# ---- design 1 ----
### Track usage over the die, design 1

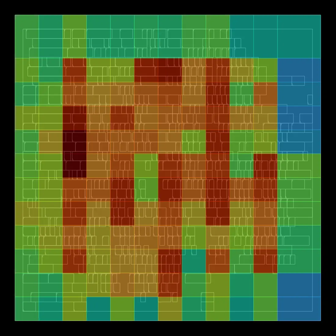
### Clock network drawn from the DEF, design 1

Drawn at 4 px/um.
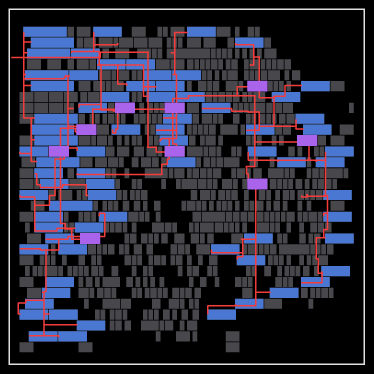
### Metal 4, design 1

Drawn at 4 px/um. Supply wires on this layer in grey.
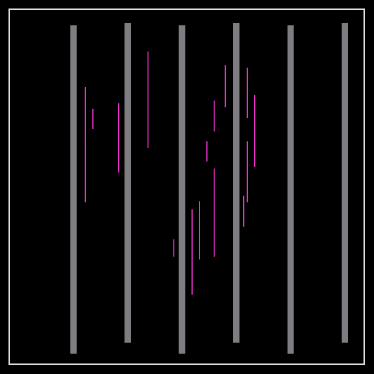
<file path="src/rtl/video_stream_source.sv">
// Synthetic video frame source: blanking-separated frames of ramp / maze-cross / constant content
// with data_ready back-pressure. Optional frame stamp in the top-left 8x8 block: VIDEO_SRC_FRAME_STAMP_EN.
module video_stream_source #(
   parameter int H_ACTIVE = 702,
   parameter int V_ACTIVE = 288,
   parameter int H_BLANK  = 20,
   parameter int V_BLANK  = 4,
   parameter int CORR_X   = 340,
   parameter int CORR_Y   = 140,
   parameter int CORR_W   = 16
) (
   input  logic        clk,
   input  logic        reset,
   input  logic        enable,
   input  logic [1:0]  mode,
   input  logic [7:0]  ext_pixel,
   input  logic        video_data_ready,
   output logic        video_frame_valid,
   output logic        video_line_valid,
   output logic        video_data_valid,
   output logic [7:0]  video_data_out,
   output logic [19:0] video_address,
   output logic        frame_done
);

   localparam int VB_CYC = V_BLANK * (H_ACTIVE + 2 * H_BLANK);
   localparam int CNT_W  = $clog2(VB_CYC + H_BLANK + 1);

   localparam logic [CNT_W-1:0] HB_LAST  = CNT_W'(H_BLANK - 1);
   localparam logic [CNT_W-1:0] VB_LAST  = CNT_W'(VB_CYC - 1);
   localparam logic [9:0]       COL_LAST = 10'(H_ACTIVE - 1);
   localparam logic [8:0]       ROW_LAST = 9'(V_ACTIVE - 1);
   localparam logic [9:0]       CX       = 10'(CORR_X);
   localparam logic [9:0]       CY       = 10'(CORR_Y);
   localparam logic [9:0]       CWID     = 10'(CORR_W);

   localparam logic [2:0] S_IDLE   = 3'd0;
   localparam logic [2:0] S_PRE    = 3'd1;
   localparam logic [2:0] S_ACTIVE = 3'd2;
   localparam logic [2:0] S_HBLANK = 3'd3;
   localparam logic [2:0] S_VBLANK = 3'd4;

   logic [2:0]       state, nstate;
   logic [CNT_W-1:0] cnt, ncnt;
   logic [8:0]       row, nrow;
   logic [9:0]       col, ncol;
   logic [1:0]       mode_r;
   logic [7:0]       ext_r;
   logic             relatch;
   logic             active_n;
   logic [7:0]       pix_n;

   // Maze distances use 10-bit wrap so columns/rows left of the corridor compare as large.
   function automatic logic [7:0] pattern_pixel(input logic [1:0] m, input logic [8:0] r,
                                                input logic [9:0] c, input logic [7:0] lvl);
      logic [9:0] dc;
      logic [9:0] dr;
      logic [7:0] pix;
      dc = c - CX;
      dr = {1'b0, r} - CY;
      case (m)
         2'b00:   pix = c[7:0];
         2'b01:   pix = r[7:0];
         2'b10:   pix = (dc < CWID || dr < CWID) ? 8'hFF : 8'h00;
         default: pix = lvl;
      endcase
      return pix;
   endfunction

   always_comb begin
      nstate  = state;
      ncnt    = cnt;
      nrow    = row;
      ncol    = col;
      relatch = 1'b0;
      case (state)
         S_IDLE: begin
            if (enable) begin
               nstate  = S_PRE;
               ncnt    = '0;
               nrow    = '0;
               ncol    = '0;
               relatch = 1'b1;
            end
         end
         S_PRE: begin
            if (cnt == HB_LAST) begin
               nstate = S_ACTIVE;
               ncol   = '0;
            end else begin
               ncnt = cnt + 1'b1;
            end
         end
         S_ACTIVE: begin
            if (video_data_ready) begin
               if (col == COL_LAST) begin
                  nstate = S_HBLANK;
                  ncnt   = '0;
               end else begin
                  ncol = col + 10'd1;
               end
            end
         end
         S_HBLANK: begin
            if (cnt == HB_LAST) begin
               ncnt = '0;
               ncol = '0;
               if (row == ROW_LAST) begin
                  nstate = S_VBLANK;
               end else begin
                  nstate = S_ACTIVE;
                  nrow   = row + 9'd1;
               end
            end else begin
               ncnt = cnt + 1'b1;
            end
         end
         S_VBLANK: begin
            if (cnt == VB_LAST) begin
               ncnt = '0;
               if (enable) begin
                  nstate  = S_PRE;
                  nrow    = '0;
                  ncol    = '0;
                  relatch = 1'b1;
               end else begin
                  nstate = S_IDLE;
               end
            end else begin
               ncnt = cnt + 1'b1;
            end
         end
         default: nstate = S_IDLE;
      endcase
   end

   assign active_n = (nstate == S_ACTIVE);

`ifdef VIDEO_SRC_FRAME_STAMP_EN
   logic [9:0] frame_cnt;

   always_ff @(posedge clk) begin
      if (reset) begin
         frame_cnt <= '0;
      end else if (state == S_HBLANK && nstate == S_VBLANK) begin
         frame_cnt <= frame_cnt + 10'd1;
      end
   end

   always_comb begin
      pix_n = pattern_pixel(mode_r, nrow, ncol, ext_r);
      if (nrow < 9'd8 && ncol < 10'd8) begin
         pix_n = frame_cnt[7:0];
      end
   end
`else
   always_comb begin
      pix_n = pattern_pixel(mode_r, nrow, ncol, ext_r);
   end
`endif

   // Pattern selection is frozen for the whole frame.
   always_ff @(posedge clk) begin
      if (relatch) begin
         mode_r <= mode;
         ext_r  <= ext_pixel;
      end
   end

   always_ff @(posedge clk) begin
      if (reset) begin
         state             <= S_IDLE;
         cnt               <= '0;
         row               <= '0;
         col               <= '0;
         video_frame_valid <= 1'b0;
         video_line_valid  <= 1'b0;
         video_data_valid  <= 1'b0;
         video_data_out    <= 8'h00;
         video_address     <= 20'h0_0000;
         frame_done        <= 1'b0;
      end else begin
         state             <= nstate;
         cnt               <= ncnt;
         row               <= nrow;
         col               <= ncol;
         video_frame_valid <= (nstate == S_PRE) || (nstate == S_ACTIVE) || (nstate == S_HBLANK);
         video_line_valid  <= active_n;
         video_data_valid  <= active_n;
         video_data_out    <= active_n ? pix_n : 8'h00;
         video_address     <= active_n ? {nrow, 1'b0, ncol} : 20'h0_0000;
         frame_done        <= (state == S_HBLANK) && (nstate == S_VBLANK);
      end
   end

endmodule
</file>
<file path="config.mk">
export PLATFORM = sky130hd
export DESIGN_NAME = video_stream_source
export DESIGN_NICKNAME = d
export VERILOG_FILES = /design/src/rtl/video_stream_source.sv
export SDC_FILE = /design/constraint.sdc
export NUM_CORES = 1
export LEC_CHECK = 0
export ABC_AREA = 1
export CORE_MARGIN = 2
export CORE_UTILIZATION = 56
export CTS_CLUSTER_DIAMETER = 40
export DETAILED_ROUTE_END_ITERATION = 10
export PLACE_DENSITY = 0.9
export SETUP_SLACK_MARGIN = 0.1
export SLEW_MARGIN = 40
export SYNTH_ARGS = -nofsm -noshare
export SYNTH_HDL_FRONTEND = slang
export SYNTH_SLANG_ARGS = --single-unit
</file>
<file path="constraint.sdc">
create_clock -name clk -period 2.96 [get_ports clk]
set_clock_uncertainty 0.15 [all_clocks]
set_input_delay 0.592 -clock clk [delete_from_list [all_inputs] [get_ports clk]]
set_output_delay 0.592 -clock clk [all_outputs]
set_load 0.02 [all_outputs]
</file>
==> reports/qor.yml <==
synth:
  syn_area_um2: 3990
  ys_types: 39
  ys_warn_count: 0
floorplanning:
  die_area_um2: 7810
  die_h_um: 88.4
  row_count: 30
detailed_routing:
  ant_nets: 0
  remaining_drc_errors: 0
critical_path:
  crit_path_max_incr_delay_ns: 0.45
  worst-path-stages: 15
power_and_ir_drop:
  pg_seq_mw: 1.04
worst_hold_path:
  worstHoldEndpoint: "cnt[3]"
outcome:
  outcome: "finished clean"
timing:
  fmax_mhz: 375
  hold_ws_ns: 0.344
  period_used_pct: 90.0
Notes on 'Track usage over the die' of design 1 above:
GR Util All Layers: 27.8%
post-layout util: 69.2%
drt wl/cell: 14.5 um
most used routing layer: met2

Notes on 'Clock network drawn from the DEF' of design 1 above:
clock wires: in red, length 847 um. cells driving clock nets: in purple, count 9. flip-flops: in blue, count 74.
There are 10 routed clock nets. Position of the flops: all over the die.

Notes on 'Metal 4' of design 1 above:
The layer carries 210 um of wire. The layer holds 2.0% of the routed length. The wires run mostly vertical.
final wirelength: 10,600 um
vias: 4,046


# ---- design 2 ----
## src/rtl/sobel_arb_pkg.sv

```systemverilog
// Shared types and sizing helpers for the Sobel stream arbiter.
// Frame geometry is turned into beat-counter sizes here so every user agrees.
package sobel_arb_pkg;

  typedef enum logic [1:0] {
    ST_IDLE,
    ST_FWD,
    ST_FLUSH,
    ST_RESULT
  } arb_state_t;

  localparam int CH_W = 1;

  function automatic int calc_npix(input int x_size, input int y_size);
    return x_size * y_size;
  endfunction

  // Beat counter only ever holds 0..NPIX-1, so clog2(NPIX) bits suffice.
  function automatic int calc_cnt_w(input int npix);
    return (npix > 1) ? $clog2(npix) : 1;
  endfunction

endpackage

```

## src/rtl/sobel_rr_arbiter.sv

```systemverilog
// Two-way round-robin picker: a tie goes to the channel that was not served last.
module sobel_rr_arbiter
  import sobel_arb_pkg::*;
(
  input  logic [1:0]      req_i,
  input  logic [CH_W-1:0] last_i,
  output logic [CH_W-1:0] gnt_o,
  output logic            gnt_valid_o
);

  always_comb begin
    gnt_valid_o = |req_i;
    if (&req_i) begin
      gnt_o = ~last_i;
    end else if (req_i[1]) begin
      gnt_o = 1'b1;
    end else begin
      gnt_o = 1'b0;
    end
  end

endmodule

```

## src/rtl/sobel_stream_arbiter.sv

```systemverilog
// Time-shares one Sobel Avalon-ST core between two frame requesters, one frame at a
// time, with frame-length enforcement and a watchdog on the core's result stream.
module sobel_stream_arbiter
  import sobel_arb_pkg::*;
#(
  parameter int IMG_X_SIZE     = 320,
  parameter int IMG_Y_SIZE     = 240,
  parameter int TIMEOUT_CYCLES = 1000000
) (
  input  logic       csi_clkrst_clk,
  input  logic       csi_clkrst_reset,

  input  logic [7:0] asi_sink0_data,
  input  logic       asi_sink0_startofpacket,
  input  logic       asi_sink0_endofpacket,
  input  logic       asi_sink0_valid,
  output logic       asi_sink0_ready,

  input  logic [7:0] asi_sink1_data,
  input  logic       asi_sink1_startofpacket,
  input  logic       asi_sink1_endofpacket,
  input  logic       asi_sink1_valid,
  output logic       asi_sink1_ready,

  output logic [7:0] aso_core_data,
  output logic       aso_core_startofpacket,
  output logic       aso_core_endofpacket,
  output logic       aso_core_valid,
  input  logic       aso_core_ready,

  input  logic [7:0] asi_core_data,
  input  logic       asi_core_startofpacket,
  input  logic       asi_core_endofpacket,
  input  logic       asi_core_valid,
  output logic       asi_core_ready,

  output logic [7:0] aso_source0_data,
  output logic       aso_source0_startofpacket,
  output logic       aso_source0_endofpacket,
  output logic       aso_source0_valid,
  input  logic       aso_source0_ready,

  output logic [7:0] aso_source1_data,
  output logic       aso_source1_startofpacket,
  output logic       aso_source1_endofpacket,
  output logic       aso_source1_valid,
  input  logic       aso_source1_ready,

  output logic       grant_o,
  output logic       busy_o,
  output logic       err_len_o,
  output logic       err_timeout_o,
  output logic       frame_done_o
);

  localparam int NPIX  = calc_npix(IMG_X_SIZE, IMG_Y_SIZE);
  localparam int CNT_W = calc_cnt_w(NPIX);
  localparam int WD_W  = $clog2(TIMEOUT_CYCLES + 1);
  localparam logic [CNT_W-1:0] LAST_BEAT = CNT_W'(NPIX - 1);
  localparam logic [WD_W-1:0]  WD_LIMIT  = WD_W'(TIMEOUT_CYCLES);

  arb_state_t       state_q, state_d;
  logic [CH_W-1:0]  grant_q, grant_d;
  logic [CH_W-1:0]  last_q, last_d;
  logic [CNT_W-1:0] cnt_q, cnt_d;
  logic [WD_W-1:0]  wdog_q, wdog_d;

  logic [CH_W-1:0] arb_gnt;
  logic            arb_valid;

  logic [7:0] g_data;
  logic       g_sop, g_eop, g_valid, g_src_ready;

  logic [1:0]      sink_ready;
  logic [1:0][7:0] src_data;
  logic [1:0]      src_sop, src_eop, src_valid;
  logic [7:0]      core_data;
  logic            core_sop, core_eop, core_valid, core_ready;
  logic            err_len, err_to, done;

  sobel_rr_arbiter u_rr (
    .req_i       ({asi_sink1_valid && asi_sink1_startofpacket,
                   asi_sink0_valid && asi_sink0_startofpacket}),
    .last_i      (last_q),
    .gnt_o       (arb_gnt),
    .gnt_valid_o (arb_valid)
  );

  assign g_data      = grant_q ? asi_sink1_data          : asi_sink0_data;
  assign g_sop       = grant_q ? asi_sink1_startofpacket : asi_sink0_startofpacket;
  assign g_eop       = grant_q ? asi_sink1_endofpacket   : asi_sink0_endofpacket;
  assign g_valid     = grant_q ? asi_sink1_valid         : asi_sink0_valid;
  assign g_src_ready = grant_q ? aso_source1_ready       : aso_source0_ready;

  always_ff @(posedge csi_clkrst_clk or posedge csi_clkrst_reset) begin
    if (csi_clkrst_reset) begin
      state_q <= ST_IDLE;
      grant_q <= '0;
      last_q  <= CH_W'(1);
      cnt_q   <= '0;
      wdog_q  <= '0;
    end else begin
      state_q <= state_d;
      grant_q <= grant_d;
      last_q  <= last_d;
      cnt_q   <= cnt_d;
      wdog_q  <= wdog_d;
    end
  end

  always_comb begin
    state_d    = state_q;
    grant_d    = grant_q;
    last_d     = last_q;
    cnt_d      = cnt_q;
    wdog_d     = wdog_q;
    sink_ready = '0;
    src_data   = '0;
    src_sop    = '0;
    src_eop    = '0;
    src_valid  = '0;
    core_data  = '0;
    core_sop   = 1'b0;
    core_eop   = 1'b0;
    core_valid = 1'b0;
    core_ready = 1'b0;
    err_len    = 1'b0;
    err_to     = 1'b0;
    done       = 1'b0;

    case (state_q)
      ST_IDLE: begin
        // Stray mid-packet beats are swallowed; SOP beats wait for the grant.
        sink_ready[0] = asi_sink0_valid && !asi_sink0_startofpacket && !csi_clkrst_reset;
        sink_ready[1] = asi_sink1_valid && !asi_sink1_startofpacket && !csi_clkrst_reset;
        if (arb_valid) begin
          grant_d = arb_gnt;
          state_d = ST_FWD;
        end
      end

      ST_FWD: begin
        core_data          = g_data;
        core_sop           = g_sop;
        core_valid         = g_valid;
        core_eop           = g_eop || (cnt_q == LAST_BEAT);
        sink_ready[grant_q] = aso_core_ready;
        if (g_valid && aso_core_ready) begin
          if (g_eop) begin
            err_len = (cnt_q != LAST_BEAT);
            cnt_d   = '0;
            state_d = ST_RESULT;
          end else if (cnt_q == LAST_BEAT) begin
            err_len = 1'b1;
            cnt_d   = '0;
            state_d = ST_FLUSH;
          end else begin
            cnt_d = cnt_q + 1'b1;
          end
        end
      end

      ST_FLUSH: begin
        sink_ready[grant_q] = 1'b1;
        if (g_valid && g_eop) begin
          state_d = ST_RESULT;
        end
      end

      ST_RESULT: begin
        if (wdog_q == WD_LIMIT) begin
          err_to  = 1'b1;
          last_d  = grant_q;
          wdog_d  = '0;
          state_d = ST_IDLE;
        end else begin
          core_ready         = g_src_ready;
          src_data[grant_q]  = asi_core_data;
          src_sop[grant_q]   = asi_core_startofpacket;
          src_eop[grant_q]   = asi_core_endofpacket;
          src_valid[grant_q] = asi_core_valid;
          if (asi_core_valid && g_src_ready) begin
            wdog_d = '0;
            if (asi_core_endofpacket) begin
              done    = 1'b1;
              last_d  = grant_q;
              state_d = ST_IDLE;
            end
          end else begin
            wdog_d = wdog_q + 1'b1;
          end
        end
      end

      default: state_d = ST_IDLE;
    endcase
  end

  assign asi_sink0_ready           = sink_ready[0];
  assign asi_sink1_ready           = sink_ready[1];
  assign aso_core_data             = core_data;
  assign aso_core_startofpacket    = core_sop;
  assign aso_core_endofpacket      = core_eop;
  assign aso_core_valid            = core_valid;
  assign asi_core_ready            = core_ready;
  assign aso_source0_data          = src_data[0];
  assign aso_source0_startofpacket = src_sop[0];
  assign aso_source0_endofpacket   = src_eop[0];
  assign aso_source0_valid         = src_valid[0];
  assign aso_source1_data          = src_data[1];
  assign aso_source1_startofpacket = src_sop[1];
  assign aso_source1_endofpacket   = src_eop[1];
  assign aso_source1_valid         = src_valid[1];
  assign grant_o                   = grant_q;
  assign busy_o                    = (state_q != ST_IDLE);
  assign err_len_o                 = err_len;
  assign err_timeout_o             = err_to;
  assign frame_done_o              = done;

endmodule

```

## config.mk

```make
export PLATFORM = sky130hd
export DESIGN_NAME = sobel_stream_arbiter
export DESIGN_NICKNAME = d
export VERILOG_FILES = /design/src/rtl/sobel_arb_pkg.sv /design/src/rtl/sobel_rr_arbiter.sv /design/src/rtl/sobel_stream_arbiter.sv
export SDC_FILE = /design/constraint.sdc
export NUM_CORES = 1
export LEC_CHECK = 0
export CORE_ASPECT_RATIO = 0.7
export CORE_MARGIN = 4
export CORE_UTILIZATION = 44
export DETAILED_ROUTE_END_ITERATION = 6
export HOLD_SLACK_MARGIN = 0.03
export PLACE_DENSITY = 0.87
export SLEW_MARGIN = 20
export SYNTH_ARGS = -nofsm -noshare
export SYNTH_HDL_FRONTEND = slang
export SYNTH_SLANG_ARGS = --single-unit
```

## constraint.sdc

```tcl
create_clock -name csi_clkrst_clk -period 2 [get_ports csi_clkrst_clk]
set_clock_uncertainty 0.15 [all_clocks]
set_input_delay 0.4 -clock csi_clkrst_clk [delete_from_list [all_inputs] [get_ports csi_clkrst_clk]]
set_output_delay 0.4 -clock csi_clkrst_clk [all_outputs]
set_load 0.1 [all_outputs]
```

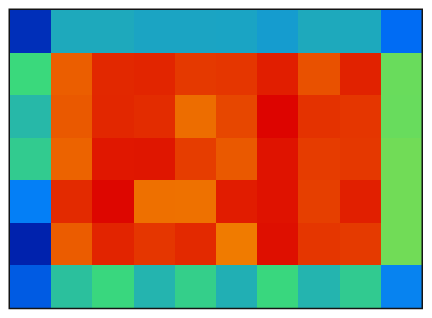
*Local utilization, design 2*
Drawn at 4 px/um. The die is cut into 10 by 7 equal tiles; dark blue is low, red is high, 0 to 100% covered.
The mean over all tiles is 70%. The densest ninth of the die: centre. 57% of the tiles are over 75% full. The fullest tile reaches 100%.

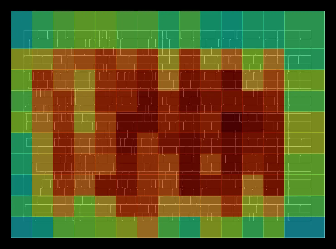
*Track usage over the die, design 2*
drt wl/cell: 26.7 um
met1 GRT Util: 35.5%
post-layout util: 92.9%
met3 Usage GRT: 7.03%

==> reports/qor.yml <==
synth:
  synthXorXnorAreaFrac_pct: 8.84
  ys_types: 49
  syn_area_um2: 2770
  simple_gate_share_pct: 32.9
  syn_inst: 312
timing:
  setup_viol: 72
  layout_setup_ws_ns: -0.557
  fin_tns_setup_ns: -23.13
power_and_ir_drop:
  p_clk_share_pct: 7.0
  ir_worst_vdd_mv: 1.15
  clock_power_uw: 586
final_layout:
  fin_area_um2: 5480
  nets: 528
  layout_top_cells: "buf_4 (73), buf_12 (45), dfrtp_1 (39), clkdlybuf4s50_1 (37)"
detailed_routing:
  drt-met1-wl_um: 5080
floorplanning:
  die_w_um: 103
global_route:
  first_global_vias: 3233
  antenna_found_initial: 0
outcome:
  outcome: "finished, violations left"
  violations: "setup timing"
placed_design:
  portBuffers: 78
  globalplace.congestion: 0.902
critical_path:
  r2r-end: "wdog_q[16]"

# ---- design 3 ----
### Clock network drawn from the DEF, design 3

Drawn at 3 px/um.
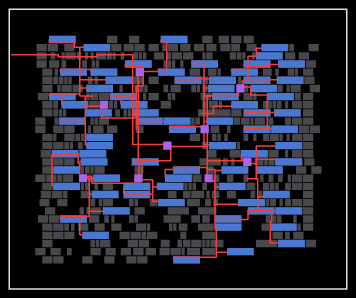
$ cat src/rtl/mem_arbiter_if.sv
// Bus bundle for mem_arbiter: fetch port, data port and the memory command/response bus.
// The arbiter connects through the slave modport; the pipeline/memory side uses master.
interface mem_arbiter_if #(
    parameter int ADDR_W = 16,
    parameter int DATA_W = 16
);
    logic              if_req;
    logic [ADDR_W-1:0] if_addr;
    logic [DATA_W-1:0] if_rdata;
    logic              if_ack;
    logic              dm_req;
    logic              dm_wr;
    logic [ADDR_W-1:0] dm_addr;
    logic [DATA_W-1:0] dm_wdata;
    logic [DATA_W-1:0] dm_rdata;
    logic              dm_ack;
    logic              mem_en;
    logic              mem_wr;
    logic [ADDR_W-1:0] mem_addr;
    logic [DATA_W-1:0] mem_wdata;
    logic [DATA_W-1:0] mem_rdata;
    logic              busy;

    modport slave (
        input  if_req, if_addr, dm_req, dm_wr, dm_addr, dm_wdata, mem_rdata,
        output if_rdata, if_ack, dm_rdata, dm_ack,
        output mem_en, mem_wr, mem_addr, mem_wdata, busy
    );

    modport master (
        output if_req, if_addr, dm_req, dm_wr, dm_addr, dm_wdata, mem_rdata,
        input  if_rdata, if_ack, dm_rdata, dm_ack,
        input  mem_en, mem_wr, mem_addr, mem_wdata, busy
    );
endinterface

$ cat src/rtl/mem_arbiter.sv
// mem_arbiter: shares one fixed-latency memory between the fetch port (reads only)
// and the data port (reads/writes). The data port wins ties since it carries the
// older instruction. Each access runs IDLE -> ISSUE -> WAIT -> RESP and returns a
// one-cycle ack to its owner.
// Optional build macro: ARB_STARVE_GUARD_EN -- after STARVE_LIMIT consecutive data
// grants taken while fetch waits, the next grant is forced to fetch.
module mem_arbiter #(
    parameter int ADDR_W  = 16,
    parameter int DATA_W  = 16,
    parameter int LATENCY = 4
`ifdef ARB_STARVE_GUARD_EN
    ,
    parameter int STARVE_LIMIT = 3
`endif
) (
    input  logic          clk,
    input  logic          rst_n,
    mem_arbiter_if.slave  bus
);

    localparam int CNT_W = $clog2(LATENCY + 1);
    localparam logic [CNT_W-1:0] CNT_LOAD = CNT_W'(LATENCY - 1);

    typedef enum logic [1:0] {IDLE, ISSUE, WAIT, RESP} state_t;

    state_t            state_q, state_d;
    logic              owner_dm_q, owner_dm_d;   // 1 = data port owns the transaction
    logic              wr_q, wr_d;
    logic [CNT_W-1:0]  cnt_q, cnt_d;
    logic              mem_en_q, mem_en_d;
    logic              mem_wr_q, mem_wr_d;
    logic [ADDR_W-1:0] mem_addr_q, mem_addr_d;   // doubles as the latched grant address
    logic [DATA_W-1:0] mem_wdata_q, mem_wdata_d; // doubles as the latched write data
    logic              grant_dm;
    logic              any_req;
    logic              resp_fire;
    logic [DATA_W-1:0] resp_data;

    assign any_req = bus.if_req | bus.dm_req;

`ifdef ARB_STARVE_GUARD_EN
    localparam int SW = $clog2(STARVE_LIMIT + 1);
    logic [SW-1:0] starve_q, starve_d;

    // Winner: data port, unless fetch has already waited through STARVE_LIMIT data grants.
    always_comb begin
        grant_dm = bus.dm_req;
        if (bus.if_req && (starve_q >= SW'(STARVE_LIMIT))) begin
            grant_dm = 1'b0;
        end
    end

    // Count data grants made while fetch waits; any other grant restarts the streak.
    always_comb begin
        starve_d = starve_q;
        if ((state_q == IDLE) && any_req) begin
            if (grant_dm && bus.if_req) begin
                starve_d = starve_q + 1'b1;
            end else begin
                starve_d = '0;
            end
        end
    end

    // Starvation streak register.
    always_ff @(posedge clk or negedge rst_n) begin
        if (!rst_n) begin
            starve_q <= '0;
        end else begin
            starve_q <= starve_d;
        end
    end
`else
    // Winner: strict data-port priority.
    always_comb begin
        grant_dm = bus.dm_req;
    end
`endif

    // Response fires in the last WAIT cycle; writes return zero data.
    assign resp_fire = (state_q == WAIT) && (cnt_q == '0);
    assign resp_data = wr_q ? '0 : bus.mem_rdata;

    // Next-state and registered memory command generation.
    always_comb begin
        state_d     = state_q;
        owner_dm_d  = owner_dm_q;
        wr_d        = wr_q;
        cnt_d       = cnt_q;
        mem_en_d    = 1'b0;
        mem_wr_d    = 1'b0;
        mem_addr_d  = mem_addr_q;
        mem_wdata_d = mem_wdata_q;
        case (state_q)
            IDLE: begin
                if (any_req) begin
                    owner_dm_d  = grant_dm;
                    wr_d        = grant_dm & bus.dm_wr;
                    mem_en_d    = 1'b1;
                    mem_wr_d    = grant_dm & bus.dm_wr;
                    mem_addr_d  = grant_dm ? bus.dm_addr : bus.if_addr;
                    mem_wdata_d = grant_dm ? bus.dm_wdata : '0;
                    state_d     = ISSUE;
                end
            end
            ISSUE: begin
                cnt_d   = CNT_LOAD;
                state_d = WAIT;
            end
            WAIT: begin
                if (cnt_q == '0) begin
                    state_d = RESP;
                end else begin
                    cnt_d = cnt_q - 1'b1;
                end
            end
            RESP: begin
                state_d = IDLE;
            end
            default: begin
                state_d = IDLE;
            end
        endcase
    end

    // State, latched grant and memory command registers.
    always_ff @(posedge clk or negedge rst_n) begin
        if (!rst_n) begin
            state_q     <= IDLE;
            owner_dm_q  <= 1'b0;
            wr_q        <= 1'b0;
            cnt_q       <= '0;
            mem_en_q    <= 1'b0;
            mem_wr_q    <= 1'b0;
            mem_addr_q  <= '0;
            mem_wdata_q <= '0;
        end else begin
            state_q     <= state_d;
            owner_dm_q  <= owner_dm_d;
            wr_q        <= wr_d;
            cnt_q       <= cnt_d;
            mem_en_q    <= mem_en_d;
            mem_wr_q    <= mem_wr_d;
            mem_addr_q  <= mem_addr_d;
            mem_wdata_q <= mem_wdata_d;
        end
    end

    // Per-port response registers: index 0 = fetch, 1 = data.
    for (genvar gi = 0; gi < 2; gi++) begin : g_port
        logic              ack_q, ack_d;
        logic [DATA_W-1:0] rdata_q, rdata_d;

        // Ack only the owner; the other port's rdata holds its last value.
        always_comb begin
            ack_d   = resp_fire && (owner_dm_q == (gi == 1));
            rdata_d = ack_d ? resp_data : rdata_q;
        end

        // Registered ack pulse and read data.
        always_ff @(posedge clk or negedge rst_n) begin
            if (!rst_n) begin
                ack_q   <= 1'b0;
                rdata_q <= '0;
            end else begin
                ack_q   <= ack_d;
                rdata_q <= rdata_d;
            end
        end
    end

    assign bus.if_ack    = g_port[0].ack_q;
    assign bus.if_rdata  = g_port[0].rdata_q;
    assign bus.dm_ack    = g_port[1].ack_q;
    assign bus.dm_rdata  = g_port[1].rdata_q;
    assign bus.mem_en    = mem_en_q;
    assign bus.mem_wr    = mem_wr_q;
    assign bus.mem_addr  = mem_addr_q;
    assign bus.mem_wdata = mem_wdata_q;
    assign bus.busy      = (state_q != IDLE);

endmodule

$ cat src/flat_wrapper.sv
// flat-port wrapper written by rule: the top's interface ports become plain ports
module mem_arbiter_flat 
#(
    parameter int ADDR_W  = 16,
    parameter int DATA_W  = 16,
    parameter int LATENCY = 4

)
  (clk, rst_n, bus_if_req, bus_if_addr, bus_dm_req, bus_dm_wr, bus_dm_addr, bus_dm_wdata, bus_mem_rdata, bus_if_rdata, bus_if_ack, bus_dm_rdata, bus_dm_ack, bus_mem_en, bus_mem_wr, bus_mem_addr, bus_mem_wdata, bus_busy);
  mem_arbiter_if #(.ADDR_W(ADDR_W), .DATA_W(DATA_W)) bus_i ();
  input  logic clk;
  input  logic rst_n;
  input wire logic [$bits(bus_i.if_req)-1:0] bus_if_req;
  input wire logic [$bits(bus_i.if_addr)-1:0] bus_if_addr;
  input wire logic [$bits(bus_i.dm_req)-1:0] bus_dm_req;
  input wire logic [$bits(bus_i.dm_wr)-1:0] bus_dm_wr;
  input wire logic [$bits(bus_i.dm_addr)-1:0] bus_dm_addr;
  input wire logic [$bits(bus_i.dm_wdata)-1:0] bus_dm_wdata;
  input wire logic [$bits(bus_i.mem_rdata)-1:0] bus_mem_rdata;
  output wire logic [$bits(bus_i.if_rdata)-1:0] bus_if_rdata;
  output wire logic [$bits(bus_i.if_ack)-1:0] bus_if_ack;
  output wire logic [$bits(bus_i.dm_rdata)-1:0] bus_dm_rdata;
  output wire logic [$bits(bus_i.dm_ack)-1:0] bus_dm_ack;
  output wire logic [$bits(bus_i.mem_en)-1:0] bus_mem_en;
  output wire logic [$bits(bus_i.mem_wr)-1:0] bus_mem_wr;
  output wire logic [$bits(bus_i.mem_addr)-1:0] bus_mem_addr;
  output wire logic [$bits(bus_i.mem_wdata)-1:0] bus_mem_wdata;
  output wire logic [$bits(bus_i.busy)-1:0] bus_busy;
  assign bus_i.if_req = bus_if_req;
  assign bus_i.if_addr = bus_if_addr;
  assign bus_i.dm_req = bus_dm_req;
  assign bus_i.dm_wr = bus_dm_wr;
  assign bus_i.dm_addr = bus_dm_addr;
  assign bus_i.dm_wdata = bus_dm_wdata;
  assign bus_i.mem_rdata = bus_mem_rdata;
  assign bus_if_rdata = bus_i.if_rdata;
  assign bus_if_ack = bus_i.if_ack;
  assign bus_dm_rdata = bus_i.dm_rdata;
  assign bus_dm_ack = bus_i.dm_ack;
  assign bus_mem_en = bus_i.mem_en;
  assign bus_mem_wr = bus_i.mem_wr;
  assign bus_mem_addr = bus_i.mem_addr;
  assign bus_mem_wdata = bus_i.mem_wdata;
  assign bus_busy = bus_i.busy;
  mem_arbiter #(.ADDR_W(ADDR_W), .DATA_W(DATA_W), .LATENCY(LATENCY)) u_core (.clk(clk), .rst_n(rst_n), .bus(bus_i));
endmodule
$ cat config.mk
export PLATFORM = sky130hd
export DESIGN_NAME = mem_arbiter_flat
export DESIGN_NICKNAME = d
export VERILOG_FILES = /design/src/rtl/mem_arbiter_if.sv /design/src/rtl/mem_arbiter.sv /design/src/flat_wrapper.sv
export SDC_FILE = /design/constraint.sdc
export NUM_CORES = 1
export LEC_CHECK = 0
export CAP_MARGIN = 15
export CORE_ASPECT_RATIO = 0.8
export CORE_MARGIN = 8
export CORE_UTILIZATION = 44
export CTS_BUF_LIST = sky130_fd_sc_hd__clkbuf_4
export DETAILED_ROUTE_END_ITERATION = 8
export PLACE_DENSITY = 0.81
export SLEW_MARGIN = 5
export SYNTH_ARGS = -nofsm -noshare
export SYNTH_HDL_FRONTEND = slang
export SYNTH_SLANG_ARGS = --single-unit
$ cat constraint.sdc
create_clock -name clk -period 2.2 [get_ports clk]
set_input_delay 0.44 -clock clk [delete_from_list [all_inputs] [get_ports clk]]
set_output_delay 0.44 -clock clk [all_outputs]
set_load 0.02 [all_outputs]
==> reports/qor.yml <==
outcome:
  outcome: "finished clean"
synth:
  synth-async-reset-ratio_pct: 100
  ys_chip_area_um2: 3240
  most_common_cell: "nand2_1"
  synthXorXnorAreaFrac_pct: 0
critical_path:
  cp_common_cell: "inv_1"
  r2r-start: "u_core.cnt_q[0]"
  ff2ff_path_depth: 6
global_route:
  grtUsageMet3_pct: 9.62
timing:
  period_used_pct: 88.7
  layout_setup_ws_ns: 0.248
  finalCriticalPeriod_ns: 1.95
power_and_ir_drop:
  power_leakage_nw: 2.26
cts:
  htree_levels: 3
  cts_buffer_depth: 2
detailed_routing:
  wire_per_inst_um: 15.9
job:
  warnings: 29
worst_hold_path:
  whs_path_depth: 2
Notes on 'Clock network drawn from the DEF' of design 3 above:
flip-flops: in blue, count 75. clock wires: in red, length 858 um. cells driving clock nets: in purple, count 9.
There are 10 routed clock nets.
P_clk: 835 uW
worst clock skew: 0.0208 ns
Clk pwr share: 12.4%
clk ins delay skew pair: 0.40 ns


# ---- design 4 ----
[src/rtl/pwm_sequencer.sv]
// Purpose: sequences the 3LFCC PWM stage through reset hold, soft-start, sync-aligned updates and fault safe state.
// Latency: all outputs are registered; duty and dead-time change one clk edge after the qualifying sync_evt.
// Backpressure: cmd_ready is low in FAULT, and in RUN while a shadow command waits for its sync_evt.
module pwm_sequencer #(
    parameter logic [6:0] D_MAX      = 7'd100,
    parameter logic [6:0] RAMP_STEP  = 7'd1,
    parameter logic [4:0] DT_DEFAULT = 5'd2,
    parameter logic [4:0] DT_MIN     = 5'd1
) (
    input  logic       clk,
    input  logic       RST_n,
    input  logic       enable,
    input  logic       fault,
    input  logic       sync_evt,
    input  logic       cmd_valid,
    output logic       cmd_ready,
    input  logic [6:0] cmd_d1,
    input  logic [6:0] cmd_d2,
    input  logic [4:0] cmd_dt,
    output logic [6:0] d1,
    output logic [6:0] d2,
    output logic [4:0] dt,
    output logic       pwm_rst,
    output logic [2:0] state,
    output logic       fault_latched
);
    typedef enum logic [2:0] {
        IDLE  = 3'd0,
        ARM   = 3'd1,
        RAMP  = 3'd2,
        RUN   = 3'd3,
        FAULT = 3'd4
    } state_t;

    state_t     st_q, st_d;
    logic [6:0] d1_q, d1_d, d2_q, d2_d;
    logic [6:0] tgt1_q, tgt1_d, tgt2_q, tgt2_d;
    logic [6:0] sh1_q, sh1_d, sh2_q, sh2_d;
    logic [4:0] dt_q, dt_d, tgt_dt_q, tgt_dt_d, sh_dt_q, sh_dt_d;
    logic       sh_vld_q, sh_vld_d, rdy_q, rdy_d, prst_q, prst_d, flt_q, flt_d;

    logic       cmd_acc;
    logic [6:0] sat1, sat2, eff1, eff2, ramp1, ramp2;
    logic [4:0] sat_dt, eff_dt;
    logic [7:0] sum1, sum2;

    assign cmd_acc = cmd_valid & rdy_q;
    assign sat1    = (cmd_d1 > D_MAX) ? D_MAX : cmd_d1;
    assign sat2    = (cmd_d2 > D_MAX) ? D_MAX : cmd_d2;
    assign sat_dt  = (cmd_dt < DT_MIN) ? DT_MIN : cmd_dt;

    // A command accepted on a ramp sync already steers that sync's step.
    assign eff1    = cmd_acc ? sat1 : tgt1_q;
    assign eff2    = cmd_acc ? sat2 : tgt2_q;
    assign eff_dt  = cmd_acc ? sat_dt : tgt_dt_q;

    assign sum1    = {1'b0, d1_q} + {1'b0, RAMP_STEP};
    assign sum2    = {1'b0, d2_q} + {1'b0, RAMP_STEP};
    assign ramp1   = (d1_q < eff1) ? ((sum1 > {1'b0, eff1}) ? eff1 : sum1[6:0]) : eff1;
    assign ramp2   = (d2_q < eff2) ? ((sum2 > {1'b0, eff2}) ? eff2 : sum2[6:0]) : eff2;

    always_ff @(posedge clk or negedge RST_n) begin
        if (!RST_n) begin
            st_q     <= IDLE;
            d1_q     <= '0;
            d2_q     <= '0;
            dt_q     <= DT_DEFAULT;
            tgt1_q   <= '0;
            tgt2_q   <= '0;
            tgt_dt_q <= DT_DEFAULT;
            sh1_q    <= '0;
            sh2_q    <= '0;
            sh_dt_q  <= DT_DEFAULT;
            sh_vld_q <= 1'b0;
            rdy_q    <= 1'b0;
            prst_q   <= 1'b1;
            flt_q    <= 1'b0;
        end else begin
            st_q     <= st_d;
            d1_q     <= d1_d;
            d2_q     <= d2_d;
            dt_q     <= dt_d;
            tgt1_q   <= tgt1_d;
            tgt2_q   <= tgt2_d;
            tgt_dt_q <= tgt_dt_d;
            sh1_q    <= sh1_d;
            sh2_q    <= sh2_d;
            sh_dt_q  <= sh_dt_d;
            sh_vld_q <= sh_vld_d;
            rdy_q    <= rdy_d;
            prst_q   <= prst_d;
            flt_q    <= flt_d;
        end
    end

    always_comb begin
        st_d     = st_q;
        d1_d     = d1_q;
        d2_d     = d2_q;
        dt_d     = dt_q;
        tgt1_d   = tgt1_q;
        tgt2_d   = tgt2_q;
        tgt_dt_d = tgt_dt_q;
        sh1_d    = sh1_q;
        sh2_d    = sh2_q;
        sh_dt_d  = sh_dt_q;
        sh_vld_d = sh_vld_q;
        flt_d    = flt_q;

        if (fault) begin
            st_d     = FAULT;
            d1_d     = '0;
            d2_d     = '0;
            sh_vld_d = 1'b0;
            flt_d    = 1'b1;
        end else if (!enable && st_q != IDLE && st_q != FAULT) begin
            st_d     = IDLE;
            d1_d     = '0;
            d2_d     = '0;
            sh_vld_d = 1'b0;
        end else begin
            case (st_q)
                IDLE, ARM, RAMP: begin
                    if (cmd_acc) begin
                        tgt1_d   = sat1;
                        tgt2_d   = sat2;
                        tgt_dt_d = sat_dt;
                    end
                    if (st_q == IDLE && enable) begin
                        st_d = ARM;
                    end else if (st_q == ARM && sync_evt) begin
                        st_d = RAMP;
                    end else if (st_q == RAMP && sync_evt) begin
                        d1_d = ramp1;
                        d2_d = ramp2;
                        dt_d = eff_dt;
                        if (ramp1 == eff1 && ramp2 == eff2) begin
                            st_d = RUN;
                        end
                    end
                end
                RUN: begin
                    // Targets follow applied values so a later re-enable ramps toward them.
                    if (sync_evt && sh_vld_q) begin
                        d1_d     = sh1_q;
                        d2_d     = sh2_q;
                        dt_d     = sh_dt_q;
                        tgt1_d   = sh1_q;
                        tgt2_d   = sh2_q;
                        tgt_dt_d = sh_dt_q;
                        sh_vld_d = 1'b0;
                    end
                    if (cmd_acc) begin
                        sh1_d    = sat1;
                        sh2_d    = sat2;
                        sh_dt_d  = sat_dt;
                        sh_vld_d = 1'b1;
                    end
                end
                FAULT: begin
                    if (!enable) begin
                        st_d  = IDLE;
                        flt_d = 1'b0;
                    end
                end
                default: begin
                    st_d = IDLE;
                    d1_d = '0;
                    d2_d = '0;
                end
            endcase
        end

        prst_d = (st_d == IDLE) || (st_d == FAULT);
        rdy_d  = (st_d == FAULT) ? 1'b0 : (st_d == RUN) ? !sh_vld_d : 1'b1;
    end

    assign cmd_ready     = rdy_q;
    assign d1            = d1_q;
    assign d2            = d2_q;
    assign dt            = dt_q;
    assign pwm_rst       = prst_q;
    assign state         = st_q;
    assign fault_latched = flt_q;
endmodule

[config.mk]
export PLATFORM = sky130hd
export DESIGN_NAME = pwm_sequencer
export DESIGN_NICKNAME = d
export VERILOG_FILES = /design/src/rtl/pwm_sequencer.sv
export SDC_FILE = /design/constraint.sdc
export NUM_CORES = 1
export LEC_CHECK = 0
export CAP_MARGIN = 20
export CORE_UTILIZATION = 35
export CTS_CLUSTER_DIAMETER = 80
export DETAILED_ROUTE_END_ITERATION = 10
export PLACE_DENSITY_LB_ADDON = 0.15
export SLEW_MARGIN = 15
export SYNTH_ARGS = -nofsm -noshare
export SYNTH_HDL_FRONTEND = slang
export SYNTH_SLANG_ARGS = --single-unit
export TNS_END_PERCENT = 1
[constraint.sdc]
create_clock -name clk -period 3.1 [get_ports clk]
set_input_delay 0.465 -clock clk [delete_from_list [all_inputs] [get_ports clk]]
set_output_delay 0.465 -clock clk [all_outputs]
set_load 0.05 [all_outputs]
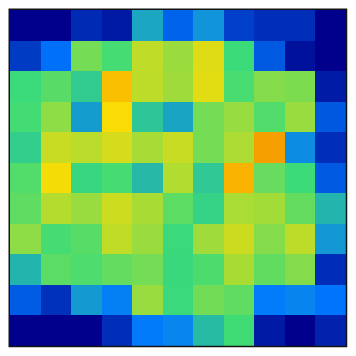
*Local utilization, design 4*
Drawn at 3 px/um. The die is cut into 11 by 11 equal tiles; dark blue is low, red is high, 0 to 100% covered.
2.5% of the tiles are over 75% full. 6.6% of the tiles are nearly empty. The fullest tile reaches 82%. The emptiest ninth of the die: north-east. The mean over all tiles is 44%.
core area: 11,600 um^2
post-layout util: 48.7%
floorplan utilization: 36.4%

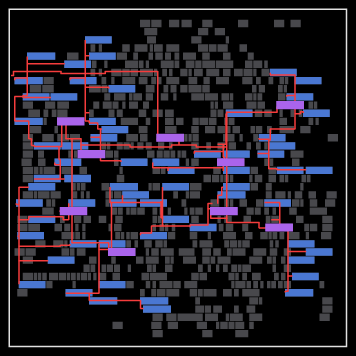
*Clock network drawn from the DEF, design 4*
Drawn at 3 px/um.
cells driving clock nets: in purple, count 9. flip-flops: in blue, count 64. clock wires: in red, length 919 um.
There are 10 routed clock nets.

==> reports/qor.yml <==
detailed_routing:
  finalWirelength_um: 12000
  remaining_drc_errors: 4
final_layout:
  flop_area_um2: 1610
  logic_area_um2: 2520
  antenna_cells: 0
  n_all_buffers: 118
  layout_top_cells: "buf_4 (69), nand2_1 (56), dfrtp_1 (55), clkdlybuf4s50_1 (47), a21oi_1 (38)"
placed_design:
  pre_cts_slack_ns: -0.249
  globalplace.congestion: 0.839
  dpl_cell_area_um2: 5330
critical_path:
  worst-path-stages: 13
  cp_common_cell: "o21a_1"
  arrival_ns: 3.23
  slowest_stage: "clkdlybuf4s50_1"
  ff2ff_path_depth: 13
power_and_ir_drop:
  power_combinational_uw: 954
  ir_worst_vdd_mv: 0.335
  p_int_mw: 1.96
floorplanning:
  die_area_um2: 12500
  die_h_um: 112
timing:
  tightest_slew_ns: 0.857
  layout_setup_ws_ns: 0.116
  rsz0062_at_grt: "false"
worst_hold_path:
  hp-class: "in2async"
synth:
  ys_chip_area_um2: 4230
global_route:
  grt_overflow: 0
outcome:
  violations: "DRC"
  outcome: "finished, violations left"
cts:
  post-cts-setup-buffers: 0

# ---- design 5 ----
## config.mk

```make
export PLATFORM = sky130hd
export DESIGN_NAME = tree_route_node
export DESIGN_NICKNAME = d
export VERILOG_FILES = /design/src/rtl/route_pkg.sv /design/src/rtl/route_fifo.sv /design/src/rtl/tree_route_node.sv
export SDC_FILE = /design/constraint.sdc
export NUM_CORES = 1
export LEC_CHECK = 0
export CAP_MARGIN = 10
export CELL_PAD_IN_SITES_DETAIL_PLACEMENT = 1
export CELL_PAD_IN_SITES_GLOBAL_PLACEMENT = 2
export CORE_ASPECT_RATIO = 0.75
export CORE_UTILIZATION = 30
export CTS_BUF_LIST = sky130_fd_sc_hd__clkbuf_8
export DETAILED_ROUTE_END_ITERATION = 8
export HOLD_SLACK_MARGIN = 0.12
export PLACE_DENSITY_LB_ADDON = 0.1
export SLEW_MARGIN = 20
export SYNTH_ARGS = -nofsm -noshare
export SYNTH_HDL_FRONTEND = slang
export SYNTH_SLANG_ARGS = --single-unit
```

## constraint.sdc

```tcl
create_clock -name clk -period 2.8 [get_ports clk]
set_input_delay 0.28 -clock clk [delete_from_list [all_inputs] [get_ports clk]]
set_output_delay 0.28 -clock clk [all_outputs]
set_load 0.05 [all_outputs]
```

## src/rtl/route_pkg.sv

```systemverilog
// route_pkg: port encoding and route-decision helper shared by the tree router blocks.
package route_pkg;

    typedef enum logic [1:0] {
        PORT_DN0 = 2'd0,
        PORT_DN1 = 2'd1,
        PORT_UP  = 2'd2
    } port_e;

    localparam int NUM_PORTS = 3;
    localparam int CNT_W     = 16;

    // The address is passed zero-extended to 32 bits so one helper serves any ADDR_W.
    // The top LEVEL address bits must match the node prefix, otherwise the packet goes up.
    // The bit just below the prefix then picks the child.
    function automatic port_e route_decide(
        input logic [31:0] addr,
        input int          addr_w,
        input int          level,
        input logic [31:0] prefix
    );
        logic [31:0] prefix_mask;
        logic [31:0] addr_hi;
        logic [31:0] dir_vec;
        logic        in_prefix;
        port_e       result;
        prefix_mask = (32'd1 << level) - 32'd1;
        addr_hi     = addr >> (addr_w - level);
        dir_vec     = addr >> (addr_w - 1 - level);
        in_prefix   = (level == 0) || ((addr_hi & prefix_mask) == (prefix & prefix_mask));
        if (!in_prefix) begin
            result = PORT_UP;
        end else if (dir_vec[0]) begin
            result = PORT_DN1;
        end else begin
            result = PORT_DN0;
        end
        return result;
    endfunction

endpackage

```

## src/rtl/route_fifo.sv

```systemverilog
// route_fifo: small valid/ready FIFO for one router output.
// The head entry is visible combinationally, so a push into an empty FIFO
// appears on rd_valid/rd_data the cycle after the write edge.
module route_fifo #(
    parameter int DATA_W = 9,
    parameter int DEPTH  = 2
) (
    input  logic              clk,
    input  logic              rst,
    input  logic              wr_valid,
    output logic              wr_ready,
    input  logic [DATA_W-1:0] wr_data,
    output logic              rd_valid,
    input  logic              rd_ready,
    output logic [DATA_W-1:0] rd_data
);

    localparam int PTR_W = (DEPTH > 1) ? $clog2(DEPTH) : 1;
    localparam logic [PTR_W:0] FULL_CNT = (PTR_W + 1)'(DEPTH);

    logic [DATA_W-1:0] mem_q [DEPTH];
    logic [PTR_W-1:0]  wr_ptr_q, wr_ptr_d;
    logic [PTR_W-1:0]  rd_ptr_q, rd_ptr_d;
    logic [PTR_W:0]    count_q, count_d;
    logic              wr_fire;
    logic              rd_fire;

    // Ready comes from registered occupancy only: a pop this cycle frees space next cycle.
    assign wr_ready = (count_q != FULL_CNT);
    assign rd_valid = (count_q != '0);
    assign rd_data  = mem_q[rd_ptr_q];
    assign wr_fire  = wr_valid & wr_ready;
    assign rd_fire  = rd_valid & rd_ready;

    // Next-state pointers and occupancy; pointers wrap naturally because DEPTH is a power of two.
    always_comb begin
        wr_ptr_d = wr_ptr_q;
        rd_ptr_d = rd_ptr_q;
        count_d  = count_q;
        if (wr_fire) begin
            wr_ptr_d = wr_ptr_q + PTR_W'(1);
        end
        if (rd_fire) begin
            rd_ptr_d = rd_ptr_q + PTR_W'(1);
        end
        case ({wr_fire, rd_fire})
            2'b10:   count_d = count_q + (PTR_W + 1)'(1);
            2'b01:   count_d = count_q - (PTR_W + 1)'(1);
            default: count_d = count_q;
        endcase
    end

    // Control state; reset empties the FIFO immediately.
    always_ff @(posedge clk or posedge rst) begin
        if (rst) begin
            wr_ptr_q <= '0;
            rd_ptr_q <= '0;
            count_q  <= '0;
        end else begin
            wr_ptr_q <= wr_ptr_d;
            rd_ptr_q <= rd_ptr_d;
            count_q  <= count_d;
        end
    end

    // Storage array; contents need no reset since occupancy gates visibility.
    always_ff @(posedge clk) begin
        if (wr_fire) begin
            mem_q[wr_ptr_q] <= wr_data;
        end
    end

endmodule

```

## src/rtl/tree_route_node.sv

```systemverilog
// tree_route_node: one node of an address-routed tree. Each ingress packet is
// steered to child 0, child 1 or the parent, each through its own FIFO.
// Optional per-route packet counters are built when TREE_ROUTE_STATS_EN is defined.
module tree_route_node
    import route_pkg::*;
#(
    parameter int DATA_W      = 9,
    parameter int ADDR_W      = 4,
    parameter int LEVEL       = 0,
    parameter int NODE_PREFIX = 0,
    parameter int DEPTH       = 2
) (
    input  logic              clk,
    input  logic              rst,
    input  logic              in_valid,
    output logic              in_ready,
    input  logic [DATA_W-1:0] in_data,
    output logic              dn0_valid,
    input  logic              dn0_ready,
    output logic [DATA_W-1:0] dn0_data,
    output logic              dn1_valid,
    input  logic              dn1_ready,
    output logic [DATA_W-1:0] dn1_data,
    output logic              up_valid,
    input  logic              up_ready,
    output logic [DATA_W-1:0] up_data,
    output logic              sel_valid,
    output logic [1:0]        sel_port
`ifdef TREE_ROUTE_STATS_EN
    ,
    output logic [15:0]       cnt_dn0,
    output logic [15:0]       cnt_dn1,
    output logic [15:0]       cnt_up
`endif
);

    port_e                route_sel;
    logic                 accept;
    logic [NUM_PORTS-1:0] fifo_wr_valid;
    logic [NUM_PORTS-1:0] fifo_wr_ready;
    logic [NUM_PORTS-1:0] fifo_rd_valid;
    logic [NUM_PORTS-1:0] fifo_rd_ready;
    logic [DATA_W-1:0]    fifo_rd_data [NUM_PORTS];
    logic                 sel_valid_q, sel_valid_d;
    logic [1:0]           sel_port_q, sel_port_d;

    assign route_sel = route_decide(32'(in_data[DATA_W-1 -: ADDR_W]), ADDR_W, LEVEL,
                                    32'(NODE_PREFIX));

    // Steer the packet to its FIFO; ready reflects only the FIFO this packet targets.
    always_comb begin
        fifo_wr_valid = '0;
        in_ready      = 1'b0;
        case (route_sel)
            PORT_DN0: begin
                fifo_wr_valid[0] = in_valid;
                in_ready         = fifo_wr_ready[0];
            end
            PORT_DN1: begin
                fifo_wr_valid[1] = in_valid;
                in_ready         = fifo_wr_ready[1];
            end
            PORT_UP: begin
                fifo_wr_valid[2] = in_valid;
                in_ready         = fifo_wr_ready[2];
            end
            default: begin
                fifo_wr_valid = '0;
                in_ready      = 1'b0;
            end
        endcase
    end

    assign accept = in_valid & in_ready;

    assign fifo_rd_ready = {up_ready, dn1_ready, dn0_ready};

    genvar gi;
    generate
        for (gi = 0; gi < NUM_PORTS; gi++) begin : g_out
            route_fifo #(
                .DATA_W (DATA_W),
                .DEPTH  (DEPTH)
            ) u_fifo (
                .clk      (clk),
                .rst      (rst),
                .wr_valid (fifo_wr_valid[gi]),
                .wr_ready (fifo_wr_ready[gi]),
                .wr_data  (in_data),
                .rd_valid (fifo_rd_valid[gi]),
                .rd_ready (fifo_rd_ready[gi]),
                .rd_data  (fifo_rd_data[gi])
            );
        end
    endgenerate

    assign dn0_valid = fifo_rd_valid[0];
    assign dn0_data  = fifo_rd_data[0];
    assign dn1_valid = fifo_rd_valid[1];
    assign dn1_data  = fifo_rd_data[1];
    assign up_valid  = fifo_rd_valid[2];
    assign up_data   = fifo_rd_data[2];

    // Decision trace: pulse for one cycle per acceptance, port held otherwise.
    always_comb begin
        sel_valid_d = accept;
        sel_port_d  = sel_port_q;
        if (accept) begin
            sel_port_d = route_sel;
        end
    end

    // Decision trace registers.
    always_ff @(posedge clk or posedge rst) begin
        if (rst) begin
            sel_valid_q <= 1'b0;
            sel_port_q  <= 2'd0;
        end else begin
            sel_valid_q <= sel_valid_d;
            sel_port_q  <= sel_port_d;
        end
    end

    assign sel_valid = sel_valid_q;
    assign sel_port  = sel_port_q;

`ifdef TREE_ROUTE_STATS_EN
    generate
        for (gi = 0; gi < NUM_PORTS; gi++) begin : g_stat
            logic [CNT_W-1:0] cnt_q, cnt_d;

            // Saturating count of packets accepted on this route.
            always_comb begin
                cnt_d = cnt_q;
                if (fifo_wr_valid[gi] && fifo_wr_ready[gi] && (cnt_q != '1)) begin
                    cnt_d = cnt_q + CNT_W'(1);
                end
            end

            // Counter register.
            always_ff @(posedge clk or posedge rst) begin
                if (rst) begin
                    cnt_q <= '0;
                end else begin
                    cnt_q <= cnt_d;
                end
            end
        end
    endgenerate

    assign cnt_dn0 = g_stat[0].cnt_q;
    assign cnt_dn1 = g_stat[1].cnt_q;
    assign cnt_up  = g_stat[2].cnt_q;
`endif

endmodule

```

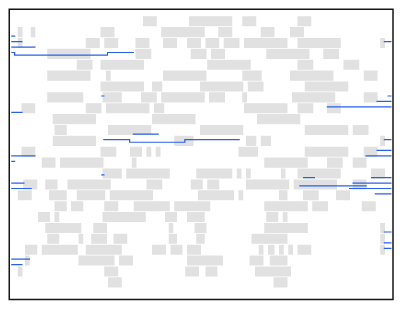
*Signal wires on met3, design 5*
Drawn at 4 px/um.
The longest straight run is 23.2 um. The layer holds 5.4% of the routed length. The layer carries 192 um of wire.
vias: 1,038
final wirelength: 3530 um

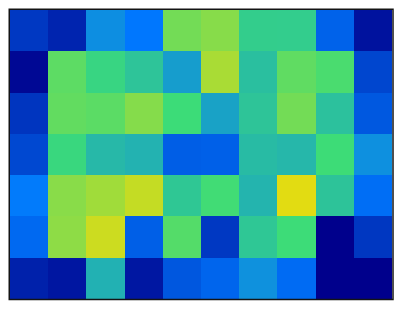
*Local utilization, design 5*
Drawn at 4 px/um. The die is cut into 10 by 7 equal tiles; dark blue is low, red is high, 0 to 100% covered.
5.7% of the tiles are nearly empty. The densest ninth of the die: north. The mean over all tiles is 35%. The fullest tile reaches 71%.

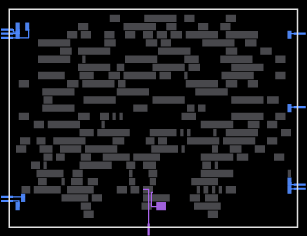
*Port wiring, design 5*
Drawn at 3 px/um.
`up_data`: in blue, bits 9, direction output, edge 5 west, 4 east, end cells 9, buffers 0, wire 32.8 um. `dn1_ready`: in purple, bits 1, direction input, edge south, end cells 1, buffers 1, wire 21.0 um.
IO Pins: 49
I/O Buffers: 38

==> reports/qor.yml <==
outcome:
  outcome: "finished, violations left"
  violations: "DRC"
final_layout:
  nonClkBufAreaFrac_pct: 16.2
  comb_share_pct: 20.3
  largest_class: "sequential cells"
  logic_gates: 62
  largest-register: "g_out.u_fifo.mem_q"
  instances_no_fill: 247
  seq_cells: 48
  final.fill_count: 658
  layout-drive-gt1-share_pct: 10.2
synth:
  simple_gate_share_pct: 5.78
  most_common_cell: "edfxtp_1"
  synth-async-reset-ratio_pct: 25.0
  common_cells: "edfxtp_1 (36), mux2_1 (18), dfrtp_1 (12), buf_4 (10), xnor2_1 (7)"
  synth_area_per_cell_um2: 16.5
  synth-adder-area-share_pct: 1.91
  ys_types: 22
timing:
  fin_tns_setup_ns: 0
detailed_routing:
  remaining_drc_errors: 2
floorplanning:
  nWellTaps: 81
critical_path:
  rrSetupSlack_ns: 1.18
  worstSetupEndpoint: "dn1_data[4]"
power_and_ir_drop:
  p_clk_share_pct: 16.9
  power-top-group: "combinational logic"
cts:
  postCtsHoldBufs: 0

# ---- design 6 ----
[src/rtl/alu_arb_pkg.sv]
// rtl/alu_arb_pkg.sv - shared constants for the ALU arbiter slice
// Purpose: ALU op encodings, requester ids and datapath width used by
//          alu_arbiter and rr_arb2.
// Ports:   none (package).
package alu_arb_pkg;

  localparam int ALU_W = 16;

  localparam logic [1:0] OP_ADD = 2'b00;
  localparam logic [1:0] OP_SUB = 2'b01;
  localparam logic [1:0] OP_AND = 2'b10;
  localparam logic [1:0] OP_OR  = 2'b11;

  localparam logic REQ0 = 1'b0;
  localparam logic REQ1 = 1'b1;

endpackage

[src/rtl/rr_arb2.sv]
// rtl/rr_arb2.sv - two-way round-robin arbiter with priority pointer
// Purpose: grants one of two requesters per cycle when enabled; on a tie the
//          pointer decides, and after any grant the pointer moves to the
//          requester that was not granted.
// Ports:   clk, reset_n (async, active-low)
//          req[1:0]   request vector, bit N = requester N
//          enable     grants allowed this cycle
//          init_ptr   pointer value loaded by reset
//          grant[1:0] one-hot grant (all zero when no grant)
module rr_arb2
  import alu_arb_pkg::*;
(
  input  logic       clk,
  input  logic       reset_n,
  input  logic [1:0] req,
  input  logic       enable,
  input  logic       init_ptr,
  output logic [1:0] grant
);

  logic ptr_q;
  logic ptr_d;

  always_comb begin
    grant = 2'b00;
    ptr_d = ptr_q;
    if (enable) begin
      case (req)
        2'b01:   grant = 2'b01;
        2'b10:   grant = 2'b10;
        2'b11:   grant = (ptr_q == REQ0) ? 2'b01 : 2'b10;
        default: grant = 2'b00;
      endcase
    end
    // Pointer hands priority to whoever lost (or was idle) this cycle.
    if (grant[0]) begin
      ptr_d = REQ1;
    end else if (grant[1]) begin
      ptr_d = REQ0;
    end
  end

  always_ff @(posedge clk or negedge reset_n) begin
    if (!reset_n) begin
      ptr_q <= init_ptr;
    end else begin
      ptr_q <= ptr_d;
    end
  end

endmodule

[src/rtl/alu_arbiter.sv]
// rtl/alu_arbiter.sv - shares one 16-bit ALU between two requesters
// Purpose: round-robin selects a requester, drives the external ALU with its
//          op/operands, registers the ALU result and returns it on a
//          valid/ready response channel tagged with the requester id.
// Ports:   clk, reset_n (async, active-low)
//          req0_*/req1_*  valid/ready request channels with op, a, b
//          alu_op, alu_i0, alu_i1 -> ALU inputs; alu_o, alu_cout <- ALU
//          rsp_valid/rsp_ready response handshake; rsp_id, rsp_data,
//          rsp_cout, rsp_zero response fields
module alu_arbiter
  import alu_arb_pkg::*;
#(
  parameter int W       = ALU_W,
  parameter int RR_INIT = 0
) (
  input  logic         clk,
  input  logic         reset_n,
  input  logic         req0_valid,
  output logic         req0_ready,
  input  logic [1:0]   req0_op,
  input  logic [W-1:0] req0_a,
  input  logic [W-1:0] req0_b,
  input  logic         req1_valid,
  output logic         req1_ready,
  input  logic [1:0]   req1_op,
  input  logic [W-1:0] req1_a,
  input  logic [W-1:0] req1_b,
  output logic [1:0]   alu_op,
  output logic [W-1:0] alu_i0,
  output logic [W-1:0] alu_i1,
  input  logic [W-1:0] alu_o,
  input  logic         alu_cout,
  output logic         rsp_valid,
  input  logic         rsp_ready,
  output logic         rsp_id,
  output logic [W-1:0] rsp_data,
  output logic         rsp_cout,
  output logic         rsp_zero
);

  localparam logic RR_INIT_BIT = 1'(RR_INIT);

  logic [1:0]   grant;
  logic         slot_free;

  logic         rsp_valid_q, rsp_valid_d;
  logic         rsp_id_q,    rsp_id_d;
  logic [W-1:0] rsp_data_q,  rsp_data_d;
  logic         rsp_cout_q,  rsp_cout_d;
  logic         rsp_zero_q,  rsp_zero_d;

  // Slot is free when empty or being drained this same cycle, which keeps
  // back-to-back issue at one result per clock.
  assign slot_free = !rsp_valid_q || rsp_ready;

  rr_arb2 u_rr_arb2 (
    .clk      (clk),
    .reset_n  (reset_n),
    .req      ({req1_valid, req0_valid}),
    .enable   (slot_free),
    .init_ptr (RR_INIT_BIT),
    .grant    (grant)
  );

  assign req0_ready = grant[0];
  assign req1_ready = grant[1];

  always_comb begin
    alu_op = 2'b00;
    alu_i0 = '0;
    alu_i1 = '0;
    if (grant[0]) begin
      alu_op = req0_op;
      alu_i0 = req0_a;
      alu_i1 = req0_b;
    end else if (grant[1]) begin
      alu_op = req1_op;
      alu_i0 = req1_a;
      alu_i1 = req1_b;
    end
  end

  always_comb begin
    rsp_valid_d = rsp_valid_q;
    rsp_id_d    = rsp_id_q;
    rsp_data_d  = rsp_data_q;
    rsp_cout_d  = rsp_cout_q;
    rsp_zero_d  = rsp_zero_q;
    if (|grant) begin
      rsp_valid_d = 1'b1;
      rsp_id_d    = grant[1] ? REQ1 : REQ0;
      rsp_data_d  = alu_o;
      // Carry only has meaning for add/sub (op[1]==0); logic ops report 0.
      rsp_cout_d  = alu_cout & ~alu_op[1];
      rsp_zero_d  = (alu_o == '0);
    end else if (rsp_valid_q && rsp_ready) begin
      rsp_valid_d = 1'b0;
    end
  end

  always_ff @(posedge clk or negedge reset_n) begin
    if (!reset_n) begin
      rsp_valid_q <= 1'b0;
      rsp_id_q    <= 1'b0;
      rsp_data_q  <= '0;
      rsp_cout_q  <= 1'b0;
      rsp_zero_q  <= 1'b0;
    end else begin
      rsp_valid_q <= rsp_valid_d;
      rsp_id_q    <= rsp_id_d;
      rsp_data_q  <= rsp_data_d;
      rsp_cout_q  <= rsp_cout_d;
      rsp_zero_q  <= rsp_zero_d;
    end
  end

  assign rsp_valid = rsp_valid_q;
  assign rsp_id    = rsp_id_q;
  assign rsp_data  = rsp_data_q;
  assign rsp_cout  = rsp_cout_q;
  assign rsp_zero  = rsp_zero_q;

endmodule

[config.mk]
export PLATFORM = sky130hd
export DESIGN_NAME = alu_arbiter
export DESIGN_NICKNAME = d
export VERILOG_FILES = /design/src/rtl/alu_arb_pkg.sv /design/src/rtl/rr_arb2.sv /design/src/rtl/alu_arbiter.sv
export SDC_FILE = /design/constraint.sdc
export NUM_CORES = 1
export LEC_CHECK = 0
export CORE_MARGIN = 1.5
export CORE_UTILIZATION = 34
export CTS_BUF_LIST = sky130_fd_sc_hd__clkbuf_4 sky130_fd_sc_hd__clkbuf_8 sky130_fd_sc_hd__clkbuf_16
export CTS_CLUSTER_SIZE = 30
export DETAILED_ROUTE_END_ITERATION = 8
export GPL_TIMING_DRIVEN = 1
export PLACE_DENSITY = 0.83
export SETUP_SLACK_MARGIN = 0.1
export SKIP_LAST_GASP = 1
export SLEW_MARGIN = 30
export SYNTH_ARGS = -nofsm -noshare
export SYNTH_HDL_FRONTEND = slang
export SYNTH_SLANG_ARGS = --single-unit
[constraint.sdc]
create_clock -name clk -period 1.8 [get_ports clk]
set_input_delay 0.36 -clock clk [delete_from_list [all_inputs] [get_ports clk]]
set_output_delay 0.36 -clock clk [all_outputs]
set_load 0.01 [all_outputs]
==> reports/qor.yml <==
cts:
  post-cts-setup-buffers: 12
  post_cts_resized: 173
timing:
  tightest_slew_ns: 0.341
  setup_viol: 35
  skew_ns: 0.00433
  layout_setup_ws_ns: -0.270
power_and_ir_drop:
  p_clk_share_pct: 14.2
  power-top-group: "combinational logic"
  power_leakage_nw: 1.56
  p_int_mw: 1.41
outcome:
  outcome: "finished, violations left"
  violations: "setup timing"
critical_path:
  end_kind: "output pin"
  worst-path-stages: 7
  arrival_ns: 1.71
synth:
  yosysTopAreaCell: "dfrtp_1"
  synthXorXnorAreaFrac_pct: 0
  synth_area_per_cell_um2: 9.84
  edf_count: 0
  syn_inst: 190
  top_cell_area_share_pct: 28.1
  ys_types: 27
  syn_area_um2: 1870
detailed_routing:
  wire_per_inst_um: 19.7
job:
  warnings: 28
global_route:
  grt_first_pass_wirelength_um: 12400
  first_global_vias: 2478
final_layout:
  nonClkBufAreaFrac_pct: 48.2
  final.fill_count: 351
worst_hold_path:
  hp-class: "in2async"
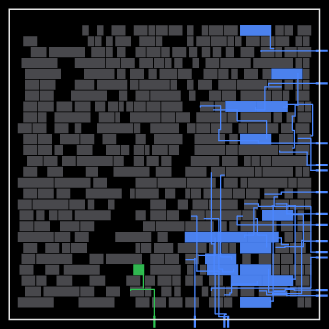
*Port wiring, design 6*
Drawn at 4 px/um.
`alu_cout`: in green, bits 1, direction input, edge south, end cells 1, buffers 1, wire 18.2 um. `req1_a`: in blue, bits 16, direction input, edge 13 east, 3 south, end cells 16, buffers 16, wire 597 um.
I/O Buffers: 145
IO Pins: 146


# ---- design 7 ----
## src/rtl/regfile_sweep.sv

```systemverilog
// Single-clock register file with one write port, one pipelined read port and a clear sweeper.
// Optional per-word even parity enabled by defining REGFILE_PARITY_EN.
module regfile_sweep #(
    parameter int                DATA_W  = 8,
    parameter int                ADDR_W  = 4,
    parameter int                RD_LAT  = 2,
    parameter logic [DATA_W-1:0] CLR_VAL = '0
) (
    input  logic              clk,
    input  logic              nreset,
    input  logic              clr_req,
    output logic              busy,
    input  logic              wr_en,
    input  logic [ADDR_W-1:0] wr_addr,
    input  logic [DATA_W-1:0] wr_data,
    input  logic              rd_en,
    input  logic [ADDR_W-1:0] rd_addr,
    output logic [DATA_W-1:0] rd_data,
    output logic              rd_valid
`ifdef REGFILE_PARITY_EN
    ,
    input  logic              wr_par_inj,
    output logic              par_err
`endif
);

    localparam int DEPTH = 1 << ADDR_W;
`ifdef REGFILE_PARITY_EN
    localparam int MEM_W = DATA_W + 1;
`else
    localparam int MEM_W = DATA_W;
`endif

    localparam logic [0:0] ST_CLEAR = 1'b0;
    localparam logic [0:0] ST_IDLE  = 1'b1;

    logic [0:0]        state_reg, state_next;
    logic [ADDR_W-1:0] cnt_reg, cnt_next;

    logic              idle;
    logic              rd_accept;
    logic              mem_we;
    logic [ADDR_W-1:0] mem_waddr;
    logic [MEM_W-1:0]  mem_wword;
    logic [MEM_W-1:0]  clear_word;
    logic [MEM_W-1:0]  wr_word;

    logic [MEM_W-1:0]  mem [DEPTH];

    assign idle      = (state_reg == ST_IDLE);
    assign busy      = !idle;
    assign rd_accept = rd_en && idle;

`ifdef REGFILE_PARITY_EN
    assign clear_word = {^CLR_VAL, CLR_VAL};
    assign wr_word    = {(^wr_data) ^ wr_par_inj, wr_data};
`else
    assign clear_word = CLR_VAL;
    assign wr_word    = wr_data;
`endif

    always_comb begin
        state_next = state_reg;
        cnt_next   = cnt_reg;
        case (state_reg)
            ST_CLEAR: begin
                cnt_next = cnt_reg + ADDR_W'(1);
                if (cnt_reg == {ADDR_W{1'b1}}) begin
                    state_next = ST_IDLE;
                end
            end
            ST_IDLE: begin
                if (clr_req) begin
                    state_next = ST_CLEAR;
                    cnt_next   = '0;
                end
            end
            default: state_next = ST_CLEAR;
        endcase
    end

    always_ff @(posedge clk or negedge nreset) begin
        if (!nreset) begin
            state_reg <= ST_CLEAR;
            cnt_reg   <= '0;
        end else begin
            state_reg <= state_next;
            cnt_reg   <= cnt_next;
        end
    end

    // The sweeper owns the write port while clearing; user writes are dropped.
    always_comb begin
        mem_we    = 1'b1;
        mem_waddr = cnt_reg;
        mem_wword = clear_word;
        if (idle) begin
            mem_we    = wr_en;
            mem_waddr = wr_addr;
            mem_wword = wr_word;
        end
    end

    always_ff @(posedge clk) begin
        if (mem_we) begin
            mem[mem_waddr] <= mem_wword;
        end
    end

    // Read pipeline: stage 0 is the registered array read, later stages only delay.
    // Each stage loads data only with a valid token, so the output holds between reads.
    genvar gi;
    generate
        for (gi = 0; gi < RD_LAT; gi++) begin : g_stage
            logic             in_valid;
            logic [MEM_W-1:0] in_word;
            logic             valid_reg;
            logic [MEM_W-1:0] word_reg;

            if (gi == 0) begin : g_head
                assign in_valid = rd_accept;
                assign in_word  = mem[rd_addr];
            end else begin : g_tail
                assign in_valid = g_stage[gi-1].valid_reg;
                assign in_word  = g_stage[gi-1].word_reg;
            end

            always_ff @(posedge clk or negedge nreset) begin
                if (!nreset) begin
                    valid_reg <= 1'b0;
                    word_reg  <= '0;
                end else begin
                    valid_reg <= in_valid;
                    if (in_valid) begin
                        word_reg <= in_word;
                    end
                end
            end
        end
    endgenerate

    assign rd_valid = g_stage[RD_LAT-1].valid_reg;
    assign rd_data  = g_stage[RD_LAT-1].word_reg[DATA_W-1:0];

`ifdef REGFILE_PARITY_EN
    assign par_err = rd_valid &&
                     ((^g_stage[RD_LAT-1].word_reg[DATA_W-1:0]) != g_stage[RD_LAT-1].word_reg[DATA_W]);
`endif

endmodule

```

## config.mk

```make
export PLATFORM = sky130hd
export DESIGN_NAME = regfile_sweep
export DESIGN_NICKNAME = d
export VERILOG_FILES = /design/src/rtl/regfile_sweep.sv
export SDC_FILE = /design/constraint.sdc
export NUM_CORES = 1
export LEC_CHECK = 0
export CORE_UTILIZATION = 54
export CTS_BUF_LIST = sky130_fd_sc_hd__clkbuf_8 sky130_fd_sc_hd__clkbuf_16
export DETAILED_ROUTE_END_ITERATION = 16
export GPL_TIMING_DRIVEN = 0
export HOLD_SLACK_MARGIN = 0.12
export PLACE_DENSITY = 0.76
export SYNTH_ARGS = -nofsm -noshare
export SYNTH_HDL_FRONTEND = slang
export SYNTH_SLANG_ARGS = --single-unit
```

## constraint.sdc

```tcl
create_clock -name clk -period 1.6 [get_ports clk]
set_input_delay 0.32 -clock clk [delete_from_list [all_inputs] [get_ports clk]]
set_output_delay 0.32 -clock clk [all_outputs]
set_load 0.05 [all_outputs]
```

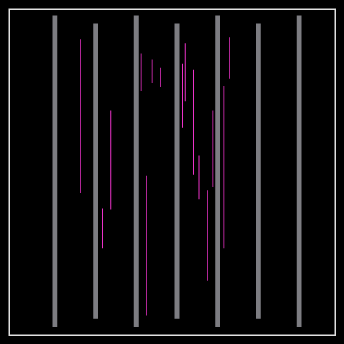
*Metal 4, design 7*
Drawn at 3 px/um. Supply wires on this layer in grey.
The layer carries 380 um of wire. The longest straight run is 53.7 um. 11 nets have wire on it. The layer holds 2.7% of the routed length. The wires run mostly vertical.

==> reports/qor.yml <==
detailed_routing:
  drt-met1-wl_um: 5550
  vias: 3647
  met2_length_um: 7360
  finalWirelength_um: 14200
final_layout:
  clock_area_share_pct: 6.68
  layout_top_cells: "edfxtp_1 (128), mux2i_1 (64), nand2_1 (32), a22oi_1 (22), dfrtp_1 (21)"
  area_growth_pct: 24.0
floorplanning:
  io_pins: 31
  die_w_um: 108
timing:
  slew_headroom_pct: 24.5
  tightest_slew_ns: 1.13
  setup_viol: 85
  layout_setup_ws_ns: -0.0427
  rsz0062_at_grt: "true"
worst_hold_path:
  worstHoldEndpoint: "rd_valid"
cts:
  cts_tree: "done"
synth:
  ys_chip_area_um2: 6080
  synth-async-reset-ratio_pct: 15.2
  ys_warn_count: 0
global_route:
  grt_busiest_layer: "met2"
placed_design:
  portBuffers: 29
  pre_cts_slack_ns: -0.690
critical_path:
  worst-path-stages: 4
power_and_ir_drop:
  clock_power_mw: 3.45
outcome:
  outcome: "finished, violations left"
  violations: "setup timing"

# ---- design 8 ----
### Local utilization, design 8

Drawn at 3 px/um. The die is cut into 11 by 10 equal tiles; dark blue is low, red is high, 0 to 100% covered.
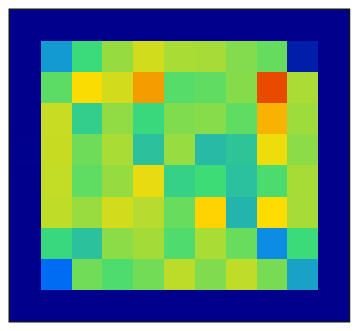
### Track usage over the die, design 8

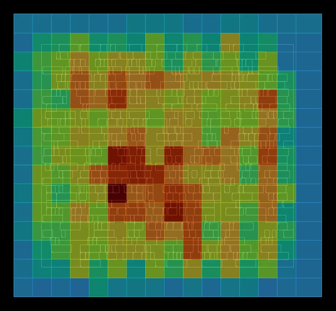
**src/rtl/sample_clock_monitor_if.sv**
```systemverilog
// Signal bundle between the sample-clock monitor and its consumer:
// the raw sample clock in, and the tick / period / lock status out.
interface sample_clock_monitor_if;
  logic        clk_sample;
  logic        sample_tick;
  logic [31:0] period;
  logic        period_valid;
  logic        locked;
  logic        timeout;

  modport master (
    input  clk_sample,
    output sample_tick,
    output period,
    output period_valid,
    output locked,
    output timeout
  );

  modport slave (
    output clk_sample,
    input  sample_tick,
    input  period,
    input  period_valid,
    input  locked,
    input  timeout
  );
endinterface

```
**src/rtl/sample_clock_monitor.sv**
```systemverilog
// Synchronises an asynchronous sample clock into clk_in, emits one tick per
// rising edge, measures each period and tracks lock / loss of the clock.
module sample_clock_monitor #(
  parameter int unsigned NOMINAL_PERIOD = 1133,
  parameter int unsigned TOLERANCE      = 4,
  parameter int unsigned LOCK_COUNT     = 8,
  parameter int unsigned TIMEOUT_CYCLES = 4532
) (
  input  logic                   clk_in,
  input  logic                   reset,
  sample_clock_monitor_if.master mon
);

  localparam logic [31:0] LO_BOUND = 32'(NOMINAL_PERIOD - TOLERANCE);
  localparam logic [31:0] HI_BOUND = 32'(NOMINAL_PERIOD + TOLERANCE);
  localparam logic [31:0] CNT_MAX  = 32'(TIMEOUT_CYCLES - 1);
  localparam int unsigned GW       = $clog2(LOCK_COUNT + 1);
  localparam logic [GW-1:0] LOCK_TARGET = GW'(LOCK_COUNT);

  typedef enum logic [1:0] {SEARCH, ACQUIRE, LOCKED} state_t;

  state_t        state_q, state_d;
  logic          s1_q, s1_d, s2_q, s2_d, s3_q, s3_d;
  logic [1:0]    fill_q, fill_d;
  logic          armed_q, armed_d;
  logic [31:0]   cnt_q, cnt_d;
  logic [GW-1:0] good_q, good_d;
  logic          tick_q, tick_d;
  logic [31:0]   period_q, period_d;
  logic          pv_q, pv_d;
  logic          locked_q, locked_d;
  logic          timeout_q, timeout_d;

  logic          edge_hit;
  logic [31:0]   meas;
  logic          in_tol;

  always_comb begin
    s1_d = mon.clk_sample;
    s2_d = s1_q;
    s3_d = s2_q;
    // The zeros loaded into s1/s2 by reset are not real samples; only a low
    // that actually came through the synchroniser may arm edge detection.
    fill_d  = {fill_q[0], 1'b1};
    armed_d = armed_q | (fill_q[1] & ~s2_q);

    edge_hit = s2_q & ~s3_q & armed_q;
    meas     = cnt_q + 32'd1;
    in_tol   = (meas >= LO_BOUND) && (meas <= HI_BOUND);

    if (edge_hit)
      cnt_d = '0;
    else if (cnt_q == CNT_MAX)
      cnt_d = cnt_q;
    else
      cnt_d = cnt_q + 32'd1;

    state_d   = state_q;
    good_d    = good_q;
    tick_d    = edge_hit;
    period_d  = period_q;
    pv_d      = 1'b0;
    locked_d  = locked_q;
    timeout_d = 1'b0;

    case (state_q)
      SEARCH: begin
        if (edge_hit) begin
          state_d = ACQUIRE;
          good_d  = '0;
        end
      end
      ACQUIRE: begin
        if (edge_hit) begin
          period_d = meas;
          pv_d     = 1'b1;
          if (in_tol) begin
            if (good_q + GW'(1) == LOCK_TARGET) begin
              state_d  = LOCKED;
              locked_d = 1'b1;
            end
            good_d = good_q + GW'(1);
          end else begin
            good_d = '0;
          end
        end else if (cnt_q == CNT_MAX) begin
          state_d   = SEARCH;
          timeout_d = 1'b1;
          locked_d  = 1'b0;
          period_d  = '0;
        end
      end
      LOCKED: begin
        if (edge_hit) begin
          period_d = meas;
          pv_d     = 1'b1;
          if (!in_tol) begin
            state_d  = ACQUIRE;
            locked_d = 1'b0;
            good_d   = '0;
          end
        end else if (cnt_q == CNT_MAX) begin
          state_d   = SEARCH;
          timeout_d = 1'b1;
          locked_d  = 1'b0;
          period_d  = '0;
        end
      end
      default: state_d = SEARCH;
    endcase
  end

  always_ff @(posedge clk_in) begin
    if (reset) begin
      state_q   <= SEARCH;
      s1_q      <= 1'b0;
      s2_q      <= 1'b0;
      s3_q      <= 1'b0;
      fill_q    <= '0;
      armed_q   <= 1'b0;
      cnt_q     <= '0;
      good_q    <= '0;
      tick_q    <= 1'b0;
      period_q  <= '0;
      pv_q      <= 1'b0;
      locked_q  <= 1'b0;
      timeout_q <= 1'b0;
    end else begin
      state_q   <= state_d;
      s1_q      <= s1_d;
      s2_q      <= s2_d;
      s3_q      <= s3_d;
      fill_q    <= fill_d;
      armed_q   <= armed_d;
      cnt_q     <= cnt_d;
      good_q    <= good_d;
      tick_q    <= tick_d;
      period_q  <= period_d;
      pv_q      <= pv_d;
      locked_q  <= locked_d;
      timeout_q <= timeout_d;
    end
  end

  assign mon.sample_tick  = tick_q;
  assign mon.period       = period_q;
  assign mon.period_valid = pv_q;
  assign mon.locked       = locked_q;
  assign mon.timeout      = timeout_q;

endmodule

```
**src/flat_wrapper.sv**
```systemverilog
// flat-port wrapper written by rule: the top's interface ports become plain ports
module sample_clock_monitor_flat 
#(
  parameter int unsigned NOMINAL_PERIOD = 1133,
  parameter int unsigned TOLERANCE      = 4,
  parameter int unsigned LOCK_COUNT     = 8,
  parameter int unsigned TIMEOUT_CYCLES = 4532
)
  (clk_in, reset, mon_clk_sample, mon_sample_tick, mon_period, mon_period_valid, mon_locked, mon_timeout);
  sample_clock_monitor_if mon_i ();
  input  logic clk_in;
  input  logic reset;
  input wire logic [$bits(mon_i.clk_sample)-1:0] mon_clk_sample;
  output wire logic [$bits(mon_i.sample_tick)-1:0] mon_sample_tick;
  output wire logic [$bits(mon_i.period)-1:0] mon_period;
  output wire logic [$bits(mon_i.period_valid)-1:0] mon_period_valid;
  output wire logic [$bits(mon_i.locked)-1:0] mon_locked;
  output wire logic [$bits(mon_i.timeout)-1:0] mon_timeout;
  assign mon_i.clk_sample = mon_clk_sample;
  assign mon_sample_tick = mon_i.sample_tick;
  assign mon_period = mon_i.period;
  assign mon_period_valid = mon_i.period_valid;
  assign mon_locked = mon_i.locked;
  assign mon_timeout = mon_i.timeout;
  sample_clock_monitor #(.NOMINAL_PERIOD(NOMINAL_PERIOD), .TOLERANCE(TOLERANCE), .LOCK_COUNT(LOCK_COUNT), .TIMEOUT_CYCLES(TIMEOUT_CYCLES)) u_core (.clk_in(clk_in), .reset(reset), .mon(mon_i));
endmodule
```
**config.mk**
```make
export PLATFORM = sky130hd
export DESIGN_NAME = sample_clock_monitor_flat
export DESIGN_NICKNAME = d
export VERILOG_FILES = /design/src/rtl/sample_clock_monitor_if.sv /design/src/rtl/sample_clock_monitor.sv /design/src/flat_wrapper.sv
export SDC_FILE = /design/constraint.sdc
export NUM_CORES = 1
export LEC_CHECK = 0
export CORE_ASPECT_RATIO = 0.9
export CORE_MARGIN = 10
export CORE_UTILIZATION = 50
export CTS_BUF_LIST = sky130_fd_sc_hd__clkbuf_8
export CTS_CLUSTER_SIZE = 16
export DETAILED_ROUTE_END_ITERATION = 10
export PLACE_DENSITY_LB_ADDON = 0.12
export SYNTH_ARGS = -nofsm -noshare
export SYNTH_HDL_FRONTEND = slang
export SYNTH_SLANG_ARGS = --single-unit
```
**constraint.sdc**
```tcl
create_clock -name clk_in -period 3.7 [get_ports clk_in]
set_input_delay 0.74 -clock clk_in [delete_from_list [all_inputs] [get_ports clk_in]]
set_output_delay 0.74 -clock clk_in [all_outputs]
set_load 0.02 [all_outputs]
```
==> reports/qor.yml <==
outcome:
  outcome: "finished clean"
critical_path:
  critical_path_required_ns: 3.99
  path_max_fanout: 11
  worst-path-stages: 10
  cp.buffers_inverters: 1
detailed_routing:
  finalWirelength_um: 10500
  first_iter_violations: 264
  ant_nets: 0
  remaining_drc_errors: 0
  wl_met3_um: 827
  highest_layer: "met4"
synth:
  ys.flop_type: "dfxtp_1"
  yosysTopAreaCell: "dfxtp_1"
  synth_area_per_cell_um2: 8.22
  top_logic_kind: "simple AND/OR/NAND/NOR gates"
cts:
  post-cts-setup-buffers: 0
  post_cts_resized: 0
  cts_root_buf: "clkbuf_8"
  cts_tree: "done"
  clk_pin_slew_ns: 0.09
final_layout:
  flop_area_um2: 1600
  nonClkBufAreaFrac_pct: 10.6
  logic_area_um2: 2110
floorplanning:
  die_h_um: 104
job:
  warnings: 30
timing:
  finalCriticalPeriod_ns: 3.44
power_and_ir_drop:
  power_density_nw_per_um2: 348
  switchingPower_uw: 418
placed_design:
  dpl_cell_area_um2: 4320
## Picture notes: 'Local utilization' of design 8
The densest ninth of the die: centre. 35% of the tiles are nearly empty. The fullest tile reaches 91%. The mean over all tiles is 38%.
floorplan utilization: 51.5%
core area: 7540 um^2
post-layout util: 60.0%

## Picture notes: 'Track usage over the die' of design 8
met1 GRT Util: 23.4%
drt wl/cell: 17.4 um
met3 Usage GRT: 6.92%


# ---- design 9 ----
### Signal wires on met3, design 9

Drawn at 8 px/um.
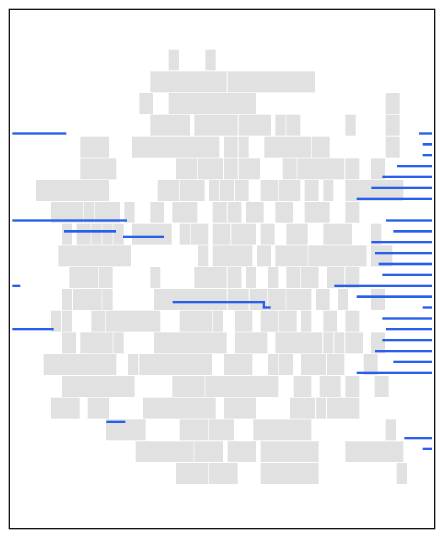
### Local utilization, design 9

Drawn at 6 px/um. The die is cut into 5 by 6 equal tiles; dark blue is low, red is high, 0 to 100% covered.
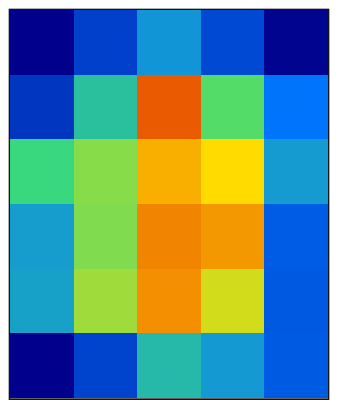
### Track usage over the die, design 9

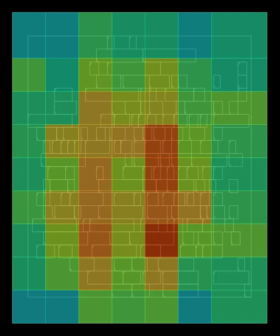
**config.mk**
```make
export PLATFORM = sky130hd
export DESIGN_NAME = mem_instr_sequencer_flat
export DESIGN_NICKNAME = d
export VERILOG_FILES = /design/src/rtl/mem_seq_pkg.sv /design/src/rtl/mem_instr_sequencer_if.sv /design/src/rtl/mem_wait_counter.sv /design/src/rtl/mem_instr_sequencer.sv /design/src/flat_wrapper.sv
export SDC_FILE = /design/constraint.sdc
export NUM_CORES = 1
export LEC_CHECK = 0
export CAP_MARGIN = 20
export CORE_ASPECT_RATIO = 1.25
export CORE_MARGIN = 3
export CORE_UTILIZATION = 38
export CTS_BUF_LIST = sky130_fd_sc_hd__clkbuf_8
export DETAILED_ROUTE_END_ITERATION = 10
export PLACE_DENSITY = 0.83
export RECOVER_POWER = 100
export SKIP_CTS_REPAIR_TIMING = 1
export SLEW_MARGIN = 0
export SYNTH_ARGS = -nofsm -noshare
export SYNTH_HDL_FRONTEND = slang
export SYNTH_HIERARCHICAL = 1
export SYNTH_SLANG_ARGS = --single-unit
```
**constraint.sdc**
```tcl
create_clock -name clock -period 3.1 [get_ports clock]
set_clock_uncertainty 0.1 [all_clocks]
set_input_delay 0.62 -clock clock [delete_from_list [all_inputs] [get_ports clock]]
set_output_delay 0.62 -clock clock [all_outputs]
set_load 0.1 [all_outputs]
```
**src/rtl/mem_seq_pkg.sv**
```systemverilog
// ---------------------------------------------------------------------------
// mem_seq_pkg
// Shared definitions for the memory-instruction control sequencer:
//   - opcode values of the memory-class instructions (ld, ldi, st)
//   - step encoding of the sequencer (T0..T7 plus IDLE)
//   - ALU select codes driven on alu_op
//   - width of the memory wait counter
// No ports; imported by every file of the sequencer.
// ---------------------------------------------------------------------------
package mem_seq_pkg;

  // Opcodes of the instructions this sequencer knows how to execute
  localparam logic [4:0] OPC_LD  = 5'b00000;
  localparam logic [4:0] OPC_LDI = 5'b00001;
  localparam logic [4:0] OPC_ST  = 5'b00010;

  // ALU select codes; only add is used by the address calculation
  localparam logic [4:0] ALU_NOP = 5'b00000;
  localparam logic [4:0] ALU_ADD = 5'b00011;
  localparam logic [4:0] ALU_SUB = 5'b00100;

  // Wide enough for a hold of up to 15 cycles (load value 14)
  localparam int CNT_W = 4;

  // Step encoding doubles as the t_state output, so T-numbers are literal
  typedef enum logic [3:0] {
    ST_T0   = 4'd0,
    ST_T1   = 4'd1,
    ST_T2   = 4'd2,
    ST_T3   = 4'd3,
    ST_T4   = 4'd4,
    ST_T5   = 4'd5,
    ST_T6   = 4'd6,
    ST_T7   = 4'd7,
    ST_IDLE = 4'd15
  } state_e;

endpackage

```
**src/rtl/mem_instr_sequencer_if.sv**
```systemverilog
// ---------------------------------------------------------------------------
// mem_instr_sequencer_if
// Bundle between the control sequencer and the CPU datapath.
//   Datapath -> sequencer : run, ir, mem_ready
//   Sequencer -> datapath : bus source enables (PCout, Zlowout, MDRout, BAout,
//                           Cout, Rout), register loads (PCin, MARin, MDRin,
//                           IRin, Yin, Zlowin, Rin), register selects (Gra,
//                           Grb), IncPC, read, write, alu_op
//   Sequencer status      : t_state, busy, instr_done, illegal_op
// Modports:
//   master - the sequencer (drives the control lines)
//   slave  - the datapath / environment (drives run, ir, mem_ready)
// ---------------------------------------------------------------------------
interface mem_instr_sequencer_if #(
  parameter int IR_W      = 32,
  parameter int ALU_SEL_W = 5
);

  logic                 run;
  logic [IR_W-1:0]      ir;
  logic                 mem_ready;

  logic                 PCout, Zlowout, MDRout, BAout, Cout, Rout;
  logic                 PCin, MARin, MDRin, IRin, Yin, Zlowin, Rin;
  logic                 Gra, Grb;
  logic                 IncPC, read, write;
  logic [ALU_SEL_W-1:0] alu_op;

  logic [3:0]           t_state;
  logic                 busy;
  logic                 instr_done;
  logic                 illegal_op;

  modport master (
    input  run, ir, mem_ready,
    output PCout, Zlowout, MDRout, BAout, Cout, Rout,
    output PCin, MARin, MDRin, IRin, Yin, Zlowin, Rin,
    output Gra, Grb, IncPC, read, write, alu_op,
    output t_state, busy, instr_done, illegal_op
  );

  modport slave (
    output run, ir, mem_ready,
    input  PCout, Zlowout, MDRout, BAout, Cout, Rout,
    input  PCin, MARin, MDRin, IRin, Yin, Zlowin, Rin,
    input  Gra, Grb, IncPC, read, write, alu_op,
    input  t_state, busy, instr_done, illegal_op
  );

endinterface

```
**src/rtl/mem_wait_counter.sv**
```systemverilog
// ---------------------------------------------------------------------------
// mem_wait_counter
// Loadable down-counter that measures the minimum hold time of a memory step.
// It stops at zero, so once the minimum time has passed it keeps reporting
// zero for as long as the sequencer waits on mem_ready.
// Ports:
//   clock    - rising-edge clock
//   clear    - asynchronous active-high reset, counter returns to 0
//   load     - load load_val on the next edge (takes priority over counting)
//   load_val - value to load (hold cycles minus one)
//   zero     - counter currently at zero
// ---------------------------------------------------------------------------
module mem_wait_counter
  import mem_seq_pkg::*;
(
  input  logic             clock,
  input  logic             clear,
  input  logic             load,
  input  logic [CNT_W-1:0] load_val,
  output logic             zero
);

  logic [CNT_W-1:0] count_q, count_d;

  // Next count: a load wins, otherwise count down and saturate at zero
  always_comb begin
    count_d = count_q;
    if (load) begin
      count_d = load_val;
    end else if (count_q != '0) begin
      count_d = count_q - 1'b1;
    end
  end

  // Counter register
  always_ff @(posedge clock or posedge clear) begin
    if (clear) begin
      count_q <= '0;
    end else begin
      count_q <= count_d;
    end
  end

  assign zero = (count_q == '0);

endmodule

```
**src/rtl/mem_instr_sequencer.sv**
```systemverilog
// ---------------------------------------------------------------------------
// mem_instr_sequencer
// Hardwired control unit for the memory-class instructions ld, ldi and st.
// Steps T0-T2 fetch the instruction, T3-T4 form the effective address with
// the ALU, T5-T7 execute. Memory steps (T1, ld T6, st T7) are held for at
// least MEM_LAT cycles and until the memory reports mem_ready.
// Ports:
//   clock - rising-edge clock
//   clear - asynchronous active-high reset (back to IDLE, outputs low)
//   bus   - master side of mem_instr_sequencer_if (run/ir/mem_ready in,
//           datapath control lines and status out)
// Control lines are decoded from the registered step; instr_done on a st
// and illegal_op additionally look at mem_ready / ir in the current cycle.
// ---------------------------------------------------------------------------
module mem_instr_sequencer #(
  parameter int                   IR_W      = 32,
  parameter int                   OPC_W     = 5,
  parameter int                   ALU_SEL_W = 5,
  parameter logic [ALU_SEL_W-1:0] ALU_ADD   = ALU_SEL_W'(mem_seq_pkg::ALU_ADD),
  parameter int                   MEM_LAT   = 1
) (
  input  logic                  clock,
  input  logic                  clear,
  mem_instr_sequencer_if.master bus
);

  import mem_seq_pkg::*;

  localparam logic [OPC_W-1:0] OP_LD    = OPC_W'(OPC_LD);
  localparam logic [OPC_W-1:0] OP_LDI   = OPC_W'(OPC_LDI);
  localparam logic [OPC_W-1:0] OP_ST    = OPC_W'(OPC_ST);
  localparam logic [CNT_W-1:0] LAT_LOAD = CNT_W'(MEM_LAT - 1);

  state_e           state_q, state_d;
  state_e           endState;
  logic [OPC_W-1:0] opcode_q, opcode_d;
  logic [OPC_W-1:0] irOpcode;
  logic             cntLoad;
  logic             cntZero;
  logic             memExit;

  assign irOpcode = bus.ir[IR_W-1 -: OPC_W];

  // A memory step may be left once its minimum hold has expired and the
  // memory has answered; mem_ready is ignored in every other step
  assign memExit = cntZero && bus.mem_ready;

  // Where to go after the last step of an instruction: straight into the
  // next fetch while run is held, otherwise park in IDLE
  assign endState = bus.run ? ST_T0 : ST_IDLE;

  // Hold-time counter for the memory steps; loaded on the edge that enters
  // a memory step so the first cycle in that step already sees MEM_LAT-1
  mem_wait_counter u_wait (
    .clock    (clock),
    .clear    (clear),
    .load     (cntLoad),
    .load_val (LAT_LOAD),
    .zero     (cntZero)
  );

  // Step register, plus the opcode captured in T3 so that T5-T7 keep
  // executing the same instruction even if ir is reloaded meanwhile
  always_ff @(posedge clock or posedge clear) begin
    if (clear) begin
      state_q  <= ST_IDLE;
      opcode_q <= '0;
    end else begin
      state_q  <= state_d;
      opcode_q <= opcode_d;
    end
  end

  // Next-step and control decode. Everything defaults to inactive so each
  // step only lists the lines it raises; cntLoad is set on every transition
  // into a memory step
  always_comb begin
    state_d        = state_q;
    opcode_d       = opcode_q;
    cntLoad        = 1'b0;
    bus.PCout      = 1'b0;
    bus.Zlowout    = 1'b0;
    bus.MDRout     = 1'b0;
    bus.BAout      = 1'b0;
    bus.Cout       = 1'b0;
    bus.Rout       = 1'b0;
    bus.PCin       = 1'b0;
    bus.MARin      = 1'b0;
    bus.MDRin      = 1'b0;
    bus.IRin       = 1'b0;
    bus.Yin        = 1'b0;
    bus.Zlowin     = 1'b0;
    bus.Rin        = 1'b0;
    bus.Gra        = 1'b0;
    bus.Grb        = 1'b0;
    bus.IncPC      = 1'b0;
    bus.read       = 1'b0;
    bus.write      = 1'b0;
    bus.alu_op     = '0;
    bus.instr_done = 1'b0;
    bus.illegal_op = 1'b0;

    case (state_q)
      ST_IDLE: begin
        if (bus.run) begin
          state_d = ST_T0;
        end
      end

      ST_T0: begin
        bus.PCout  = 1'b1;
        bus.MARin  = 1'b1;
        bus.IncPC  = 1'b1;
        bus.Zlowin = 1'b1;
        state_d    = ST_T1;
        cntLoad    = 1'b1;
      end

      ST_T1: begin
        bus.Zlowout = 1'b1;
        bus.PCin    = 1'b1;
        bus.read    = 1'b1;
        bus.MDRin   = 1'b1;
        if (memExit) begin
          state_d = ST_T2;
        end
      end

      ST_T2: begin
        bus.MDRout = 1'b1;
        bus.IRin   = 1'b1;
        state_d    = ST_T3;
      end

      // IR is valid from here on; anything that is not a memory-class
      // instruction is flagged and dropped without touching the ALU
      ST_T3: begin
        bus.Grb   = 1'b1;
        bus.BAout = 1'b1;
        bus.Yin   = 1'b1;
        opcode_d  = irOpcode;
        if ((irOpcode == OP_LD) || (irOpcode == OP_LDI) || (irOpcode == OP_ST)) begin
          state_d = ST_T4;
        end else begin
          bus.illegal_op = 1'b1;
          state_d        = ST_IDLE;
        end
      end

      ST_T4: begin
        bus.Cout   = 1'b1;
        bus.alu_op = ALU_ADD;
        bus.Zlowin = 1'b1;
        state_d    = ST_T5;
      end

      // ldi is finished once the effective address lands in Ra; ld and st
      // still need to send it to the MAR
      ST_T5: begin
        bus.Zlowout = 1'b1;
        if (opcode_q == OP_LDI) begin
          bus.Gra        = 1'b1;
          bus.Rin        = 1'b1;
          bus.instr_done = 1'b1;
          state_d        = endState;
        end else begin
          bus.MARin = 1'b1;
          state_d   = ST_T6;
          cntLoad   = 1'b1;
        end
      end

      // ld reads memory into the MDR; st loads the MDR from Ra over the bus
      // (read stays low, so the MDR takes its input from the bus)
      ST_T6: begin
        bus.MDRin = 1'b1;
        if (opcode_q == OP_LD) begin
          bus.read = 1'b1;
          if (memExit) begin
            state_d = ST_T7;
          end
        end else begin
          bus.Gra  = 1'b1;
          bus.Rout = 1'b1;
          state_d  = ST_T7;
          cntLoad  = 1'b1;
        end
      end

      // ld copies the MDR into Ra; st holds write until memory accepts it,
      // and reports completion only in the cycle it leaves
      ST_T7: begin
        if (opcode_q == OP_LD) begin
          bus.MDRout     = 1'b1;
          bus.Gra        = 1'b1;
          bus.Rin        = 1'b1;
          bus.instr_done = 1'b1;
          state_d        = endState;
        end else begin
          bus.write = 1'b1;
          if (memExit) begin
            bus.instr_done = 1'b1;
            state_d        = endState;
          end
        end
      end

      default: begin
        state_d = ST_IDLE;
      end
    endcase
  end

  assign bus.t_state = state_q;
  assign bus.busy    = (state_q != ST_IDLE);

endmodule

```
**src/flat_wrapper.sv**
```systemverilog
// flat-port wrapper written by rule: the top's interface ports become plain ports
module mem_instr_sequencer_flat import mem_seq_pkg::*;
#(
  parameter int                   IR_W      = 32,
  parameter int                   OPC_W     = 5,
  parameter int                   ALU_SEL_W = 5,
  parameter logic [ALU_SEL_W-1:0] ALU_ADD   = ALU_SEL_W'(mem_seq_pkg::ALU_ADD),
  parameter int                   MEM_LAT   = 1
)
  (clock, clear, bus_run, bus_ir, bus_mem_ready, bus_PCout, bus_Zlowout, bus_MDRout, bus_BAout, bus_Cout, bus_Rout, bus_PCin, bus_MARin, bus_MDRin, bus_IRin, bus_Yin, bus_Zlowin, bus_Rin, bus_Gra, bus_Grb, bus_IncPC, bus_read, bus_write, bus_alu_op, bus_t_state, bus_busy, bus_instr_done, bus_illegal_op);
  mem_instr_sequencer_if #(.IR_W(IR_W), .ALU_SEL_W(ALU_SEL_W)) bus_i ();
  input  logic clock;
  input  logic clear;
  input wire logic [$bits(bus_i.run)-1:0] bus_run;
  input wire logic [$bits(bus_i.ir)-1:0] bus_ir;
  input wire logic [$bits(bus_i.mem_ready)-1:0] bus_mem_ready;
  output wire logic [$bits(bus_i.PCout)-1:0] bus_PCout;
  output wire logic [$bits(bus_i.Zlowout)-1:0] bus_Zlowout;
  output wire logic [$bits(bus_i.MDRout)-1:0] bus_MDRout;
  output wire logic [$bits(bus_i.BAout)-1:0] bus_BAout;
  output wire logic [$bits(bus_i.Cout)-1:0] bus_Cout;
  output wire logic [$bits(bus_i.Rout)-1:0] bus_Rout;
  output wire logic [$bits(bus_i.PCin)-1:0] bus_PCin;
  output wire logic [$bits(bus_i.MARin)-1:0] bus_MARin;
  output wire logic [$bits(bus_i.MDRin)-1:0] bus_MDRin;
  output wire logic [$bits(bus_i.IRin)-1:0] bus_IRin;
  output wire logic [$bits(bus_i.Yin)-1:0] bus_Yin;
  output wire logic [$bits(bus_i.Zlowin)-1:0] bus_Zlowin;
  output wire logic [$bits(bus_i.Rin)-1:0] bus_Rin;
  output wire logic [$bits(bus_i.Gra)-1:0] bus_Gra;
  output wire logic [$bits(bus_i.Grb)-1:0] bus_Grb;
  output wire logic [$bits(bus_i.IncPC)-1:0] bus_IncPC;
  output wire logic [$bits(bus_i.read)-1:0] bus_read;
  output wire logic [$bits(bus_i.write)-1:0] bus_write;
  output wire logic [$bits(bus_i.alu_op)-1:0] bus_alu_op;
  output wire logic [$bits(bus_i.t_state)-1:0] bus_t_state;
  output wire logic [$bits(bus_i.busy)-1:0] bus_busy;
  output wire logic [$bits(bus_i.instr_done)-1:0] bus_instr_done;
  output wire logic [$bits(bus_i.illegal_op)-1:0] bus_illegal_op;
  assign bus_i.run = bus_run;
  assign bus_i.ir = bus_ir;
  assign bus_i.mem_ready = bus_mem_ready;
  assign bus_PCout = bus_i.PCout;
  assign bus_Zlowout = bus_i.Zlowout;
  assign bus_MDRout = bus_i.MDRout;
  assign bus_BAout = bus_i.BAout;
  assign bus_Cout = bus_i.Cout;
  assign bus_Rout = bus_i.Rout;
  assign bus_PCin = bus_i.PCin;
  assign bus_MARin = bus_i.MARin;
  assign bus_MDRin = bus_i.MDRin;
  assign bus_IRin = bus_i.IRin;
  assign bus_Yin = bus_i.Yin;
  assign bus_Zlowin = bus_i.Zlowin;
  assign bus_Rin = bus_i.Rin;
  assign bus_Gra = bus_i.Gra;
  assign bus_Grb = bus_i.Grb;
  assign bus_IncPC = bus_i.IncPC;
  assign bus_read = bus_i.read;
  assign bus_write = bus_i.write;
  assign bus_alu_op = bus_i.alu_op;
  assign bus_t_state = bus_i.t_state;
  assign bus_busy = bus_i.busy;
  assign bus_instr_done = bus_i.instr_done;
  assign bus_illegal_op = bus_i.illegal_op;
  mem_instr_sequencer #(.IR_W(IR_W), .OPC_W(OPC_W), .ALU_SEL_W(ALU_SEL_W), .ALU_ADD(ALU_ADD), .MEM_LAT(MEM_LAT)) u_core (.clock(clock), .clear(clear), .bus(bus_i));
endmodule
```
==> reports/qor.yml <==
outcome:
  outcome: "finished clean"
critical_path:
  arrival_ns: 2.11
cts:
  cts_tree: "done"
  clkSinkCount: 13
synth:
  yosysTopAreaCell: "dfrtp_1"
  synth-async-reset-ratio_pct: 100
  simple_gate_share_pct: 28.2
  synth_flops: 13
  edf_count: 0
  top_cell_area_share_pct: 21.5
final_layout:
  instances_no_fill: 188
  fin_area_um2: 1460
  layout-drive-gt1-share_pct: 34.8
  nNonClkInverters: 7
  seq_cells: 13
  clock_area_share_pct: 3.18
  logic_gates: 94
placed_design:
  dpl_cell_area_um2: 1510
  portBuffers: 35
floorplanning:
  nWellTaps: 33
timing:
  tightest_slew_ns: 1.17
global_route:
  grt_overflow: 0
## Picture notes: 'Signal wires on met3' of design 9
The layer carries 181 um of wire. The layer holds 7.3% of the routed length.
final wirelength: 2470 um
vias: 983
met3 Usage GRT: 3.22%

## Picture notes: 'Local utilization' of design 9
The fullest tile reaches 90%. The mean over all tiles is 41%. The densest ninth of the die: centre. The emptiest ninth of the die: north-west.
post-layout util: 57.6%
floorplan utilization: 41.5%

## Picture notes: 'Track usage over the die' of design 9
met2 GRT Util: 27.2%
drt wl/cell: 13.1 um
most used routing layer: met2


# ---- design 10 ----
[src/rtl/serial_pattern_pkg.sv]
// -----------------------------------------------------------------------------
// serial_pattern_pkg
// Shared types and helpers for the serial pattern transmitter.
//   tx_state_t   : transmitter FSM state (IDLE -> SHIFT -> GAP -> IDLE)
//   eff_len()    : maps the requested frame length onto the number of bits
//                  actually sent (0 or anything above the width means "full")
//   DEFAULT_*    : default parameter values used by serial_pattern_tx
// -----------------------------------------------------------------------------
package serial_pattern_pkg;

  localparam int   DEFAULT_WIDTH      = 8;
  localparam int   DEFAULT_GAP_CYCLES = 2;
  localparam logic DEFAULT_IDLE_LEVEL = 1'b0;

  typedef enum logic [1:0] {
    IDLE  = 2'd0,
    SHIFT = 2'd1,
    GAP   = 2'd2
  } tx_state_t;

  // Length compared as unsigned; zero or oversize requests send a full word.
  function automatic int eff_len(input int len, input int width);
    return ((len == 0) || (len > width)) ? width : len;
  endfunction

endpackage

[src/rtl/serial_pattern_tx_shift_reg.sv]
// -----------------------------------------------------------------------------
// tx_shift_reg
// MSB-aligned parallel-load shift register feeding the serial line.
// Ports:
//   clk     : clock
//   rst     : synchronous active-high reset, fills register with FILL
//   load_i  : parallel load of data_i (wins over shift_i)
//   shift_i : shift left by one, FILL enters at bit 0
//   data_i  : parallel word, first bit to send already at the MSB
//   msb_o   : current MSB, the registered serial output
// -----------------------------------------------------------------------------
module tx_shift_reg #(
  parameter int   WIDTH = 8,
  parameter logic FILL  = 1'b0
) (
  input  logic             clk,
  input  logic             rst,
  input  logic             load_i,
  input  logic             shift_i,
  input  logic [WIDTH-1:0] data_i,
  output logic             msb_o
);

  logic [WIDTH-1:0] sr_q;
  logic [WIDTH-1:0] sr_d;

  genvar gi;
  generate
    for (gi = 0; gi < WIDTH; gi++) begin : g_bit
      logic shift_in;
      if (gi == 0) begin : g_lsb
        assign shift_in = FILL;
      end else begin : g_upper
        assign shift_in = sr_q[gi-1];
      end
      assign sr_d[gi] = load_i ? data_i[gi] : (shift_i ? shift_in : sr_q[gi]);
    end
  endgenerate

  always_ff @(posedge clk) begin
    if (rst) begin
      sr_q <= {WIDTH{FILL}};
    end else begin
      sr_q <= sr_d;
    end
  end

  assign msb_o = sr_q[WIDTH-1];

endmodule

[src/rtl/serial_pattern_tx.sv]
// -----------------------------------------------------------------------------
// serial_pattern_tx
// Loads a parallel word on a valid/ready handshake and shifts it out one bit
// per clock, MSB of the selected length first, followed by an idle gap.
// Ports:
//   clk       : single clock, all state on posedge
//   rst       : synchronous active-high reset (aborts any frame in flight)
//   data_in   : frame bits, data_in[L-1] is sent first, data_in[0] last
//   len_in    : bits to send; 0 or more than WIDTH sends WIDTH bits
//   valid_in  : load request
//   ready_out : high while a load will be accepted (IDLE)
//   out       : registered serial line
//   busy      : high while in SHIFT or GAP
//   done      : one-cycle pulse on the first cycle back in IDLE
// -----------------------------------------------------------------------------
module serial_pattern_tx
  import serial_pattern_pkg::*;
#(
  parameter int   WIDTH      = DEFAULT_WIDTH,
  parameter int   GAP_CYCLES = DEFAULT_GAP_CYCLES,
  parameter logic IDLE_LEVEL = DEFAULT_IDLE_LEVEL,
  parameter int   LEN_W      = $clog2(WIDTH + 1)
) (
  input  logic             clk,
  input  logic             rst,
  input  logic [WIDTH-1:0] data_in,
  input  logic [LEN_W-1:0] len_in,
  input  logic             valid_in,
  output logic             ready_out,
  output logic             out,
  output logic             busy,
  output logic             done
);

  localparam int CNT_W = (WIDTH > 1) ? $clog2(WIDTH) : 1;
  localparam int GAP_W = (GAP_CYCLES > 1) ? $clog2(GAP_CYCLES) : 1;

  tx_state_t        state_q, state_d;
  logic [CNT_W-1:0] bit_cnt_q, bit_cnt_d;
  logic [GAP_W-1:0] gap_cnt_q, gap_cnt_d;
  logic             done_q, done_d;
  logic             load, shift;
  logic [CNT_W-1:0] len_m1;
  logic [WIDTH-1:0] aligned;

  // Align the frame so data_in[L-1] lands on the MSB. The vacated low bits
  // are filled with the idle level, so once the last frame bit has been
  // shifted past the MSB the line falls back to idle without a separate mux.
  always_comb begin
    int l;
    l       = eff_len(int'(len_in), WIDTH);
    len_m1  = CNT_W'(l - 1);
    aligned = (data_in << (WIDTH - l))
            | ({WIDTH{IDLE_LEVEL}} & ~({WIDTH{1'b1}} << (WIDTH - l)));
  end

  always_comb begin
    state_d   = state_q;
    bit_cnt_d = bit_cnt_q;
    gap_cnt_d = gap_cnt_q;
    done_d    = 1'b0;
    load      = 1'b0;
    shift     = 1'b0;
    case (state_q)
      IDLE: begin
        if (valid_in) begin
          load      = 1'b1;
          bit_cnt_d = len_m1;
          state_d   = SHIFT;
        end
      end
      SHIFT: begin
        // Shift every cycle; after bit [0] the fill bit reaches the MSB.
        shift = 1'b1;
        if (bit_cnt_q == '0) begin
          gap_cnt_d = GAP_W'(GAP_CYCLES - 1);
          state_d   = GAP;
        end else begin
          bit_cnt_d = bit_cnt_q - 1'b1;
        end
      end
      GAP: begin
        if (gap_cnt_q == '0) begin
          done_d  = 1'b1;
          state_d = IDLE;
        end else begin
          gap_cnt_d = gap_cnt_q - 1'b1;
        end
      end
      default: state_d = IDLE;
    endcase
  end

  always_ff @(posedge clk) begin
    if (rst) begin
      state_q   <= IDLE;
      bit_cnt_q <= '0;
      gap_cnt_q <= '0;
      done_q    <= 1'b0;
    end else begin
      state_q   <= state_d;
      bit_cnt_q <= bit_cnt_d;
      gap_cnt_q <= gap_cnt_d;
      done_q    <= done_d;
    end
  end

  tx_shift_reg #(
    .WIDTH (WIDTH),
    .FILL  (IDLE_LEVEL)
  ) u_shift_reg (
    .clk     (clk),
    .rst     (rst),
    .load_i  (load),
    .shift_i (shift),
    .data_i  (aligned),
    .msb_o   (out)
  );

  assign ready_out = (state_q == IDLE);
  assign busy      = (state_q != IDLE);
  assign done      = done_q;

endmodule
[config.mk]
export PLATFORM = sky130hd
export DESIGN_NAME = serial_pattern_tx
export DESIGN_NICKNAME = d
export VERILOG_FILES = /design/src/rtl/serial_pattern_pkg.sv /design/src/rtl/serial_pattern_tx_shift_reg.sv /design/src/rtl/serial_pattern_tx.sv
export SDC_FILE = /design/constraint.sdc
export NUM_CORES = 1
export LEC_CHECK = 0
export CELL_PAD_IN_SITES_DETAIL_PLACEMENT = 2
export CELL_PAD_IN_SITES_GLOBAL_PLACEMENT = 2
export CORE_MARGIN = 5
export CORE_UTILIZATION = 30
export DETAILED_ROUTE_END_ITERATION = 16
export PLACE_DENSITY = 0.87
export RECOVER_POWER = 25
export REMOVE_ABC_BUFFERS = 1
export SYNTH_ARGS = -nofsm -noshare
export SYNTH_HDL_FRONTEND = slang
export SYNTH_SLANG_ARGS = --single-unit
[constraint.sdc]
create_clock -name clk -period 2.4 [get_ports clk]
set_input_delay 0.48 -clock clk [delete_from_list [all_inputs] [get_ports clk]]
set_output_delay 0.48 -clock clk [all_outputs]
set_load 0.01 [all_outputs]
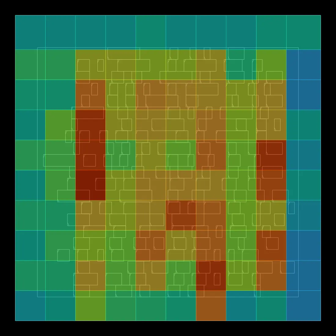
*Track usage over the die, design 10*
met2 GRT Util: 31.7%
post-layout util: 41.6%
met3 Usage GRT: 3.16%
GR Util All Layers: 17.1%

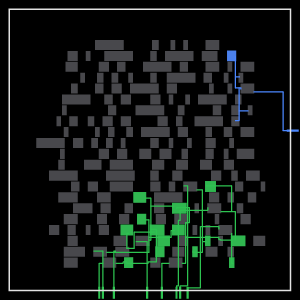
*Port wiring, design 10*
Drawn at 4 px/um.
`data_in`: in green, bits 8, direction input, edge south, end cells 14, buffers 8, wire 298 um. `ready_out`: in blue, bits 1, direction output, edge east, end cells 1, buffers 1, wire 40.2 um.
I/O Buffers: 18
IO Pins: 19

==> reports/qor.yml <==
final_layout:
  clock_area_share_pct: 1.94
  n_all_buffers: 35
  layout_top_cells: "nor2_1 (19), clkdlybuf4s50_1 (17), buf_4 (16), dfxtp_1 (15), a21oi_1 (12)"
  largest_class: "multi-input combinational cells"
  nonClkBufAreaFrac_pct: 21.4
  seq_share_pct: 21.1
synth:
  most_common_cell: "nor2_1"
  ys_types: 44
  synth-adder-area-share_pct: 2.32
  synth_flops: 15
  syn_inst: 136
  ys.flop_type: "dfxtp_1"
cts:
  cts_root_buf: "clkbuf_4"
global_route:
  grt_overflow: 0
  antenna_found_initial: 0
critical_path:
  cp.buffers_inverters: 1
  critical_path.top_delay_family: "simple AND/OR/NAND/NOR gates"
  arrival_ns: 2.39
power_and_ir_drop:
  switchingPower_uw: 317
timing:
  drv_slew: 0
job:
  warnings: 25
outcome:
  outcome: "finished clean"

# ---- design 11 ----
$ cat config.mk
export PLATFORM = sky130hd
export DESIGN_NAME = note_lane_scheduler
export DESIGN_NICKNAME = d
export VERILOG_FILES = /design/src/rtl/note_lane_scheduler.sv
export SDC_FILE = /design/constraint.sdc
export NUM_CORES = 1
export LEC_CHECK = 0
export CORE_MARGIN = 3
export CORE_UTILIZATION = 65
export CTS_CLUSTER_SIZE = 40
export DETAILED_ROUTE_END_ITERATION = 6
export HOLD_SLACK_MARGIN = 0.06
export MAX_ROUTING_LAYER = met4
export PLACE_DENSITY_LB_ADDON = 0.15
export REMOVE_ABC_BUFFERS = 1
export SLEW_MARGIN = 20
export SYNTH_ARGS = -nofsm -noshare
export SYNTH_HDL_FRONTEND = slang
export SYNTH_SLANG_ARGS = --single-unit
$ cat constraint.sdc
create_clock -name CLOCK_50 -period 19.6 [get_ports CLOCK_50]
set_input_delay 3.92 -clock CLOCK_50 [delete_from_list [all_inputs] [get_ports CLOCK_50]]
set_output_delay 3.92 -clock CLOCK_50 [all_outputs]
set_load 0.02 [all_outputs]
$ cat src/rtl/note_lane_scheduler.sv
// One scrolling lane of Taiko notes: on each frame tick, erase, advance, retire and spawn notes,
// then redraw them, issuing one sprite request at a time to the circle plotter.
module note_lane_scheduler #(
  parameter int unsigned MAX_NOTES  = 8,
  parameter logic [7:0]  START_X    = 8'd152,
  parameter logic [6:0]  LANE_Y     = 7'd56,
  parameter int unsigned STEP       = 1,
  parameter logic [2:0]  COLOUR_DON = 3'b100,
  parameter logic [2:0]  COLOUR_KA  = 3'b001
) (
  input  logic       CLOCK_50,
  input  logic       reset,
  input  logic       frame_tick,
  input  logic       spawn,
  input  logic       spawn_kind,
  output logic       draw_req,
  output logic [7:0] draw_x,
  output logic [6:0] draw_y,
  output logic [2:0] draw_colour,
  input  logic       draw_done,
  output logic       busy,
  output logic [4:0] active_count,
  output logic       miss_pulse,
  output logic [7:0] miss_total,
  output logic       spawn_drop,
  output logic       frame_overrun
);

  localparam int unsigned    IdxW    = (MAX_NOTES > 1) ? $clog2(MAX_NOTES) : 1;
  localparam logic [IdxW-1:0] LastIdx = IdxW'(MAX_NOTES - 1);
  localparam logic [7:0]     StepX   = 8'(STEP);
  localparam logic [7:0]     RetireX = 8'(STEP + 1);

  typedef enum logic [2:0] {
    StIdle, StEraseScan, StEraseWait, StMove, StDrawScan, StDrawWait
  } state_e;

  state_e               state_q, state_d;
  logic [IdxW-1:0]      idx_q, idx_d;
  logic [MAX_NOTES-1:0] valid_q, valid_d;
  logic [MAX_NOTES-1:0] kind_q, kind_d;
  logic [7:0]           x_q [MAX_NOTES];
  logic [7:0]           x_d [MAX_NOTES];
  logic                 tick_pend_q, tick_pend_d;
  logic                 spawn_pend_q, spawn_pend_d;
  logic                 spawn_kind_q, spawn_kind_d;
  logic                 draw_req_q, draw_req_d;
  logic [7:0]           draw_x_q, draw_x_d;
  logic [6:0]           draw_y_q, draw_y_d;
  logic [2:0]           draw_colour_q, draw_colour_d;
  logic [4:0]           active_count_q, active_count_d;
  logic                 miss_pulse_q, miss_pulse_d;
  logic [7:0]           miss_total_q, miss_total_d;
  logic                 spawn_drop_q, spawn_drop_d;
  logic                 frame_overrun_q, frame_overrun_d;

  logic [4:0]           retired;
  logic [8:0]           miss_sum;
  logic [IdxW-1:0]      free_idx;
  logic                 free_found;

  always_comb begin
    state_d         = state_q;
    idx_d           = idx_q;
    valid_d         = valid_q;
    kind_d          = kind_q;
    x_d             = x_q;
    tick_pend_d     = tick_pend_q;
    spawn_pend_d    = spawn_pend_q;
    spawn_kind_d    = spawn_kind_q;
    draw_req_d      = draw_req_q;
    draw_x_d        = draw_x_q;
    draw_y_d        = draw_y_q;
    draw_colour_d   = draw_colour_q;
    miss_pulse_d    = 1'b0;
    miss_total_d    = miss_total_q;
    spawn_drop_d    = 1'b0;
    frame_overrun_d = 1'b0;
    retired         = '0;
    miss_sum        = '0;
    free_idx        = '0;
    free_found      = 1'b0;

    if (spawn) begin
      if (spawn_pend_q) begin
        spawn_drop_d = 1'b1;
      end else begin
        spawn_pend_d = 1'b1;
        spawn_kind_d = spawn_kind;
      end
    end

    if (frame_tick && state_q != StIdle) begin
      if (tick_pend_q) frame_overrun_d = 1'b1;
      else             tick_pend_d     = 1'b1;
    end

    unique case (state_q)
      StIdle: begin
        if (frame_tick || tick_pend_q) begin
          state_d     = StEraseScan;
          idx_d       = '0;
          // A direct tick arriving while a queued one is consumed becomes the new queued tick.
          tick_pend_d = tick_pend_q && frame_tick;
        end
      end
      StEraseScan, StDrawScan: begin
        if (valid_q[idx_q]) begin
          draw_req_d    = 1'b1;
          draw_x_d      = x_q[idx_q];
          draw_y_d      = LANE_Y;
          draw_colour_d = (state_q == StEraseScan) ? 3'b000 :
                          (kind_q[idx_q] ? COLOUR_KA : COLOUR_DON);
          state_d       = (state_q == StEraseScan) ? StEraseWait : StDrawWait;
        end else if (idx_q == LastIdx) begin
          state_d = (state_q == StEraseScan) ? StMove : StIdle;
          idx_d   = '0;
        end else begin
          idx_d = idx_q + IdxW'(1);
        end
      end
      StEraseWait, StDrawWait: begin
        if (draw_done) begin
          draw_req_d = 1'b0;
          if (idx_q == LastIdx) begin
            state_d = (state_q == StEraseWait) ? StMove : StIdle;
            idx_d   = '0;
          end else begin
            state_d = (state_q == StEraseWait) ? StEraseScan : StDrawScan;
            idx_d   = idx_q + IdxW'(1);
          end
        end
      end
      StMove: begin
        for (int i = 0; i < int'(MAX_NOTES); i++) begin
          if (valid_q[i]) begin
            if (x_q[i] < RetireX) begin
              valid_d[i] = 1'b0;
              retired    = retired + 5'd1;
            end else begin
              x_d[i] = x_q[i] - StepX;
            end
          end
        end
        if (retired != 5'd0) begin
          miss_pulse_d = 1'b1;
          miss_sum     = {1'b0, miss_total_q} + {4'b0000, retired};
          miss_total_d = miss_sum[8] ? 8'hff : miss_sum[7:0];
        end
        // Spawn lands in the lowest slot left free after retirement.
        if (spawn_pend_q) begin
          for (int i = int'(MAX_NOTES) - 1; i >= 0; i--) begin
            if (!valid_d[i]) begin
              free_idx   = IdxW'(i);
              free_found = 1'b1;
            end
          end
          if (free_found) begin
            valid_d[free_idx] = 1'b1;
            x_d[free_idx]     = START_X;
            kind_d[free_idx]  = spawn_kind_q;
          end else begin
            spawn_drop_d = 1'b1;
          end
          spawn_pend_d = 1'b0;
        end
        state_d = StDrawScan;
        idx_d   = '0;
      end
      default: state_d = StIdle;
    endcase

    active_count_d = '0;
    for (int i = 0; i < int'(MAX_NOTES); i++) begin
      active_count_d = active_count_d + {4'b0000, valid_d[i]};
    end
  end

  always_ff @(posedge CLOCK_50) begin
    if (reset) begin
      state_q         <= StIdle;
      idx_q           <= '0;
      valid_q         <= '0;
      kind_q          <= '0;
      for (int i = 0; i < int'(MAX_NOTES); i++) x_q[i] <= '0;
      tick_pend_q     <= 1'b0;
      spawn_pend_q    <= 1'b0;
      spawn_kind_q    <= 1'b0;
      draw_req_q      <= 1'b0;
      draw_x_q        <= '0;
      draw_y_q        <= '0;
      draw_colour_q   <= '0;
      active_count_q  <= '0;
      miss_pulse_q    <= 1'b0;
      miss_total_q    <= '0;
      spawn_drop_q    <= 1'b0;
      frame_overrun_q <= 1'b0;
    end else begin
      state_q         <= state_d;
      idx_q           <= idx_d;
      valid_q         <= valid_d;
      kind_q          <= kind_d;
      x_q             <= x_d;
      tick_pend_q     <= tick_pend_d;
      spawn_pend_q    <= spawn_pend_d;
      spawn_kind_q    <= spawn_kind_d;
      draw_req_q      <= draw_req_d;
      draw_x_q        <= draw_x_d;
      draw_y_q        <= draw_y_d;
      draw_colour_q   <= draw_colour_d;
      active_count_q  <= active_count_d;
      miss_pulse_q    <= miss_pulse_d;
      miss_total_q    <= miss_total_d;
      spawn_drop_q    <= spawn_drop_d;
      frame_overrun_q <= frame_overrun_d;
    end
  end

  assign draw_req      = draw_req_q;
  assign draw_x        = draw_x_q;
  assign draw_y        = draw_y_q;
  assign draw_colour   = draw_colour_q;
  assign busy          = (state_q != StIdle);
  assign active_count  = active_count_q;
  assign miss_pulse    = miss_pulse_q;
  assign miss_total    = miss_total_q;
  assign spawn_drop    = spawn_drop_q;
  assign frame_overrun = frame_overrun_q;

endmodule

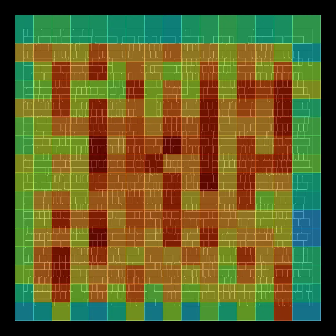
*Track usage over the die, design 11*
met1 GRT Util: 44.8%
most used routing layer: met2
met2 GRT Util: 53.6%
GR Util All Layers: 34.3%

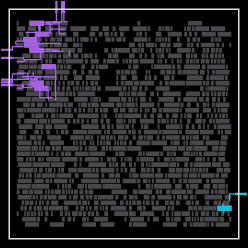
*Port wiring, design 11*
Drawn at 2 px/um.
`draw_req`: in cyan, bits 1, direction output, edge east, end cells 1, buffers 1, wire 17.2 um. `miss_total`: in purple, bits 8, direction output, edge 5 west, 3 north, end cells 8, buffers 8, wire 307 um.

==> reports/qor.yml <==
outcome:
  outcome: "finished clean"
final_layout:
  lay_top_count: "a21oi_1"
  comb_share_pct: 57.3
  fin_area_um2: 8470
  logic_gates: 743
synth:
  top_logic_kind: "simple AND/OR/NAND/NOR gates"
  ys_types: 79
  ys_chip_area_um2: 7590
detailed_routing:
  ant_nets: 0
worst_hold_path:
  hp-class: "reg2reg"
  whs_path_depth: 2
critical_path:
  r2r-end: "miss_total[3]"
  worstSetupEndpoint: "miss_total[3]"
cts:
  cts_buffer_depth: 2
  post-cts-setup-buffers: 0
job:
  warnings: 27
power_and_ir_drop:
  switchingPower_uw: 173
  p_total_uw: 637
floorplanning:
  die_h_um: 114
timing:
  hold_ws_ns: 0.465

# ---- design 12 ----
### Clock network drawn from the DEF, design 12

Drawn at 1 px/um.
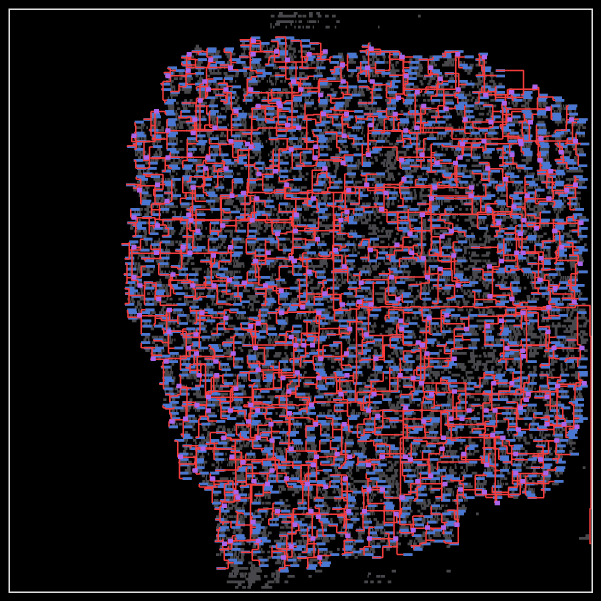
### Port wiring, design 12

Drawn at 1 px/um.
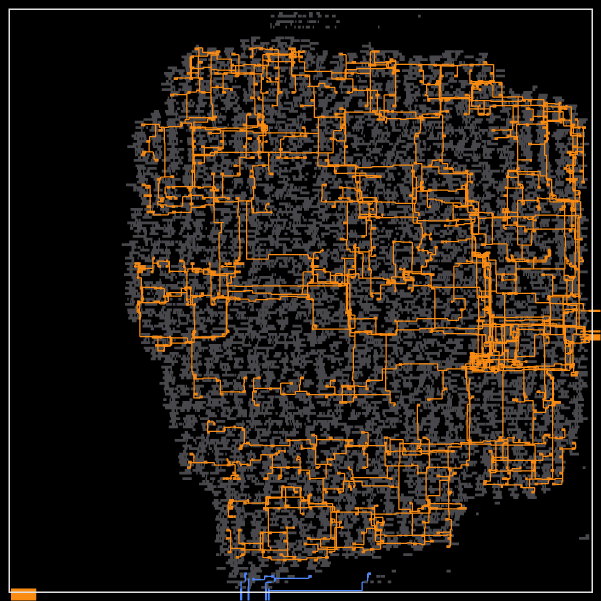
==> src/rtl/data_memory_if.sv <==
// Bus bundle for the data memory: store controls, byte address, write data
// and the combinational read word.
interface data_memory_if;
  logic        WE;
  logic [3:0]  BE;
  logic [31:0] A;
  logic [31:0] WD;
  logic [31:0] RD;

  modport master (output WE, output BE, output A, output WD, input RD);
  modport slave  (input WE, input BE, input A, input WD, output RD);
endinterface

==> src/rtl/data_memory.sv <==
// Word-organised data memory with byte-lane write enables.
// Writes land on the rising clock edge. Reads are combinational from the
// addressed word. An asynchronous active-low reset zeroes the whole array.
module data_memory #(
  parameter int DEPTH = 64,
  parameter int AW    = 6
) (
  input  logic          clk,
  input  logic          rst_n,
  data_memory_if.slave  bus
);

  logic [31:0]   mem_q [DEPTH];
  logic [31:0]   mem_d [DEPTH];
  logic [AW-1:0] idx_s;
  logic [31:0]   rd_s;
  logic          unused_addr_bits_s;

  // Merge write data into the old word, one byte lane per enable bit.
  // Lanes are fixed: no shifting of WD.
  function automatic logic [31:0] merge_lanes(
    input logic [31:0] old_word,
    input logic [31:0] new_word,
    input logic [3:0]  lane_en
  );
    logic [31:0] result;
    result = old_word;
    for (int i = 0; i < 4; i++) begin
      if (lane_en[i]) begin
        result[8*i +: 8] = new_word[8*i +: 8];
      end else begin
        result[8*i +: 8] = old_word[8*i +: 8];
      end
    end
    return result;
  endfunction

  // Word index. Byte-offset and high bits drop out, so addresses alias
  // modulo DEPTH*4 bytes.
  assign idx_s              = bus.A[AW+1:2];
  assign unused_addr_bits_s = ^{bus.A[31:AW+2], bus.A[1:0]};

  // Next-state array: only the addressed word can change, and only when WE is set.
  always_comb begin
    for (int i = 0; i < DEPTH; i++) begin
      mem_d[i] = mem_q[i];
    end
    if (bus.WE) begin
      mem_d[idx_s] = merge_lanes(mem_q[idx_s], bus.WD, bus.BE);
    end else begin
      mem_d[idx_s] = mem_q[idx_s];
    end
  end

  // Storage array: async clear while rst_n is low, which also drops any write
  // whose edge falls inside reset.
  always_ff @(posedge clk or negedge rst_n) begin
    if (!rst_n) begin
      for (int i = 0; i < DEPTH; i++) begin
        mem_q[i] <= 32'h0000_0000;
      end
    end else begin
      for (int i = 0; i < DEPTH; i++) begin
        mem_q[i] <= mem_d[i];
      end
    end
  end

  // Combinational read. Forced to zero during reset so RD never shows
  // pre-reset contents.
  always_comb begin
    if (!rst_n) begin
      rd_s = 32'h0000_0000;
    end else begin
      rd_s = mem_q[idx_s];
    end
  end

  assign bus.RD = rd_s;

endmodule

==> src/flat_wrapper.sv <==
// flat-port wrapper written by rule: the top's interface ports become plain ports
module data_memory_flat 
#(
  parameter int DEPTH = 64,
  parameter int AW    = 6
)
  (clk, rst_n, bus_WE, bus_BE, bus_A, bus_WD, bus_RD);
  data_memory_if bus_i ();
  input  logic clk;
  input  logic rst_n;
  input wire logic [$bits(bus_i.WE)-1:0] bus_WE;
  input wire logic [$bits(bus_i.BE)-1:0] bus_BE;
  input wire logic [$bits(bus_i.A)-1:0] bus_A;
  input wire logic [$bits(bus_i.WD)-1:0] bus_WD;
  output wire logic [$bits(bus_i.RD)-1:0] bus_RD;
  assign bus_i.WE = bus_WE;
  assign bus_i.BE = bus_BE;
  assign bus_i.A = bus_A;
  assign bus_i.WD = bus_WD;
  assign bus_RD = bus_i.RD;
  data_memory #(.DEPTH(DEPTH), .AW(AW)) u_core (.clk(clk), .rst_n(rst_n), .bus(bus_i));
endmodule
==> config.mk <==
export PLATFORM = sky130hd
export DESIGN_NAME = data_memory_flat
export DESIGN_NICKNAME = d
export VERILOG_FILES = /design/src/rtl/data_memory_if.sv /design/src/rtl/data_memory.sv /design/src/flat_wrapper.sv
export SDC_FILE = /design/constraint.sdc
export NUM_CORES = 2
export LEC_CHECK = 0
export ABC_CLOCK_PERIOD_IN_PS = 5500
export CAP_MARGIN = 15
export CORE_MARGIN = 2
export CORE_UTILIZATION = 30
export CTS_BUF_LIST = sky130_fd_sc_hd__clkbuf_2 sky130_fd_sc_hd__clkbuf_4 sky130_fd_sc_hd__clkbuf_8
export CTS_CLUSTER_SIZE = 40
export DETAILED_ROUTE_END_ITERATION = 12
export PLACE_DENSITY = 0.53
export SLEW_MARGIN = 20
export SYNTH_ARGS = -nofsm -noshare
export SYNTH_HDL_FRONTEND = slang
export SYNTH_SLANG_ARGS = --single-unit
==> constraint.sdc <==
create_clock -name clk -period 5.5 [get_ports clk]
set_input_delay 0.825 -clock clk [delete_from_list [all_inputs] [get_ports clk]]
set_output_delay 0.825 -clock clk [all_outputs]
set_load 0.01 [all_outputs]
==> reports/qor.yml <==
power_and_ir_drop:
  p_total_mw: 46.2
  power_density_nw_per_um2: 402
synth:
  ys.flop_type: "dfrtp_1"
  top_cell_area_share_pct: 51.2
  synthXorXnorAreaFrac_pct: 0
  yosys.area_share.aoi_pct: 26.5
worst_hold_path:
  hp-class: "in2async"
timing:
  layout_setup_ws_ns: -0.0352
  setup_viol: 1
outcome:
  violations: "setup timing"
  outcome: "finished, violations left"
placed_design:
  hpwl_um: 286000
  portBuffers: 76
final_layout:
  final.fill_count: 33500
  utilization_pct: 34.6
  antenna_cells: 7
  area_growth_pct: 15.0
floorplanning:
  die_h_um: 581
  core_um2: 333000
critical_path:
  worstPathCellList: "buf_8, nor2b_4, buf_12, buf_4, a221o_1, a2bb2oi_1, o22ai_1, nor3_4, a21oi_1, buf_4, clkdlybuf4s50_1"
  worstSetupEndpoint: "bus_RD[30]"
  critical_path_class: "in2out"
job:
  warnings: 81
cts:
  clkSinkCount: 2048
About 'Clock network drawn from the DEF' of design 12:
clock wires: in red, length 30.8 mm. flip-flops: in blue, count 2,048. cells driving clock nets: in purple, count 364.
There are 365 routed clock nets.

About 'Port wiring' of design 12:
`bus_A`: in orange, bits 32, direction input, edge 26 south, 6 east, end cells 1,002, buffers 62, wire 22.5 mm. `bus_BE`: in blue, bits 4, direction input, edge south, end cells 8, buffers 4, wire 221 um.


# ---- design 13 ----
[config.mk]
export PLATFORM = sky130hd
export DESIGN_NAME = decode_hs_flat
export DESIGN_NICKNAME = d
export VERILOG_FILES = /design/src/rtl/decode_hs_if.sv /design/src/rtl/decode_hs.sv /design/src/flat_wrapper.sv
export SDC_FILE = /design/constraint.sdc
export NUM_CORES = 1
export LEC_CHECK = 0
export CAP_MARGIN = 10
export CORE_MARGIN = 2
export CORE_UTILIZATION = 39
export DETAILED_ROUTE_END_ITERATION = 10
export MAX_ROUTING_LAYER = met4
export PLACE_DENSITY = 0.77
export SLEW_MARGIN = 20
export SYNTH_ARGS = -nofsm -noshare
export SYNTH_HDL_FRONTEND = slang
export SYNTH_SLANG_ARGS = --single-unit
[constraint.sdc]
create_clock -name clk_i -period 2 [get_ports clk_i]
set_clock_uncertainty 0.05 [all_clocks]
set_input_delay 0.4 -clock clk_i [delete_from_list [all_inputs] [get_ports clk_i]]
set_output_delay 0.4 -clock clk_i [all_outputs]
set_load 0.05 [all_outputs]
[src/rtl/decode_hs_if.sv]
// ID/EX handshake bundle between decode (master) and execute (slave).
// Carries the registered payload plus the out_valid/out_ready pair.
interface decode_hs_if #(
    parameter int XLEN = 32
);
    logic            out_valid_o;
    logic            out_ready_i;
    logic [XLEN-1:0] pc_o;
    logic [XLEN-1:0] imm_o;
    logic [XLEN-1:0] rs1_o;
    logic [XLEN-1:0] rs2_o;
    logic [4:0]      rd_addr_o;
    logic            rd_we_o;
    logic [2:0]      opfunc3_o;
    logic [2:0]      optype_o;
    logic            shiftsel_o;
    logic            addsubsel_o;
    logic            typesel_o;
    logic            mem_re_o;
    logic            mem_we_o;
    logic [4:0]      fwd_raddr1_o;
    logic [4:0]      fwd_raddr2_o;
    logic            illegal_o;

    modport master (
        output out_valid_o, pc_o, imm_o, rs1_o, rs2_o, rd_addr_o, rd_we_o,
               opfunc3_o, optype_o, shiftsel_o, addsubsel_o, typesel_o,
               mem_re_o, mem_we_o, fwd_raddr1_o, fwd_raddr2_o, illegal_o,
        input  out_ready_i
    );

    modport slave (
        input  out_valid_o, pc_o, imm_o, rs1_o, rs2_o, rd_addr_o, rd_we_o,
               opfunc3_o, optype_o, shiftsel_o, addsubsel_o, typesel_o,
               mem_re_o, mem_we_o, fwd_raddr1_o, fwd_raddr2_o, illegal_o,
        output out_ready_i
    );
endinterface

[src/rtl/decode_hs.sv]
// RV32I/M instruction decode stage with valid/ready handshakes on both sides,
// load-use interlock over one or two load stages, and illegal-opcode flagging.
module decode_hs #(
    parameter int          XLEN           = 32,
    parameter bit          EN_MEXT        = 1'b1,
    parameter int unsigned LOAD_USE_DEPTH = 1
) (
    input  logic            clk_i,
    input  logic            rst_ni,
    input  logic            in_valid_i,
    output logic            in_ready_o,
    input  logic [XLEN-1:0] pc_i,
    input  logic [31:0]     inst_i,
    output logic [4:0]      rs1_addr_o,
    output logic [4:0]      rs2_addr_o,
    input  logic [XLEN-1:0] reg_data1_i,
    input  logic [XLEN-1:0] reg_data2_i,
    input  logic            flush_i,
    output logic            hazard_o,
    decode_hs_if.master     id_ex
);

    localparam logic [6:0] OP_IMM   = 7'b0010011;
    localparam logic [6:0] OP_RM    = 7'b0110011;
    localparam logic [6:0] OP_LOAD  = 7'b0000011;
    localparam logic [6:0] OP_STORE = 7'b0100011;
    localparam logic [6:0] OP_LUI   = 7'b0110111;
    localparam logic [6:0] OP_AUIPC = 7'b0010111;
    localparam logic [6:0] OP_JAL   = 7'b1101111;
    localparam logic [6:0] OP_JALR  = 7'b1100111;
    localparam logic [6:0] OP_BR    = 7'b1100011;

    localparam logic [6:0] F7_MUL = 7'b0000001;
    localparam logic [6:0] F7_ALT = 7'b0100000;

    localparam logic [2:0] OPT_R   = 3'b000;
    localparam logic [2:0] OPT_I   = 3'b001;
    localparam logic [2:0] OPT_B   = 3'b010;
    localparam logic [2:0] OPT_S   = 3'b011;
    localparam logic [2:0] OPT_U   = 3'b100;
    localparam logic [2:0] OPT_M   = 3'b101;
    localparam logic [2:0] OPT_J   = 3'b110;
    localparam logic [2:0] OPT_LDX = 3'b111;

    logic [6:0] opcode;
    logic [2:0] funct3;
    logic [6:0] funct7;
    logic [4:0] rd;

    assign opcode     = inst_i[6:0];
    assign rd         = inst_i[11:7];
    assign funct3     = inst_i[14:12];
    assign rs1_addr_o = inst_i[19:15];
    assign rs2_addr_o = inst_i[24:20];
    assign funct7     = inst_i[31:25];

    logic is_i, is_rm, is_r, is_m, is_l, is_s, is_lui, is_auipc;
    logic is_jal, is_jalr, is_b, illegal;

    assign is_i     = (opcode == OP_IMM);
    assign is_rm    = (opcode == OP_RM);
    assign is_m     = is_rm && (funct7 == F7_MUL) && EN_MEXT;
    assign is_r     = is_rm && (funct7 != F7_MUL);
    assign is_l     = (opcode == OP_LOAD);
    assign is_s     = (opcode == OP_STORE);
    assign is_lui   = (opcode == OP_LUI);
    assign is_auipc = (opcode == OP_AUIPC);
    assign is_jal   = (opcode == OP_JAL);
    assign is_jalr  = (opcode == OP_JALR);
    assign is_b     = (opcode == OP_BR);
    assign illegal  = !(is_i || is_r || is_m || is_l || is_s || is_lui ||
                        is_auipc || is_jal || is_jalr || is_b);

    logic [XLEN-1:0] imm_d;
    logic [2:0]      optype_d;
    logic [2:0]      opfunc3_d;
    logic            rd_we_d;
    logic            uses_rs1;
    logic            uses_rs2;

    always_comb begin
        imm_d = '0;
        if (is_i || is_l || is_jalr)
            imm_d = {{20{inst_i[31]}}, inst_i[31:20]};
        else if (is_s)
            imm_d = {{20{inst_i[31]}}, inst_i[31:25], inst_i[11:7]};
        else if (is_b)
            imm_d = {{19{inst_i[31]}}, inst_i[31], inst_i[7], inst_i[30:25],
                     inst_i[11:8], 1'b0};
        else if (is_lui || is_auipc)
            imm_d = {inst_i[31:12], 12'b0};
        else if (is_jal)
            imm_d = {{11{inst_i[31]}}, inst_i[31], inst_i[19:12], inst_i[20],
                     inst_i[30:21], 1'b0};
    end

    // Loads and illegal opcodes share 111; illegal_o tells them apart.
    always_comb begin
        optype_d = OPT_LDX;
        if (is_r)                   optype_d = OPT_R;
        else if (is_i)              optype_d = OPT_I;
        else if (is_b)              optype_d = OPT_B;
        else if (is_s)              optype_d = OPT_S;
        else if (is_lui || is_auipc) optype_d = OPT_U;
        else if (is_m)              optype_d = OPT_M;
        else if (is_jal || is_jalr) optype_d = OPT_J;
    end

    assign opfunc3_d = (is_lui || is_auipc) ? 3'b000 : funct3;
    assign rd_we_d   = (is_i || is_r || is_m || is_l || is_lui || is_auipc ||
                        is_jal || is_jalr) && (rd != 5'd0) && !illegal;
    assign uses_rs1  = is_r || is_m || is_s || is_b || is_i || is_l || is_jalr;
    assign uses_rs2  = is_r || is_m || is_s || is_b;

    logic fire_in, fire_out;
    logic a_hit1, a_hit2, b_hit1, b_hit2;

    // Stage A: a load currently sitting in the ID/EX register.
    assign a_hit1 = id_ex.out_valid_o && id_ex.mem_re_o &&
                    (id_ex.rd_addr_o == rs1_addr_o) && (rs1_addr_o != 5'd0);
    assign a_hit2 = id_ex.out_valid_o && id_ex.mem_re_o &&
                    (id_ex.rd_addr_o == rs2_addr_o) && (rs2_addr_o != 5'd0);

    generate
        if (LOAD_USE_DEPTH == 2) begin : g_shadow
            logic       sh_valid;
            logic [4:0] sh_rd;

            // Stage B remembers a load for one cycle after exe takes it.
            always_ff @(posedge clk_i or negedge rst_ni) begin
                if (!rst_ni) begin
                    sh_valid <= 1'b0;
                    sh_rd    <= 5'd0;
                end else if (flush_i) begin
                    sh_valid <= 1'b0;
                end else if (fire_out && id_ex.mem_re_o) begin
                    sh_valid <= 1'b1;
                    sh_rd    <= id_ex.rd_addr_o;
                end else begin
                    sh_valid <= 1'b0;
                end
            end

            assign b_hit1 = sh_valid && (sh_rd == rs1_addr_o) && (rs1_addr_o != 5'd0);
            assign b_hit2 = sh_valid && (sh_rd == rs2_addr_o) && (rs2_addr_o != 5'd0);
        end else begin : g_no_shadow
            assign b_hit1 = 1'b0;
            assign b_hit2 = 1'b0;
        end
    endgenerate

    assign hazard_o   = in_valid_i && ((uses_rs1 && (a_hit1 || b_hit1)) ||
                                       (uses_rs2 && (a_hit2 || b_hit2)));
    assign in_ready_o = (!id_ex.out_valid_o || id_ex.out_ready_i) && !hazard_o && !flush_i;
    assign fire_in    = in_valid_i && in_ready_o;
    assign fire_out   = id_ex.out_valid_o && id_ex.out_ready_i;

    always_ff @(posedge clk_i or negedge rst_ni) begin
        if (!rst_ni)
            id_ex.out_valid_o <= 1'b0;
        else if (flush_i)
            id_ex.out_valid_o <= 1'b0;
        else if (fire_in)
            id_ex.out_valid_o <= 1'b1;
        else if (fire_out)
            id_ex.out_valid_o <= 1'b0;
    end

    always_ff @(posedge clk_i or negedge rst_ni) begin
        if (!rst_ni) begin
            id_ex.pc_o         <= '0;
            id_ex.imm_o        <= '0;
            id_ex.rs1_o        <= '0;
            id_ex.rs2_o        <= '0;
            id_ex.rd_addr_o    <= 5'd0;
            id_ex.rd_we_o      <= 1'b0;
            id_ex.opfunc3_o    <= 3'b000;
            id_ex.optype_o     <= 3'b000;
            id_ex.shiftsel_o   <= 1'b0;
            id_ex.addsubsel_o  <= 1'b0;
            id_ex.typesel_o    <= 1'b0;
            id_ex.mem_re_o     <= 1'b0;
            id_ex.mem_we_o     <= 1'b0;
            id_ex.fwd_raddr1_o <= 5'd0;
            id_ex.fwd_raddr2_o <= 5'd0;
            id_ex.illegal_o    <= 1'b0;
        end else if (fire_in) begin
            id_ex.pc_o         <= pc_i;
            id_ex.imm_o        <= imm_d;
            id_ex.rs1_o        <= reg_data1_i;
            id_ex.rs2_o        <= reg_data2_i;
            id_ex.rd_addr_o    <= rd;
            id_ex.rd_we_o      <= rd_we_d;
            id_ex.opfunc3_o    <= opfunc3_d;
            id_ex.optype_o     <= optype_d;
            id_ex.shiftsel_o   <= (funct7 == F7_ALT);
            id_ex.addsubsel_o  <= is_rm && (funct7 == F7_ALT) && (funct3 == 3'b000);
            id_ex.typesel_o    <= is_jal || is_lui;
            id_ex.mem_re_o     <= is_l;
            id_ex.mem_we_o     <= is_s;
            id_ex.fwd_raddr1_o <= rs1_addr_o;
            id_ex.fwd_raddr2_o <= rs2_addr_o;
            id_ex.illegal_o    <= illegal;
        end
    end

endmodule

[src/flat_wrapper.sv]
// flat-port wrapper written by rule: the top's interface ports become plain ports
module decode_hs_flat 
#(
    parameter int          XLEN           = 32,
    parameter bit          EN_MEXT        = 1'b1,
    parameter int unsigned LOAD_USE_DEPTH = 1
)
  (clk_i, rst_ni, in_valid_i, in_ready_o, pc_i, inst_i, rs1_addr_o, rs2_addr_o, reg_data1_i, reg_data2_i, flush_i, hazard_o, id_ex_out_valid_o, id_ex_pc_o, id_ex_imm_o, id_ex_rs1_o, id_ex_rs2_o, id_ex_rd_addr_o, id_ex_rd_we_o, id_ex_opfunc3_o, id_ex_optype_o, id_ex_shiftsel_o, id_ex_addsubsel_o, id_ex_typesel_o, id_ex_mem_re_o, id_ex_mem_we_o, id_ex_fwd_raddr1_o, id_ex_fwd_raddr2_o, id_ex_illegal_o, id_ex_out_ready_i);
  decode_hs_if #(.XLEN(XLEN)) id_ex_i ();
  input  logic clk_i;
  input  logic rst_ni;
  input  logic in_valid_i;
  output logic in_ready_o;
  input  logic [XLEN-1:0] pc_i;
  input  logic [31:0] inst_i;
  output logic [4:0] rs1_addr_o;
  output logic [4:0] rs2_addr_o;
  input  logic [XLEN-1:0] reg_data1_i;
  input  logic [XLEN-1:0] reg_data2_i;
  input  logic flush_i;
  output logic hazard_o;
  output wire logic [$bits(id_ex_i.out_valid_o)-1:0] id_ex_out_valid_o;
  output wire logic [$bits(id_ex_i.pc_o)-1:0] id_ex_pc_o;
  output wire logic [$bits(id_ex_i.imm_o)-1:0] id_ex_imm_o;
  output wire logic [$bits(id_ex_i.rs1_o)-1:0] id_ex_rs1_o;
  output wire logic [$bits(id_ex_i.rs2_o)-1:0] id_ex_rs2_o;
  output wire logic [$bits(id_ex_i.rd_addr_o)-1:0] id_ex_rd_addr_o;
  output wire logic [$bits(id_ex_i.rd_we_o)-1:0] id_ex_rd_we_o;
  output wire logic [$bits(id_ex_i.opfunc3_o)-1:0] id_ex_opfunc3_o;
  output wire logic [$bits(id_ex_i.optype_o)-1:0] id_ex_optype_o;
  output wire logic [$bits(id_ex_i.shiftsel_o)-1:0] id_ex_shiftsel_o;
  output wire logic [$bits(id_ex_i.addsubsel_o)-1:0] id_ex_addsubsel_o;
  output wire logic [$bits(id_ex_i.typesel_o)-1:0] id_ex_typesel_o;
  output wire logic [$bits(id_ex_i.mem_re_o)-1:0] id_ex_mem_re_o;
  output wire logic [$bits(id_ex_i.mem_we_o)-1:0] id_ex_mem_we_o;
  output wire logic [$bits(id_ex_i.fwd_raddr1_o)-1:0] id_ex_fwd_raddr1_o;
  output wire logic [$bits(id_ex_i.fwd_raddr2_o)-1:0] id_ex_fwd_raddr2_o;
  output wire logic [$bits(id_ex_i.illegal_o)-1:0] id_ex_illegal_o;
  input wire logic [$bits(id_ex_i.out_ready_i)-1:0] id_ex_out_ready_i;
  assign id_ex_out_valid_o = id_ex_i.out_valid_o;
  assign id_ex_pc_o = id_ex_i.pc_o;
  assign id_ex_imm_o = id_ex_i.imm_o;
  assign id_ex_rs1_o = id_ex_i.rs1_o;
  assign id_ex_rs2_o = id_ex_i.rs2_o;
  assign id_ex_rd_addr_o = id_ex_i.rd_addr_o;
  assign id_ex_rd_we_o = id_ex_i.rd_we_o;
  assign id_ex_opfunc3_o = id_ex_i.opfunc3_o;
  assign id_ex_optype_o = id_ex_i.optype_o;
  assign id_ex_shiftsel_o = id_ex_i.shiftsel_o;
  assign id_ex_addsubsel_o = id_ex_i.addsubsel_o;
  assign id_ex_typesel_o = id_ex_i.typesel_o;
  assign id_ex_mem_re_o = id_ex_i.mem_re_o;
  assign id_ex_mem_we_o = id_ex_i.mem_we_o;
  assign id_ex_fwd_raddr1_o = id_ex_i.fwd_raddr1_o;
  assign id_ex_fwd_raddr2_o = id_ex_i.fwd_raddr2_o;
  assign id_ex_illegal_o = id_ex_i.illegal_o;
  assign id_ex_i.out_ready_i = id_ex_out_ready_i;
  decode_hs #(.XLEN(XLEN), .EN_MEXT(EN_MEXT), .LOAD_USE_DEPTH(LOAD_USE_DEPTH)) u_core (.clk_i(clk_i), .rst_ni(rst_ni), .in_valid_i(in_valid_i), .in_ready_o(in_ready_o), .pc_i(pc_i), .inst_i(inst_i), .rs1_addr_o(rs1_addr_o), .rs2_addr_o(rs2_addr_o), .reg_data1_i(reg_data1_i), .reg_data2_i(reg_data2_i), .flush_i(flush_i), .hazard_o(hazard_o), .id_ex(id_ex_i));
endmodule
==> reports/qor.yml <==
outcome:
  outcome: "finished, violations left"
  violations: "setup timing"
critical_path:
  r2r-end: "u_core.id_ex.pc_o[10]"
  critical_path.top_delay_family: "flip-flops"
detailed_routing:
  highest_layer: "met4"
cts:
  clk_pin_slew_ns: 0.07
  cts_tree: "done"
timing:
  rsz0062_at_grt: "true"
  layout_setup_ws_ns: -0.440
  setup_viol: 158
final_layout:
  layout-drive-gt1-share_pct: 40.3
  n_all_buffers: 414
  logic_area_um2: 3130
  seq_share_pct: 32.2
power_and_ir_drop:
  power_density_nw_per_um2: 901
  seqPwrFrac_pct: 35.1
synth:
  synth.area.mux_share_pct: 29.0
  syn_inst: 500
  ys_warn_count: 0
  synthTopCellsByArea: "dfrtp_1 (53%), mux2_4 (22%), mux2_1 (4.3%), buf_12 (3.0%), mux2i_1 (2.9%)"
placed_design:
  globalplace.congestion: 0.885
global_route:
  antenna_found_initial: 1
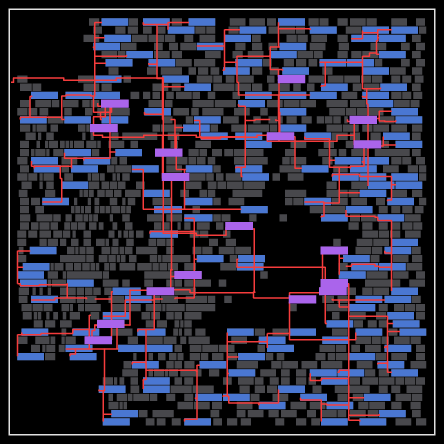
*Clock network drawn from the DEF, design 13*
Drawn at 3 px/um.
cells driving clock nets: in purple, count 17. clock wires: in red, length 2,070 um. flip-flops: in blue, count 157.
There are 18 routed clock nets.
clk ins delay skew pair: 0.42 ns
P_clk: 3.25 mW
Clk pwr share: 29.5%


# ---- design 14 ----
### Track usage over the die, design 14

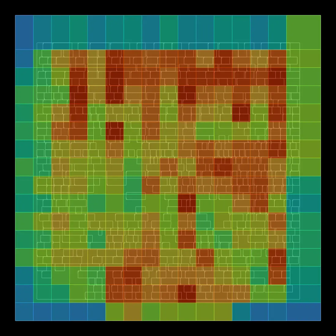
### Clock network drawn from the DEF, design 14

Drawn at 3 px/um.
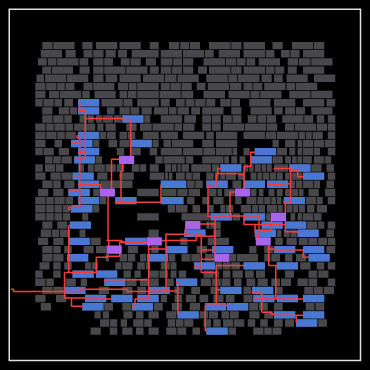
### Local utilization, design 14

Drawn at 3 px/um. The die is cut into 12 by 12 equal tiles; dark blue is low, red is high, 0 to 100% covered.
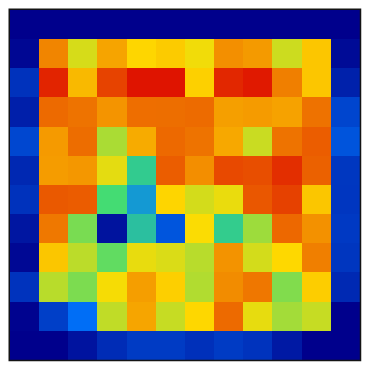
File: src/rtl/mem_arbiter.sv
// mem_arbiter: round-robin arbiter sharing MainMemory (mem_*) between an instruction read port (i_*) and a data read/write port (d_*)
module mem_arbiter #(
  parameter int ADDR_W = 32,
  parameter int DATA_W = 32
) (
  input  logic              clk,
  input  logic              rst,
  input  logic              i_read,
  input  logic [ADDR_W-1:0] i_addr,
  output logic [DATA_W-1:0] i_rdata,
  output logic              i_ready,
  input  logic              d_read,
  input  logic              d_write,
  input  logic [ADDR_W-1:0] d_addr,
  input  logic [DATA_W-1:0] d_wdata,
  output logic [DATA_W-1:0] d_rdata,
  output logic              d_ready,
  output logic              mem_read,
  output logic              mem_write,
  output logic [ADDR_W-1:0] mem_addr,
  output logic [DATA_W-1:0] mem_wdata,
  input  logic [DATA_W-1:0] mem_rdata,
  input  logic              mem_ready,
  output logic              busy
);
  localparam logic [1:0] IDLE = 2'd0, GRANT_I = 2'd1, GRANT_D = 2'd2;
  logic [1:0] state;
  logic last_d, wr_q, d_req, pick_i, pick_d, g_i, g_d;
  logic [ADDR_W-1:0] addr_q;
  logic [DATA_W-1:0] wdata_q;
  assign d_req  = d_read | d_write;
  assign pick_i = i_read & (~d_req | last_d);
  assign pick_d = d_req & (~i_read | ~last_d);
  always_ff @(posedge clk) begin
    if (rst) begin
      state   <= IDLE;
      last_d  <= 1'b1;
      addr_q  <= '0;
      wdata_q <= '0;
      wr_q    <= 1'b0;
    end else if (state == IDLE) begin
      if (pick_i) begin
        state   <= GRANT_I;
        last_d  <= 1'b0;
        addr_q  <= i_addr;
        wdata_q <= '0;
        wr_q    <= 1'b0;
      end else if (pick_d) begin
        state   <= GRANT_D;
        last_d  <= 1'b1;
        addr_q  <= d_addr;
        wdata_q <= d_wdata;
        wr_q    <= d_write;
      end
    end else if (mem_ready) begin
      state <= IDLE;
    end
  end
  always_comb begin
    g_i       = ~rst & (state == GRANT_I);
    g_d       = ~rst & (state == GRANT_D);
    busy      = g_i | g_d;
    mem_read  = g_i | (g_d & ~wr_q);
    mem_write = g_d & wr_q;
    mem_addr  = rst ? '0 : addr_q;
    mem_wdata = rst ? '0 : wdata_q;
    i_ready   = g_i & mem_ready;
    d_ready   = g_d & mem_ready;
    i_rdata   = i_ready ? mem_rdata : '0;
    d_rdata   = d_ready ? mem_rdata : '0;
  end
endmodule

File: config.mk
export PLATFORM = sky130hd
export DESIGN_NAME = mem_arbiter
export DESIGN_NICKNAME = d
export VERILOG_FILES = /design/src/rtl/mem_arbiter.sv
export SDC_FILE = /design/constraint.sdc
export NUM_CORES = 1
export LEC_CHECK = 0
export CAP_MARGIN = 20
export CORE_MARGIN = 8
export CORE_UTILIZATION = 34
export CTS_BUF_LIST = sky130_fd_sc_hd__clkbuf_8 sky130_fd_sc_hd__clkbuf_16
export DETAILED_ROUTE_END_ITERATION = 16
export HOLD_SLACK_MARGIN = 0.03
export PLACE_DENSITY = 0.82
export SLEW_MARGIN = 20
export SYNTH_ARGS = -nofsm -noshare
export SYNTH_HDL_FRONTEND = slang
export SYNTH_SLANG_ARGS = --single-unit
File: constraint.sdc
create_clock -name clk -period 1.7 [get_ports clk]
set_input_delay 0.34 -clock clk [delete_from_list [all_inputs] [get_ports clk]]
set_output_delay 0.34 -clock clk [all_outputs]
set_load 0.05 [all_outputs]
==> reports/qor.yml <==
synth:
  synth-async-reset-ratio_pct: 0
  ys.flop_type: "dfxtp_1"
  synthTopCellsByArea: "dfxtp_1 (40%), nor2b_1 (12%), and2_1 (12%), a22o_1 (8.1%), a221o_1 (6.4%)"
  ys_chip_area_um2: 3440
  syn_inst: 379
  synthXorXnorAreaFrac_pct: 0
  ys_warn_count: 0
  top_cell_area_share_pct: 39.6
timing:
  layout_setup_ws_ns: -0.206
  period_used_pct: 112
  setup_viol: 67
  rsz0062_at_grt: "true"
floorplanning:
  io_pins: 267
  die_h_um: 117
power_and_ir_drop:
  p_clk_share_pct: 25.8
  power_combinational_mw: 2.00
final_layout:
  seq_share_pct: 18.2
  logic_area_um2: 2170
detailed_routing:
  wl_met3_um: 1360
placed_design:
  dp.cells: 770
  portBuffers: 266
outcome:
  violations: "setup timing"
  outcome: "finished, violations left"
cts:
  clkSinkCount: 68
About 'Track usage over the die' of design 14:
GR Util All Layers: 22.9%
met3 Usage GRT: 6.00%
post-layout util: 76.4%
met1 GRT Util: 24.9%
met2 GRT Util: 42.5%

About 'Clock network drawn from the DEF' of design 14:
clock wires: in red, length 804 um. cells driving clock nets: in purple, count 9. flip-flops: in blue, count 68.
There are 10 routed clock nets.

About 'Local utilization' of design 14:
The mean over all tiles is 54%. The emptiest ninth of the die: south-west. 14% of the tiles are nearly empty. The fullest tile reaches 98%.


# ---- design 15 ----
<file path="src/rtl/lycan.sv">
// Shared definitions for the lycan peripheral subsystem.
// Holds the system-wide sizing constants, the TX arbiter state type, the
// USB packet type and a small index helper shared by the arbiters.
package lycan;

    localparam int num_peripherals      = 8;
    localparam int usb_packet_width     = 32;
    localparam int periph_address_width = 3;
    localparam int tx_burst_max         = 4;

    typedef enum logic {ARB_IDLE, ARB_GRANT} arb_state_t;

    typedef logic [usb_packet_width-1:0] usb_packet_t;

    // Next slot index after idx in a ring of n slots (explicit modulo wrap).
    function automatic int wrap_inc(input int idx, input int n);
        return (idx + 1) % n;
    endfunction

endpackage

</file>
<file path="src/rtl/rr_priority_picker.sv">
// Combinational round-robin find-first-set.
// Returns the first set bit of req_i at or after ptr_i, searching upward and
// wrapping modulo NUM_REQ. Shared by the TX arbiter and future RX/config
// arbiters.
//   req_i  : request vector
//   ptr_i  : search start index
//   idx_o  : index of the selected request (0 when none)
//   any_o  : at least one request is set
module rr_priority_picker
    import lycan::*;
#(
    parameter int NUM_REQ = num_peripherals,
    parameter int IDX_W   = periph_address_width
) (
    input  logic [NUM_REQ-1:0] req_i,
    input  logic [IDX_W-1:0]   ptr_i,
    output logic [IDX_W-1:0]   idx_o,
    output logic               any_o
);

    // Index reached by stepping off positions upward from base, wrapped.
    function automatic logic [IDX_W-1:0] ring_idx(input int base, input int off);
        return IDX_W'((base + off) % NUM_REQ);
    endfunction

    // Scan from the farthest offset down to the pointer so the closest hit
    // is the last one written and therefore wins.
    always_comb begin
        idx_o = '0;
        any_o = 1'b0;
        for (int i = NUM_REQ - 1; i >= 0; i--) begin
            if (req_i[ring_idx(int'(ptr_i), i)]) begin
                idx_o = ring_idx(int'(ptr_i), i);
                any_o = 1'b1;
            end else begin
            end
        end
    end

endmodule

</file>
<file path="src/rtl/periph_tx_arbiter.sv">
// Round-robin arbiter sharing the upstream USB TX packet path among the
// peripheral slots. One peripheral owns the path for a burst of up to
// MAX_BURST packets; each forwarded packet has its top ADDR_W bits replaced
// by the owner index and leaves through a single registered output stage.
//   clk, rst   : clock and synchronous active-high reset
//   req_valid  : per-peripheral packet valid
//   req_data   : per-peripheral packet (address field ignored)
//   req_ready  : per-peripheral accept (only the owner can see ready)
//   tx_valid   : registered packet valid toward USB TX
//   tx_data    : {owner index, payload}
//   tx_ready   : USB TX accept
//   grant      : one-hot current owner, 0 while idle
//   busy       : a peripheral currently owns the path
module periph_tx_arbiter
    import lycan::*;
#(
    parameter int NUM_REQ   = num_peripherals,
    parameter int DATA_W    = usb_packet_width,
    parameter int ADDR_W    = periph_address_width,
    parameter int MAX_BURST = tx_burst_max
) (
    input  logic              clk,
    input  logic              rst,
    input  logic [NUM_REQ-1:0] req_valid,
    input  logic [DATA_W-1:0] req_data [NUM_REQ],
    output logic [NUM_REQ-1:0] req_ready,
    output logic              tx_valid,
    output logic [DATA_W-1:0] tx_data,
    input  logic              tx_ready,
    output logic [NUM_REQ-1:0] grant,
    output logic              busy
);

    localparam int CNT_W = $clog2(MAX_BURST + 1);

    arb_state_t        state_q, state_d;
    logic [ADDR_W-1:0] rr_ptr_q, rr_ptr_d;
    logic [ADDR_W-1:0] owner_q, owner_d;
    logic [CNT_W-1:0]  burst_cnt_q, burst_cnt_d;
    logic              tx_valid_q, tx_valid_d;
    logic [DATA_W-1:0] tx_data_q, tx_data_d;

    logic [ADDR_W-1:0] sel_idx_s;
    logic              sel_any_s;
    logic              out_free_s;
    logic              own_valid_s;
    logic              xfer_s;
    logic [DATA_W-1:0] tagged_s;
    logic              unused_addr_s;

    rr_priority_picker #(
        .NUM_REQ (NUM_REQ),
        .IDX_W   (ADDR_W)
    ) u_picker (
        .req_i (req_valid),
        .ptr_i (rr_ptr_q),
        .idx_o (sel_idx_s),
        .any_o (sel_any_s)
    );

    // The output stage can take a packet when empty or draining this cycle.
    assign out_free_s  = !tx_valid_q || tx_ready;
    assign own_valid_s = req_valid[owner_q];
    assign xfer_s      = (state_q == ARB_GRANT) && own_valid_s && out_free_s;
    assign tagged_s    = {owner_q, req_data[owner_q][DATA_W-ADDR_W-1:0]};

    // The incoming address field is overwritten, so its bits are only folded
    // into a dummy to mark them as intentionally ignored.
    always_comb begin
        unused_addr_s = 1'b0;
        for (int i = 0; i < NUM_REQ; i++) begin
            unused_addr_s = unused_addr_s ^ (^req_data[i][DATA_W-1 -: ADDR_W]);
        end
    end

    // Arbitration FSM: ownership, burst counting and round-robin pointer.
    always_comb begin
        state_d     = state_q;
        rr_ptr_d    = rr_ptr_q;
        owner_d     = owner_q;
        burst_cnt_d = burst_cnt_q;
        case (state_q)
            ARB_IDLE: begin
                if (sel_any_s) begin
                    owner_d     = sel_idx_s;
                    burst_cnt_d = '0;
                    state_d     = ARB_GRANT;
                end else begin
                    state_d = ARB_IDLE;
                end
            end
            ARB_GRANT: begin
                if (xfer_s) begin
                    burst_cnt_d = burst_cnt_q + CNT_W'(1);
                    if (burst_cnt_d == CNT_W'(MAX_BURST)) begin
                        state_d  = ARB_IDLE;
                        rr_ptr_d = ADDR_W'(wrap_inc(int'(owner_q), NUM_REQ));
                    end else begin
                        state_d = ARB_GRANT;
                    end
                end else if (out_free_s) begin
                    // Ready was offered but the owner had nothing to send.
                    state_d  = ARB_IDLE;
                    rr_ptr_d = ADDR_W'(wrap_inc(int'(owner_q), NUM_REQ));
                end else begin
                    // Output stalled: ownership is frozen until it drains.
                    state_d = ARB_GRANT;
                end
            end
            default: begin
                state_d = ARB_IDLE;
            end
        endcase
    end

    // Output register: load on transfer, clear once consumed, hold on stall.
    always_comb begin
        tx_valid_d = tx_valid_q;
        tx_data_d  = tx_data_q;
        if (xfer_s) begin
            tx_valid_d = 1'b1;
            tx_data_d  = tagged_s;
        end else if (tx_valid_q && tx_ready) begin
            tx_valid_d = 1'b0;
        end else begin
            tx_valid_d = tx_valid_q;
        end
    end

    // Per-peripheral ready and one-hot grant decode for the current owner.
    always_comb begin
        req_ready = '0;
        grant     = '0;
        if (state_q == ARB_GRANT) begin
            req_ready[owner_q] = out_free_s;
            grant[owner_q]     = 1'b1;
        end else begin
            req_ready = '0;
            grant     = '0;
        end
    end

    assign busy     = (state_q == ARB_GRANT);
    assign tx_valid = tx_valid_q;
    assign tx_data  = tx_data_q;

    // State and output registers with synchronous reset.
    always_ff @(posedge clk) begin
        if (rst) begin
            state_q     <= ARB_IDLE;
            rr_ptr_q    <= '0;
            owner_q     <= '0;
            burst_cnt_q <= '0;
            tx_valid_q  <= 1'b0;
            tx_data_q   <= '0;
        end else begin
            state_q     <= state_d;
            rr_ptr_q    <= rr_ptr_d;
            owner_q     <= owner_d;
            burst_cnt_q <= burst_cnt_d;
            tx_valid_q  <= tx_valid_d;
            tx_data_q   <= tx_data_d;
        end
    end

endmodule

</file>
<file path="config.mk">
export PLATFORM = sky130hd
export DESIGN_NAME = periph_tx_arbiter
export DESIGN_NICKNAME = d
export VERILOG_FILES = /design/src/rtl/lycan.sv /design/src/rtl/rr_priority_picker.sv /design/src/rtl/periph_tx_arbiter.sv
export SDC_FILE = /design/constraint.sdc
export NUM_CORES = 1
export LEC_CHECK = 0
export ABC_AREA = 1
export CAP_MARGIN = 20
export CORE_MARGIN = 8
export CORE_UTILIZATION = 34
export CTS_CLUSTER_DIAMETER = 60
export DETAILED_ROUTE_END_ITERATION = 8
export PLACE_DENSITY = 0.83
export SLEW_MARGIN = 20
export SYNTH_ARGS = -nofsm -noshare
export SYNTH_HDL_FRONTEND = slang
export SYNTH_SLANG_ARGS = --single-unit
</file>
<file path="constraint.sdc">
create_clock -name clk -period 2.95 [get_ports clk]
set_clock_uncertainty 0.15 [all_clocks]
set_input_delay 0.4425 -clock clk [delete_from_list [all_inputs] [get_ports clk]]
set_output_delay 0.4425 -clock clk [all_outputs]
set_load 0.02 [all_outputs]
</file>
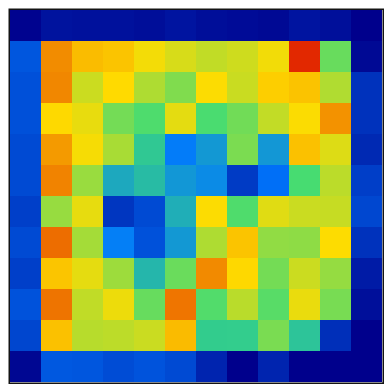
*Local utilization, design 15*
Drawn at 3 px/um. The die is cut into 12 by 12 equal tiles; dark blue is low, red is high, 0 to 100% covered.
The emptiest ninth of the die: south-east. The mean over all tiles is 45%. 15% of the tiles are over 75% full. 6.9% of the tiles are nearly empty. The fullest tile reaches 96%.

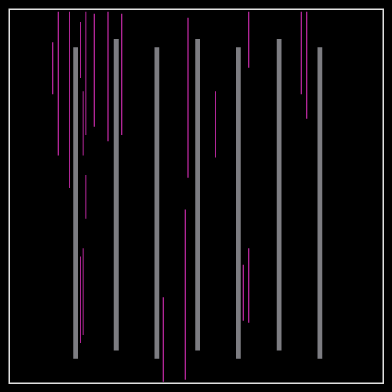
*Metal 4, design 15*
Drawn at 3 px/um. Supply wires on this layer in grey.
The longest straight run is 58.5 um. The layer holds 3.4% of the routed length. The wires run mostly vertical.
vias: 5,847
final wirelength: 19,900 um

==> reports/qor.yml <==
synth:
  synth.area.mux_share_pct: 0
  synth_area_per_cell_um2: 5.70
  synth_flops: 43
placed_design:
  portBuffers: 292
  hpwl_um: 15400
final_layout:
  seq_cells: 43
  largest_class: "buffers"
  logic_area_um2: 2730
  largest_register_ffs: 32
  nets: 1231
  lay_top_count: "clkdlybuf4s50_1"
detailed_routing:
  drt-met1-wl_um: 7490
  first_pass_iters: 5
  ant_nets: 0
cts:
  post-cts-setup-buffers: 0
  clk_pin_slew_ns: 0.06
power_and_ir_drop:
  power_density_nw_per_um2: 783
  power-top-group: "combinational logic"
global_route:
  grt_use_total_pct: 23.9
critical_path:
  worstSetupEndpoint: "req_ready[4]"
  cp.buffers_inverters: 4
  crit_path_max_incr_delay_ns: 0.64
  critical_path_class: "reg2out"
worst_hold_path:
  hp-class: "reg2reg"
outcome:
  outcome: "finished clean"
timing:
  hold_viol: 0
floorplanning:
  row_count: 39
  io_pins: 317

# ---- design 16 ----
### Port wiring, design 16

Drawn at 2 px/um.
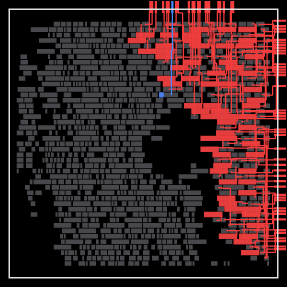
### Clock network drawn from the DEF, design 16

Drawn at 3 px/um.
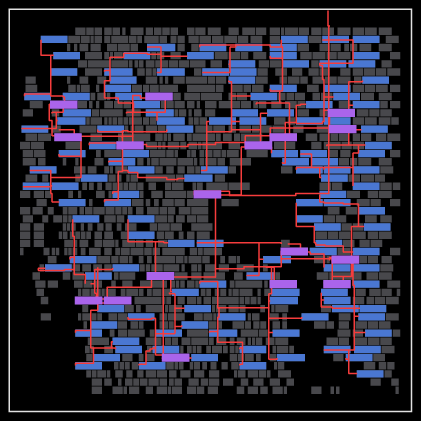
### src/rtl/axil_dma_seq.sv
// Single-channel DMA copy sequencer: one AXI-Lite read then one AXI-Lite write per beat,
// with a single beat in flight at a time. Abort and write errors end the transfer once the current beat finishes.
module axil_dma_seq #(
    parameter int ADDR_WIDTH = 16,
    parameter int DATA_WIDTH = 64,
    parameter int STRB_WIDTH = DATA_WIDTH / 8,
    parameter int LEN_WIDTH  = 16
) (
    input  logic                  aclk,
    input  logic                  anreset,
    input  logic                  aenable,
    input  logic                  i_start,
    input  logic                  i_abort,
    input  logic [ADDR_WIDTH-1:0] i_src_addr,
    input  logic [ADDR_WIDTH-1:0] i_dst_addr,
    input  logic [LEN_WIDTH-1:0]  i_len,
    output logic                  o_busy,
    output logic                  o_done,
    output logic                  o_err,
    output logic                  o_aborted,
    output logic [LEN_WIDTH-1:0]  o_beats,
    output logic                  o_rd_req,
    output logic [ADDR_WIDTH-1:0] o_rd_addr,
    input  logic                  i_rd_valid,
    input  logic [DATA_WIDTH-1:0] i_rd_data,
    output logic                  o_wr_req,
    output logic [ADDR_WIDTH-1:0] o_wr_addr,
    output logic [DATA_WIDTH-1:0] o_wr_data,
    output logic [STRB_WIDTH-1:0] o_wr_strb,
    input  logic                  i_wr_done,
    input  logic                  i_wr_err
);

    typedef enum logic [2:0] {
        S_IDLE, S_RD_REQ, S_RD_WAIT, S_WR_REQ, S_WR_WAIT, S_DONE
    } state_t;

    state_t                state_q, state_d;
    logic [ADDR_WIDTH-1:0] src_q, src_d;
    logic [ADDR_WIDTH-1:0] dst_q, dst_d;
    logic [LEN_WIDTH-1:0]  rem_q, rem_d;
    logic [LEN_WIDTH-1:0]  beats_q, beats_d;
    logic [DATA_WIDTH-1:0] data_q, data_d;
    logic                  err_q, err_d;
    logic                  aborted_q, aborted_d;
    logic                  abort_flag_q, abort_flag_d;
    logic                  abort_pend;

    // An abort arriving in the same cycle as the write response still counts for this beat.
    assign abort_pend = abort_flag_q | i_abort;

    always_comb begin
        state_d      = state_q;
        src_d        = src_q;
        dst_d        = dst_q;
        rem_d        = rem_q;
        beats_d      = beats_q;
        data_d       = data_q;
        err_d        = err_q;
        aborted_d    = aborted_q;
        abort_flag_d = abort_flag_q;

        if (state_q != S_IDLE && i_abort) begin
            abort_flag_d = 1'b1;
        end

        case (state_q)
            S_IDLE: begin
                if (i_start) begin
                    src_d        = i_src_addr;
                    dst_d        = i_dst_addr;
                    rem_d        = i_len;
                    beats_d      = '0;
                    err_d        = 1'b0;
                    aborted_d    = 1'b0;
                    abort_flag_d = 1'b0;
                    state_d      = (i_len == '0) ? S_DONE : S_RD_REQ;
                end
            end
            S_RD_REQ: state_d = S_RD_WAIT;
            S_RD_WAIT: begin
                if (i_rd_valid) begin
                    data_d  = i_rd_data;
                    state_d = S_WR_REQ;
                end
            end
            S_WR_REQ: state_d = S_WR_WAIT;
            S_WR_WAIT: begin
                if (i_wr_done) begin
                    beats_d = beats_q + LEN_WIDTH'(1);
                    if (i_wr_err) begin
                        err_d   = 1'b1;
                        state_d = S_DONE;
                    end else if (abort_pend) begin
                        aborted_d = 1'b1;
                        state_d   = S_DONE;
                    end else if (rem_q == LEN_WIDTH'(1)) begin
                        state_d = S_DONE;
                    end else begin
                        src_d   = src_q + ADDR_WIDTH'(STRB_WIDTH);
                        dst_d   = dst_q + ADDR_WIDTH'(STRB_WIDTH);
                        rem_d   = rem_q - LEN_WIDTH'(1);
                        state_d = S_RD_REQ;
                    end
                end
            end
            S_DONE:  state_d = S_IDLE;
            default: state_d = S_IDLE;
        endcase
    end

    always_ff @(posedge aclk or negedge anreset) begin
        if (!anreset) begin
            state_q      <= S_IDLE;
            src_q        <= '0;
            dst_q        <= '0;
            rem_q        <= '0;
            beats_q      <= '0;
            data_q       <= '0;
            err_q        <= 1'b0;
            aborted_q    <= 1'b0;
            abort_flag_q <= 1'b0;
        end else if (aenable) begin
            state_q      <= state_d;
            src_q        <= src_d;
            dst_q        <= dst_d;
            rem_q        <= rem_d;
            beats_q      <= beats_d;
            data_q       <= data_d;
            err_q        <= err_d;
            aborted_q    <= aborted_d;
            abort_flag_q <= abort_flag_d;
        end
    end

    // Pulses are gated by aenable so a stalled request state is never seen as a second request.
    assign o_busy    = (state_q != S_IDLE) && (state_q != S_DONE);
    assign o_done    = (state_q == S_DONE) && aenable;
    assign o_rd_req  = (state_q == S_RD_REQ) && aenable;
    assign o_wr_req  = (state_q == S_WR_REQ) && aenable;
    assign o_err     = err_q;
    assign o_aborted = aborted_q;
    assign o_beats   = beats_q;
    assign o_rd_addr = src_q;
    assign o_wr_addr = dst_q;
    assign o_wr_data = data_q;
    assign o_wr_strb = '1;

endmodule

### config.mk
export PLATFORM = sky130hd
export DESIGN_NAME = axil_dma_seq
export DESIGN_NICKNAME = d
export VERILOG_FILES = /design/src/rtl/axil_dma_seq.sv
export SDC_FILE = /design/constraint.sdc
export NUM_CORES = 1
export LEC_CHECK = 0
export CAP_MARGIN = 20
export CORE_MARGIN = 3
export CORE_UTILIZATION = 40
export DETAILED_ROUTE_END_ITERATION = 7
export PLACE_DENSITY = 0.83
export SKIP_CTS_REPAIR_TIMING = 1
export SLEW_MARGIN = 5
export SYNTH_ARGS = -nofsm -noshare
export SYNTH_HDL_FRONTEND = slang
export SYNTH_SLANG_ARGS = --single-unit
### constraint.sdc
create_clock -name aclk -period 1.9 [get_ports aclk]
set_clock_uncertainty 0.2 [all_clocks]
set_input_delay 0.19 -clock aclk [delete_from_list [all_inputs] [get_ports aclk]]
set_output_delay 0.19 -clock aclk [all_outputs]
set_load 0.05 [all_outputs]
==> reports/qor.yml <==
outcome:
  outcome: "finished, violations left"
  violations: "setup timing"
timing:
  setup_viol: 121
  layout_setup_ws_ns: -0.263
  period_used_pct: 114
power_and_ir_drop:
  combPwrFrac_pct: 55.5
synth:
  ys.flop_type: "dfrtp_1"
detailed_routing:
  first_pass_iters: 6
  ant_nets: 0
critical_path:
  crit_path_max_incr_delay_ns: 0.43
  worst-path-stages: 8
floorplanning:
  nWellTaps: 211
  core_um2: 15500
global_route:
  grt_first_pass_wirelength_um: 31400
  first_global_vias: 5987
final_layout:
  num-clock-buffers: 19
## Picture notes: 'Port wiring' of design 16
`o_busy`: in blue, bits 1, direction output, edge north, end cells 1, buffers 1, wire 43.3 um. `o_wr_data`: in red, bits 64, direction output, edge 43 east, 21 north, end cells 64, buffers 64, wire 2,340 um.

## Picture notes: 'Clock network drawn from the DEF' of design 16
flip-flops: in blue, count 134. clock wires: in red, length 1,750 um. cells driving clock nets: in purple, count 17.
Position of the flops: all over the die.


# ---- design 17 ----
<file path="src/rtl/lsu_pkg.sv">
// Shared funct3 encodings and FSM state type for the load/store unit.
package lsu_pkg;

    localparam logic [2:0] F3_B  = 3'd0;
    localparam logic [2:0] F3_H  = 3'd1;
    localparam logic [2:0] F3_W  = 3'd2;
    localparam logic [2:0] F3_BU = 3'd4;
    localparam logic [2:0] F3_HU = 3'd5;

    typedef enum logic [1:0] {
        StIdle,
        StIssue,
        StWait,
        StDone
    } lsu_state_t;

endpackage

</file>
<file path="src/rtl/lsu_align.sv">
// Byte-lane steering: store mask/replication and alignment check on the issue side,
// lane selection and sign/zero extension on the load side.
module lsu_align
    import lsu_pkg::*;
(
    input  logic [2:0]  funct3,
    input  logic [1:0]  offset,
    input  logic [31:0] store_data,
    input  logic [31:0] mem_data_out,
    output logic [3:0]  mask,
    output logic [31:0] wdata,
    output logic        misaligned,
    output logic [31:0] rdata_ext
);

    logic [31:0] shifted;

    // Issue side: size is funct3[1:0]; the unsigned bit does not affect lanes.
    always_comb begin
        mask       = 4'b0000;
        wdata      = store_data;
        misaligned = 1'b0;
        case (funct3[1:0])
            2'd0: begin
                mask  = 4'b0001 << offset;
                wdata = {4{store_data[7:0]}};
            end
            2'd1: begin
                mask       = 4'b0011 << offset;
                wdata      = {2{store_data[15:0]}};
                misaligned = offset[0];
            end
            2'd2: begin
                mask       = 4'b1111;
                misaligned = |offset;
            end
            default: ;
        endcase
    end

    // Load side: bring the addressed lane down to bit 0, then extend.
    always_comb begin
        shifted = mem_data_out >> {offset, 3'b000};
        case (funct3)
            F3_B:    rdata_ext = {{24{shifted[7]}}, shifted[7:0]};
            F3_BU:   rdata_ext = {24'h0, shifted[7:0]};
            F3_H:    rdata_ext = {{16{shifted[15]}}, shifted[15:0]};
            F3_HU:   rdata_ext = {16'h0, shifted[15:0]};
            default: rdata_ext = shifted;
        endcase
    end

endmodule

</file>
<file path="src/rtl/lsu.sv">
// Load/store unit: one command at a time through IDLE -> ISSUE -> (WAIT) -> DONE.
module lsu
    import lsu_pkg::*;
#(
    parameter int unsigned TIMEOUT = 15
) (
    input  logic        clk,
    input  logic        rst,
    input  logic        start,
    input  logic        is_store,
    input  logic [2:0]  funct3,
    input  logic [31:0] addr,
    input  logic [31:0] store_data,
    output logic        busy,
    output logic        done,
    output logic        err,
    output logic [31:0] load_data,
    output logic        mem_request,
    output logic        mem_we_re,
    output logic [7:0]  mem_address,
    output logic [31:0] mem_data_in,
    output logic [3:0]  mem_mask,
    input  logic        mem_valid,
    input  logic [31:0] mem_data_out
);

    localparam logic [7:0] TimeoutCnt = 8'(TIMEOUT);

    lsu_state_t  state_q, state_d;
    logic [7:0]  cnt_q, cnt_d;
    logic [7:0]  maddr_q, maddr_d;
    logic [3:0]  mask_q, mask_d;
    logic [31:0] wdata_q, wdata_d;
    logic        we_q, we_d;
    logic [2:0]  f3_q, f3_d;
    logic [1:0]  off_q, off_d;
    logic        err_q, err_d;
    logic [31:0] load_q, load_d;

    logic [2:0]  al_f3;
    logic [1:0]  al_off;
    logic [3:0]  al_mask;
    logic [31:0] al_wdata;
    logic        al_misaligned;
    logic [31:0] al_rdata;
    logic        illegal;
    logic        unused_addr_hi;

    assign unused_addr_hi = ^addr[31:10];

    // One aligner serves both sides: live inputs while idle, latched command afterwards.
    assign al_f3  = (state_q == StIdle) ? funct3    : f3_q;
    assign al_off = (state_q == StIdle) ? addr[1:0] : off_q;

    lsu_align u_align (
        .funct3       (al_f3),
        .offset       (al_off),
        .store_data   (store_data),
        .mem_data_out (mem_data_out),
        .mask         (al_mask),
        .wdata        (al_wdata),
        .misaligned   (al_misaligned),
        .rdata_ext    (al_rdata)
    );

    assign illegal = (funct3 == 3'd3) || (funct3 == 3'd6) || (funct3 == 3'd7) ||
                     (is_store && funct3[2]) || al_misaligned;

    // Next-state and command latching.
    always_comb begin
        state_d = state_q;
        cnt_d   = cnt_q;
        maddr_d = maddr_q;
        mask_d  = mask_q;
        wdata_d = wdata_q;
        we_d    = we_q;
        f3_d    = f3_q;
        off_d   = off_q;
        err_d   = err_q;
        load_d  = load_q;
        unique case (state_q)
            StIdle: begin
                if (start) begin
                    if (illegal) begin
                        err_d   = 1'b1;
                        state_d = StDone;
                    end else begin
                        maddr_d = addr[9:2];
                        mask_d  = al_mask;
                        wdata_d = al_wdata;
                        we_d    = is_store;
                        f3_d    = funct3;
                        off_d   = addr[1:0];
                        err_d   = 1'b0;
                        state_d = StIssue;
                    end
                end
            end
            StIssue: begin
                cnt_d   = 8'd0;
                state_d = we_q ? StDone : StWait;
            end
            StWait: begin
                if (mem_valid) begin
                    load_d  = al_rdata;
                    state_d = StDone;
                end else begin
                    cnt_d = cnt_q + 8'd1;
                    if (cnt_d == TimeoutCnt) begin
                        err_d   = 1'b1;
                        state_d = StDone;
                    end
                end
            end
            StDone: begin
                err_d   = 1'b0;
                state_d = StIdle;
            end
            default: state_d = StIdle;
        endcase
    end

    // State and output registers, synchronous reset.
    always_ff @(posedge clk) begin
        if (rst) begin
            state_q <= StIdle;
            cnt_q   <= 8'd0;
            maddr_q <= 8'd0;
            mask_q  <= 4'd0;
            wdata_q <= 32'd0;
            we_q    <= 1'b0;
            f3_q    <= 3'd0;
            off_q   <= 2'd0;
            err_q   <= 1'b0;
            load_q  <= 32'd0;
        end else begin
            state_q <= state_d;
            cnt_q   <= cnt_d;
            maddr_q <= maddr_d;
            mask_q  <= mask_d;
            wdata_q <= wdata_d;
            we_q    <= we_d;
            f3_q    <= f3_d;
            off_q   <= off_d;
            err_q   <= err_d;
            load_q  <= load_d;
        end
    end

    assign busy        = (state_q != StIdle);
    assign done        = (state_q == StDone);
    assign err         = done && err_q;
    assign mem_request = (state_q == StIssue);
    assign mem_we_re   = mem_request && we_q;
    assign mem_address = maddr_q;
    assign mem_mask    = mask_q;
    assign mem_data_in = wdata_q;
    assign load_data   = load_q;

endmodule

</file>
<file path="config.mk">
export PLATFORM = sky130hd
export DESIGN_NAME = lsu
export DESIGN_NICKNAME = d
export VERILOG_FILES = /design/src/rtl/lsu_pkg.sv /design/src/rtl/lsu_align.sv /design/src/rtl/lsu.sv
export SDC_FILE = /design/constraint.sdc
export NUM_CORES = 1
export LEC_CHECK = 0
export ABC_AREA = 1
export CAP_MARGIN = 20
export CORE_ASPECT_RATIO = 1.2
export CORE_MARGIN = 1
export CORE_UTILIZATION = 32
export CTS_BUF_LIST = sky130_fd_sc_hd__clkbuf_8
export CTS_CLUSTER_DIAMETER = 150
export DETAILED_ROUTE_END_ITERATION = 12
export PLACE_DENSITY = 0.75
export SETUP_SLACK_MARGIN = 0.3
export SLEW_MARGIN = 10
export SYNTH_ARGS = -nofsm -noshare
export SYNTH_HDL_FRONTEND = slang
export SYNTH_SLANG_ARGS = --single-unit
</file>
<file path="constraint.sdc">
create_clock -name clk -period 2.4 [get_ports clk]
set_clock_uncertainty 0.15 [all_clocks]
set_input_delay 0.48 -clock clk [delete_from_list [all_inputs] [get_ports clk]]
set_output_delay 0.48 -clock clk [all_outputs]
set_load 0.02 [all_outputs]
</file>
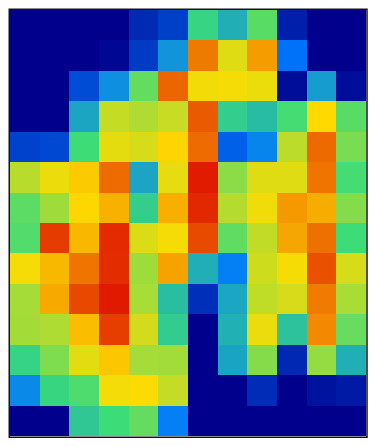
*Local utilization, design 17*
Drawn at 3 px/um. The die is cut into 12 by 14 equal tiles; dark blue is low, red is high, 0 to 100% covered.
The emptiest ninth of the die: north-west. The mean over all tiles is 49%. 17% of the tiles are nearly empty. The fullest tile reaches 97%. 22% of the tiles are over 75% full.
core area: 15,800 um^2
post-layout util: 53.8%
floorplan utilization: 33.1%

==> reports/qor.yml <==
floorplanning:
  die_h_um: 142
  row_count: 50
  die_w_um: 119
  die_area_um2: 16900
outcome:
  outcome: "finished clean"
synth:
  yosys.area_share.aoi_pct: 15.9
  ys_warn_count: 0
  syn_inst: 801
placed_design:
  portBuffers: 162
final_layout:
  logic_area_um2: 3270
  final.fill_count: 1462
  layout-drive-gt1-share_pct: 22.3
  fin_area_um2: 8520
  n_all_buffers: 247
detailed_routing:
  drt-met1-wl_um: 7310
  met2_length_um: 9050
critical_path:
  crit_start: "state_q[1]"
  cp.buffers_inverters: 5
  r2r-end: "we_q"
timing:
  rsz0062_at_grt: "true"
  tightest_slew_ns: 0.375
  fmax_mhz: 435
cts:
  post-cts-setup-buffers: 16
  clk_latency_ns: 0.38
  post_cts_resized: 54
power_and_ir_drop:
  pg_seq_mw: 2.01
  p_int_mw: 5.09
worst_hold_path:
  worstHoldEndpoint: "cnt_q[7]"
job:
  warnings: 57

# ---- design 18 ----
### Track usage over the die, design 18

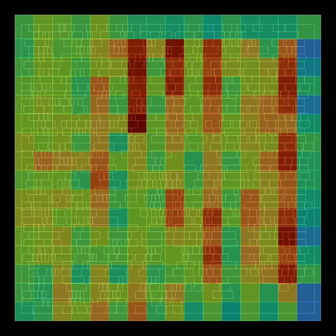
### Local utilization, design 18

Drawn at 3 px/um. The die is cut into 11 by 11 equal tiles; dark blue is low, red is high, 0 to 100% covered.
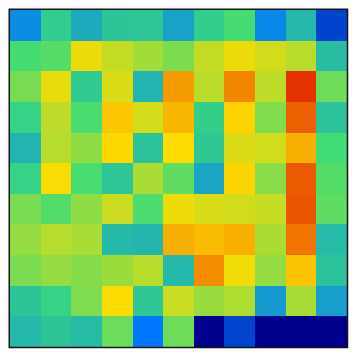
### Metal 4, design 18

Drawn at 3 px/um. Supply wires on this layer in grey.
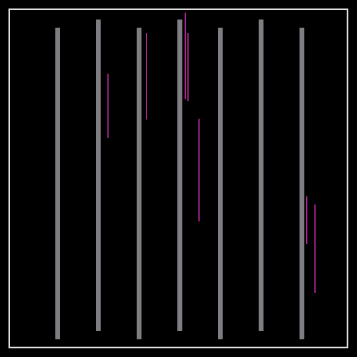
File: config.mk
export PLATFORM = sky130hd
export DESIGN_NAME = dmem_req_ctrl
export DESIGN_NICKNAME = d
export VERILOG_FILES = /design/src/rtl/dmem_req_ctrl.sv
export SDC_FILE = /design/constraint.sdc
export NUM_CORES = 1
export LEC_CHECK = 0
export ABC_AREA = 1
export CORE_MARGIN = 2
export CORE_UTILIZATION = 36
export CTS_BUF_LIST = sky130_fd_sc_hd__clkbuf_16
export DETAILED_ROUTE_END_ITERATION = 7
export PLACE_DENSITY_LB_ADDON = 0.08
export SLEW_MARGIN = 20
export SYNTH_ARGS = -nofsm -noshare
export SYNTH_HDL_FRONTEND = slang
export SYNTH_SLANG_ARGS = --single-unit
export TNS_END_PERCENT = 30
File: constraint.sdc
create_clock -name i_clk -period 1.6 [get_ports i_clk]
set_input_delay 0.48 -clock i_clk [delete_from_list [all_inputs] [get_ports i_clk]]
set_output_delay 0.48 -clock i_clk [all_outputs]
set_load 0.005 [all_outputs]
File: src/rtl/dmem_req_ctrl.sv
// Data-memory request controller: latches a memory-stage request, issues it on a valid/ready bus, returns the read word.
// Latency: write done 2 cycles after request (zero wait), read 2+ cycles; timeout forces DONE at MAX_WAIT+1.
// Backpressure: pipeline held via combinational o_stall while the request is outstanding; bus request held until i_bus_ready.
module dmem_req_ctrl #(
   parameter int unsigned MAX_WAIT = 15
) (
   input  logic        i_clk,
   input  logic        i_rst,
   input  logic [31:0] i_req_addr,
   input  logic        i_req_ren,
   input  logic        i_req_wen,
   input  logic [31:0] i_req_wdata,
   input  logic [3:0]  i_req_mask,
   output logic        o_stall,
   output logic [31:0] o_rdata,
   output logic        o_rdata_valid,
   output logic        o_err,
   output logic        o_bus_valid,
   input  logic        i_bus_ready,
   output logic [31:0] o_bus_addr,
   output logic        o_bus_we,
   output logic [31:0] o_bus_wdata,
   output logic [3:0]  o_bus_mask,
   input  logic        i_bus_rvalid,
   input  logic [31:0] i_bus_rdata
);

   typedef enum logic [1:0] {
      IDLE  = 2'd0,
      ISSUE = 2'd1,
      WAIT  = 2'd2,
      DONE  = 2'd3
   } state_t;

   localparam logic [7:0] CNT_LAST = 8'(MAX_WAIT - 1);

   state_t      state;
   state_t      state_nxt;
   logic [29:0] addr_q;
   logic [31:0] wdata_q;
   logic [3:0]  mask_q;
   logic        we_q;
   logic [7:0]  wait_cnt;
   logic [31:0] rdata_q;
   logic        err_q;
   logic        req_take;
   logic        cap_rdata;
   logic        timeout;

   // Byte offset is dropped: the bus is word-addressed and the stage shifter handles lanes.
   logic unused_addr_lsb;
   assign unused_addr_lsb = ^i_req_addr[1:0];

   assign req_take = (state == IDLE) && (i_req_wen || i_req_ren);

   // Next-state logic; a completion in the final budget cycle wins over timeout.
   always_comb begin
      state_nxt = state;
      cap_rdata = 1'b0;
      timeout   = 1'b0;
      case (state)
         IDLE: begin
            if (i_req_wen || i_req_ren) state_nxt = ISSUE;
         end
         ISSUE: begin
            if (i_bus_ready && we_q) begin
               state_nxt = DONE;
            end else if (i_bus_ready && i_bus_rvalid) begin
               cap_rdata = 1'b1;
               state_nxt = DONE;
            end else if (wait_cnt == CNT_LAST) begin
               timeout   = 1'b1;
               state_nxt = DONE;
            end else if (i_bus_ready) begin
               state_nxt = WAIT;
            end
         end
         WAIT: begin
            if (i_bus_rvalid) begin
               cap_rdata = 1'b1;
               state_nxt = DONE;
            end else if (wait_cnt == CNT_LAST) begin
               timeout   = 1'b1;
               state_nxt = DONE;
            end
         end
         DONE: begin
            state_nxt = IDLE;
         end
         default: begin
            state_nxt = IDLE;
         end
      endcase
   end

   // State register.
   always_ff @(posedge i_clk) begin
      if (i_rst) state <= IDLE;
      else       state <= state_nxt;
   end

   // Request registers keep bus outputs stable for the whole transaction; write wins over read.
   always_ff @(posedge i_clk) begin
      if (i_rst) begin
         addr_q  <= '0;
         wdata_q <= '0;
         mask_q  <= '0;
         we_q    <= 1'b0;
      end else if (req_take) begin
         addr_q  <= i_req_addr[31:2];
         wdata_q <= i_req_wdata;
         mask_q  <= i_req_mask;
         we_q    <= i_req_wen;
      end
   end

   // Cycle budget counter: zeroed on entry to ISSUE, counts every ISSUE/WAIT cycle.
   always_ff @(posedge i_clk) begin
      if (i_rst)                                wait_cnt <= '0;
      else if (req_take)                        wait_cnt <= '0;
      else if (state == ISSUE || state == WAIT) wait_cnt <= wait_cnt + 8'd1;
   end

   // Read word holds until the next read completes; timeout returns zero.
   always_ff @(posedge i_clk) begin
      if (i_rst)          rdata_q <= '0;
      else if (timeout)   rdata_q <= '0;
      else if (cap_rdata) rdata_q <= i_bus_rdata;
   end

   // Sticky error flag, cleared only by reset.
   always_ff @(posedge i_clk) begin
      if (i_rst)        err_q <= 1'b0;
      else if (timeout) err_q <= 1'b1;
   end

   assign o_stall       = !i_rst && (req_take || state == ISSUE || state == WAIT);
   assign o_rdata       = rdata_q;
   assign o_rdata_valid = (state == DONE) && !we_q;
   assign o_err         = err_q;
   assign o_bus_valid   = (state == ISSUE);
   assign o_bus_addr    = {addr_q, 2'b00};
   assign o_bus_we      = we_q;
   assign o_bus_wdata   = wdata_q;
   assign o_bus_mask    = mask_q;

endmodule

==> reports/qor.yml <==
timing:
  layout_setup_ws_ns: -0.165
  setup_viol: 35
synth:
  most_common_cell: "nor2_1"
  synthXorXnorAreaFrac_pct: 0
  synth_area_per_cell_um2: 7.86
  ys_chip_area_um2: 4220
  ys_cells: 536
cts:
  clk_pin_slew_ns: 0.07
final_layout:
  seq_cells: 110
  largest_class: "buffers"
outcome:
  outcome: "finished, violations left"
  violations: "setup timing"
detailed_routing:
  highest_layer: "met4"
  avgViaCountPerCell: 4.79
global_route:
  first_global_vias: 4058
  use_met1_pct: 22.7
critical_path:
  cp.buffers_inverters: 5
  critical_path_required_ns: 1.83
  crit_path_start_kind: "flip-flop"
worst_hold_path:
  hp-class: "reg2reg"
floorplanning:
  core_um2: 11400
  die_w_um: 112
## Picture notes: 'Track usage over the die' of design 18
drt wl/cell: 14.6 um
met3 Usage GRT: 6.64%
met2 GRT Util: 31.8%

## Picture notes: 'Local utilization' of design 18
The mean over all tiles is 57%. 15% of the tiles are over 75% full. 3.3% of the tiles are nearly empty.

## Picture notes: 'Metal 4' of design 18
The longest straight run is 34.0 um. The layer holds 1.4% of the routed length.
final wirelength: 13,200 um
vias: 4,327


# ---- design 19 ----
### Local utilization, design 19

Drawn at 4 px/um. The die is cut into 7 by 7 equal tiles; dark blue is low, red is high, 0 to 100% covered.
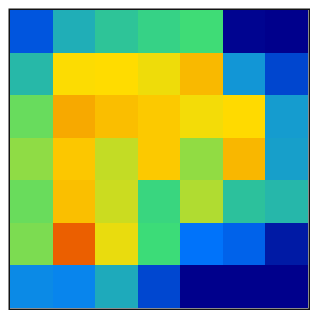
### Clock network drawn from the DEF, design 19

Drawn at 4 px/um.
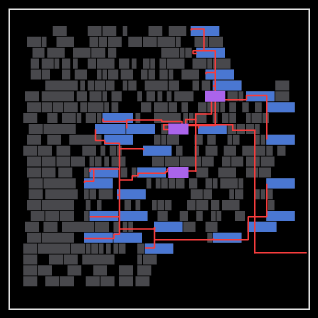
### Signal wires on met3, design 19

Drawn at 6 px/um.
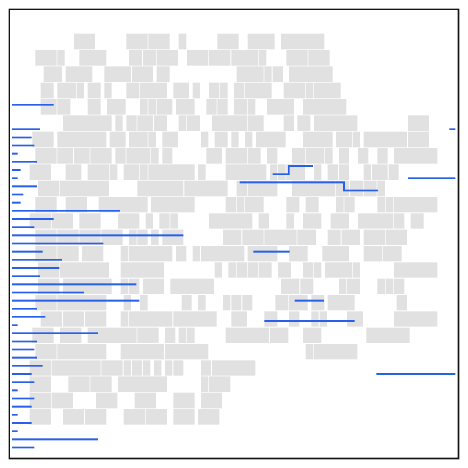
`src/rtl/uart_tx_arbiter.sv`:
```
// Round-robin, packet-granular arbiter sharing one UART TX engine between byte-stream sources.
// Define UART_ARB_SOURCE_TAG_EN to prefix each granted packet with a {5'b10100, grant_id} header.
module uart_tx_arbiter #(
  parameter int unsigned REQUESTERS     = 4,
  parameter int unsigned TIMEOUT_CYCLES = 1024
) (
  input  logic                    wb_clk_i,
  input  logic                    wb_rst_i,
  input  logic                    enable,
  input  logic [REQUESTERS-1:0]   req_valid,
  input  logic [8*REQUESTERS-1:0] req_data,
  input  logic [REQUESTERS-1:0]   req_last,
  output logic [REQUESTERS-1:0]   req_ready,
  output logic [7:0]              uart_tx_data,
  output logic                    uart_tx_start,
  input  logic                    uart_tx_busy,
  output logic                    grant_active,
  output logic [2:0]              grant_id,
  output logic                    timeout
);

  localparam int unsigned IdW  = $clog2(REQUESTERS);
  localparam int unsigned CntW = (TIMEOUT_CYCLES > 0) ? $clog2(TIMEOUT_CYCLES + 1) : 1;
  localparam logic [CntW-1:0] CntSat = CntW'(TIMEOUT_CYCLES);

`ifdef UART_ARB_SOURCE_TAG_EN
  typedef enum logic [2:0] {StIdle, StGrant, StTag, StData, StSend} state_e;
`else
  typedef enum logic [2:0] {StIdle, StGrant, StData, StSend} state_e;
`endif

  state_e          state_q, state_d;
  logic [2:0]      grant_id_q, grant_id_d;
  logic            grant_active_q, grant_active_d;
  logic [7:0]      tx_data_q, tx_data_d;
  logic            tx_start_q, tx_start_d;
  logic            last_q, last_d;
  logic            send_first_q, send_first_d;
  logic [CntW-1:0] idle_cnt_q, idle_cnt_d;
  logic            timeout_q, timeout_d;

  logic [IdW-1:0]  gsel;
  logic [IdW-1:0]  scan;
  logic [2:0]      pick_id;
  logic            pick_found;
  logic [CntW-1:0] cnt_inc;
  logic [7:0]      lane_data;

  assign gsel      = grant_id_q[IdW-1:0];
  assign lane_data = req_data[{gsel, 3'b000} +: 8];

  // Scan starts just after the last grant, so the previous owner ranks lowest.
  always_comb begin
    pick_found = 1'b0;
    pick_id    = grant_id_q;
    scan       = '0;
    for (int unsigned k = 1; k <= REQUESTERS; k++) begin
      scan = IdW'((32'(grant_id_q) + k) % REQUESTERS);
      if (!pick_found && req_valid[scan]) begin
        pick_found = 1'b1;
        pick_id    = 3'(scan);
      end
    end
  end

  always_comb begin
    state_d        = state_q;
    grant_id_d     = grant_id_q;
    grant_active_d = grant_active_q;
    tx_data_d      = tx_data_q;
    tx_start_d     = 1'b0;
    last_d         = last_q;
    send_first_d   = 1'b0;
    idle_cnt_d     = idle_cnt_q;
    timeout_d      = 1'b0;
    req_ready      = '0;
    cnt_inc        = (idle_cnt_q == CntSat) ? idle_cnt_q : idle_cnt_q + 1'b1;

    unique case (state_q)
      StIdle: begin
        idle_cnt_d = '0;
        if (enable && pick_found) begin
          grant_id_d     = pick_id;
          grant_active_d = 1'b1;
          state_d        = StGrant;
        end
      end
      StGrant: begin
`ifdef UART_ARB_SOURCE_TAG_EN
        state_d = StTag;
`else
        state_d = StData;
`endif
      end
`ifdef UART_ARB_SOURCE_TAG_EN
      StTag: begin
        idle_cnt_d = '0;
        if (!uart_tx_busy) begin
          tx_data_d    = {5'b10100, grant_id_q};
          tx_start_d   = 1'b1;
          last_d       = 1'b0;
          send_first_d = 1'b1;
          state_d      = StSend;
        end
      end
`endif
      StData: begin
        if (req_valid[gsel]) begin
          if (!uart_tx_busy) begin
            req_ready[gsel] = 1'b1;
            tx_data_d       = lane_data;
            last_d          = req_last[gsel];
            tx_start_d      = 1'b1;
            send_first_d    = 1'b1;
            idle_cnt_d      = '0;
            state_d         = StSend;
          end
        end else if (TIMEOUT_CYCLES != 0) begin
          idle_cnt_d = cnt_inc;
          if (cnt_inc == CntSat) begin
            timeout_d      = 1'b1;
            grant_active_d = 1'b0;
            state_d        = StIdle;
          end
        end
      end
      StSend: begin
        // Busy is not yet valid in the start cycle; the engine raises it one cycle later.
        if (!send_first_q && !uart_tx_busy) begin
          if (last_q) begin
            grant_active_d = 1'b0;
            state_d        = StIdle;
          end else begin
            state_d = StData;
          end
        end
      end
      default: state_d = StIdle;
    endcase
  end

  always_ff @(posedge wb_clk_i) begin
    if (wb_rst_i) begin
      state_q        <= StIdle;
      grant_id_q     <= 3'(REQUESTERS - 1);
      grant_active_q <= 1'b0;
      tx_data_q      <= 8'h00;
      tx_start_q     <= 1'b0;
      last_q         <= 1'b0;
      send_first_q   <= 1'b0;
      idle_cnt_q     <= '0;
      timeout_q      <= 1'b0;
    end else begin
      state_q        <= state_d;
      grant_id_q     <= grant_id_d;
      grant_active_q <= grant_active_d;
      tx_data_q      <= tx_data_d;
      tx_start_q     <= tx_start_d;
      last_q         <= last_d;
      send_first_q   <= send_first_d;
      idle_cnt_q     <= idle_cnt_d;
      timeout_q      <= timeout_d;
    end
  end

  assign uart_tx_data  = tx_data_q;
  assign uart_tx_start = tx_start_q;
  assign grant_active  = grant_active_q;
  assign grant_id      = grant_id_q;
  assign timeout       = timeout_q;

endmodule
```
`config.mk`:
```
export PLATFORM = sky130hd
export DESIGN_NAME = uart_tx_arbiter
export DESIGN_NICKNAME = d
export VERILOG_FILES = /design/src/rtl/uart_tx_arbiter.sv
export SDC_FILE = /design/constraint.sdc
export NUM_CORES = 1
export LEC_CHECK = 0
export CAP_MARGIN = 5
export CORE_MARGIN = 3
export CORE_UTILIZATION = 43
export DETAILED_ROUTE_END_ITERATION = 7
export GPL_TIMING_DRIVEN = 1
export HOLD_SLACK_MARGIN = 0.02
export PLACE_DENSITY = 0.77
export SLEW_MARGIN = 20
export SYNTH_ARGS = -nofsm -noshare
export SYNTH_HDL_FRONTEND = slang
export SYNTH_SLANG_ARGS = --single-unit
```
`constraint.sdc`:
```
create_clock -name wb_clk_i -period 2.47 [get_ports wb_clk_i]
set_input_delay 0.247 -clock wb_clk_i [delete_from_list [all_inputs] [get_ports wb_clk_i]]
set_output_delay 0.247 -clock wb_clk_i [all_outputs]
set_load 0.02 [all_outputs]
```
==> reports/qor.yml <==
final_layout:
  antenna_cells: 0
  seq_share_pct: 19.9
  utilization_pct: 61.5
  seq_cells: 27
detailed_routing:
  first_pass_iters: 4
  remaining_drc_errors: 0
outcome:
  outcome: "finished clean"
synth:
  ys_types: 51
  most_common_cell: "nand2_1"
power_and_ir_drop:
  p_int_mw: 1.15
  combPwrFrac_pct: 57.5
critical_path:
  slowest_stage: "mux4_2"
  ff2ff_path_depth: 7
  crit_start: "grant_id[0]"
  arrival_ns: 2.10
global_route:
  antenna_found_initial: 0
  grt_use_total_pct: 18.0
  use_met1_pct: 22.8
cts:
  postCtsHoldBufs: 0
  post_cts_resized: 0
  clk_pin_slew_ns: 0.10
## Picture notes: 'Local utilization' of design 19
The mean over all tiles is 48%. The fullest tile reaches 89%. 22% of the tiles are over 75% full. The emptiest ninth of the die: south-east. 10% of the tiles are nearly empty.

## Picture notes: 'Clock network drawn from the DEF' of design 19
clock wires: in red, length 352 um. flip-flops: in blue, count 27. cells driving clock nets: in purple, count 3.
There are 4 routed clock nets.

## Picture notes: 'Signal wires on met3' of design 19
47 nets have wire on it. The layer holds 7.1% of the routed length. The wires run mostly horizontal.
final wirelength: 4720 um
vias: 1,912
met3 Usage GRT: 5.61%


# ---- design 20 ----
### Clock network drawn from the DEF, design 20

Drawn at 4 px/um.
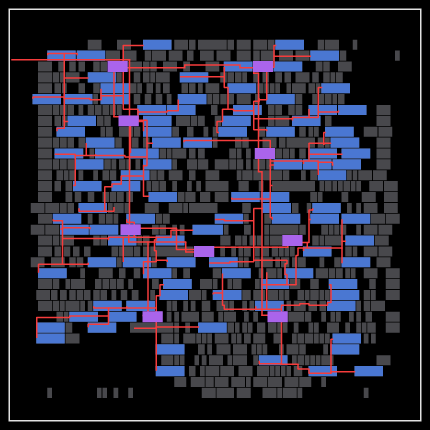
### Port wiring, design 20

Drawn at 3 px/um.
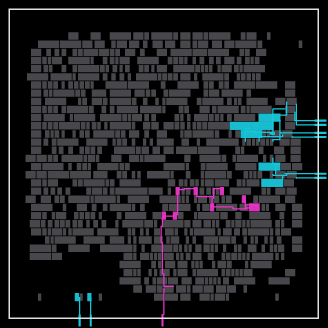
==> src/rtl/cpu_pkg.sv <==
// Shared CPU definitions: datapath widths, the NOP encoding and the fetch FSM state type.
package cpu_pkg;

  localparam int PC_W = 8;
  localparam int INSTR_W = 32;
  localparam int CNT_W = 16;
  localparam logic [31:0] NOP_WORD = 32'h0000_0000;

  typedef enum logic {
    FETCH = 1'b0,
    HOLD  = 1'b1
  } fetch_state_t;

endpackage

==> src/rtl/ifid_reg.sv <==
// IF/ID pipeline register. It loads a fetched word, a squashed NOP or a bubble while the pipe is enabled,
// and it holds its contents while the pipe is stalled.
module ifid_reg #(
  parameter int                 PC_W     = cpu_pkg::PC_W,
  parameter int                 INSTR_W  = cpu_pkg::INSTR_W,
  parameter logic [INSTR_W-1:0] NOP_WORD = cpu_pkg::NOP_WORD
) (
  input  logic               i_clk,
  input  logic               i_rst,
  input  logic               i_le,
  input  logic               i_adv,
  input  logic               i_squash,
  input  logic [INSTR_W-1:0] i_word,
  input  logic [PC_W-1:0]    i_pc,
  output logic [INSTR_W-1:0] o_instr,
  output logic [PC_W-1:0]    o_pc,
  output logic               o_valid
);

  logic [INSTR_W-1:0] r_instr;
  logic [PC_W-1:0]    r_pc;
  logic               r_valid;

  always_ff @(posedge i_clk) begin
    if (i_rst) begin
      r_instr <= NOP_WORD;
      r_pc    <= '0;
      r_valid <= 1'b0;
    end else if (i_le) begin
      if (i_adv) begin
        r_instr <= i_squash ? NOP_WORD : i_word;
        r_valid <= !i_squash;
        r_pc    <= i_pc;
      end else begin
        // The pipe is enabled but no word has arrived, so a bubble is loaded and the previous PC is kept.
        r_instr <= NOP_WORD;
        r_valid <= 1'b0;
      end
    end
  end

  assign o_instr = r_instr;
  assign o_pc    = r_pc;
  assign o_valid = r_valid;

endmodule

==> src/rtl/fetch_stage.sv <==
// Instruction-fetch stage. It keeps PC and nPC with delayed-branch semantics, fetches over a req/ack
// handshake that can add wait states, and drives the IF/ID register.
module fetch_stage
  import cpu_pkg::*;
#(
  parameter int                 PC_W     = cpu_pkg::PC_W,
  parameter int                 INSTR_W  = cpu_pkg::INSTR_W,
  parameter logic [PC_W-1:0]    RESET_PC = '0,
  parameter logic [INSTR_W-1:0] NOP_WORD = cpu_pkg::NOP_WORD,
  parameter int                 CNT_W    = cpu_pkg::CNT_W
) (
  input  logic               Clk,
  input  logic               Rst,
  input  logic               LE,
  input  logic               S,
  input  logic               TA_sel,
  input  logic [PC_W-1:0]    TA,
  output logic               imem_req,
  output logic [PC_W-1:0]    imem_addr,
  input  logic               imem_ack,
  input  logic [INSTR_W-1:0] imem_rdata,
  output logic [PC_W-1:0]    pc_q,
  output logic [PC_W-1:0]    npc_q,
  output logic [INSTR_W-1:0] ifid_instr,
  output logic [PC_W-1:0]    ifid_pc,
  output logic               ifid_valid,
  output logic [CNT_W-1:0]   stall_cnt,
  output fetch_state_t       dbg_state
);

  // Handshake: imem_req is high in FETCH with the address on imem_addr. The word is taken in a cycle where
  // imem_req and imem_ack are both high. An ack that arrives while the pipe is stalled parks the word in
  // r_hold_buf and drops imem_req until LE releases the pipe.
  fetch_state_t       r_state;
  fetch_state_t       w_state_nxt;
  logic [PC_W-1:0]    r_pc;
  logic [PC_W-1:0]    r_npc;
  logic [INSTR_W-1:0] r_hold_buf;
  logic [CNT_W-1:0]   r_stall;
  logic               w_adv;
  logic               w_capture;
  logic [INSTR_W-1:0] w_word;
  logic [PC_W-1:0]    w_ta_aligned;
  logic               w_unused_ta;

  assign w_ta_aligned = {TA[PC_W-1:2], 2'b00};
  assign w_unused_ta  = ^TA[1:0];

  always_comb begin
    w_state_nxt = r_state;
    imem_req    = 1'b0;
    w_adv       = 1'b0;
    w_capture   = 1'b0;
    w_word      = imem_rdata;
    case (r_state)
      FETCH: begin
        imem_req = 1'b1;
        if (imem_ack) begin
          if (LE) begin
            w_adv = 1'b1;
          end else begin
            w_capture   = 1'b1;
            w_state_nxt = HOLD;
          end
        end
      end
      HOLD: begin
        w_word = r_hold_buf;
        if (LE) begin
          w_adv       = 1'b1;
          w_state_nxt = FETCH;
        end
      end
      default: w_state_nxt = FETCH;
    endcase
  end

  always_ff @(posedge Clk) begin
    if (Rst) begin
      r_state <= FETCH;
    end else begin
      r_state <= w_state_nxt;
    end
  end

  always_ff @(posedge Clk) begin
    if (Rst) begin
      r_hold_buf <= NOP_WORD;
    end else if (w_capture) begin
      r_hold_buf <= imem_rdata;
    end
  end

  // A taken branch redirects only nPC, so the delay-slot word at PC still issues on its advance.
  always_ff @(posedge Clk) begin
    if (Rst) begin
      r_pc  <= RESET_PC;
      r_npc <= RESET_PC + PC_W'(4);
    end else begin
      if (w_adv) begin
        r_pc <= r_npc;
      end
      if (TA_sel) begin
        r_npc <= w_ta_aligned;
      end else if (w_adv) begin
        r_npc <= r_npc + PC_W'(4);
      end
    end
  end

  always_ff @(posedge Clk) begin
    if (Rst) begin
      r_stall <= '0;
    end else if (!w_adv && (r_stall != '1)) begin
      r_stall <= r_stall + CNT_W'(1);
    end
  end

  ifid_reg #(
    .PC_W    (PC_W),
    .INSTR_W (INSTR_W),
    .NOP_WORD(NOP_WORD)
  ) u_ifid_reg (
    .i_clk   (Clk),
    .i_rst   (Rst),
    .i_le    (LE),
    .i_adv   (w_adv),
    .i_squash(S),
    .i_word  (w_word),
    .i_pc    (r_pc),
    .o_instr (ifid_instr),
    .o_pc    (ifid_pc),
    .o_valid (ifid_valid)
  );

  assign imem_addr = r_pc;
  assign pc_q      = r_pc;
  assign npc_q     = r_npc;
  assign stall_cnt = r_stall;
  assign dbg_state = r_state;

endmodule

==> config.mk <==
export PLATFORM = sky130hd
export DESIGN_NAME = fetch_stage
export DESIGN_NICKNAME = d
export VERILOG_FILES = /design/src/rtl/cpu_pkg.sv /design/src/rtl/ifid_reg.sv /design/src/rtl/fetch_stage.sv
export SDC_FILE = /design/constraint.sdc
export NUM_CORES = 1
export LEC_CHECK = 0
export ABC_AREA = 1
export CAP_MARGIN = 10
export CORE_MARGIN = 5
export CORE_UTILIZATION = 51
export DETAILED_ROUTE_END_ITERATION = 10
export PLACE_DENSITY = 0.85
export SLEW_MARGIN = 20
export SYNTH_ARGS = -nofsm -noshare
export SYNTH_HDL_FRONTEND = slang
export SYNTH_SLANG_ARGS = --single-unit
==> constraint.sdc <==
create_clock -name Clk -period 2.4 [get_ports Clk]
set_clock_uncertainty 0.15 [all_clocks]
set_input_delay 0.48 -clock Clk [delete_from_list [all_inputs] [get_ports Clk]]
set_output_delay 0.48 -clock Clk [all_outputs]
set_load 0.05 [all_outputs]
==> reports/qor.yml <==
power_and_ir_drop:
  p_int_mw: 2.67
  swShare_pct: 28.4
  p_total_mw: 3.73
  switchingPower_mw: 1.06
floorplanning:
  die_area_um2: 10500
final_layout:
  seq_share_pct: 34.6
  flop_area_um2: 2000
  antenna_cells: 0
  nonClkBufAreaFrac_pct: 22.3
  fin_area_um2: 5780
  clock_area_share_pct: 4.15
cts:
  clkSinkCount: 100
global_route:
  grt_use_total_pct: 21.5
  grt_max_degree: 65
timing:
  period_used_pct: 96.2
  tightest_slew_ns: 0.543
  fmax_mhz: 433
critical_path:
  r2r-start: "stall_cnt[0]"
detailed_routing:
  wire_per_inst_um: 14.2
  met2_length_um: 5500
  drt-met1-wl_um: 4740
  ant_nets: 0
synth:
  syn_inst: 583
  edf_count: 0
placed_design:
  hpwl_um: 7950
outcome:
  outcome: "finished clean"
## Picture notes: 'Clock network drawn from the DEF' of design 20
flip-flops: in blue, count 100. cells driving clock nets: in purple, count 9. clock wires: in red, length 1,110 um.
There are 10 routed clock nets.

## Picture notes: 'Port wiring' of design 20
`ifid_pc`: in cyan, bits 8, direction output, edge 6 east, 2 south, end cells 8, buffers 6, wire 147 um. `TA_sel`: in magenta, bits 1, direction input, edge south, end cells 9, buffers 1, wire 98.5 um.
I/O Buffers: 118
IO Pins: 129


# ---- design 21 ----
===== config.mk =====
export PLATFORM = sky130hd
export DESIGN_NAME = tpu_op_sequencer
export DESIGN_NICKNAME = d
export VERILOG_FILES = /design/src/rtl/tpu_op_sequencer.sv
export SDC_FILE = /design/constraint.sdc
export NUM_CORES = 1
export LEC_CHECK = 0
export CAP_MARGIN = 20
export CELL_PAD_IN_SITES_DETAIL_PLACEMENT = 0
export CELL_PAD_IN_SITES_GLOBAL_PLACEMENT = 1
export CORE_MARGIN = 5
export CORE_UTILIZATION = 35
export CTS_BUF_LIST = sky130_fd_sc_hd__clkbuf_8 sky130_fd_sc_hd__clkbuf_16
export CTS_CLUSTER_DIAMETER = 30
export DETAILED_ROUTE_END_ITERATION = 6
export GPL_ROUTABILITY_DRIVEN = 0
export GPL_TIMING_DRIVEN = 0
export PLACE_DENSITY_LB_ADDON = 0.25
export SYNTH_ARGS = -nofsm -noshare
export SYNTH_HDL_FRONTEND = slang
export SYNTH_SLANG_ARGS = --single-unit

===== constraint.sdc =====
create_clock -name clk -period 4.3 [get_ports clk]
set_clock_uncertainty 0.15 [all_clocks]
set_input_delay 1.075 -clock clk [delete_from_list [all_inputs] [get_ports clk]]
set_output_delay 1.075 -clock clk [all_outputs]
set_load 0.03 [all_outputs]

===== src/rtl/tpu_op_sequencer.sv =====
// tpu_op_sequencer
// Expands one decoded macro-command (LOAD_WEIGHT, LOAD_INPUTS, COMPUTE,
// STORE, NO_OP) into cycle-by-cycle unified-buffer, array-buffer and
// compute-enable strobes. Every output comes straight from a flop: the
// output values for the coming cycle are decoded from the next state and
// next counter value, then registered together with the state.
module tpu_op_sequencer #(
    parameter int N              = 2,
    parameter int ADDR_W         = 13,
    parameter int COMPUTE_CYCLES = 3*N-2
) (
    input  logic                 clk,
    input  logic                 reset,
    input  logic                 cmd_valid,
    output logic                 cmd_ready,
    input  logic [2:0]           cmd_op,
    input  logic [ADDR_W-1:0]    cmd_addr,
    output logic                 mem_rd_en,
    output logic [ADDR_W-1:0]    mem_rd_addr,
    output logic                 mem_wr_en,
    output logic [ADDR_W-1:0]    mem_wr_addr,
    output logic                 weight_we,
    output logic                 input_we,
    output logic [$clog2(N)-1:0] weight_row,
    output logic [$clog2(N)-1:0] result_row,
    output logic                 array_valid,
    output logic                 busy,
    output logic                 done,
    output logic                 err
);

    localparam int ROW_W = $clog2(N);
    localparam int MAX_K = (COMPUTE_CYCLES > N+1) ? COMPUTE_CYCLES : N+1;
    localparam int CNT_W = $clog2(MAX_K+1);

    localparam logic [CNT_W-1:0] K_ONE      = CNT_W'(1);
    localparam logic [CNT_W-1:0] K_TWO      = CNT_W'(2);
    localparam logic [CNT_W-1:0] K_N        = CNT_W'(N);
    localparam logic [CNT_W-1:0] K_LOAD_END = CNT_W'(N+1);
    localparam logic [CNT_W-1:0] K_CMP_END  = CNT_W'(COMPUTE_CYCLES);

    localparam logic [2:0] OP_NOP = 3'b000;
    localparam logic [2:0] OP_LDW = 3'b010;
    localparam logic [2:0] OP_LDI = 3'b011;
    localparam logic [2:0] OP_CMP = 3'b100;
    localparam logic [2:0] OP_STR = 3'b101;

    typedef enum logic [2:0] {
        S_IDLE,
        S_LOAD,
        S_COMPUTE,
        S_STORE,
        S_FIN,
        S_ERR
    } state_t;

    state_t              state, state_n;
    logic [CNT_W-1:0]    cnt, cnt_n;
    logic [2:0]          op_q, op_n;
    logic [ADDR_W-1:0]   base_q, base_n;

    logic                cmd_ready_d;
    logic                mem_rd_en_d;
    logic [ADDR_W-1:0]   mem_rd_addr_d;
    logic                mem_wr_en_d;
    logic [ADDR_W-1:0]   mem_wr_addr_d;
    logic                weight_we_d;
    logic                input_we_d;
    logic [ROW_W-1:0]    weight_row_d;
    logic [ROW_W-1:0]    result_row_d;
    logic                array_valid_d;
    logic                busy_d;
    logic                done_d;
    logic                err_d;

    // Next-state logic: cnt holds the 1-based cycle index k within a command.
    always_comb begin
        state_n = state;
        cnt_n   = cnt;
        op_n    = op_q;
        base_n  = base_q;
        case (state)
            S_IDLE: begin
                if (cmd_valid) begin
                    op_n   = cmd_op;
                    base_n = cmd_addr;
                    cnt_n  = K_ONE;
                    case (cmd_op)
                        OP_LDW, OP_LDI: state_n = S_LOAD;
                        OP_CMP:         state_n = S_COMPUTE;
                        OP_STR:         state_n = S_STORE;
                        OP_NOP:         state_n = S_FIN;
                        default:        state_n = S_ERR;
                    endcase
                end
            end
            S_LOAD: begin
                if (cnt == K_LOAD_END) begin
                    state_n = S_IDLE;
                    cnt_n   = '0;
                end else begin
                    cnt_n = cnt + K_ONE;
                end
            end
            S_COMPUTE: begin
                if (cnt == K_CMP_END) begin
                    state_n = S_IDLE;
                    cnt_n   = '0;
                end else begin
                    cnt_n = cnt + K_ONE;
                end
            end
            S_STORE: begin
                if (cnt == K_N) begin
                    state_n = S_IDLE;
                    cnt_n   = '0;
                end else begin
                    cnt_n = cnt + K_ONE;
                end
            end
            default: begin
                state_n = S_IDLE;
                cnt_n   = '0;
            end
        endcase
    end

    // Output decode for the coming cycle, taken from the next state/counter.
    always_comb begin
        cmd_ready_d   = 1'b0;
        mem_rd_en_d   = 1'b0;
        mem_rd_addr_d = '0;
        mem_wr_en_d   = 1'b0;
        mem_wr_addr_d = '0;
        weight_we_d   = 1'b0;
        input_we_d    = 1'b0;
        weight_row_d  = '0;
        result_row_d  = '0;
        array_valid_d = 1'b0;
        busy_d        = 1'b1;
        done_d        = 1'b0;
        err_d         = 1'b0;
        case (state_n)
            S_IDLE: begin
                cmd_ready_d = 1'b1;
                busy_d      = 1'b0;
            end
            S_LOAD: begin
                if (cnt_n <= K_N) begin
                    mem_rd_en_d   = 1'b1;
                    mem_rd_addr_d = base_n + ADDR_W'(cnt_n - K_ONE);
                end
                if (cnt_n >= K_TWO) begin
                    if (op_n == OP_LDW) begin
                        weight_we_d = 1'b1;
                    end else begin
                        input_we_d  = 1'b1;
                    end
                    weight_row_d = ROW_W'(cnt_n - K_TWO);
                end
                done_d = (cnt_n == K_LOAD_END);
            end
            S_COMPUTE: begin
                array_valid_d = 1'b1;
                done_d        = (cnt_n == K_CMP_END);
            end
            S_STORE: begin
                mem_wr_en_d   = 1'b1;
                mem_wr_addr_d = base_n + ADDR_W'(cnt_n - K_ONE);
                result_row_d  = ROW_W'(cnt_n - K_ONE);
                done_d        = (cnt_n == K_N);
            end
            S_FIN: begin
                done_d = 1'b1;
            end
            S_ERR: begin
                err_d = 1'b1;
            end
            default: begin
                busy_d = 1'b1;
            end
        endcase
    end

    // State, latched command and registered outputs; reset abandons any command.
    always_ff @(posedge clk) begin
        if (!reset) begin
            state       <= S_IDLE;
            cnt         <= '0;
            op_q        <= '0;
            base_q      <= '0;
            cmd_ready   <= 1'b1;
            mem_rd_en   <= 1'b0;
            mem_rd_addr <= '0;
            mem_wr_en   <= 1'b0;
            mem_wr_addr <= '0;
            weight_we   <= 1'b0;
            input_we    <= 1'b0;
            weight_row  <= '0;
            result_row  <= '0;
            array_valid <= 1'b0;
            busy        <= 1'b0;
            done        <= 1'b0;
            err         <= 1'b0;
        end else begin
            state       <= state_n;
            cnt         <= cnt_n;
            op_q        <= op_n;
            base_q      <= base_n;
            cmd_ready   <= cmd_ready_d;
            mem_rd_en   <= mem_rd_en_d;
            mem_rd_addr <= mem_rd_addr_d;
            mem_wr_en   <= mem_wr_en_d;
            mem_wr_addr <= mem_wr_addr_d;
            weight_we   <= weight_we_d;
            input_we    <= input_we_d;
            weight_row  <= weight_row_d;
            result_row  <= result_row_d;
            array_valid <= array_valid_d;
            busy        <= busy_d;
            done        <= done_d;
            err         <= err_d;
        end
    end

endmodule


==> reports/qor.yml <==
detailed_routing:
  ant_nets: 0
cts:
  clk_pin_slew_ns: 0.06
  post-cts-setup-buffers: 1
  htree_levels: 3
final_layout:
  fin_area_um2: 3900
  reg.largest.list: "base_q: 13 flops, mem_rd_addr: 13 flops, mem_wr_addr: 13 flops"
  nNonClkInverters: 19
global_route:
  antenna_found_initial: 0
  grtUsageMet2_pct: 25.2
  use_met1_pct: 16.9
  grt_busiest_layer: "met2"
synth:
  synth_area_per_cell_um2: 8.93
  synth-adder-area-share_pct: 9.00
  simple_gate_share_pct: 20.6
  synth.area.mux_share_pct: 4.13
power_and_ir_drop:
  power-top-group: "combinational logic"
  swShare_pct: 32.9
critical_path:
  worstSetupEndpoint: "mem_rd_addr[11]"
  crit_path_start_kind: "primary input"
  path_max_fanout: 11
outcome:
  outcome: "finished clean"
timing:
  period_used_pct: 96.6
  slew_headroom_pct: 46.9
floorplanning:
  fp_util_pct: 35.2
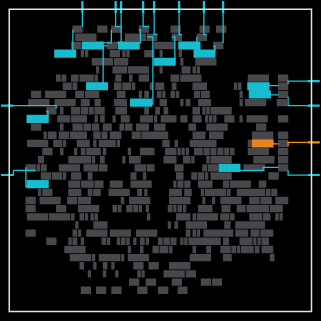
*Port wiring, design 21*
Drawn at 3 px/um.
`mem_wr_addr`: in cyan, bits 13, direction output, edge 8 north, 3 east, 2 west, end cells 13, buffers 13, wire 234 um. `cmd_ready`: in orange, bits 1, direction output, edge east, end cells 1, buffers 1, wire 10.8 um.
I/O Buffers: 55
IO Pins: 56

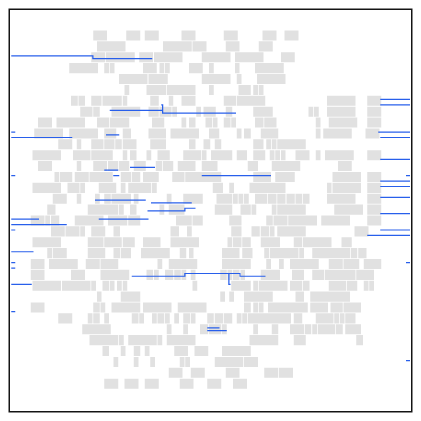
*Signal wires on met3, design 21*
Drawn at 4 px/um.
The longest straight run is 20.2 um. The wires run mostly horizontal. 33 nets have wire on it. The layer carries 325 um of wire. The layer holds 4.6% of the routed length.


# ---- design 22 ----
### Track usage over the die, design 22

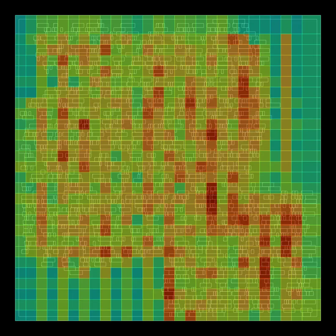
### Clock network drawn from the DEF, design 22

Drawn at 2 px/um.
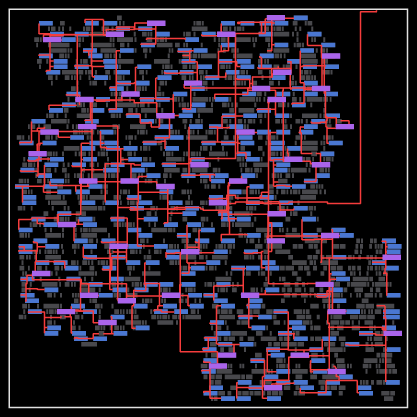
### Port wiring, design 22

Drawn at 1.5 px/um.
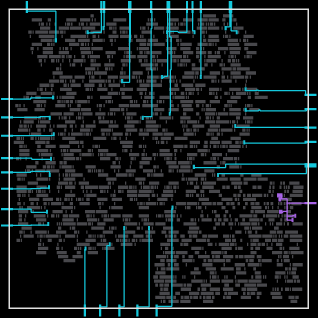
File: config.mk
export PLATFORM = sky130hd
export DESIGN_NAME = rob_ctrl
export DESIGN_NICKNAME = d
export VERILOG_FILES = /design/src/rtl/tomasulo_pkg.sv /design/src/rtl/rob_entry.sv /design/src/rtl/rob_ctrl.sv
export SDC_FILE = /design/constraint.sdc
export NUM_CORES = 1
export LEC_CHECK = 0
export CAP_MARGIN = 0
export CORE_MARGIN = 2
export CORE_UTILIZATION = 40
export CTS_CLUSTER_DIAMETER = 40
export DETAILED_ROUTE_END_ITERATION = 12
export DONT_BUFFER_PORTS = 1
export GPL_ROUTABILITY_DRIVEN = 0
export PLACE_DENSITY = 0.56
export SLEW_MARGIN = 20
export SYNTH_ARGS = -nofsm -noshare
export SYNTH_HDL_FRONTEND = slang
export SYNTH_SLANG_ARGS = --single-unit
File: constraint.sdc
create_clock -name clk -period 8.4 [get_ports clk]
set_input_delay 1.68 -clock clk [delete_from_list [all_inputs] [get_ports clk]]
set_output_delay 1.68 -clock clk [all_outputs]
set_load 0.05 [all_outputs]
File: src/rtl/tomasulo_pkg.sv
// Shared definitions for the Tomasulo core.
//   - ROB geometry and datapath widths
//   - rob_entry_t: one reorder-buffer entry {busy, done, dest, value}
//   - opcode and reservation-station index constants used by the issue logic
//   - rob_next_ptr: pointer increment with natural wrap (ROB_DEPTH is a power of 2)
package tomasulo_pkg;

  localparam int ROB_DEPTH = 8;
  localparam int TAG_W     = 3;
  localparam int REG_W     = 5;
  localparam int DATA_W    = 32;

  typedef struct packed {
    logic              busy;
    logic              done;
    logic [REG_W-1:0]  dest;
    logic [DATA_W-1:0] value;
  } rob_entry_t;

  typedef enum logic [2:0] {
    LOAD  = 3'd0,
    STORE = 3'd1,
    ADD   = 3'd2,
    SUB   = 3'd3,
    MUL   = 3'd4,
    DIV   = 3'd5
  } opcode_e;

  localparam int RS_W = 4;
  localparam logic [RS_W-1:0] RS_LS_FIRST  = 4'd0;
  localparam logic [RS_W-1:0] RS_LS_LAST   = 4'd5;
  localparam logic [RS_W-1:0] RS_ADD_FIRST = 4'd6;
  localparam logic [RS_W-1:0] RS_ADD_LAST  = 4'd8;
  localparam logic [RS_W-1:0] RS_MUL_FIRST = 4'd9;
  localparam logic [RS_W-1:0] RS_MUL_LAST  = 4'd10;
  localparam logic [RS_W-1:0] RS_NONE      = 4'd11;

  function automatic logic [TAG_W-1:0] rob_next_ptr(input logic [TAG_W-1:0] ptr);
    return ptr + TAG_W'(1);
  endfunction

endpackage

File: src/rtl/rob_entry.sv
// One reorder-buffer entry: storage plus its alloc / CDB capture / retire update.
// Ports:
//   clk, rst_n    clock, synchronous active-low reset (clears everything)
//   flush         drop the entry (busy/done cleared, dest/value kept)
//   alloc_en      claim this entry for a newly issued instruction
//   alloc_dest    destination register of that instruction
//   cdb_en        CDB broadcast addressed to this entry
//   cdb_data      broadcast result
//   clear         entry is retiring this cycle
//   busy, done, dest, value   registered entry state
module rob_entry
  import tomasulo_pkg::*;
(
  input  logic              clk,
  input  logic              rst_n,
  input  logic              flush,
  input  logic              alloc_en,
  input  logic [REG_W-1:0]  alloc_dest,
  input  logic              cdb_en,
  input  logic [DATA_W-1:0] cdb_data,
  input  logic              clear,
  output logic              busy,
  output logic              done,
  output logic [REG_W-1:0]  dest,
  output logic [DATA_W-1:0] value
);

  rob_entry_t ent_q;

  // The controller never allocates a busy entry and only retires a done one,
  // so clear/CDB/alloc cannot meaningfully collide on one entry; the busy &&
  // !done guard makes a CDB hit on a free or finished entry a no-op.
  always_ff @(posedge clk) begin
    if (!rst_n) begin
      ent_q <= '0;
    end else if (flush) begin
      ent_q.busy <= 1'b0;
      ent_q.done <= 1'b0;
    end else begin
      if (clear) begin
        ent_q.busy <= 1'b0;
        ent_q.done <= 1'b0;
      end
      if (cdb_en && ent_q.busy && !ent_q.done) begin
        ent_q.done  <= 1'b1;
        ent_q.value <= cdb_data;
      end
      if (alloc_en) begin
        ent_q.busy <= 1'b1;
        ent_q.done <= 1'b0;
        ent_q.dest <= alloc_dest;
      end
    end
  end

  assign busy  = ent_q.busy;
  assign done  = ent_q.done;
  assign dest  = ent_q.dest;
  assign value = ent_q.value;

endmodule

File: src/rtl/rob_ctrl.sv
// Reorder-buffer controller: allocates a tag per issued instruction, captures
// CDB results, and retires entries in program order to the register file.
// Ports:
//   clk, rst_n                          clock, synchronous active-low reset
//   alloc_valid/alloc_dest              issue request and its destination
//   alloc_ready/alloc_tag               entry available, tag granted (tail)
//   cdb_valid/cdb_tag/cdb_data          result broadcast
//   commit_valid/commit_ready           retirement handshake for the head entry
//   commit_tag/commit_dest/commit_data  head entry being retired
//   flush                               discard all speculative entries
//   busy, count, full, empty            occupancy status
module rob_ctrl
  import tomasulo_pkg::*;
(
  input  logic                 clk,
  input  logic                 rst_n,
  input  logic                 alloc_valid,
  input  logic [REG_W-1:0]     alloc_dest,
  output logic                 alloc_ready,
  output logic [TAG_W-1:0]     alloc_tag,
  input  logic                 cdb_valid,
  input  logic [TAG_W-1:0]     cdb_tag,
  input  logic [DATA_W-1:0]    cdb_data,
  output logic                 commit_valid,
  input  logic                 commit_ready,
  output logic [TAG_W-1:0]     commit_tag,
  output logic [REG_W-1:0]     commit_dest,
  output logic [DATA_W-1:0]    commit_data,
  input  logic                 flush,
  output logic [ROB_DEPTH-1:0] busy,
  output logic [TAG_W:0]       count,
  output logic                 full,
  output logic                 empty
);

  localparam logic [TAG_W:0] FULL_CNT = (TAG_W+1)'(ROB_DEPTH);

  logic [TAG_W-1:0]  head_q, tail_q;
  logic [TAG_W:0]    count_q;
  logic              alloc_fire, commit_fire;
  logic [ROB_DEPTH-1:0] busy_v, done_v;
  logic [REG_W-1:0]  dest_v  [ROB_DEPTH];
  logic [DATA_W-1:0] value_v [ROB_DEPTH];

  assign full  = (count_q == FULL_CNT);
  assign empty = (count_q == '0);

  // full is based on the pre-commit count, so a full ROB refuses an alloc
  // even in the cycle its head retires.
  assign alloc_fire  = alloc_valid && !full;
  // Driven purely from registered entry state: a CDB write to the head shows
  // up here one cycle later, never in the same cycle.
  assign commit_valid = busy_v[head_q] && done_v[head_q];
  assign commit_fire  = commit_valid && commit_ready;

  for (genvar i = 0; i < ROB_DEPTH; i++) begin : g_ent
    rob_entry u_ent (
      .clk        (clk),
      .rst_n      (rst_n),
      .flush      (flush),
      .alloc_en   (alloc_fire && (tail_q == TAG_W'(i))),
      .alloc_dest (alloc_dest),
      .cdb_en     (cdb_valid && (cdb_tag == TAG_W'(i))),
      .cdb_data   (cdb_data),
      .clear      (commit_fire && (head_q == TAG_W'(i))),
      .busy       (busy_v[i]),
      .done       (done_v[i]),
      .dest       (dest_v[i]),
      .value      (value_v[i])
    );
  end

  always_ff @(posedge clk) begin
    if (!rst_n || flush) begin
      head_q  <= '0;
      tail_q  <= '0;
      count_q <= '0;
    end else begin
      if (alloc_fire)  tail_q <= rob_next_ptr(tail_q);
      if (commit_fire) head_q <= rob_next_ptr(head_q);
      case ({alloc_fire, commit_fire})
        2'b10:   count_q <= count_q + 1'b1;
        2'b01:   count_q <= count_q - 1'b1;
        default: count_q <= count_q;
      endcase
    end
  end

  assign alloc_ready = !full;
  assign alloc_tag   = tail_q;
  assign commit_tag  = head_q;
  assign commit_dest = dest_v[head_q];
  assign commit_data = value_v[head_q];
  assign busy        = busy_v;
  assign count       = count_q;

endmodule
==> reports/qor.yml <==
detailed_routing:
  drt-met1-wl_um: 19900
  vias: 11300
  remaining_drc_errors: 0
  first_iter_violations: 729
  highest_layer: "met4"
outcome:
  outcome: "finished clean"
job:
  warnings: 36
final_layout:
  antenna_cells: 0
  n_all_buffers: 15
  comb_share_pct: 46.7
  logic_area_um2: 7850
  reg.largest.list: "g_ent.u_ent.value: 256 flops, g_ent.u_ent.dest: 40 flops"
  seq_cells: 322
placed_design:
  portBuffers: 0
  dp.cells: 2070
power_and_ir_drop:
  power_density_nw_per_um2: 218
  combPwrFrac_pct: 1.6
critical_path:
  slowest_stage: "dfxtp_4"
worst_hold_path:
  whs_path_depth: 2
timing:
  rsz0062_at_grt: "false"
  layout_setup_ws_ns: 3.37
  hold_ws_ns: 0.449
floorplanning:
  row_count: 71
synth:
  most_common_cell: "nand2_1"
cts:
  postCtsHoldBufs: 0
  cts_root_buf: "clkbuf_16"
global_route:
  antenna_found_initial: 0
About 'Track usage over the die' of design 22:
drt wl/cell: 19.4 um
post-layout util: 44.9%

About 'Clock network drawn from the DEF' of design 22:
cells driving clock nets: in purple, count 49. flip-flops: in blue, count 322. clock wires: in red, length 4,580 um.
Position of the flops: all over the die. There are 50 routed clock nets.
worst clock skew: 0.0213 ns
P_clk: 2.06 mW
Clk pwr share: 56.4%

About 'Port wiring' of design 22:
`commit_ready`: in purple, bits 1, direction input, edge east, end cells 6, buffers 0, wire 52.4 um. `commit_data`: in cyan, bits 32, direction output, edge 13 north, 8 west, 6 east, 5 south, end cells 32, buffers 0, wire 1,280 um.


# ---- design 23 ----
### Local utilization, design 23

Drawn at 8 px/um. The die is cut into 10 by 10 equal tiles; dark blue is low, red is high, 0 to 100% covered.
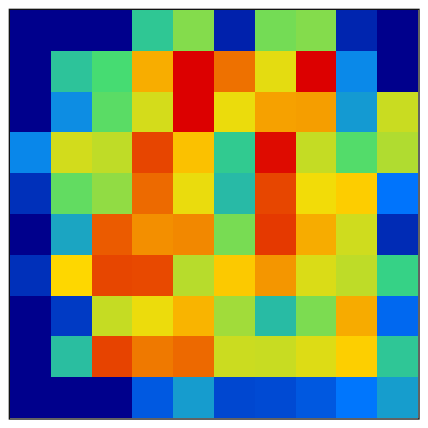
### Track usage over the die, design 23

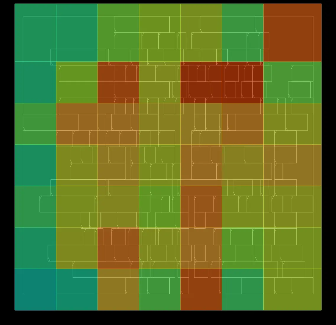
--- src/rtl/de_selector14_pkg.sv ---
// Shared types and helpers for the de_selector14 round-robin dispatcher.
package de_selector14_pkg;

  localparam int NUM_CH = 4;
  localparam int CH_W   = 2;

  typedef enum logic {
    ST_IDLE = 1'b0,
    ST_XFER = 1'b1
  } state_t;

  // First requesting channel after last, wrapping; last itself is checked last.
  function automatic logic [CH_W-1:0] rr_pick(
    input logic [CH_W-1:0]   last,
    input logic [NUM_CH-1:0] req
  );
    logic [CH_W-1:0] idx;
    logic [CH_W-1:0] pick;
    logic            found;
    pick  = last;
    found = 1'b0;
    for (int i = 1; i <= NUM_CH; i++) begin
      idx = last + CH_W'(i);
      if (!found && req[idx]) begin
        pick  = idx;
        found = 1'b1;
      end
    end
    return pick;
  endfunction

endpackage

--- src/rtl/de_selector14.sv ---
// 1-to-4 demultiplexer: routes the valid bit and a DW-wide data word
// to the output selected by {iS1,iS0}; everything is 0 while iEn is low.
module de_selector14 #(
  parameter int DW = 1
) (
  input  logic          iC,
  input  logic          iEn,
  input  logic          iS1,
  input  logic          iS0,
  input  logic [DW-1:0] iD,
  output logic          oZ0,
  output logic          oZ1,
  output logic          oZ2,
  output logic          oZ3,
  output logic [DW-1:0] oD0,
  output logic [DW-1:0] oD1,
  output logic [DW-1:0] oD2,
  output logic [DW-1:0] oD3
);

  logic [3:0] hot;

  always_comb begin
    hot = 4'b0000;
    if (iEn) hot = 4'b0001 << {iS1, iS0};
  end

  assign oZ0 = iC & hot[0];
  assign oZ1 = iC & hot[1];
  assign oZ2 = iC & hot[2];
  assign oZ3 = iC & hot[3];

  assign oD0 = hot[0] ? iD : '0;
  assign oD1 = hot[1] ? iD : '0;
  assign oD2 = hot[2] ? iD : '0;
  assign oD3 = hot[3] ? iD : '0;

endmodule

--- src/rtl/de_selector14_ctrl.sv ---
// Round-robin burst dispatcher driving de_selector14.
// Define DESEL_CNT_EN to add per-channel saturating beat counters (oBeatCnt).
module de_selector14_ctrl
  import de_selector14_pkg::*;
#(
  parameter int DW        = 1,
  parameter int BURST_LEN = 4,
  parameter int STALL_MAX = 8
) (
  input  logic              iClk,
  input  logic              iRst_n,
  input  logic              iValid,
  output logic              oReady,
  input  logic [DW-1:0]     iData,
  input  logic [NUM_CH-1:0] iReady,
  output logic [NUM_CH-1:0] oValid,
  output logic [DW-1:0]     oZ0,
  output logic [DW-1:0]     oZ1,
  output logic [DW-1:0]     oZ2,
  output logic [DW-1:0]     oZ3,
  output logic              oS1,
  output logic              oS0,
  output logic              oBusy
`ifdef DESEL_CNT_EN
  ,
  output logic [31:0]       oBeatCnt
`endif
);

  state_t          state, state_nx;
  logic [CH_W-1:0] gnt, gnt_nx;
  logic [CH_W-1:0] last, last_nx;
  logic [4:0]      cnt, cnt_nx;
  logic [7:0]      stall, stall_nx;

  logic xfer, rdy, fire, stall_hit;

  assign xfer      = (state == ST_XFER);
  assign rdy       = xfer & iReady[gnt];
  assign fire      = iValid & rdy;
  assign stall_hit = xfer & iValid & ~iReady[gnt];

  assign oReady     = rdy;
  assign oBusy      = xfer;
  assign {oS1, oS0} = gnt;

  always_ff @(posedge iClk or negedge iRst_n) begin
    if (!iRst_n) begin
      state <= ST_IDLE;
      gnt   <= '0;
      last  <= 2'd3;
      cnt   <= '0;
      stall <= '0;
    end else begin
      state <= state_nx;
      gnt   <= gnt_nx;
      last  <= last_nx;
      cnt   <= cnt_nx;
      stall <= stall_nx;
    end
  end

  always_comb begin
    state_nx = state;
    gnt_nx   = gnt;
    last_nx  = last;
    cnt_nx   = cnt;
    stall_nx = stall;
    unique case (state)
      ST_IDLE: begin
        if (iValid && (|iReady)) begin
          gnt_nx   = rr_pick(last, iReady);
          last_nx  = gnt_nx;
          cnt_nx   = '0;
          stall_nx = '0;
          state_nx = ST_XFER;
        end
      end
      ST_XFER: begin
        unique case (1'b1)
          fire: begin
            cnt_nx   = cnt + 5'd1;
            stall_nx = '0;
            if (cnt == 5'(BURST_LEN - 1)) state_nx = ST_IDLE;
          end
          stall_hit: begin
            stall_nx = stall + 8'd1;
            if (stall_nx == 8'(STALL_MAX)) state_nx = ST_IDLE;
          end
          default: ;
        endcase
      end
      default: state_nx = ST_IDLE;
    endcase
  end

  de_selector14 #(
    .DW(DW)
  ) u_demux (
    .iC  (fire),
    .iEn (xfer),
    .iS1 (gnt[1]),
    .iS0 (gnt[0]),
    .iD  (iData),
    .oZ0 (oValid[0]),
    .oZ1 (oValid[1]),
    .oZ2 (oValid[2]),
    .oZ3 (oValid[3]),
    .oD0 (oZ0),
    .oD1 (oZ1),
    .oD2 (oZ2),
    .oD3 (oZ3)
  );

`ifdef DESEL_CNT_EN
  logic [7:0] bcnt [NUM_CH];

  always_ff @(posedge iClk or negedge iRst_n) begin
    if (!iRst_n) begin
      for (int k = 0; k < NUM_CH; k++) bcnt[k] <= '0;
    end else if (fire && (bcnt[gnt] != 8'hFF)) begin
      bcnt[gnt] <= bcnt[gnt] + 8'd1;
    end
  end

  assign oBeatCnt = {bcnt[3], bcnt[2], bcnt[1], bcnt[0]};
`endif

endmodule

--- config.mk ---
export PLATFORM = sky130hd
export DESIGN_NAME = de_selector14_ctrl
export DESIGN_NICKNAME = d
export VERILOG_FILES = /design/src/rtl/de_selector14_pkg.sv /design/src/rtl/de_selector14.sv /design/src/rtl/de_selector14_ctrl.sv
export SDC_FILE = /design/constraint.sdc
export NUM_CORES = 1
export LEC_CHECK = 0
export CAP_MARGIN = 15
export CORE_UTILIZATION = 50
export DETAILED_ROUTE_END_ITERATION = 12
export PLACE_DENSITY = 0.76
export SLEW_MARGIN = 20
export SYNTH_ARGS = -nofsm -noshare
export SYNTH_HDL_FRONTEND = slang
export SYNTH_SLANG_ARGS = --single-unit
export TNS_END_PERCENT = 1
--- constraint.sdc ---
create_clock -name iClk -period 2.78 [get_ports iClk]
set_clock_uncertainty 0.15 [all_clocks]
set_input_delay 0.278 -clock iClk [delete_from_list [all_inputs] [get_ports iClk]]
set_output_delay 0.278 -clock iClk [all_outputs]
set_load 0.005 [all_outputs]
==> reports/qor.yml <==
final_layout:
  logic_gates: 103
  nets: 160
  comb_share_pct: 47.0
  seq_share_pct: 32.4
  fin_area_um2: 1400
  layout_top_cells: "clkdlybuf4s50_1 (19), dfrtp_1 (16), nand2_1 (12), nor2_1 (9), o21ai_0 (9)"
  final.fill_count: 205
worst_hold_path:
  hp-class: "in2async"
critical_path:
  r2r-start: "gnt[0]"
  arrival_ns: 2.14
  slowest_stage: "mux4_2"
synth:
  synth_area_per_cell_um2: 8.91
  yosysTopAreaCell: "dfrtp_1"
  synth.area.mux_share_pct: 1.87
  syn-num-nets: 145
placed_design:
  dp.cells: 173
  hpwl_um: 1980
power_and_ir_drop:
  p_total_mw: 1.05
detailed_routing:
  finalWirelength_um: 2700
  remaining_drc_errors: 0
  drt-met1-wl_um: 1270
floorplanning:
  row_count: 17
cts:
  cts_buffer_depth: 2
  cts_tree: "done"
outcome:
  outcome: "finished clean"
global_route:
  grt_first_pass_wirelength_um: 4550
  first_global_vias: 1011
timing:
  tightest_slew_ns: 0.820
job:
  drv_cap: 0
About 'Local utilization' of design 23:
29% of the tiles are over 75% full. The fullest tile reaches 100%. The mean over all tiles is 52%. 13% of the tiles are nearly empty.
core area: 2230 um^2
floorplan utilization: 53.8%

About 'Track usage over the die' of design 23:
met1 GRT Util: 32.0%
most used routing layer: met2
met3 Usage GRT: 2.38%
GR Util All Layers: 23.4%
drt wl/cell: 15.2 um


# ---- design 24 ----
### Port wiring, design 24

Drawn at 2 px/um.
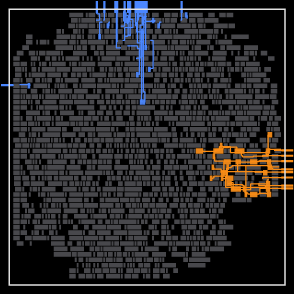
<file path="src/rtl/udp_rx_csum_check.sv">
// Purpose : inline UDP receive checker; passes the payload through untouched while
//           accumulating the one's-complement checksum (pseudo-header + UDP header +
//           payload) and the payload byte count, then emits one result beat.
// Latency : payload pass-through is combinational (zero cycles); the result beat
//           appears after one FINAL cycle following the tlast handshake.
// Backpr. : m_axis_trdy feeds straight back to s_axis_trdy, and a stalled beat adds
//           nothing to the sum or count. The result is held until m_res_trdy.
//           No new header is taken until the result has been consumed.
//
// Ports:
//   i_clk, i_reset_n        clock, synchronous active-low reset
//   s_hdr_*                 IP pseudo-header + UDP header fields, valid/ready
//   s_axis_*                incoming UDP payload byte stream
//   m_axis_*                forwarded payload byte stream (same beats, same order)
//   m_res_*                 per-datagram result: checksum ok, length ok, byte count
//
// Only AXI_DATA_WIDTH = 8 is supported: the checksum pairing logic assumes one
// byte per beat.

module udp_rx_csum_check #(
   parameter int AXI_DATA_WIDTH = 8,
   parameter int MAX_PAYLOAD    = 1472
) (
   input  logic                      i_clk,
   input  logic                      i_reset_n,

   input  logic                      s_hdr_tvalid,
   output logic                      s_hdr_trdy,
   input  logic [31:0]               s_ip_src_ip_addr,
   input  logic [31:0]               s_ip_dst_ip_addr,
   input  logic [7:0]                s_ip_protocol,
   input  logic [15:0]               s_udp_src_port,
   input  logic [15:0]               s_udp_dst_port,
   input  logic [15:0]               s_udp_length,
   input  logic [15:0]               s_udp_checksum,

   input  logic [AXI_DATA_WIDTH-1:0] s_axis_tdata,
   input  logic                      s_axis_tvalid,
   input  logic                      s_axis_tlast,
   output logic                      s_axis_trdy,

   output logic [AXI_DATA_WIDTH-1:0] m_axis_tdata,
   output logic                      m_axis_tvalid,
   output logic                      m_axis_tlast,
   input  logic                      m_axis_trdy,

   output logic                      m_res_tvalid,
   input  logic                      m_res_trdy,
   output logic                      m_res_csum_ok,
   output logic                      m_res_len_ok,
   output logic [15:0]               m_res_byte_cnt
);

   localparam logic [15:0] MAX_PAYLOAD_W = 16'(MAX_PAYLOAD);
   localparam logic [3:0]  HDR_LAST_IDX  = 4'd9;   // ten header terms, indices 0..9

   typedef enum logic [2:0] {
      ST_IDLE,
      ST_HDR_SUM,
      ST_PAYLOAD,
      ST_FINAL,
      ST_RESULT
   } state_t;

   state_t state_q, state_d;

   // Header fields captured at acceptance; inputs are ignored afterwards.
   logic [31:0] src_ip_q;
   logic [31:0] dst_ip_q;
   logic [7:0]  proto_q;
   logic [15:0] src_port_q;
   logic [15:0] dst_port_q;
   logic [15:0] udp_len_q;
   logic [15:0] udp_csum_q;

   // Running one's-complement sum, kept already folded to 16 bits.
   logic [15:0] sum_q;
   logic [3:0]  hdr_idx_q;
   logic [15:0] byte_cnt_q;
   logic [7:0]  held_byte_q;   // even-index byte waiting for its odd partner
   logic        odd_q;         // next payload byte has an odd index

   logic        res_csum_ok_q;
   logic        res_len_ok_q;
   logic [15:0] res_byte_cnt_q;

   logic        hdr_hs;
   logic        pay_hs;
   logic        res_hs;
   logic [7:0]  pay_byte;

   logic        add_en;
   logic [15:0] add_term;
   logic [16:0] sum_raw;
   logic [15:0] sum_fold;

   logic        fin_csum_ok;
   logic        fin_len_ok;

   assign pay_byte = s_axis_tdata[7:0];

   assign hdr_hs = (state_q == ST_IDLE)    && s_hdr_tvalid;
   assign pay_hs = (state_q == ST_PAYLOAD) && s_axis_tvalid && m_axis_trdy;
   assign res_hs = (state_q == ST_RESULT)  && m_res_trdy;

   // ------------------------------------------------------------------
   // Adder term selection: one header word per HDR_SUM cycle, one payload
   // word per odd-index handshake (or a zero-padded word for a trailing
   // even-index tlast byte).
   // ------------------------------------------------------------------
   always_comb begin
      add_en   = 1'b0;
      add_term = 16'h0000;
      case (state_q)
         ST_HDR_SUM: begin
            add_en = 1'b1;
            case (hdr_idx_q)
               4'd0:    add_term = src_ip_q[31:16];
               4'd1:    add_term = src_ip_q[15:0];
               4'd2:    add_term = dst_ip_q[31:16];
               4'd3:    add_term = dst_ip_q[15:0];
               4'd4:    add_term = {8'h00, proto_q};
               4'd5:    add_term = udp_len_q;      // pseudo-header length
               4'd6:    add_term = src_port_q;
               4'd7:    add_term = dst_port_q;
               4'd8:    add_term = udp_len_q;      // UDP header length
               4'd9:    add_term = udp_csum_q;
               default: add_term = 16'h0000;
            endcase
         end
         ST_PAYLOAD: begin
            if (pay_hs) begin
               if (odd_q) begin
                  add_en   = 1'b1;
                  add_term = {held_byte_q, pay_byte};
               end else if (s_axis_tlast) begin
                  add_en   = 1'b1;
                  add_term = {pay_byte, 8'h00};
               end
            end
         end
         default: begin
            add_en   = 1'b0;
            add_term = 16'h0000;
         end
      endcase
   end

   // End-around carry. Folding once is enough: the largest raw value is
   // 0x1FFFE, which folds to 0xFFFF without a second carry.
   assign sum_raw  = {1'b0, sum_q} + {1'b0, add_term};
   assign sum_fold = sum_raw[15:0] + {15'd0, sum_raw[16]};

   // A zero checksum field means the sender did not compute one.
   assign fin_csum_ok = (udp_csum_q == 16'h0000) || (sum_q == 16'hFFFF);

   // 17-bit compare so a saturated count cannot wrap into a false match.
   assign fin_len_ok = (({1'b0, byte_cnt_q} + 17'd8) == {1'b0, udp_len_q})
                       && (byte_cnt_q <= MAX_PAYLOAD_W)
                       && (udp_len_q >= 16'd8);

   // ------------------------------------------------------------------
   // Next state and handshake outputs
   // ------------------------------------------------------------------
   always_comb begin
      state_d       = state_q;
      s_hdr_trdy    = 1'b0;
      s_axis_trdy   = 1'b0;
      m_axis_tvalid = 1'b0;
      m_axis_tlast  = 1'b0;
      m_axis_tdata  = '0;
      case (state_q)
         ST_IDLE: begin
            s_hdr_trdy = 1'b1;
            if (s_hdr_tvalid) begin
               state_d = ST_HDR_SUM;
            end
         end
         ST_HDR_SUM: begin
            if (hdr_idx_q == HDR_LAST_IDX) begin
               state_d = ST_PAYLOAD;
            end
         end
         ST_PAYLOAD: begin
            s_axis_trdy   = m_axis_trdy;
            m_axis_tvalid = s_axis_tvalid;
            m_axis_tlast  = s_axis_tlast;
            m_axis_tdata  = s_axis_tdata;
            if (pay_hs && s_axis_tlast) begin
               state_d = ST_FINAL;
            end
         end
         ST_FINAL: begin
            state_d = ST_RESULT;
         end
         ST_RESULT: begin
            // Header ready stays low here even on the handshake cycle.
            if (res_hs) begin
               state_d = ST_IDLE;
            end
         end
         default: begin
            state_d = ST_IDLE;
         end
      endcase
   end

   // ------------------------------------------------------------------
   // State and datapath registers
   // ------------------------------------------------------------------
   always_ff @(posedge i_clk) begin
      if (!i_reset_n) begin
         state_q        <= ST_IDLE;
         src_ip_q       <= 32'd0;
         dst_ip_q       <= 32'd0;
         proto_q        <= 8'd0;
         src_port_q     <= 16'd0;
         dst_port_q     <= 16'd0;
         udp_len_q      <= 16'd0;
         udp_csum_q     <= 16'd0;
         sum_q          <= 16'd0;
         hdr_idx_q      <= 4'd0;
         byte_cnt_q     <= 16'd0;
         held_byte_q    <= 8'd0;
         odd_q          <= 1'b0;
         res_csum_ok_q  <= 1'b0;
         res_len_ok_q   <= 1'b0;
         res_byte_cnt_q <= 16'd0;
      end else begin
         state_q <= state_d;

         if (hdr_hs) begin
            src_ip_q    <= s_ip_src_ip_addr;
            dst_ip_q    <= s_ip_dst_ip_addr;
            proto_q     <= s_ip_protocol;
            src_port_q  <= s_udp_src_port;
            dst_port_q  <= s_udp_dst_port;
            udp_len_q   <= s_udp_length;
            udp_csum_q  <= s_udp_checksum;
            sum_q       <= 16'd0;
            hdr_idx_q   <= 4'd0;
            byte_cnt_q  <= 16'd0;
            held_byte_q <= 8'd0;
            odd_q       <= 1'b0;
         end else if (add_en) begin
            sum_q <= sum_fold;
         end

         if (state_q == ST_HDR_SUM) begin
            hdr_idx_q <= hdr_idx_q + 4'd1;
         end

         if (pay_hs) begin
            if (byte_cnt_q != 16'hFFFF) begin
               byte_cnt_q <= byte_cnt_q + 16'd1;
            end
            if (!odd_q) begin
               held_byte_q <= pay_byte;
            end
            odd_q <= !odd_q;
         end

         if (state_q == ST_FINAL) begin
            res_csum_ok_q  <= fin_csum_ok;
            res_len_ok_q   <= fin_len_ok;
            res_byte_cnt_q <= byte_cnt_q;
         end
      end
   end

   assign m_res_tvalid   = (state_q == ST_RESULT);
   assign m_res_csum_ok  = res_csum_ok_q;
   assign m_res_len_ok   = res_len_ok_q;
   assign m_res_byte_cnt = res_byte_cnt_q;

endmodule

</file>
<file path="config.mk">
export PLATFORM = sky130hd
export DESIGN_NAME = udp_rx_csum_check
export DESIGN_NICKNAME = d
export VERILOG_FILES = /design/src/rtl/udp_rx_csum_check.sv
export SDC_FILE = /design/constraint.sdc
export NUM_CORES = 1
export LEC_CHECK = 0
export CAP_MARGIN = 20
export CORE_UTILIZATION = 58
export DETAILED_ROUTE_END_ITERATION = 7
export GPL_ROUTABILITY_DRIVEN = 0
export PLACE_DENSITY = 0.95
export SLEW_MARGIN = 25
export SYNTH_ARGS = -nofsm -noshare
export SYNTH_HDL_FRONTEND = slang
export SYNTH_SLANG_ARGS = --single-unit
</file>
<file path="constraint.sdc">
create_clock -name i_clk -period 13.1 [get_ports i_clk]
set_input_delay 1.31 -clock i_clk [delete_from_list [all_inputs] [get_ports i_clk]]
set_output_delay 1.31 -clock i_clk [all_outputs]
set_load 0.02 [all_outputs]
</file>
==> reports/qor.yml <==
cts:
  clk_latency_ns: 0.51
final_layout:
  nNonClkInverters: 10
synth:
  synthXorXnorAreaFrac_pct: 3.31
  ys_cells: 1344
critical_path:
  crit_path_start_kind: "flip-flop"
  r2r-end: "sum_q[10]"
  end_kind: "flip-flop"
job:
  warnings: 32
outcome:
  violations: "DRC"
  outcome: "finished, violations left"
timing:
  fmax_mhz: 157
  rsz0062_at_grt: "false"
detailed_routing:
  remaining_drc_errors: 46
  wire_per_inst_um: 18.7
  wl_met3_um: 3370
floorplanning:
  row_count: 49
  io_pins: 182
power_and_ir_drop:
  switchingPower_uw: 360
  pg_seq_uw: 669
  power_density_nw_per_um2: 109
global_route:
  grt_use_total_pct: 33.6
  first_global_vias: 9720
Notes on 'Port wiring' of design 24 above:
`s_udp_length`: in blue, bits 16, direction input, edge 15 north, 1 west, end cells 16, buffers 16, wire 384 um. `s_axis_tdata`: in orange, bits 8, direction input, edge east, end cells 32, buffers 8, wire 387 um.


# ---- design 25 ----
[src/rtl/fetch_ctrl.sv]
// rtl/fetch_ctrl.sv - instruction-fetch sequencer: PC, IF/ID latch, imem req/ready handshake
module fetch_ctrl #(
    parameter logic [31:0] RESET_PC = 32'h0000_0000,
    parameter logic [31:0] PC_INCR  = 32'd4
) (
    input  logic        clk,
    input  logic        rst_n,
    input  logic        ex_mem_pc_src,
    input  logic [31:0] ex_mem_npc,
    input  logic        hazard_stall,
    input  logic        imem_ready,
    input  logic [31:0] imem_rdata,
    output logic        imem_req,
    output logic [31:0] imem_addr,
    output logic [31:0] pc,
    output logic [31:0] if_id_instr,
    output logic [31:0] if_id_npc,
    output logic        if_id_valid
);

    // FETCH: request outstanding (or start-up cycle); HOLD: response parked in skid
    // buffer while ID stalls; DRAIN: waiting out a response that a redirect killed.
    typedef enum logic [1:0] {
        S_FETCH = 2'd0,
        S_HOLD  = 2'd1,
        S_DRAIN = 2'd2
    } state_t;

    state_t      r_state;
    logic        r_req;
    logic [31:0] r_pc;
    logic [31:0] r_instr;
    logic [31:0] r_npc;
    logic        r_valid;
    logic [31:0] r_skid_instr;
    logic [31:0] r_skid_npc;
    logic [31:0] r_target;

    logic [31:0] w_pc_seq;
    logic [31:0] w_redir_tgt;

    assign w_pc_seq    = r_pc + PC_INCR;
    assign w_redir_tgt = {ex_mem_npc[31:2], 2'b00};

    assign imem_req    = r_req;
    assign imem_addr   = r_pc;
    assign pc          = r_pc;
    assign if_id_instr = r_instr;
    assign if_id_npc   = r_npc;
    assign if_id_valid = r_valid;

    // Fetch sequencer: state, PC, IF/ID latch and skid buffer with registered request
    always_ff @(posedge clk or negedge rst_n) begin
        if (!rst_n) begin
            r_state      <= S_FETCH;
            r_req        <= 1'b0;
            r_pc         <= RESET_PC;
            r_instr      <= 32'd0;
            r_npc        <= 32'd0;
            r_valid      <= 1'b0;
            r_skid_instr <= 32'd0;
            r_skid_npc   <= 32'd0;
            r_target     <= 32'd0;
        end else begin
            case (r_state)
                S_FETCH: begin
                    if (!r_req) begin
                        // First cycle out of reset: nothing is outstanding, so a
                        // redirect can retarget the PC directly.
                        r_req <= 1'b1;
                        if (ex_mem_pc_src) begin
                            r_pc    <= w_redir_tgt;
                            r_valid <= 1'b0;
                        end
                    end else if (ex_mem_pc_src) begin
                        r_valid <= 1'b0;
                        if (imem_ready) begin
                            r_pc <= w_redir_tgt;
                        end else begin
                            // Address must not change mid-request; wait it out.
                            r_target <= w_redir_tgt;
                            r_state  <= S_DRAIN;
                        end
                    end else if (imem_ready) begin
                        r_pc <= w_pc_seq;
                        if (hazard_stall) begin
                            r_skid_instr <= imem_rdata;
                            r_skid_npc   <= w_pc_seq;
                            r_req        <= 1'b0;
                            r_state      <= S_HOLD;
                        end else begin
                            r_instr <= imem_rdata;
                            r_npc   <= w_pc_seq;
                            r_valid <= 1'b1;
                        end
                    end
                end
                S_HOLD: begin
                    if (ex_mem_pc_src) begin
                        r_valid <= 1'b0;
                        r_pc    <= w_redir_tgt;
                        r_req   <= 1'b1;
                        r_state <= S_FETCH;
                    end else if (!hazard_stall) begin
                        r_instr <= r_skid_instr;
                        r_npc   <= r_skid_npc;
                        r_valid <= 1'b1;
                        r_req   <= 1'b1;
                        r_state <= S_FETCH;
                    end
                end
                S_DRAIN: begin
                    // Latest redirect wins, including one arriving with the response.
                    if (imem_ready) begin
                        r_pc    <= ex_mem_pc_src ? w_redir_tgt : r_target;
                        r_state <= S_FETCH;
                    end else if (ex_mem_pc_src) begin
                        r_target <= w_redir_tgt;
                    end
                end
                default: begin
                    r_state <= S_FETCH;
                    r_req   <= 1'b1;
                end
            endcase
        end
    end

endmodule

[config.mk]
export PLATFORM = sky130hd
export DESIGN_NAME = fetch_ctrl
export DESIGN_NICKNAME = d
export VERILOG_FILES = /design/src/rtl/fetch_ctrl.sv
export SDC_FILE = /design/constraint.sdc
export NUM_CORES = 1
export LEC_CHECK = 0
export CORE_MARGIN = 1.5
export CORE_UTILIZATION = 56
export CTS_BUF_LIST = sky130_fd_sc_hd__clkbuf_16
export DETAILED_ROUTE_END_ITERATION = 10
export PLACE_DENSITY_LB_ADDON = 0.1
export SETUP_SLACK_MARGIN = 0.4
export SLEW_MARGIN = 20
export SYNTH_ARGS = -nofsm -noshare
export SYNTH_HDL_FRONTEND = slang
export SYNTH_SLANG_ARGS = --single-unit
[constraint.sdc]
create_clock -name clk -period 5 [get_ports clk]
set_input_delay 0.75 -clock clk [delete_from_list [all_inputs] [get_ports clk]]
set_output_delay 0.75 -clock clk [all_outputs]
set_load 0.05 [all_outputs]
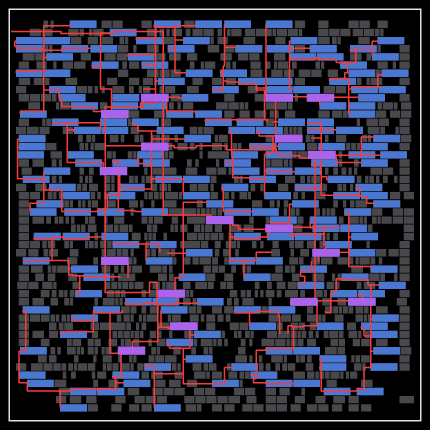
*Clock network drawn from the DEF, design 25*
Drawn at 3 px/um.
flip-flops: in blue, count 196. clock wires: in red, length 2,290 um. cells driving clock nets: in purple, count 17.
Position of the flops: all over the die.
worst clock skew: 0.0107 ns
P_clk: 1.30 mW
clk ins delay skew pair: 0.44 ns
Clk pwr share: 14.6%

==> reports/qor.yml <==
timing:
  tightest_slew_ns: 1.06
  fmax_mhz: 329
  period_used_pct: 60.8
  fin_tns_setup_ns: 0
  drv_slew: 0
final_layout:
  fin_area_um2: 12300
  logic_area_um2: 4480
  nonClkBufAreaFrac_pct: 16.7
cts:
  htree_levels: 4
  numCtsBuffers: 17
critical_path:
  r2r-start: "r_state[0]"
  crit_path_start_kind: "flip-flop"
power_and_ir_drop:
  power_leakage_nw: 5.12
  pg_seq_mw: 2.88
synth:
  synth-adder-area-share_pct: 0.625
  yosys.area_share.aoi_pct: 16.0
  edf_count: 0
  top_logic_kind: "AND-OR/OR-AND gates"
  synth_flops: 196
placed_design:
  globalplace.congestion: 0.907
  pre_cts_slack_ns: 1.80
  portBuffers: 196
detailed_routing:
  wl_met3_um: 1770
global_route:
  grt_busiest_layer: "met2"
  grtUsageMet3_pct: 5.48
  grt_max_degree: 126
outcome:
  outcome: "finished clean"
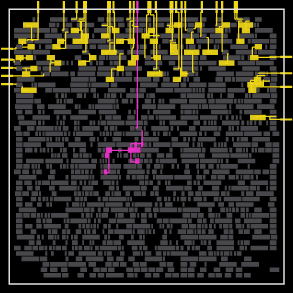
*Port wiring, design 25*
Drawn at 2 px/um.
`imem_rdata`: in yellow, bits 32, direction input, edge 23 north, 5 west, 4 east, end cells 64, buffers 32, wire 765 um. `hazard_stall`: in magenta, bits 1, direction input, edge north, end cells 7, buffers 1, wire 115 um.


# ---- design 26 ----
`config.mk`:
```
export PLATFORM = sky130hd
export DESIGN_NAME = sd_init_ctrl
export DESIGN_NICKNAME = d
export VERILOG_FILES = /design/src/rtl/sd_init_ctrl.sv
export SDC_FILE = /design/constraint.sdc
export NUM_CORES = 1
export LEC_CHECK = 0
export ABC_AREA = 1
export CAP_MARGIN = 5
export CORE_MARGIN = 5
export CORE_UTILIZATION = 50
export CTS_BUF_LIST = sky130_fd_sc_hd__clkbuf_8
export DETAILED_ROUTE_END_ITERATION = 10
export HOLD_SLACK_MARGIN = 0.08
export PLACE_DENSITY = 0.89
export SYNTH_ARGS = -nofsm -noshare
export SYNTH_HDL_FRONTEND = slang
export SYNTH_SLANG_ARGS = --single-unit
```
`constraint.sdc`:
```
create_clock -name clk -period 2.09 [get_ports clk]
set_input_delay 0.418 -clock clk [delete_from_list [all_inputs] [get_ports clk]]
set_output_delay 0.418 -clock clk [all_outputs]
set_load 0.05 [all_outputs]
```
`src/rtl/sd_init_ctrl.sv`:
```
// SPI-mode SD card init sequencer: dummy clocks, CMD0, CMD8, CMD55/ACMD41 loop, CMD16.
// Drives SD_CMD via index/argument/start handshake, owns chip-select, checks R1 bytes.
module sd_init_ctrl #(
  parameter int DUMMY_CLKS   = 80,
  parameter int RESP_TIMEOUT = 1024,
  parameter int MAX_RETRY    = 1000
) (
  input  logic        clk,
  input  logic        reset,
  input  logic        start,
  output logic [5:0]  cmdIndex,
  output logic [31:0] cmdArgument,
  output logic        cmdStart,
  input  logic        cmdBusy,
  input  logic        cmdFinish,
  input  logic        respValid,
  input  logic [7:0]  resp,
  output logic        CS,
  output logic        isBusy,
  output logic        isReady,
  output logic        isError,
  output logic [2:0]  errCode
);

  typedef enum logic [2:0] {
    IDLE, POWERUP, ISSUE, WAIT_FIN, WAIT_RESP, DONE, ERROR
  } state_t;

  typedef enum logic [2:0] {
    S_CMD0, S_CMD8, S_CMD55, S_ACMD41, S_CMD16
  } step_t;

  state_t      state_q;
  step_t       step_q;
  logic [15:0] cnt_q;
  logic [15:0] retry_q;
  logic [5:0]  idx_q;
  logic [31:0] arg_q;
  logic        start_q;
  logic        cs_q;
  logic        busy_q;
  logic        ready_q;
  logic        error_q;
  logic [2:0]  code_q;

  // SD_CMD busy carries no decision here; the finish strobe is the handshake.
  logic unused_busy;
  assign unused_busy = cmdBusy;

  logic [5:0]  idx_d;
  logic [31:0] arg_d;
  always_comb begin
    idx_d = 6'd0;
    arg_d = 32'h0000_0000;
    case (step_q)
      S_CMD0:   begin idx_d = 6'd0;  arg_d = 32'h0000_0000; end
      S_CMD8:   begin idx_d = 6'd8;  arg_d = 32'h0000_01AA; end
      S_CMD55:  begin idx_d = 6'd55; arg_d = 32'h0000_0000; end
      S_ACMD41: begin idx_d = 6'd41; arg_d = 32'h4000_0000; end
      S_CMD16:  begin idx_d = 6'd16; arg_d = 32'h0000_0200; end
      default:  begin idx_d = 6'd0;  arg_d = 32'h0000_0000; end
    endcase
  end

  // R1 evaluation: whether the byte is acceptable, where to go next, and the code if not.
  logic        resp_ok;
  logic        done_d;
  step_t       step_d;
  logic [2:0]  code_d;
  logic [15:0] retry_d;
  always_comb begin
    resp_ok = 1'b0;
    done_d  = 1'b0;
    step_d  = step_q;
    code_d  = 3'd0;
    retry_d = retry_q;
    case (step_q)
      S_CMD0:  begin resp_ok = (resp == 8'h01); step_d = S_CMD8;  code_d = 3'd2; end
      S_CMD8:  begin resp_ok = (resp == 8'h01); step_d = S_CMD55; code_d = 3'd3; end
      S_CMD55: begin
        resp_ok = (resp == 8'h01) || (resp == 8'h00);
        step_d  = S_ACMD41;
        code_d  = 3'd4;
      end
      S_ACMD41: begin
        code_d = 3'd5;
        if (resp == 8'h00) begin
          resp_ok = 1'b1;
          step_d  = S_CMD16;
        end else if (resp == 8'h01) begin
          retry_d = retry_q + 16'd1;
          resp_ok = (retry_d != 16'(MAX_RETRY));
          step_d  = S_CMD55;
        end
      end
      S_CMD16: begin resp_ok = (resp == 8'h00); done_d = 1'b1; code_d = 3'd6; end
      default: begin resp_ok = 1'b0; code_d = 3'd0; end
    endcase
  end

  always_ff @(posedge clk) begin
    if (reset) begin
      state_q <= IDLE;
      step_q  <= S_CMD0;
      cnt_q   <= 16'd0;
      retry_q <= 16'd0;
      idx_q   <= 6'd0;
      arg_q   <= 32'h0000_0000;
      start_q <= 1'b0;
      cs_q    <= 1'b1;
      busy_q  <= 1'b0;
      ready_q <= 1'b0;
      error_q <= 1'b0;
      code_q  <= 3'd0;
    end else begin
      case (state_q)
        IDLE, DONE, ERROR: begin
          if (start) begin
            state_q <= POWERUP;
            cnt_q   <= 16'd0;
            retry_q <= 16'd0;
            cs_q    <= 1'b1;
            busy_q  <= 1'b1;
            ready_q <= 1'b0;
            error_q <= 1'b0;
            code_q  <= 3'd0;
          end
        end
        POWERUP: begin
          if (cnt_q == 16'(DUMMY_CLKS - 1)) begin
            cnt_q   <= 16'd0;
            cs_q    <= 1'b0;
            step_q  <= S_CMD0;
            state_q <= ISSUE;
          end else begin
            cnt_q <= cnt_q + 16'd1;
          end
        end
        ISSUE: begin
          idx_q   <= idx_d;
          arg_q   <= arg_d;
          start_q <= 1'b1;
          state_q <= WAIT_FIN;
        end
        WAIT_FIN: begin
          if (cmdFinish) begin
            start_q <= 1'b0;
            cnt_q   <= 16'd0;
            state_q <= WAIT_RESP;
          end
        end
        WAIT_RESP: begin
          // A response arriving on the terminal-count cycle takes priority over the timeout.
          if (respValid) begin
            retry_q <= retry_d;
            if (!resp_ok) begin
              state_q <= ERROR;
              code_q  <= code_d;
              error_q <= 1'b1;
              busy_q  <= 1'b0;
              cs_q    <= 1'b1;
            end else if (done_d) begin
              state_q <= DONE;
              ready_q <= 1'b1;
              busy_q  <= 1'b0;
            end else begin
              step_q  <= step_d;
              state_q <= ISSUE;
            end
          end else if (cnt_q == 16'(RESP_TIMEOUT - 1)) begin
            state_q <= ERROR;
            code_q  <= 3'd1;
            error_q <= 1'b1;
            busy_q  <= 1'b0;
            cs_q    <= 1'b1;
          end else begin
            cnt_q <= cnt_q + 16'd1;
          end
        end
        default: state_q <= IDLE;
      endcase
    end
  end

  assign cmdIndex    = idx_q;
  assign cmdArgument = arg_q;
  assign cmdStart    = start_q;
  assign CS          = cs_q;
  assign isBusy      = busy_q;
  assign isReady     = ready_q;
  assign isError     = error_q;
  assign errCode     = code_q;

endmodule

```
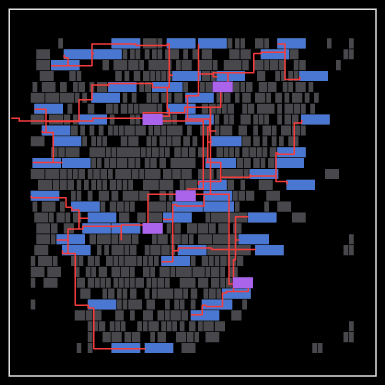
*Clock network drawn from the DEF, design 26*
Drawn at 4 px/um.
clock wires: in red, length 662 um. cells driving clock nets: in purple, count 5. flip-flops: in blue, count 53.
There are 6 routed clock nets.
clk ins delay skew pair: 0.32 ns
P_clk: 708 uW

==> reports/qor.yml <==
detailed_routing:
  ant_nets: 0
  wire_per_inst_um: 13.0
  met2_length_um: 3820
  finalWirelength_um: 8020
final_layout:
  lay_top_count: "nand2_1"
  seq_share_pct: 27.2
  instances_no_fill: 619
  nonClkBufAreaFrac_pct: 13.0
  final.fill_count: 558
cts:
  numCtsBuffers: 5
  cts_root_buf: "clkbuf_8"
placed_design:
  dp.cells: 609
floorplanning:
  core_um2: 6390
  fp_util_pct: 51.8
  nWellTaps: 77
power_and_ir_drop:
  power-top-group: "combinational logic"
  switchingPower_mw: 2.10
  seqPwrFrac_pct: 31.3
  p_clk_share_pct: 15.9
worst_hold_path:
  worstHoldEndpoint: "isReady"
critical_path:
  crit_path_max_incr_delay_ns: 0.37
  slowest_stage: "dfxtp_2"
job:
  warnings: 28
outcome:
  outcome: "finished clean"
timing:
  setup_viol: 0
synth:
  top_logic_kind: "simple AND/OR/NAND/NOR gates"


==> notes/layouts.md <==
Pictures saved along the way, in no particular order.

Local utilization.
shot_01.png
Drawn at 3 px/um. The die is cut into 14 by 14 equal tiles; dark blue is low, red is high, 0 to 100% covered.
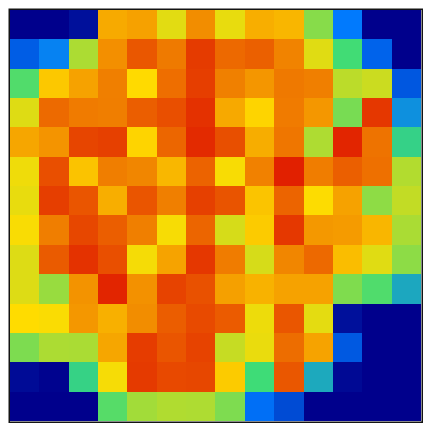
shot_02.png
Drawn at 2 px/um. The die is cut into 20 by 20 equal tiles; dark blue is low, red is high, 0 to 100% covered.
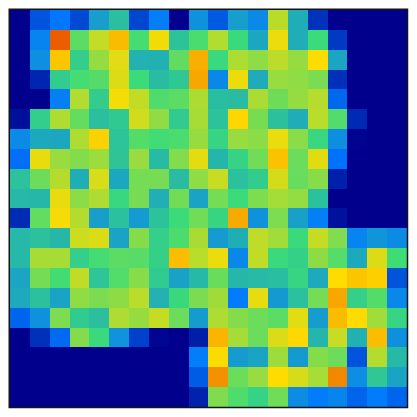
shot_03.png
Drawn at 3 px/um. The die is cut into 14 by 14 equal tiles; dark blue is low, red is high, 0 to 100% covered.
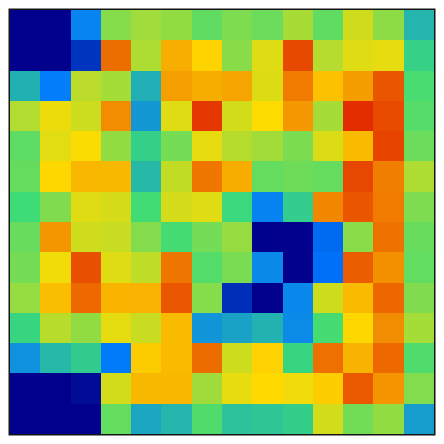
shot_04.png
Drawn at 4 px/um. The die is cut into 10 by 10 equal tiles; dark blue is low, red is high, 0 to 100% covered.
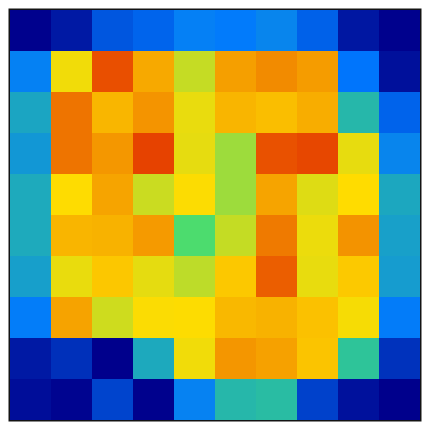
shot_05.png
Drawn at 4 px/um. The die is cut into 8 by 8 equal tiles; dark blue is low, red is high, 0 to 100% covered.
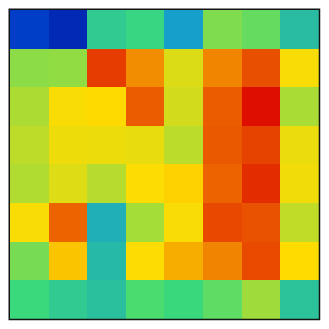
shot_06.png
Drawn at 3 px/um. The die is cut into 11 by 11 equal tiles; dark blue is low, red is high, 0 to 100% covered.
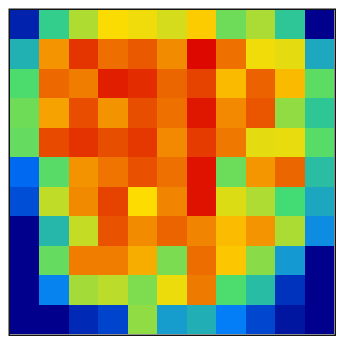
Of these, smallest die: shot_05.png
shot_02.png comes from design 22.
shot_01.png comes from design 24.
shot_05.png comes from design 6.
shot_04.png comes from design 20.
shot_06.png comes from design 7.
shot_03.png comes from design 13.

Key to shot_06.png:
7.4% of the tiles are nearly empty. The mean over all tiles is 63%. The fullest tile reaches 99%. 46% of the tiles are over 75% full.


## Gallery

Local utilization.
Plate I
Drawn at 3 px/um. The die is cut into 11 by 9 equal tiles; dark blue is low, red is high, 0 to 100% covered.
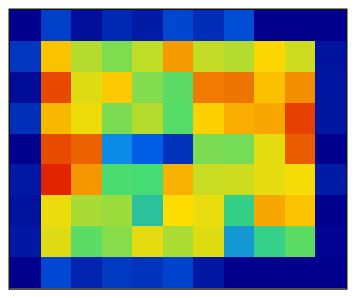
Plate II
Drawn at 3 px/um. The die is cut into 11 by 11 equal tiles; dark blue is low, red is high, 0 to 100% covered.
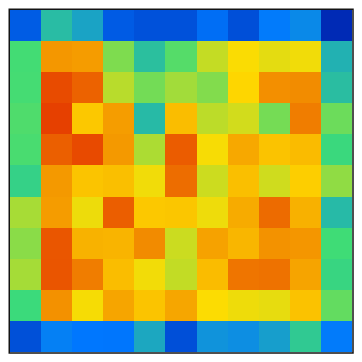
Plate III
Drawn at 6 px/um. The die is cut into 7 by 7 equal tiles; dark blue is low, red is high, 0 to 100% covered.
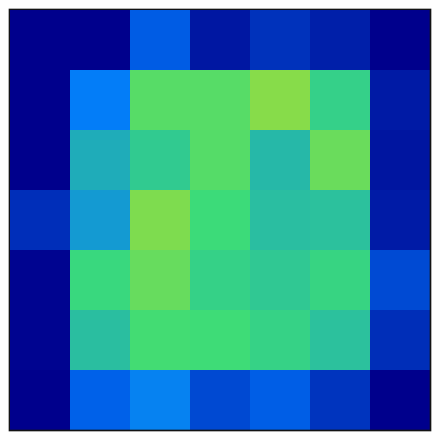
Plate IV
Drawn at 4 px/um. The die is cut into 9 by 9 equal tiles; dark blue is low, red is high, 0 to 100% covered.
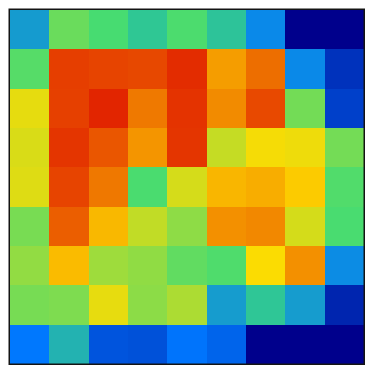
Plate V
Drawn at 0.5 px/um. The die is cut into 29 by 29 equal tiles; dark blue is low, red is high, 0 to 100% covered.
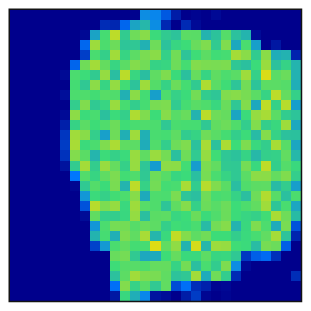
Plate VI
Drawn at 4 px/um. The die is cut into 10 by 10 equal tiles; dark blue is low, red is high, 0 to 100% covered.
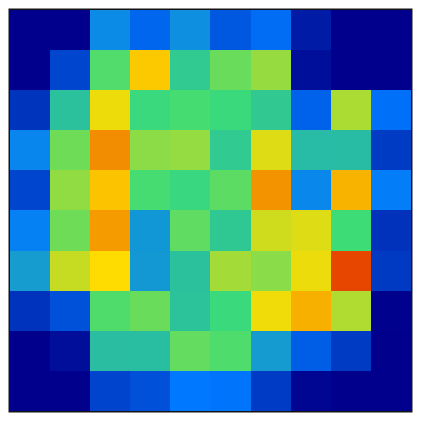
For design 3, see Plate I.
For design 21, see Plate VI.
For design 10, see Plate III.
For design 11, see Plate II.
For design 12, see Plate V.
For design 1, see Plate IV.
Of these, largest die: Plate V
Of these, lowest utilization: Plate V

Power and IR drop assume default switching activity.
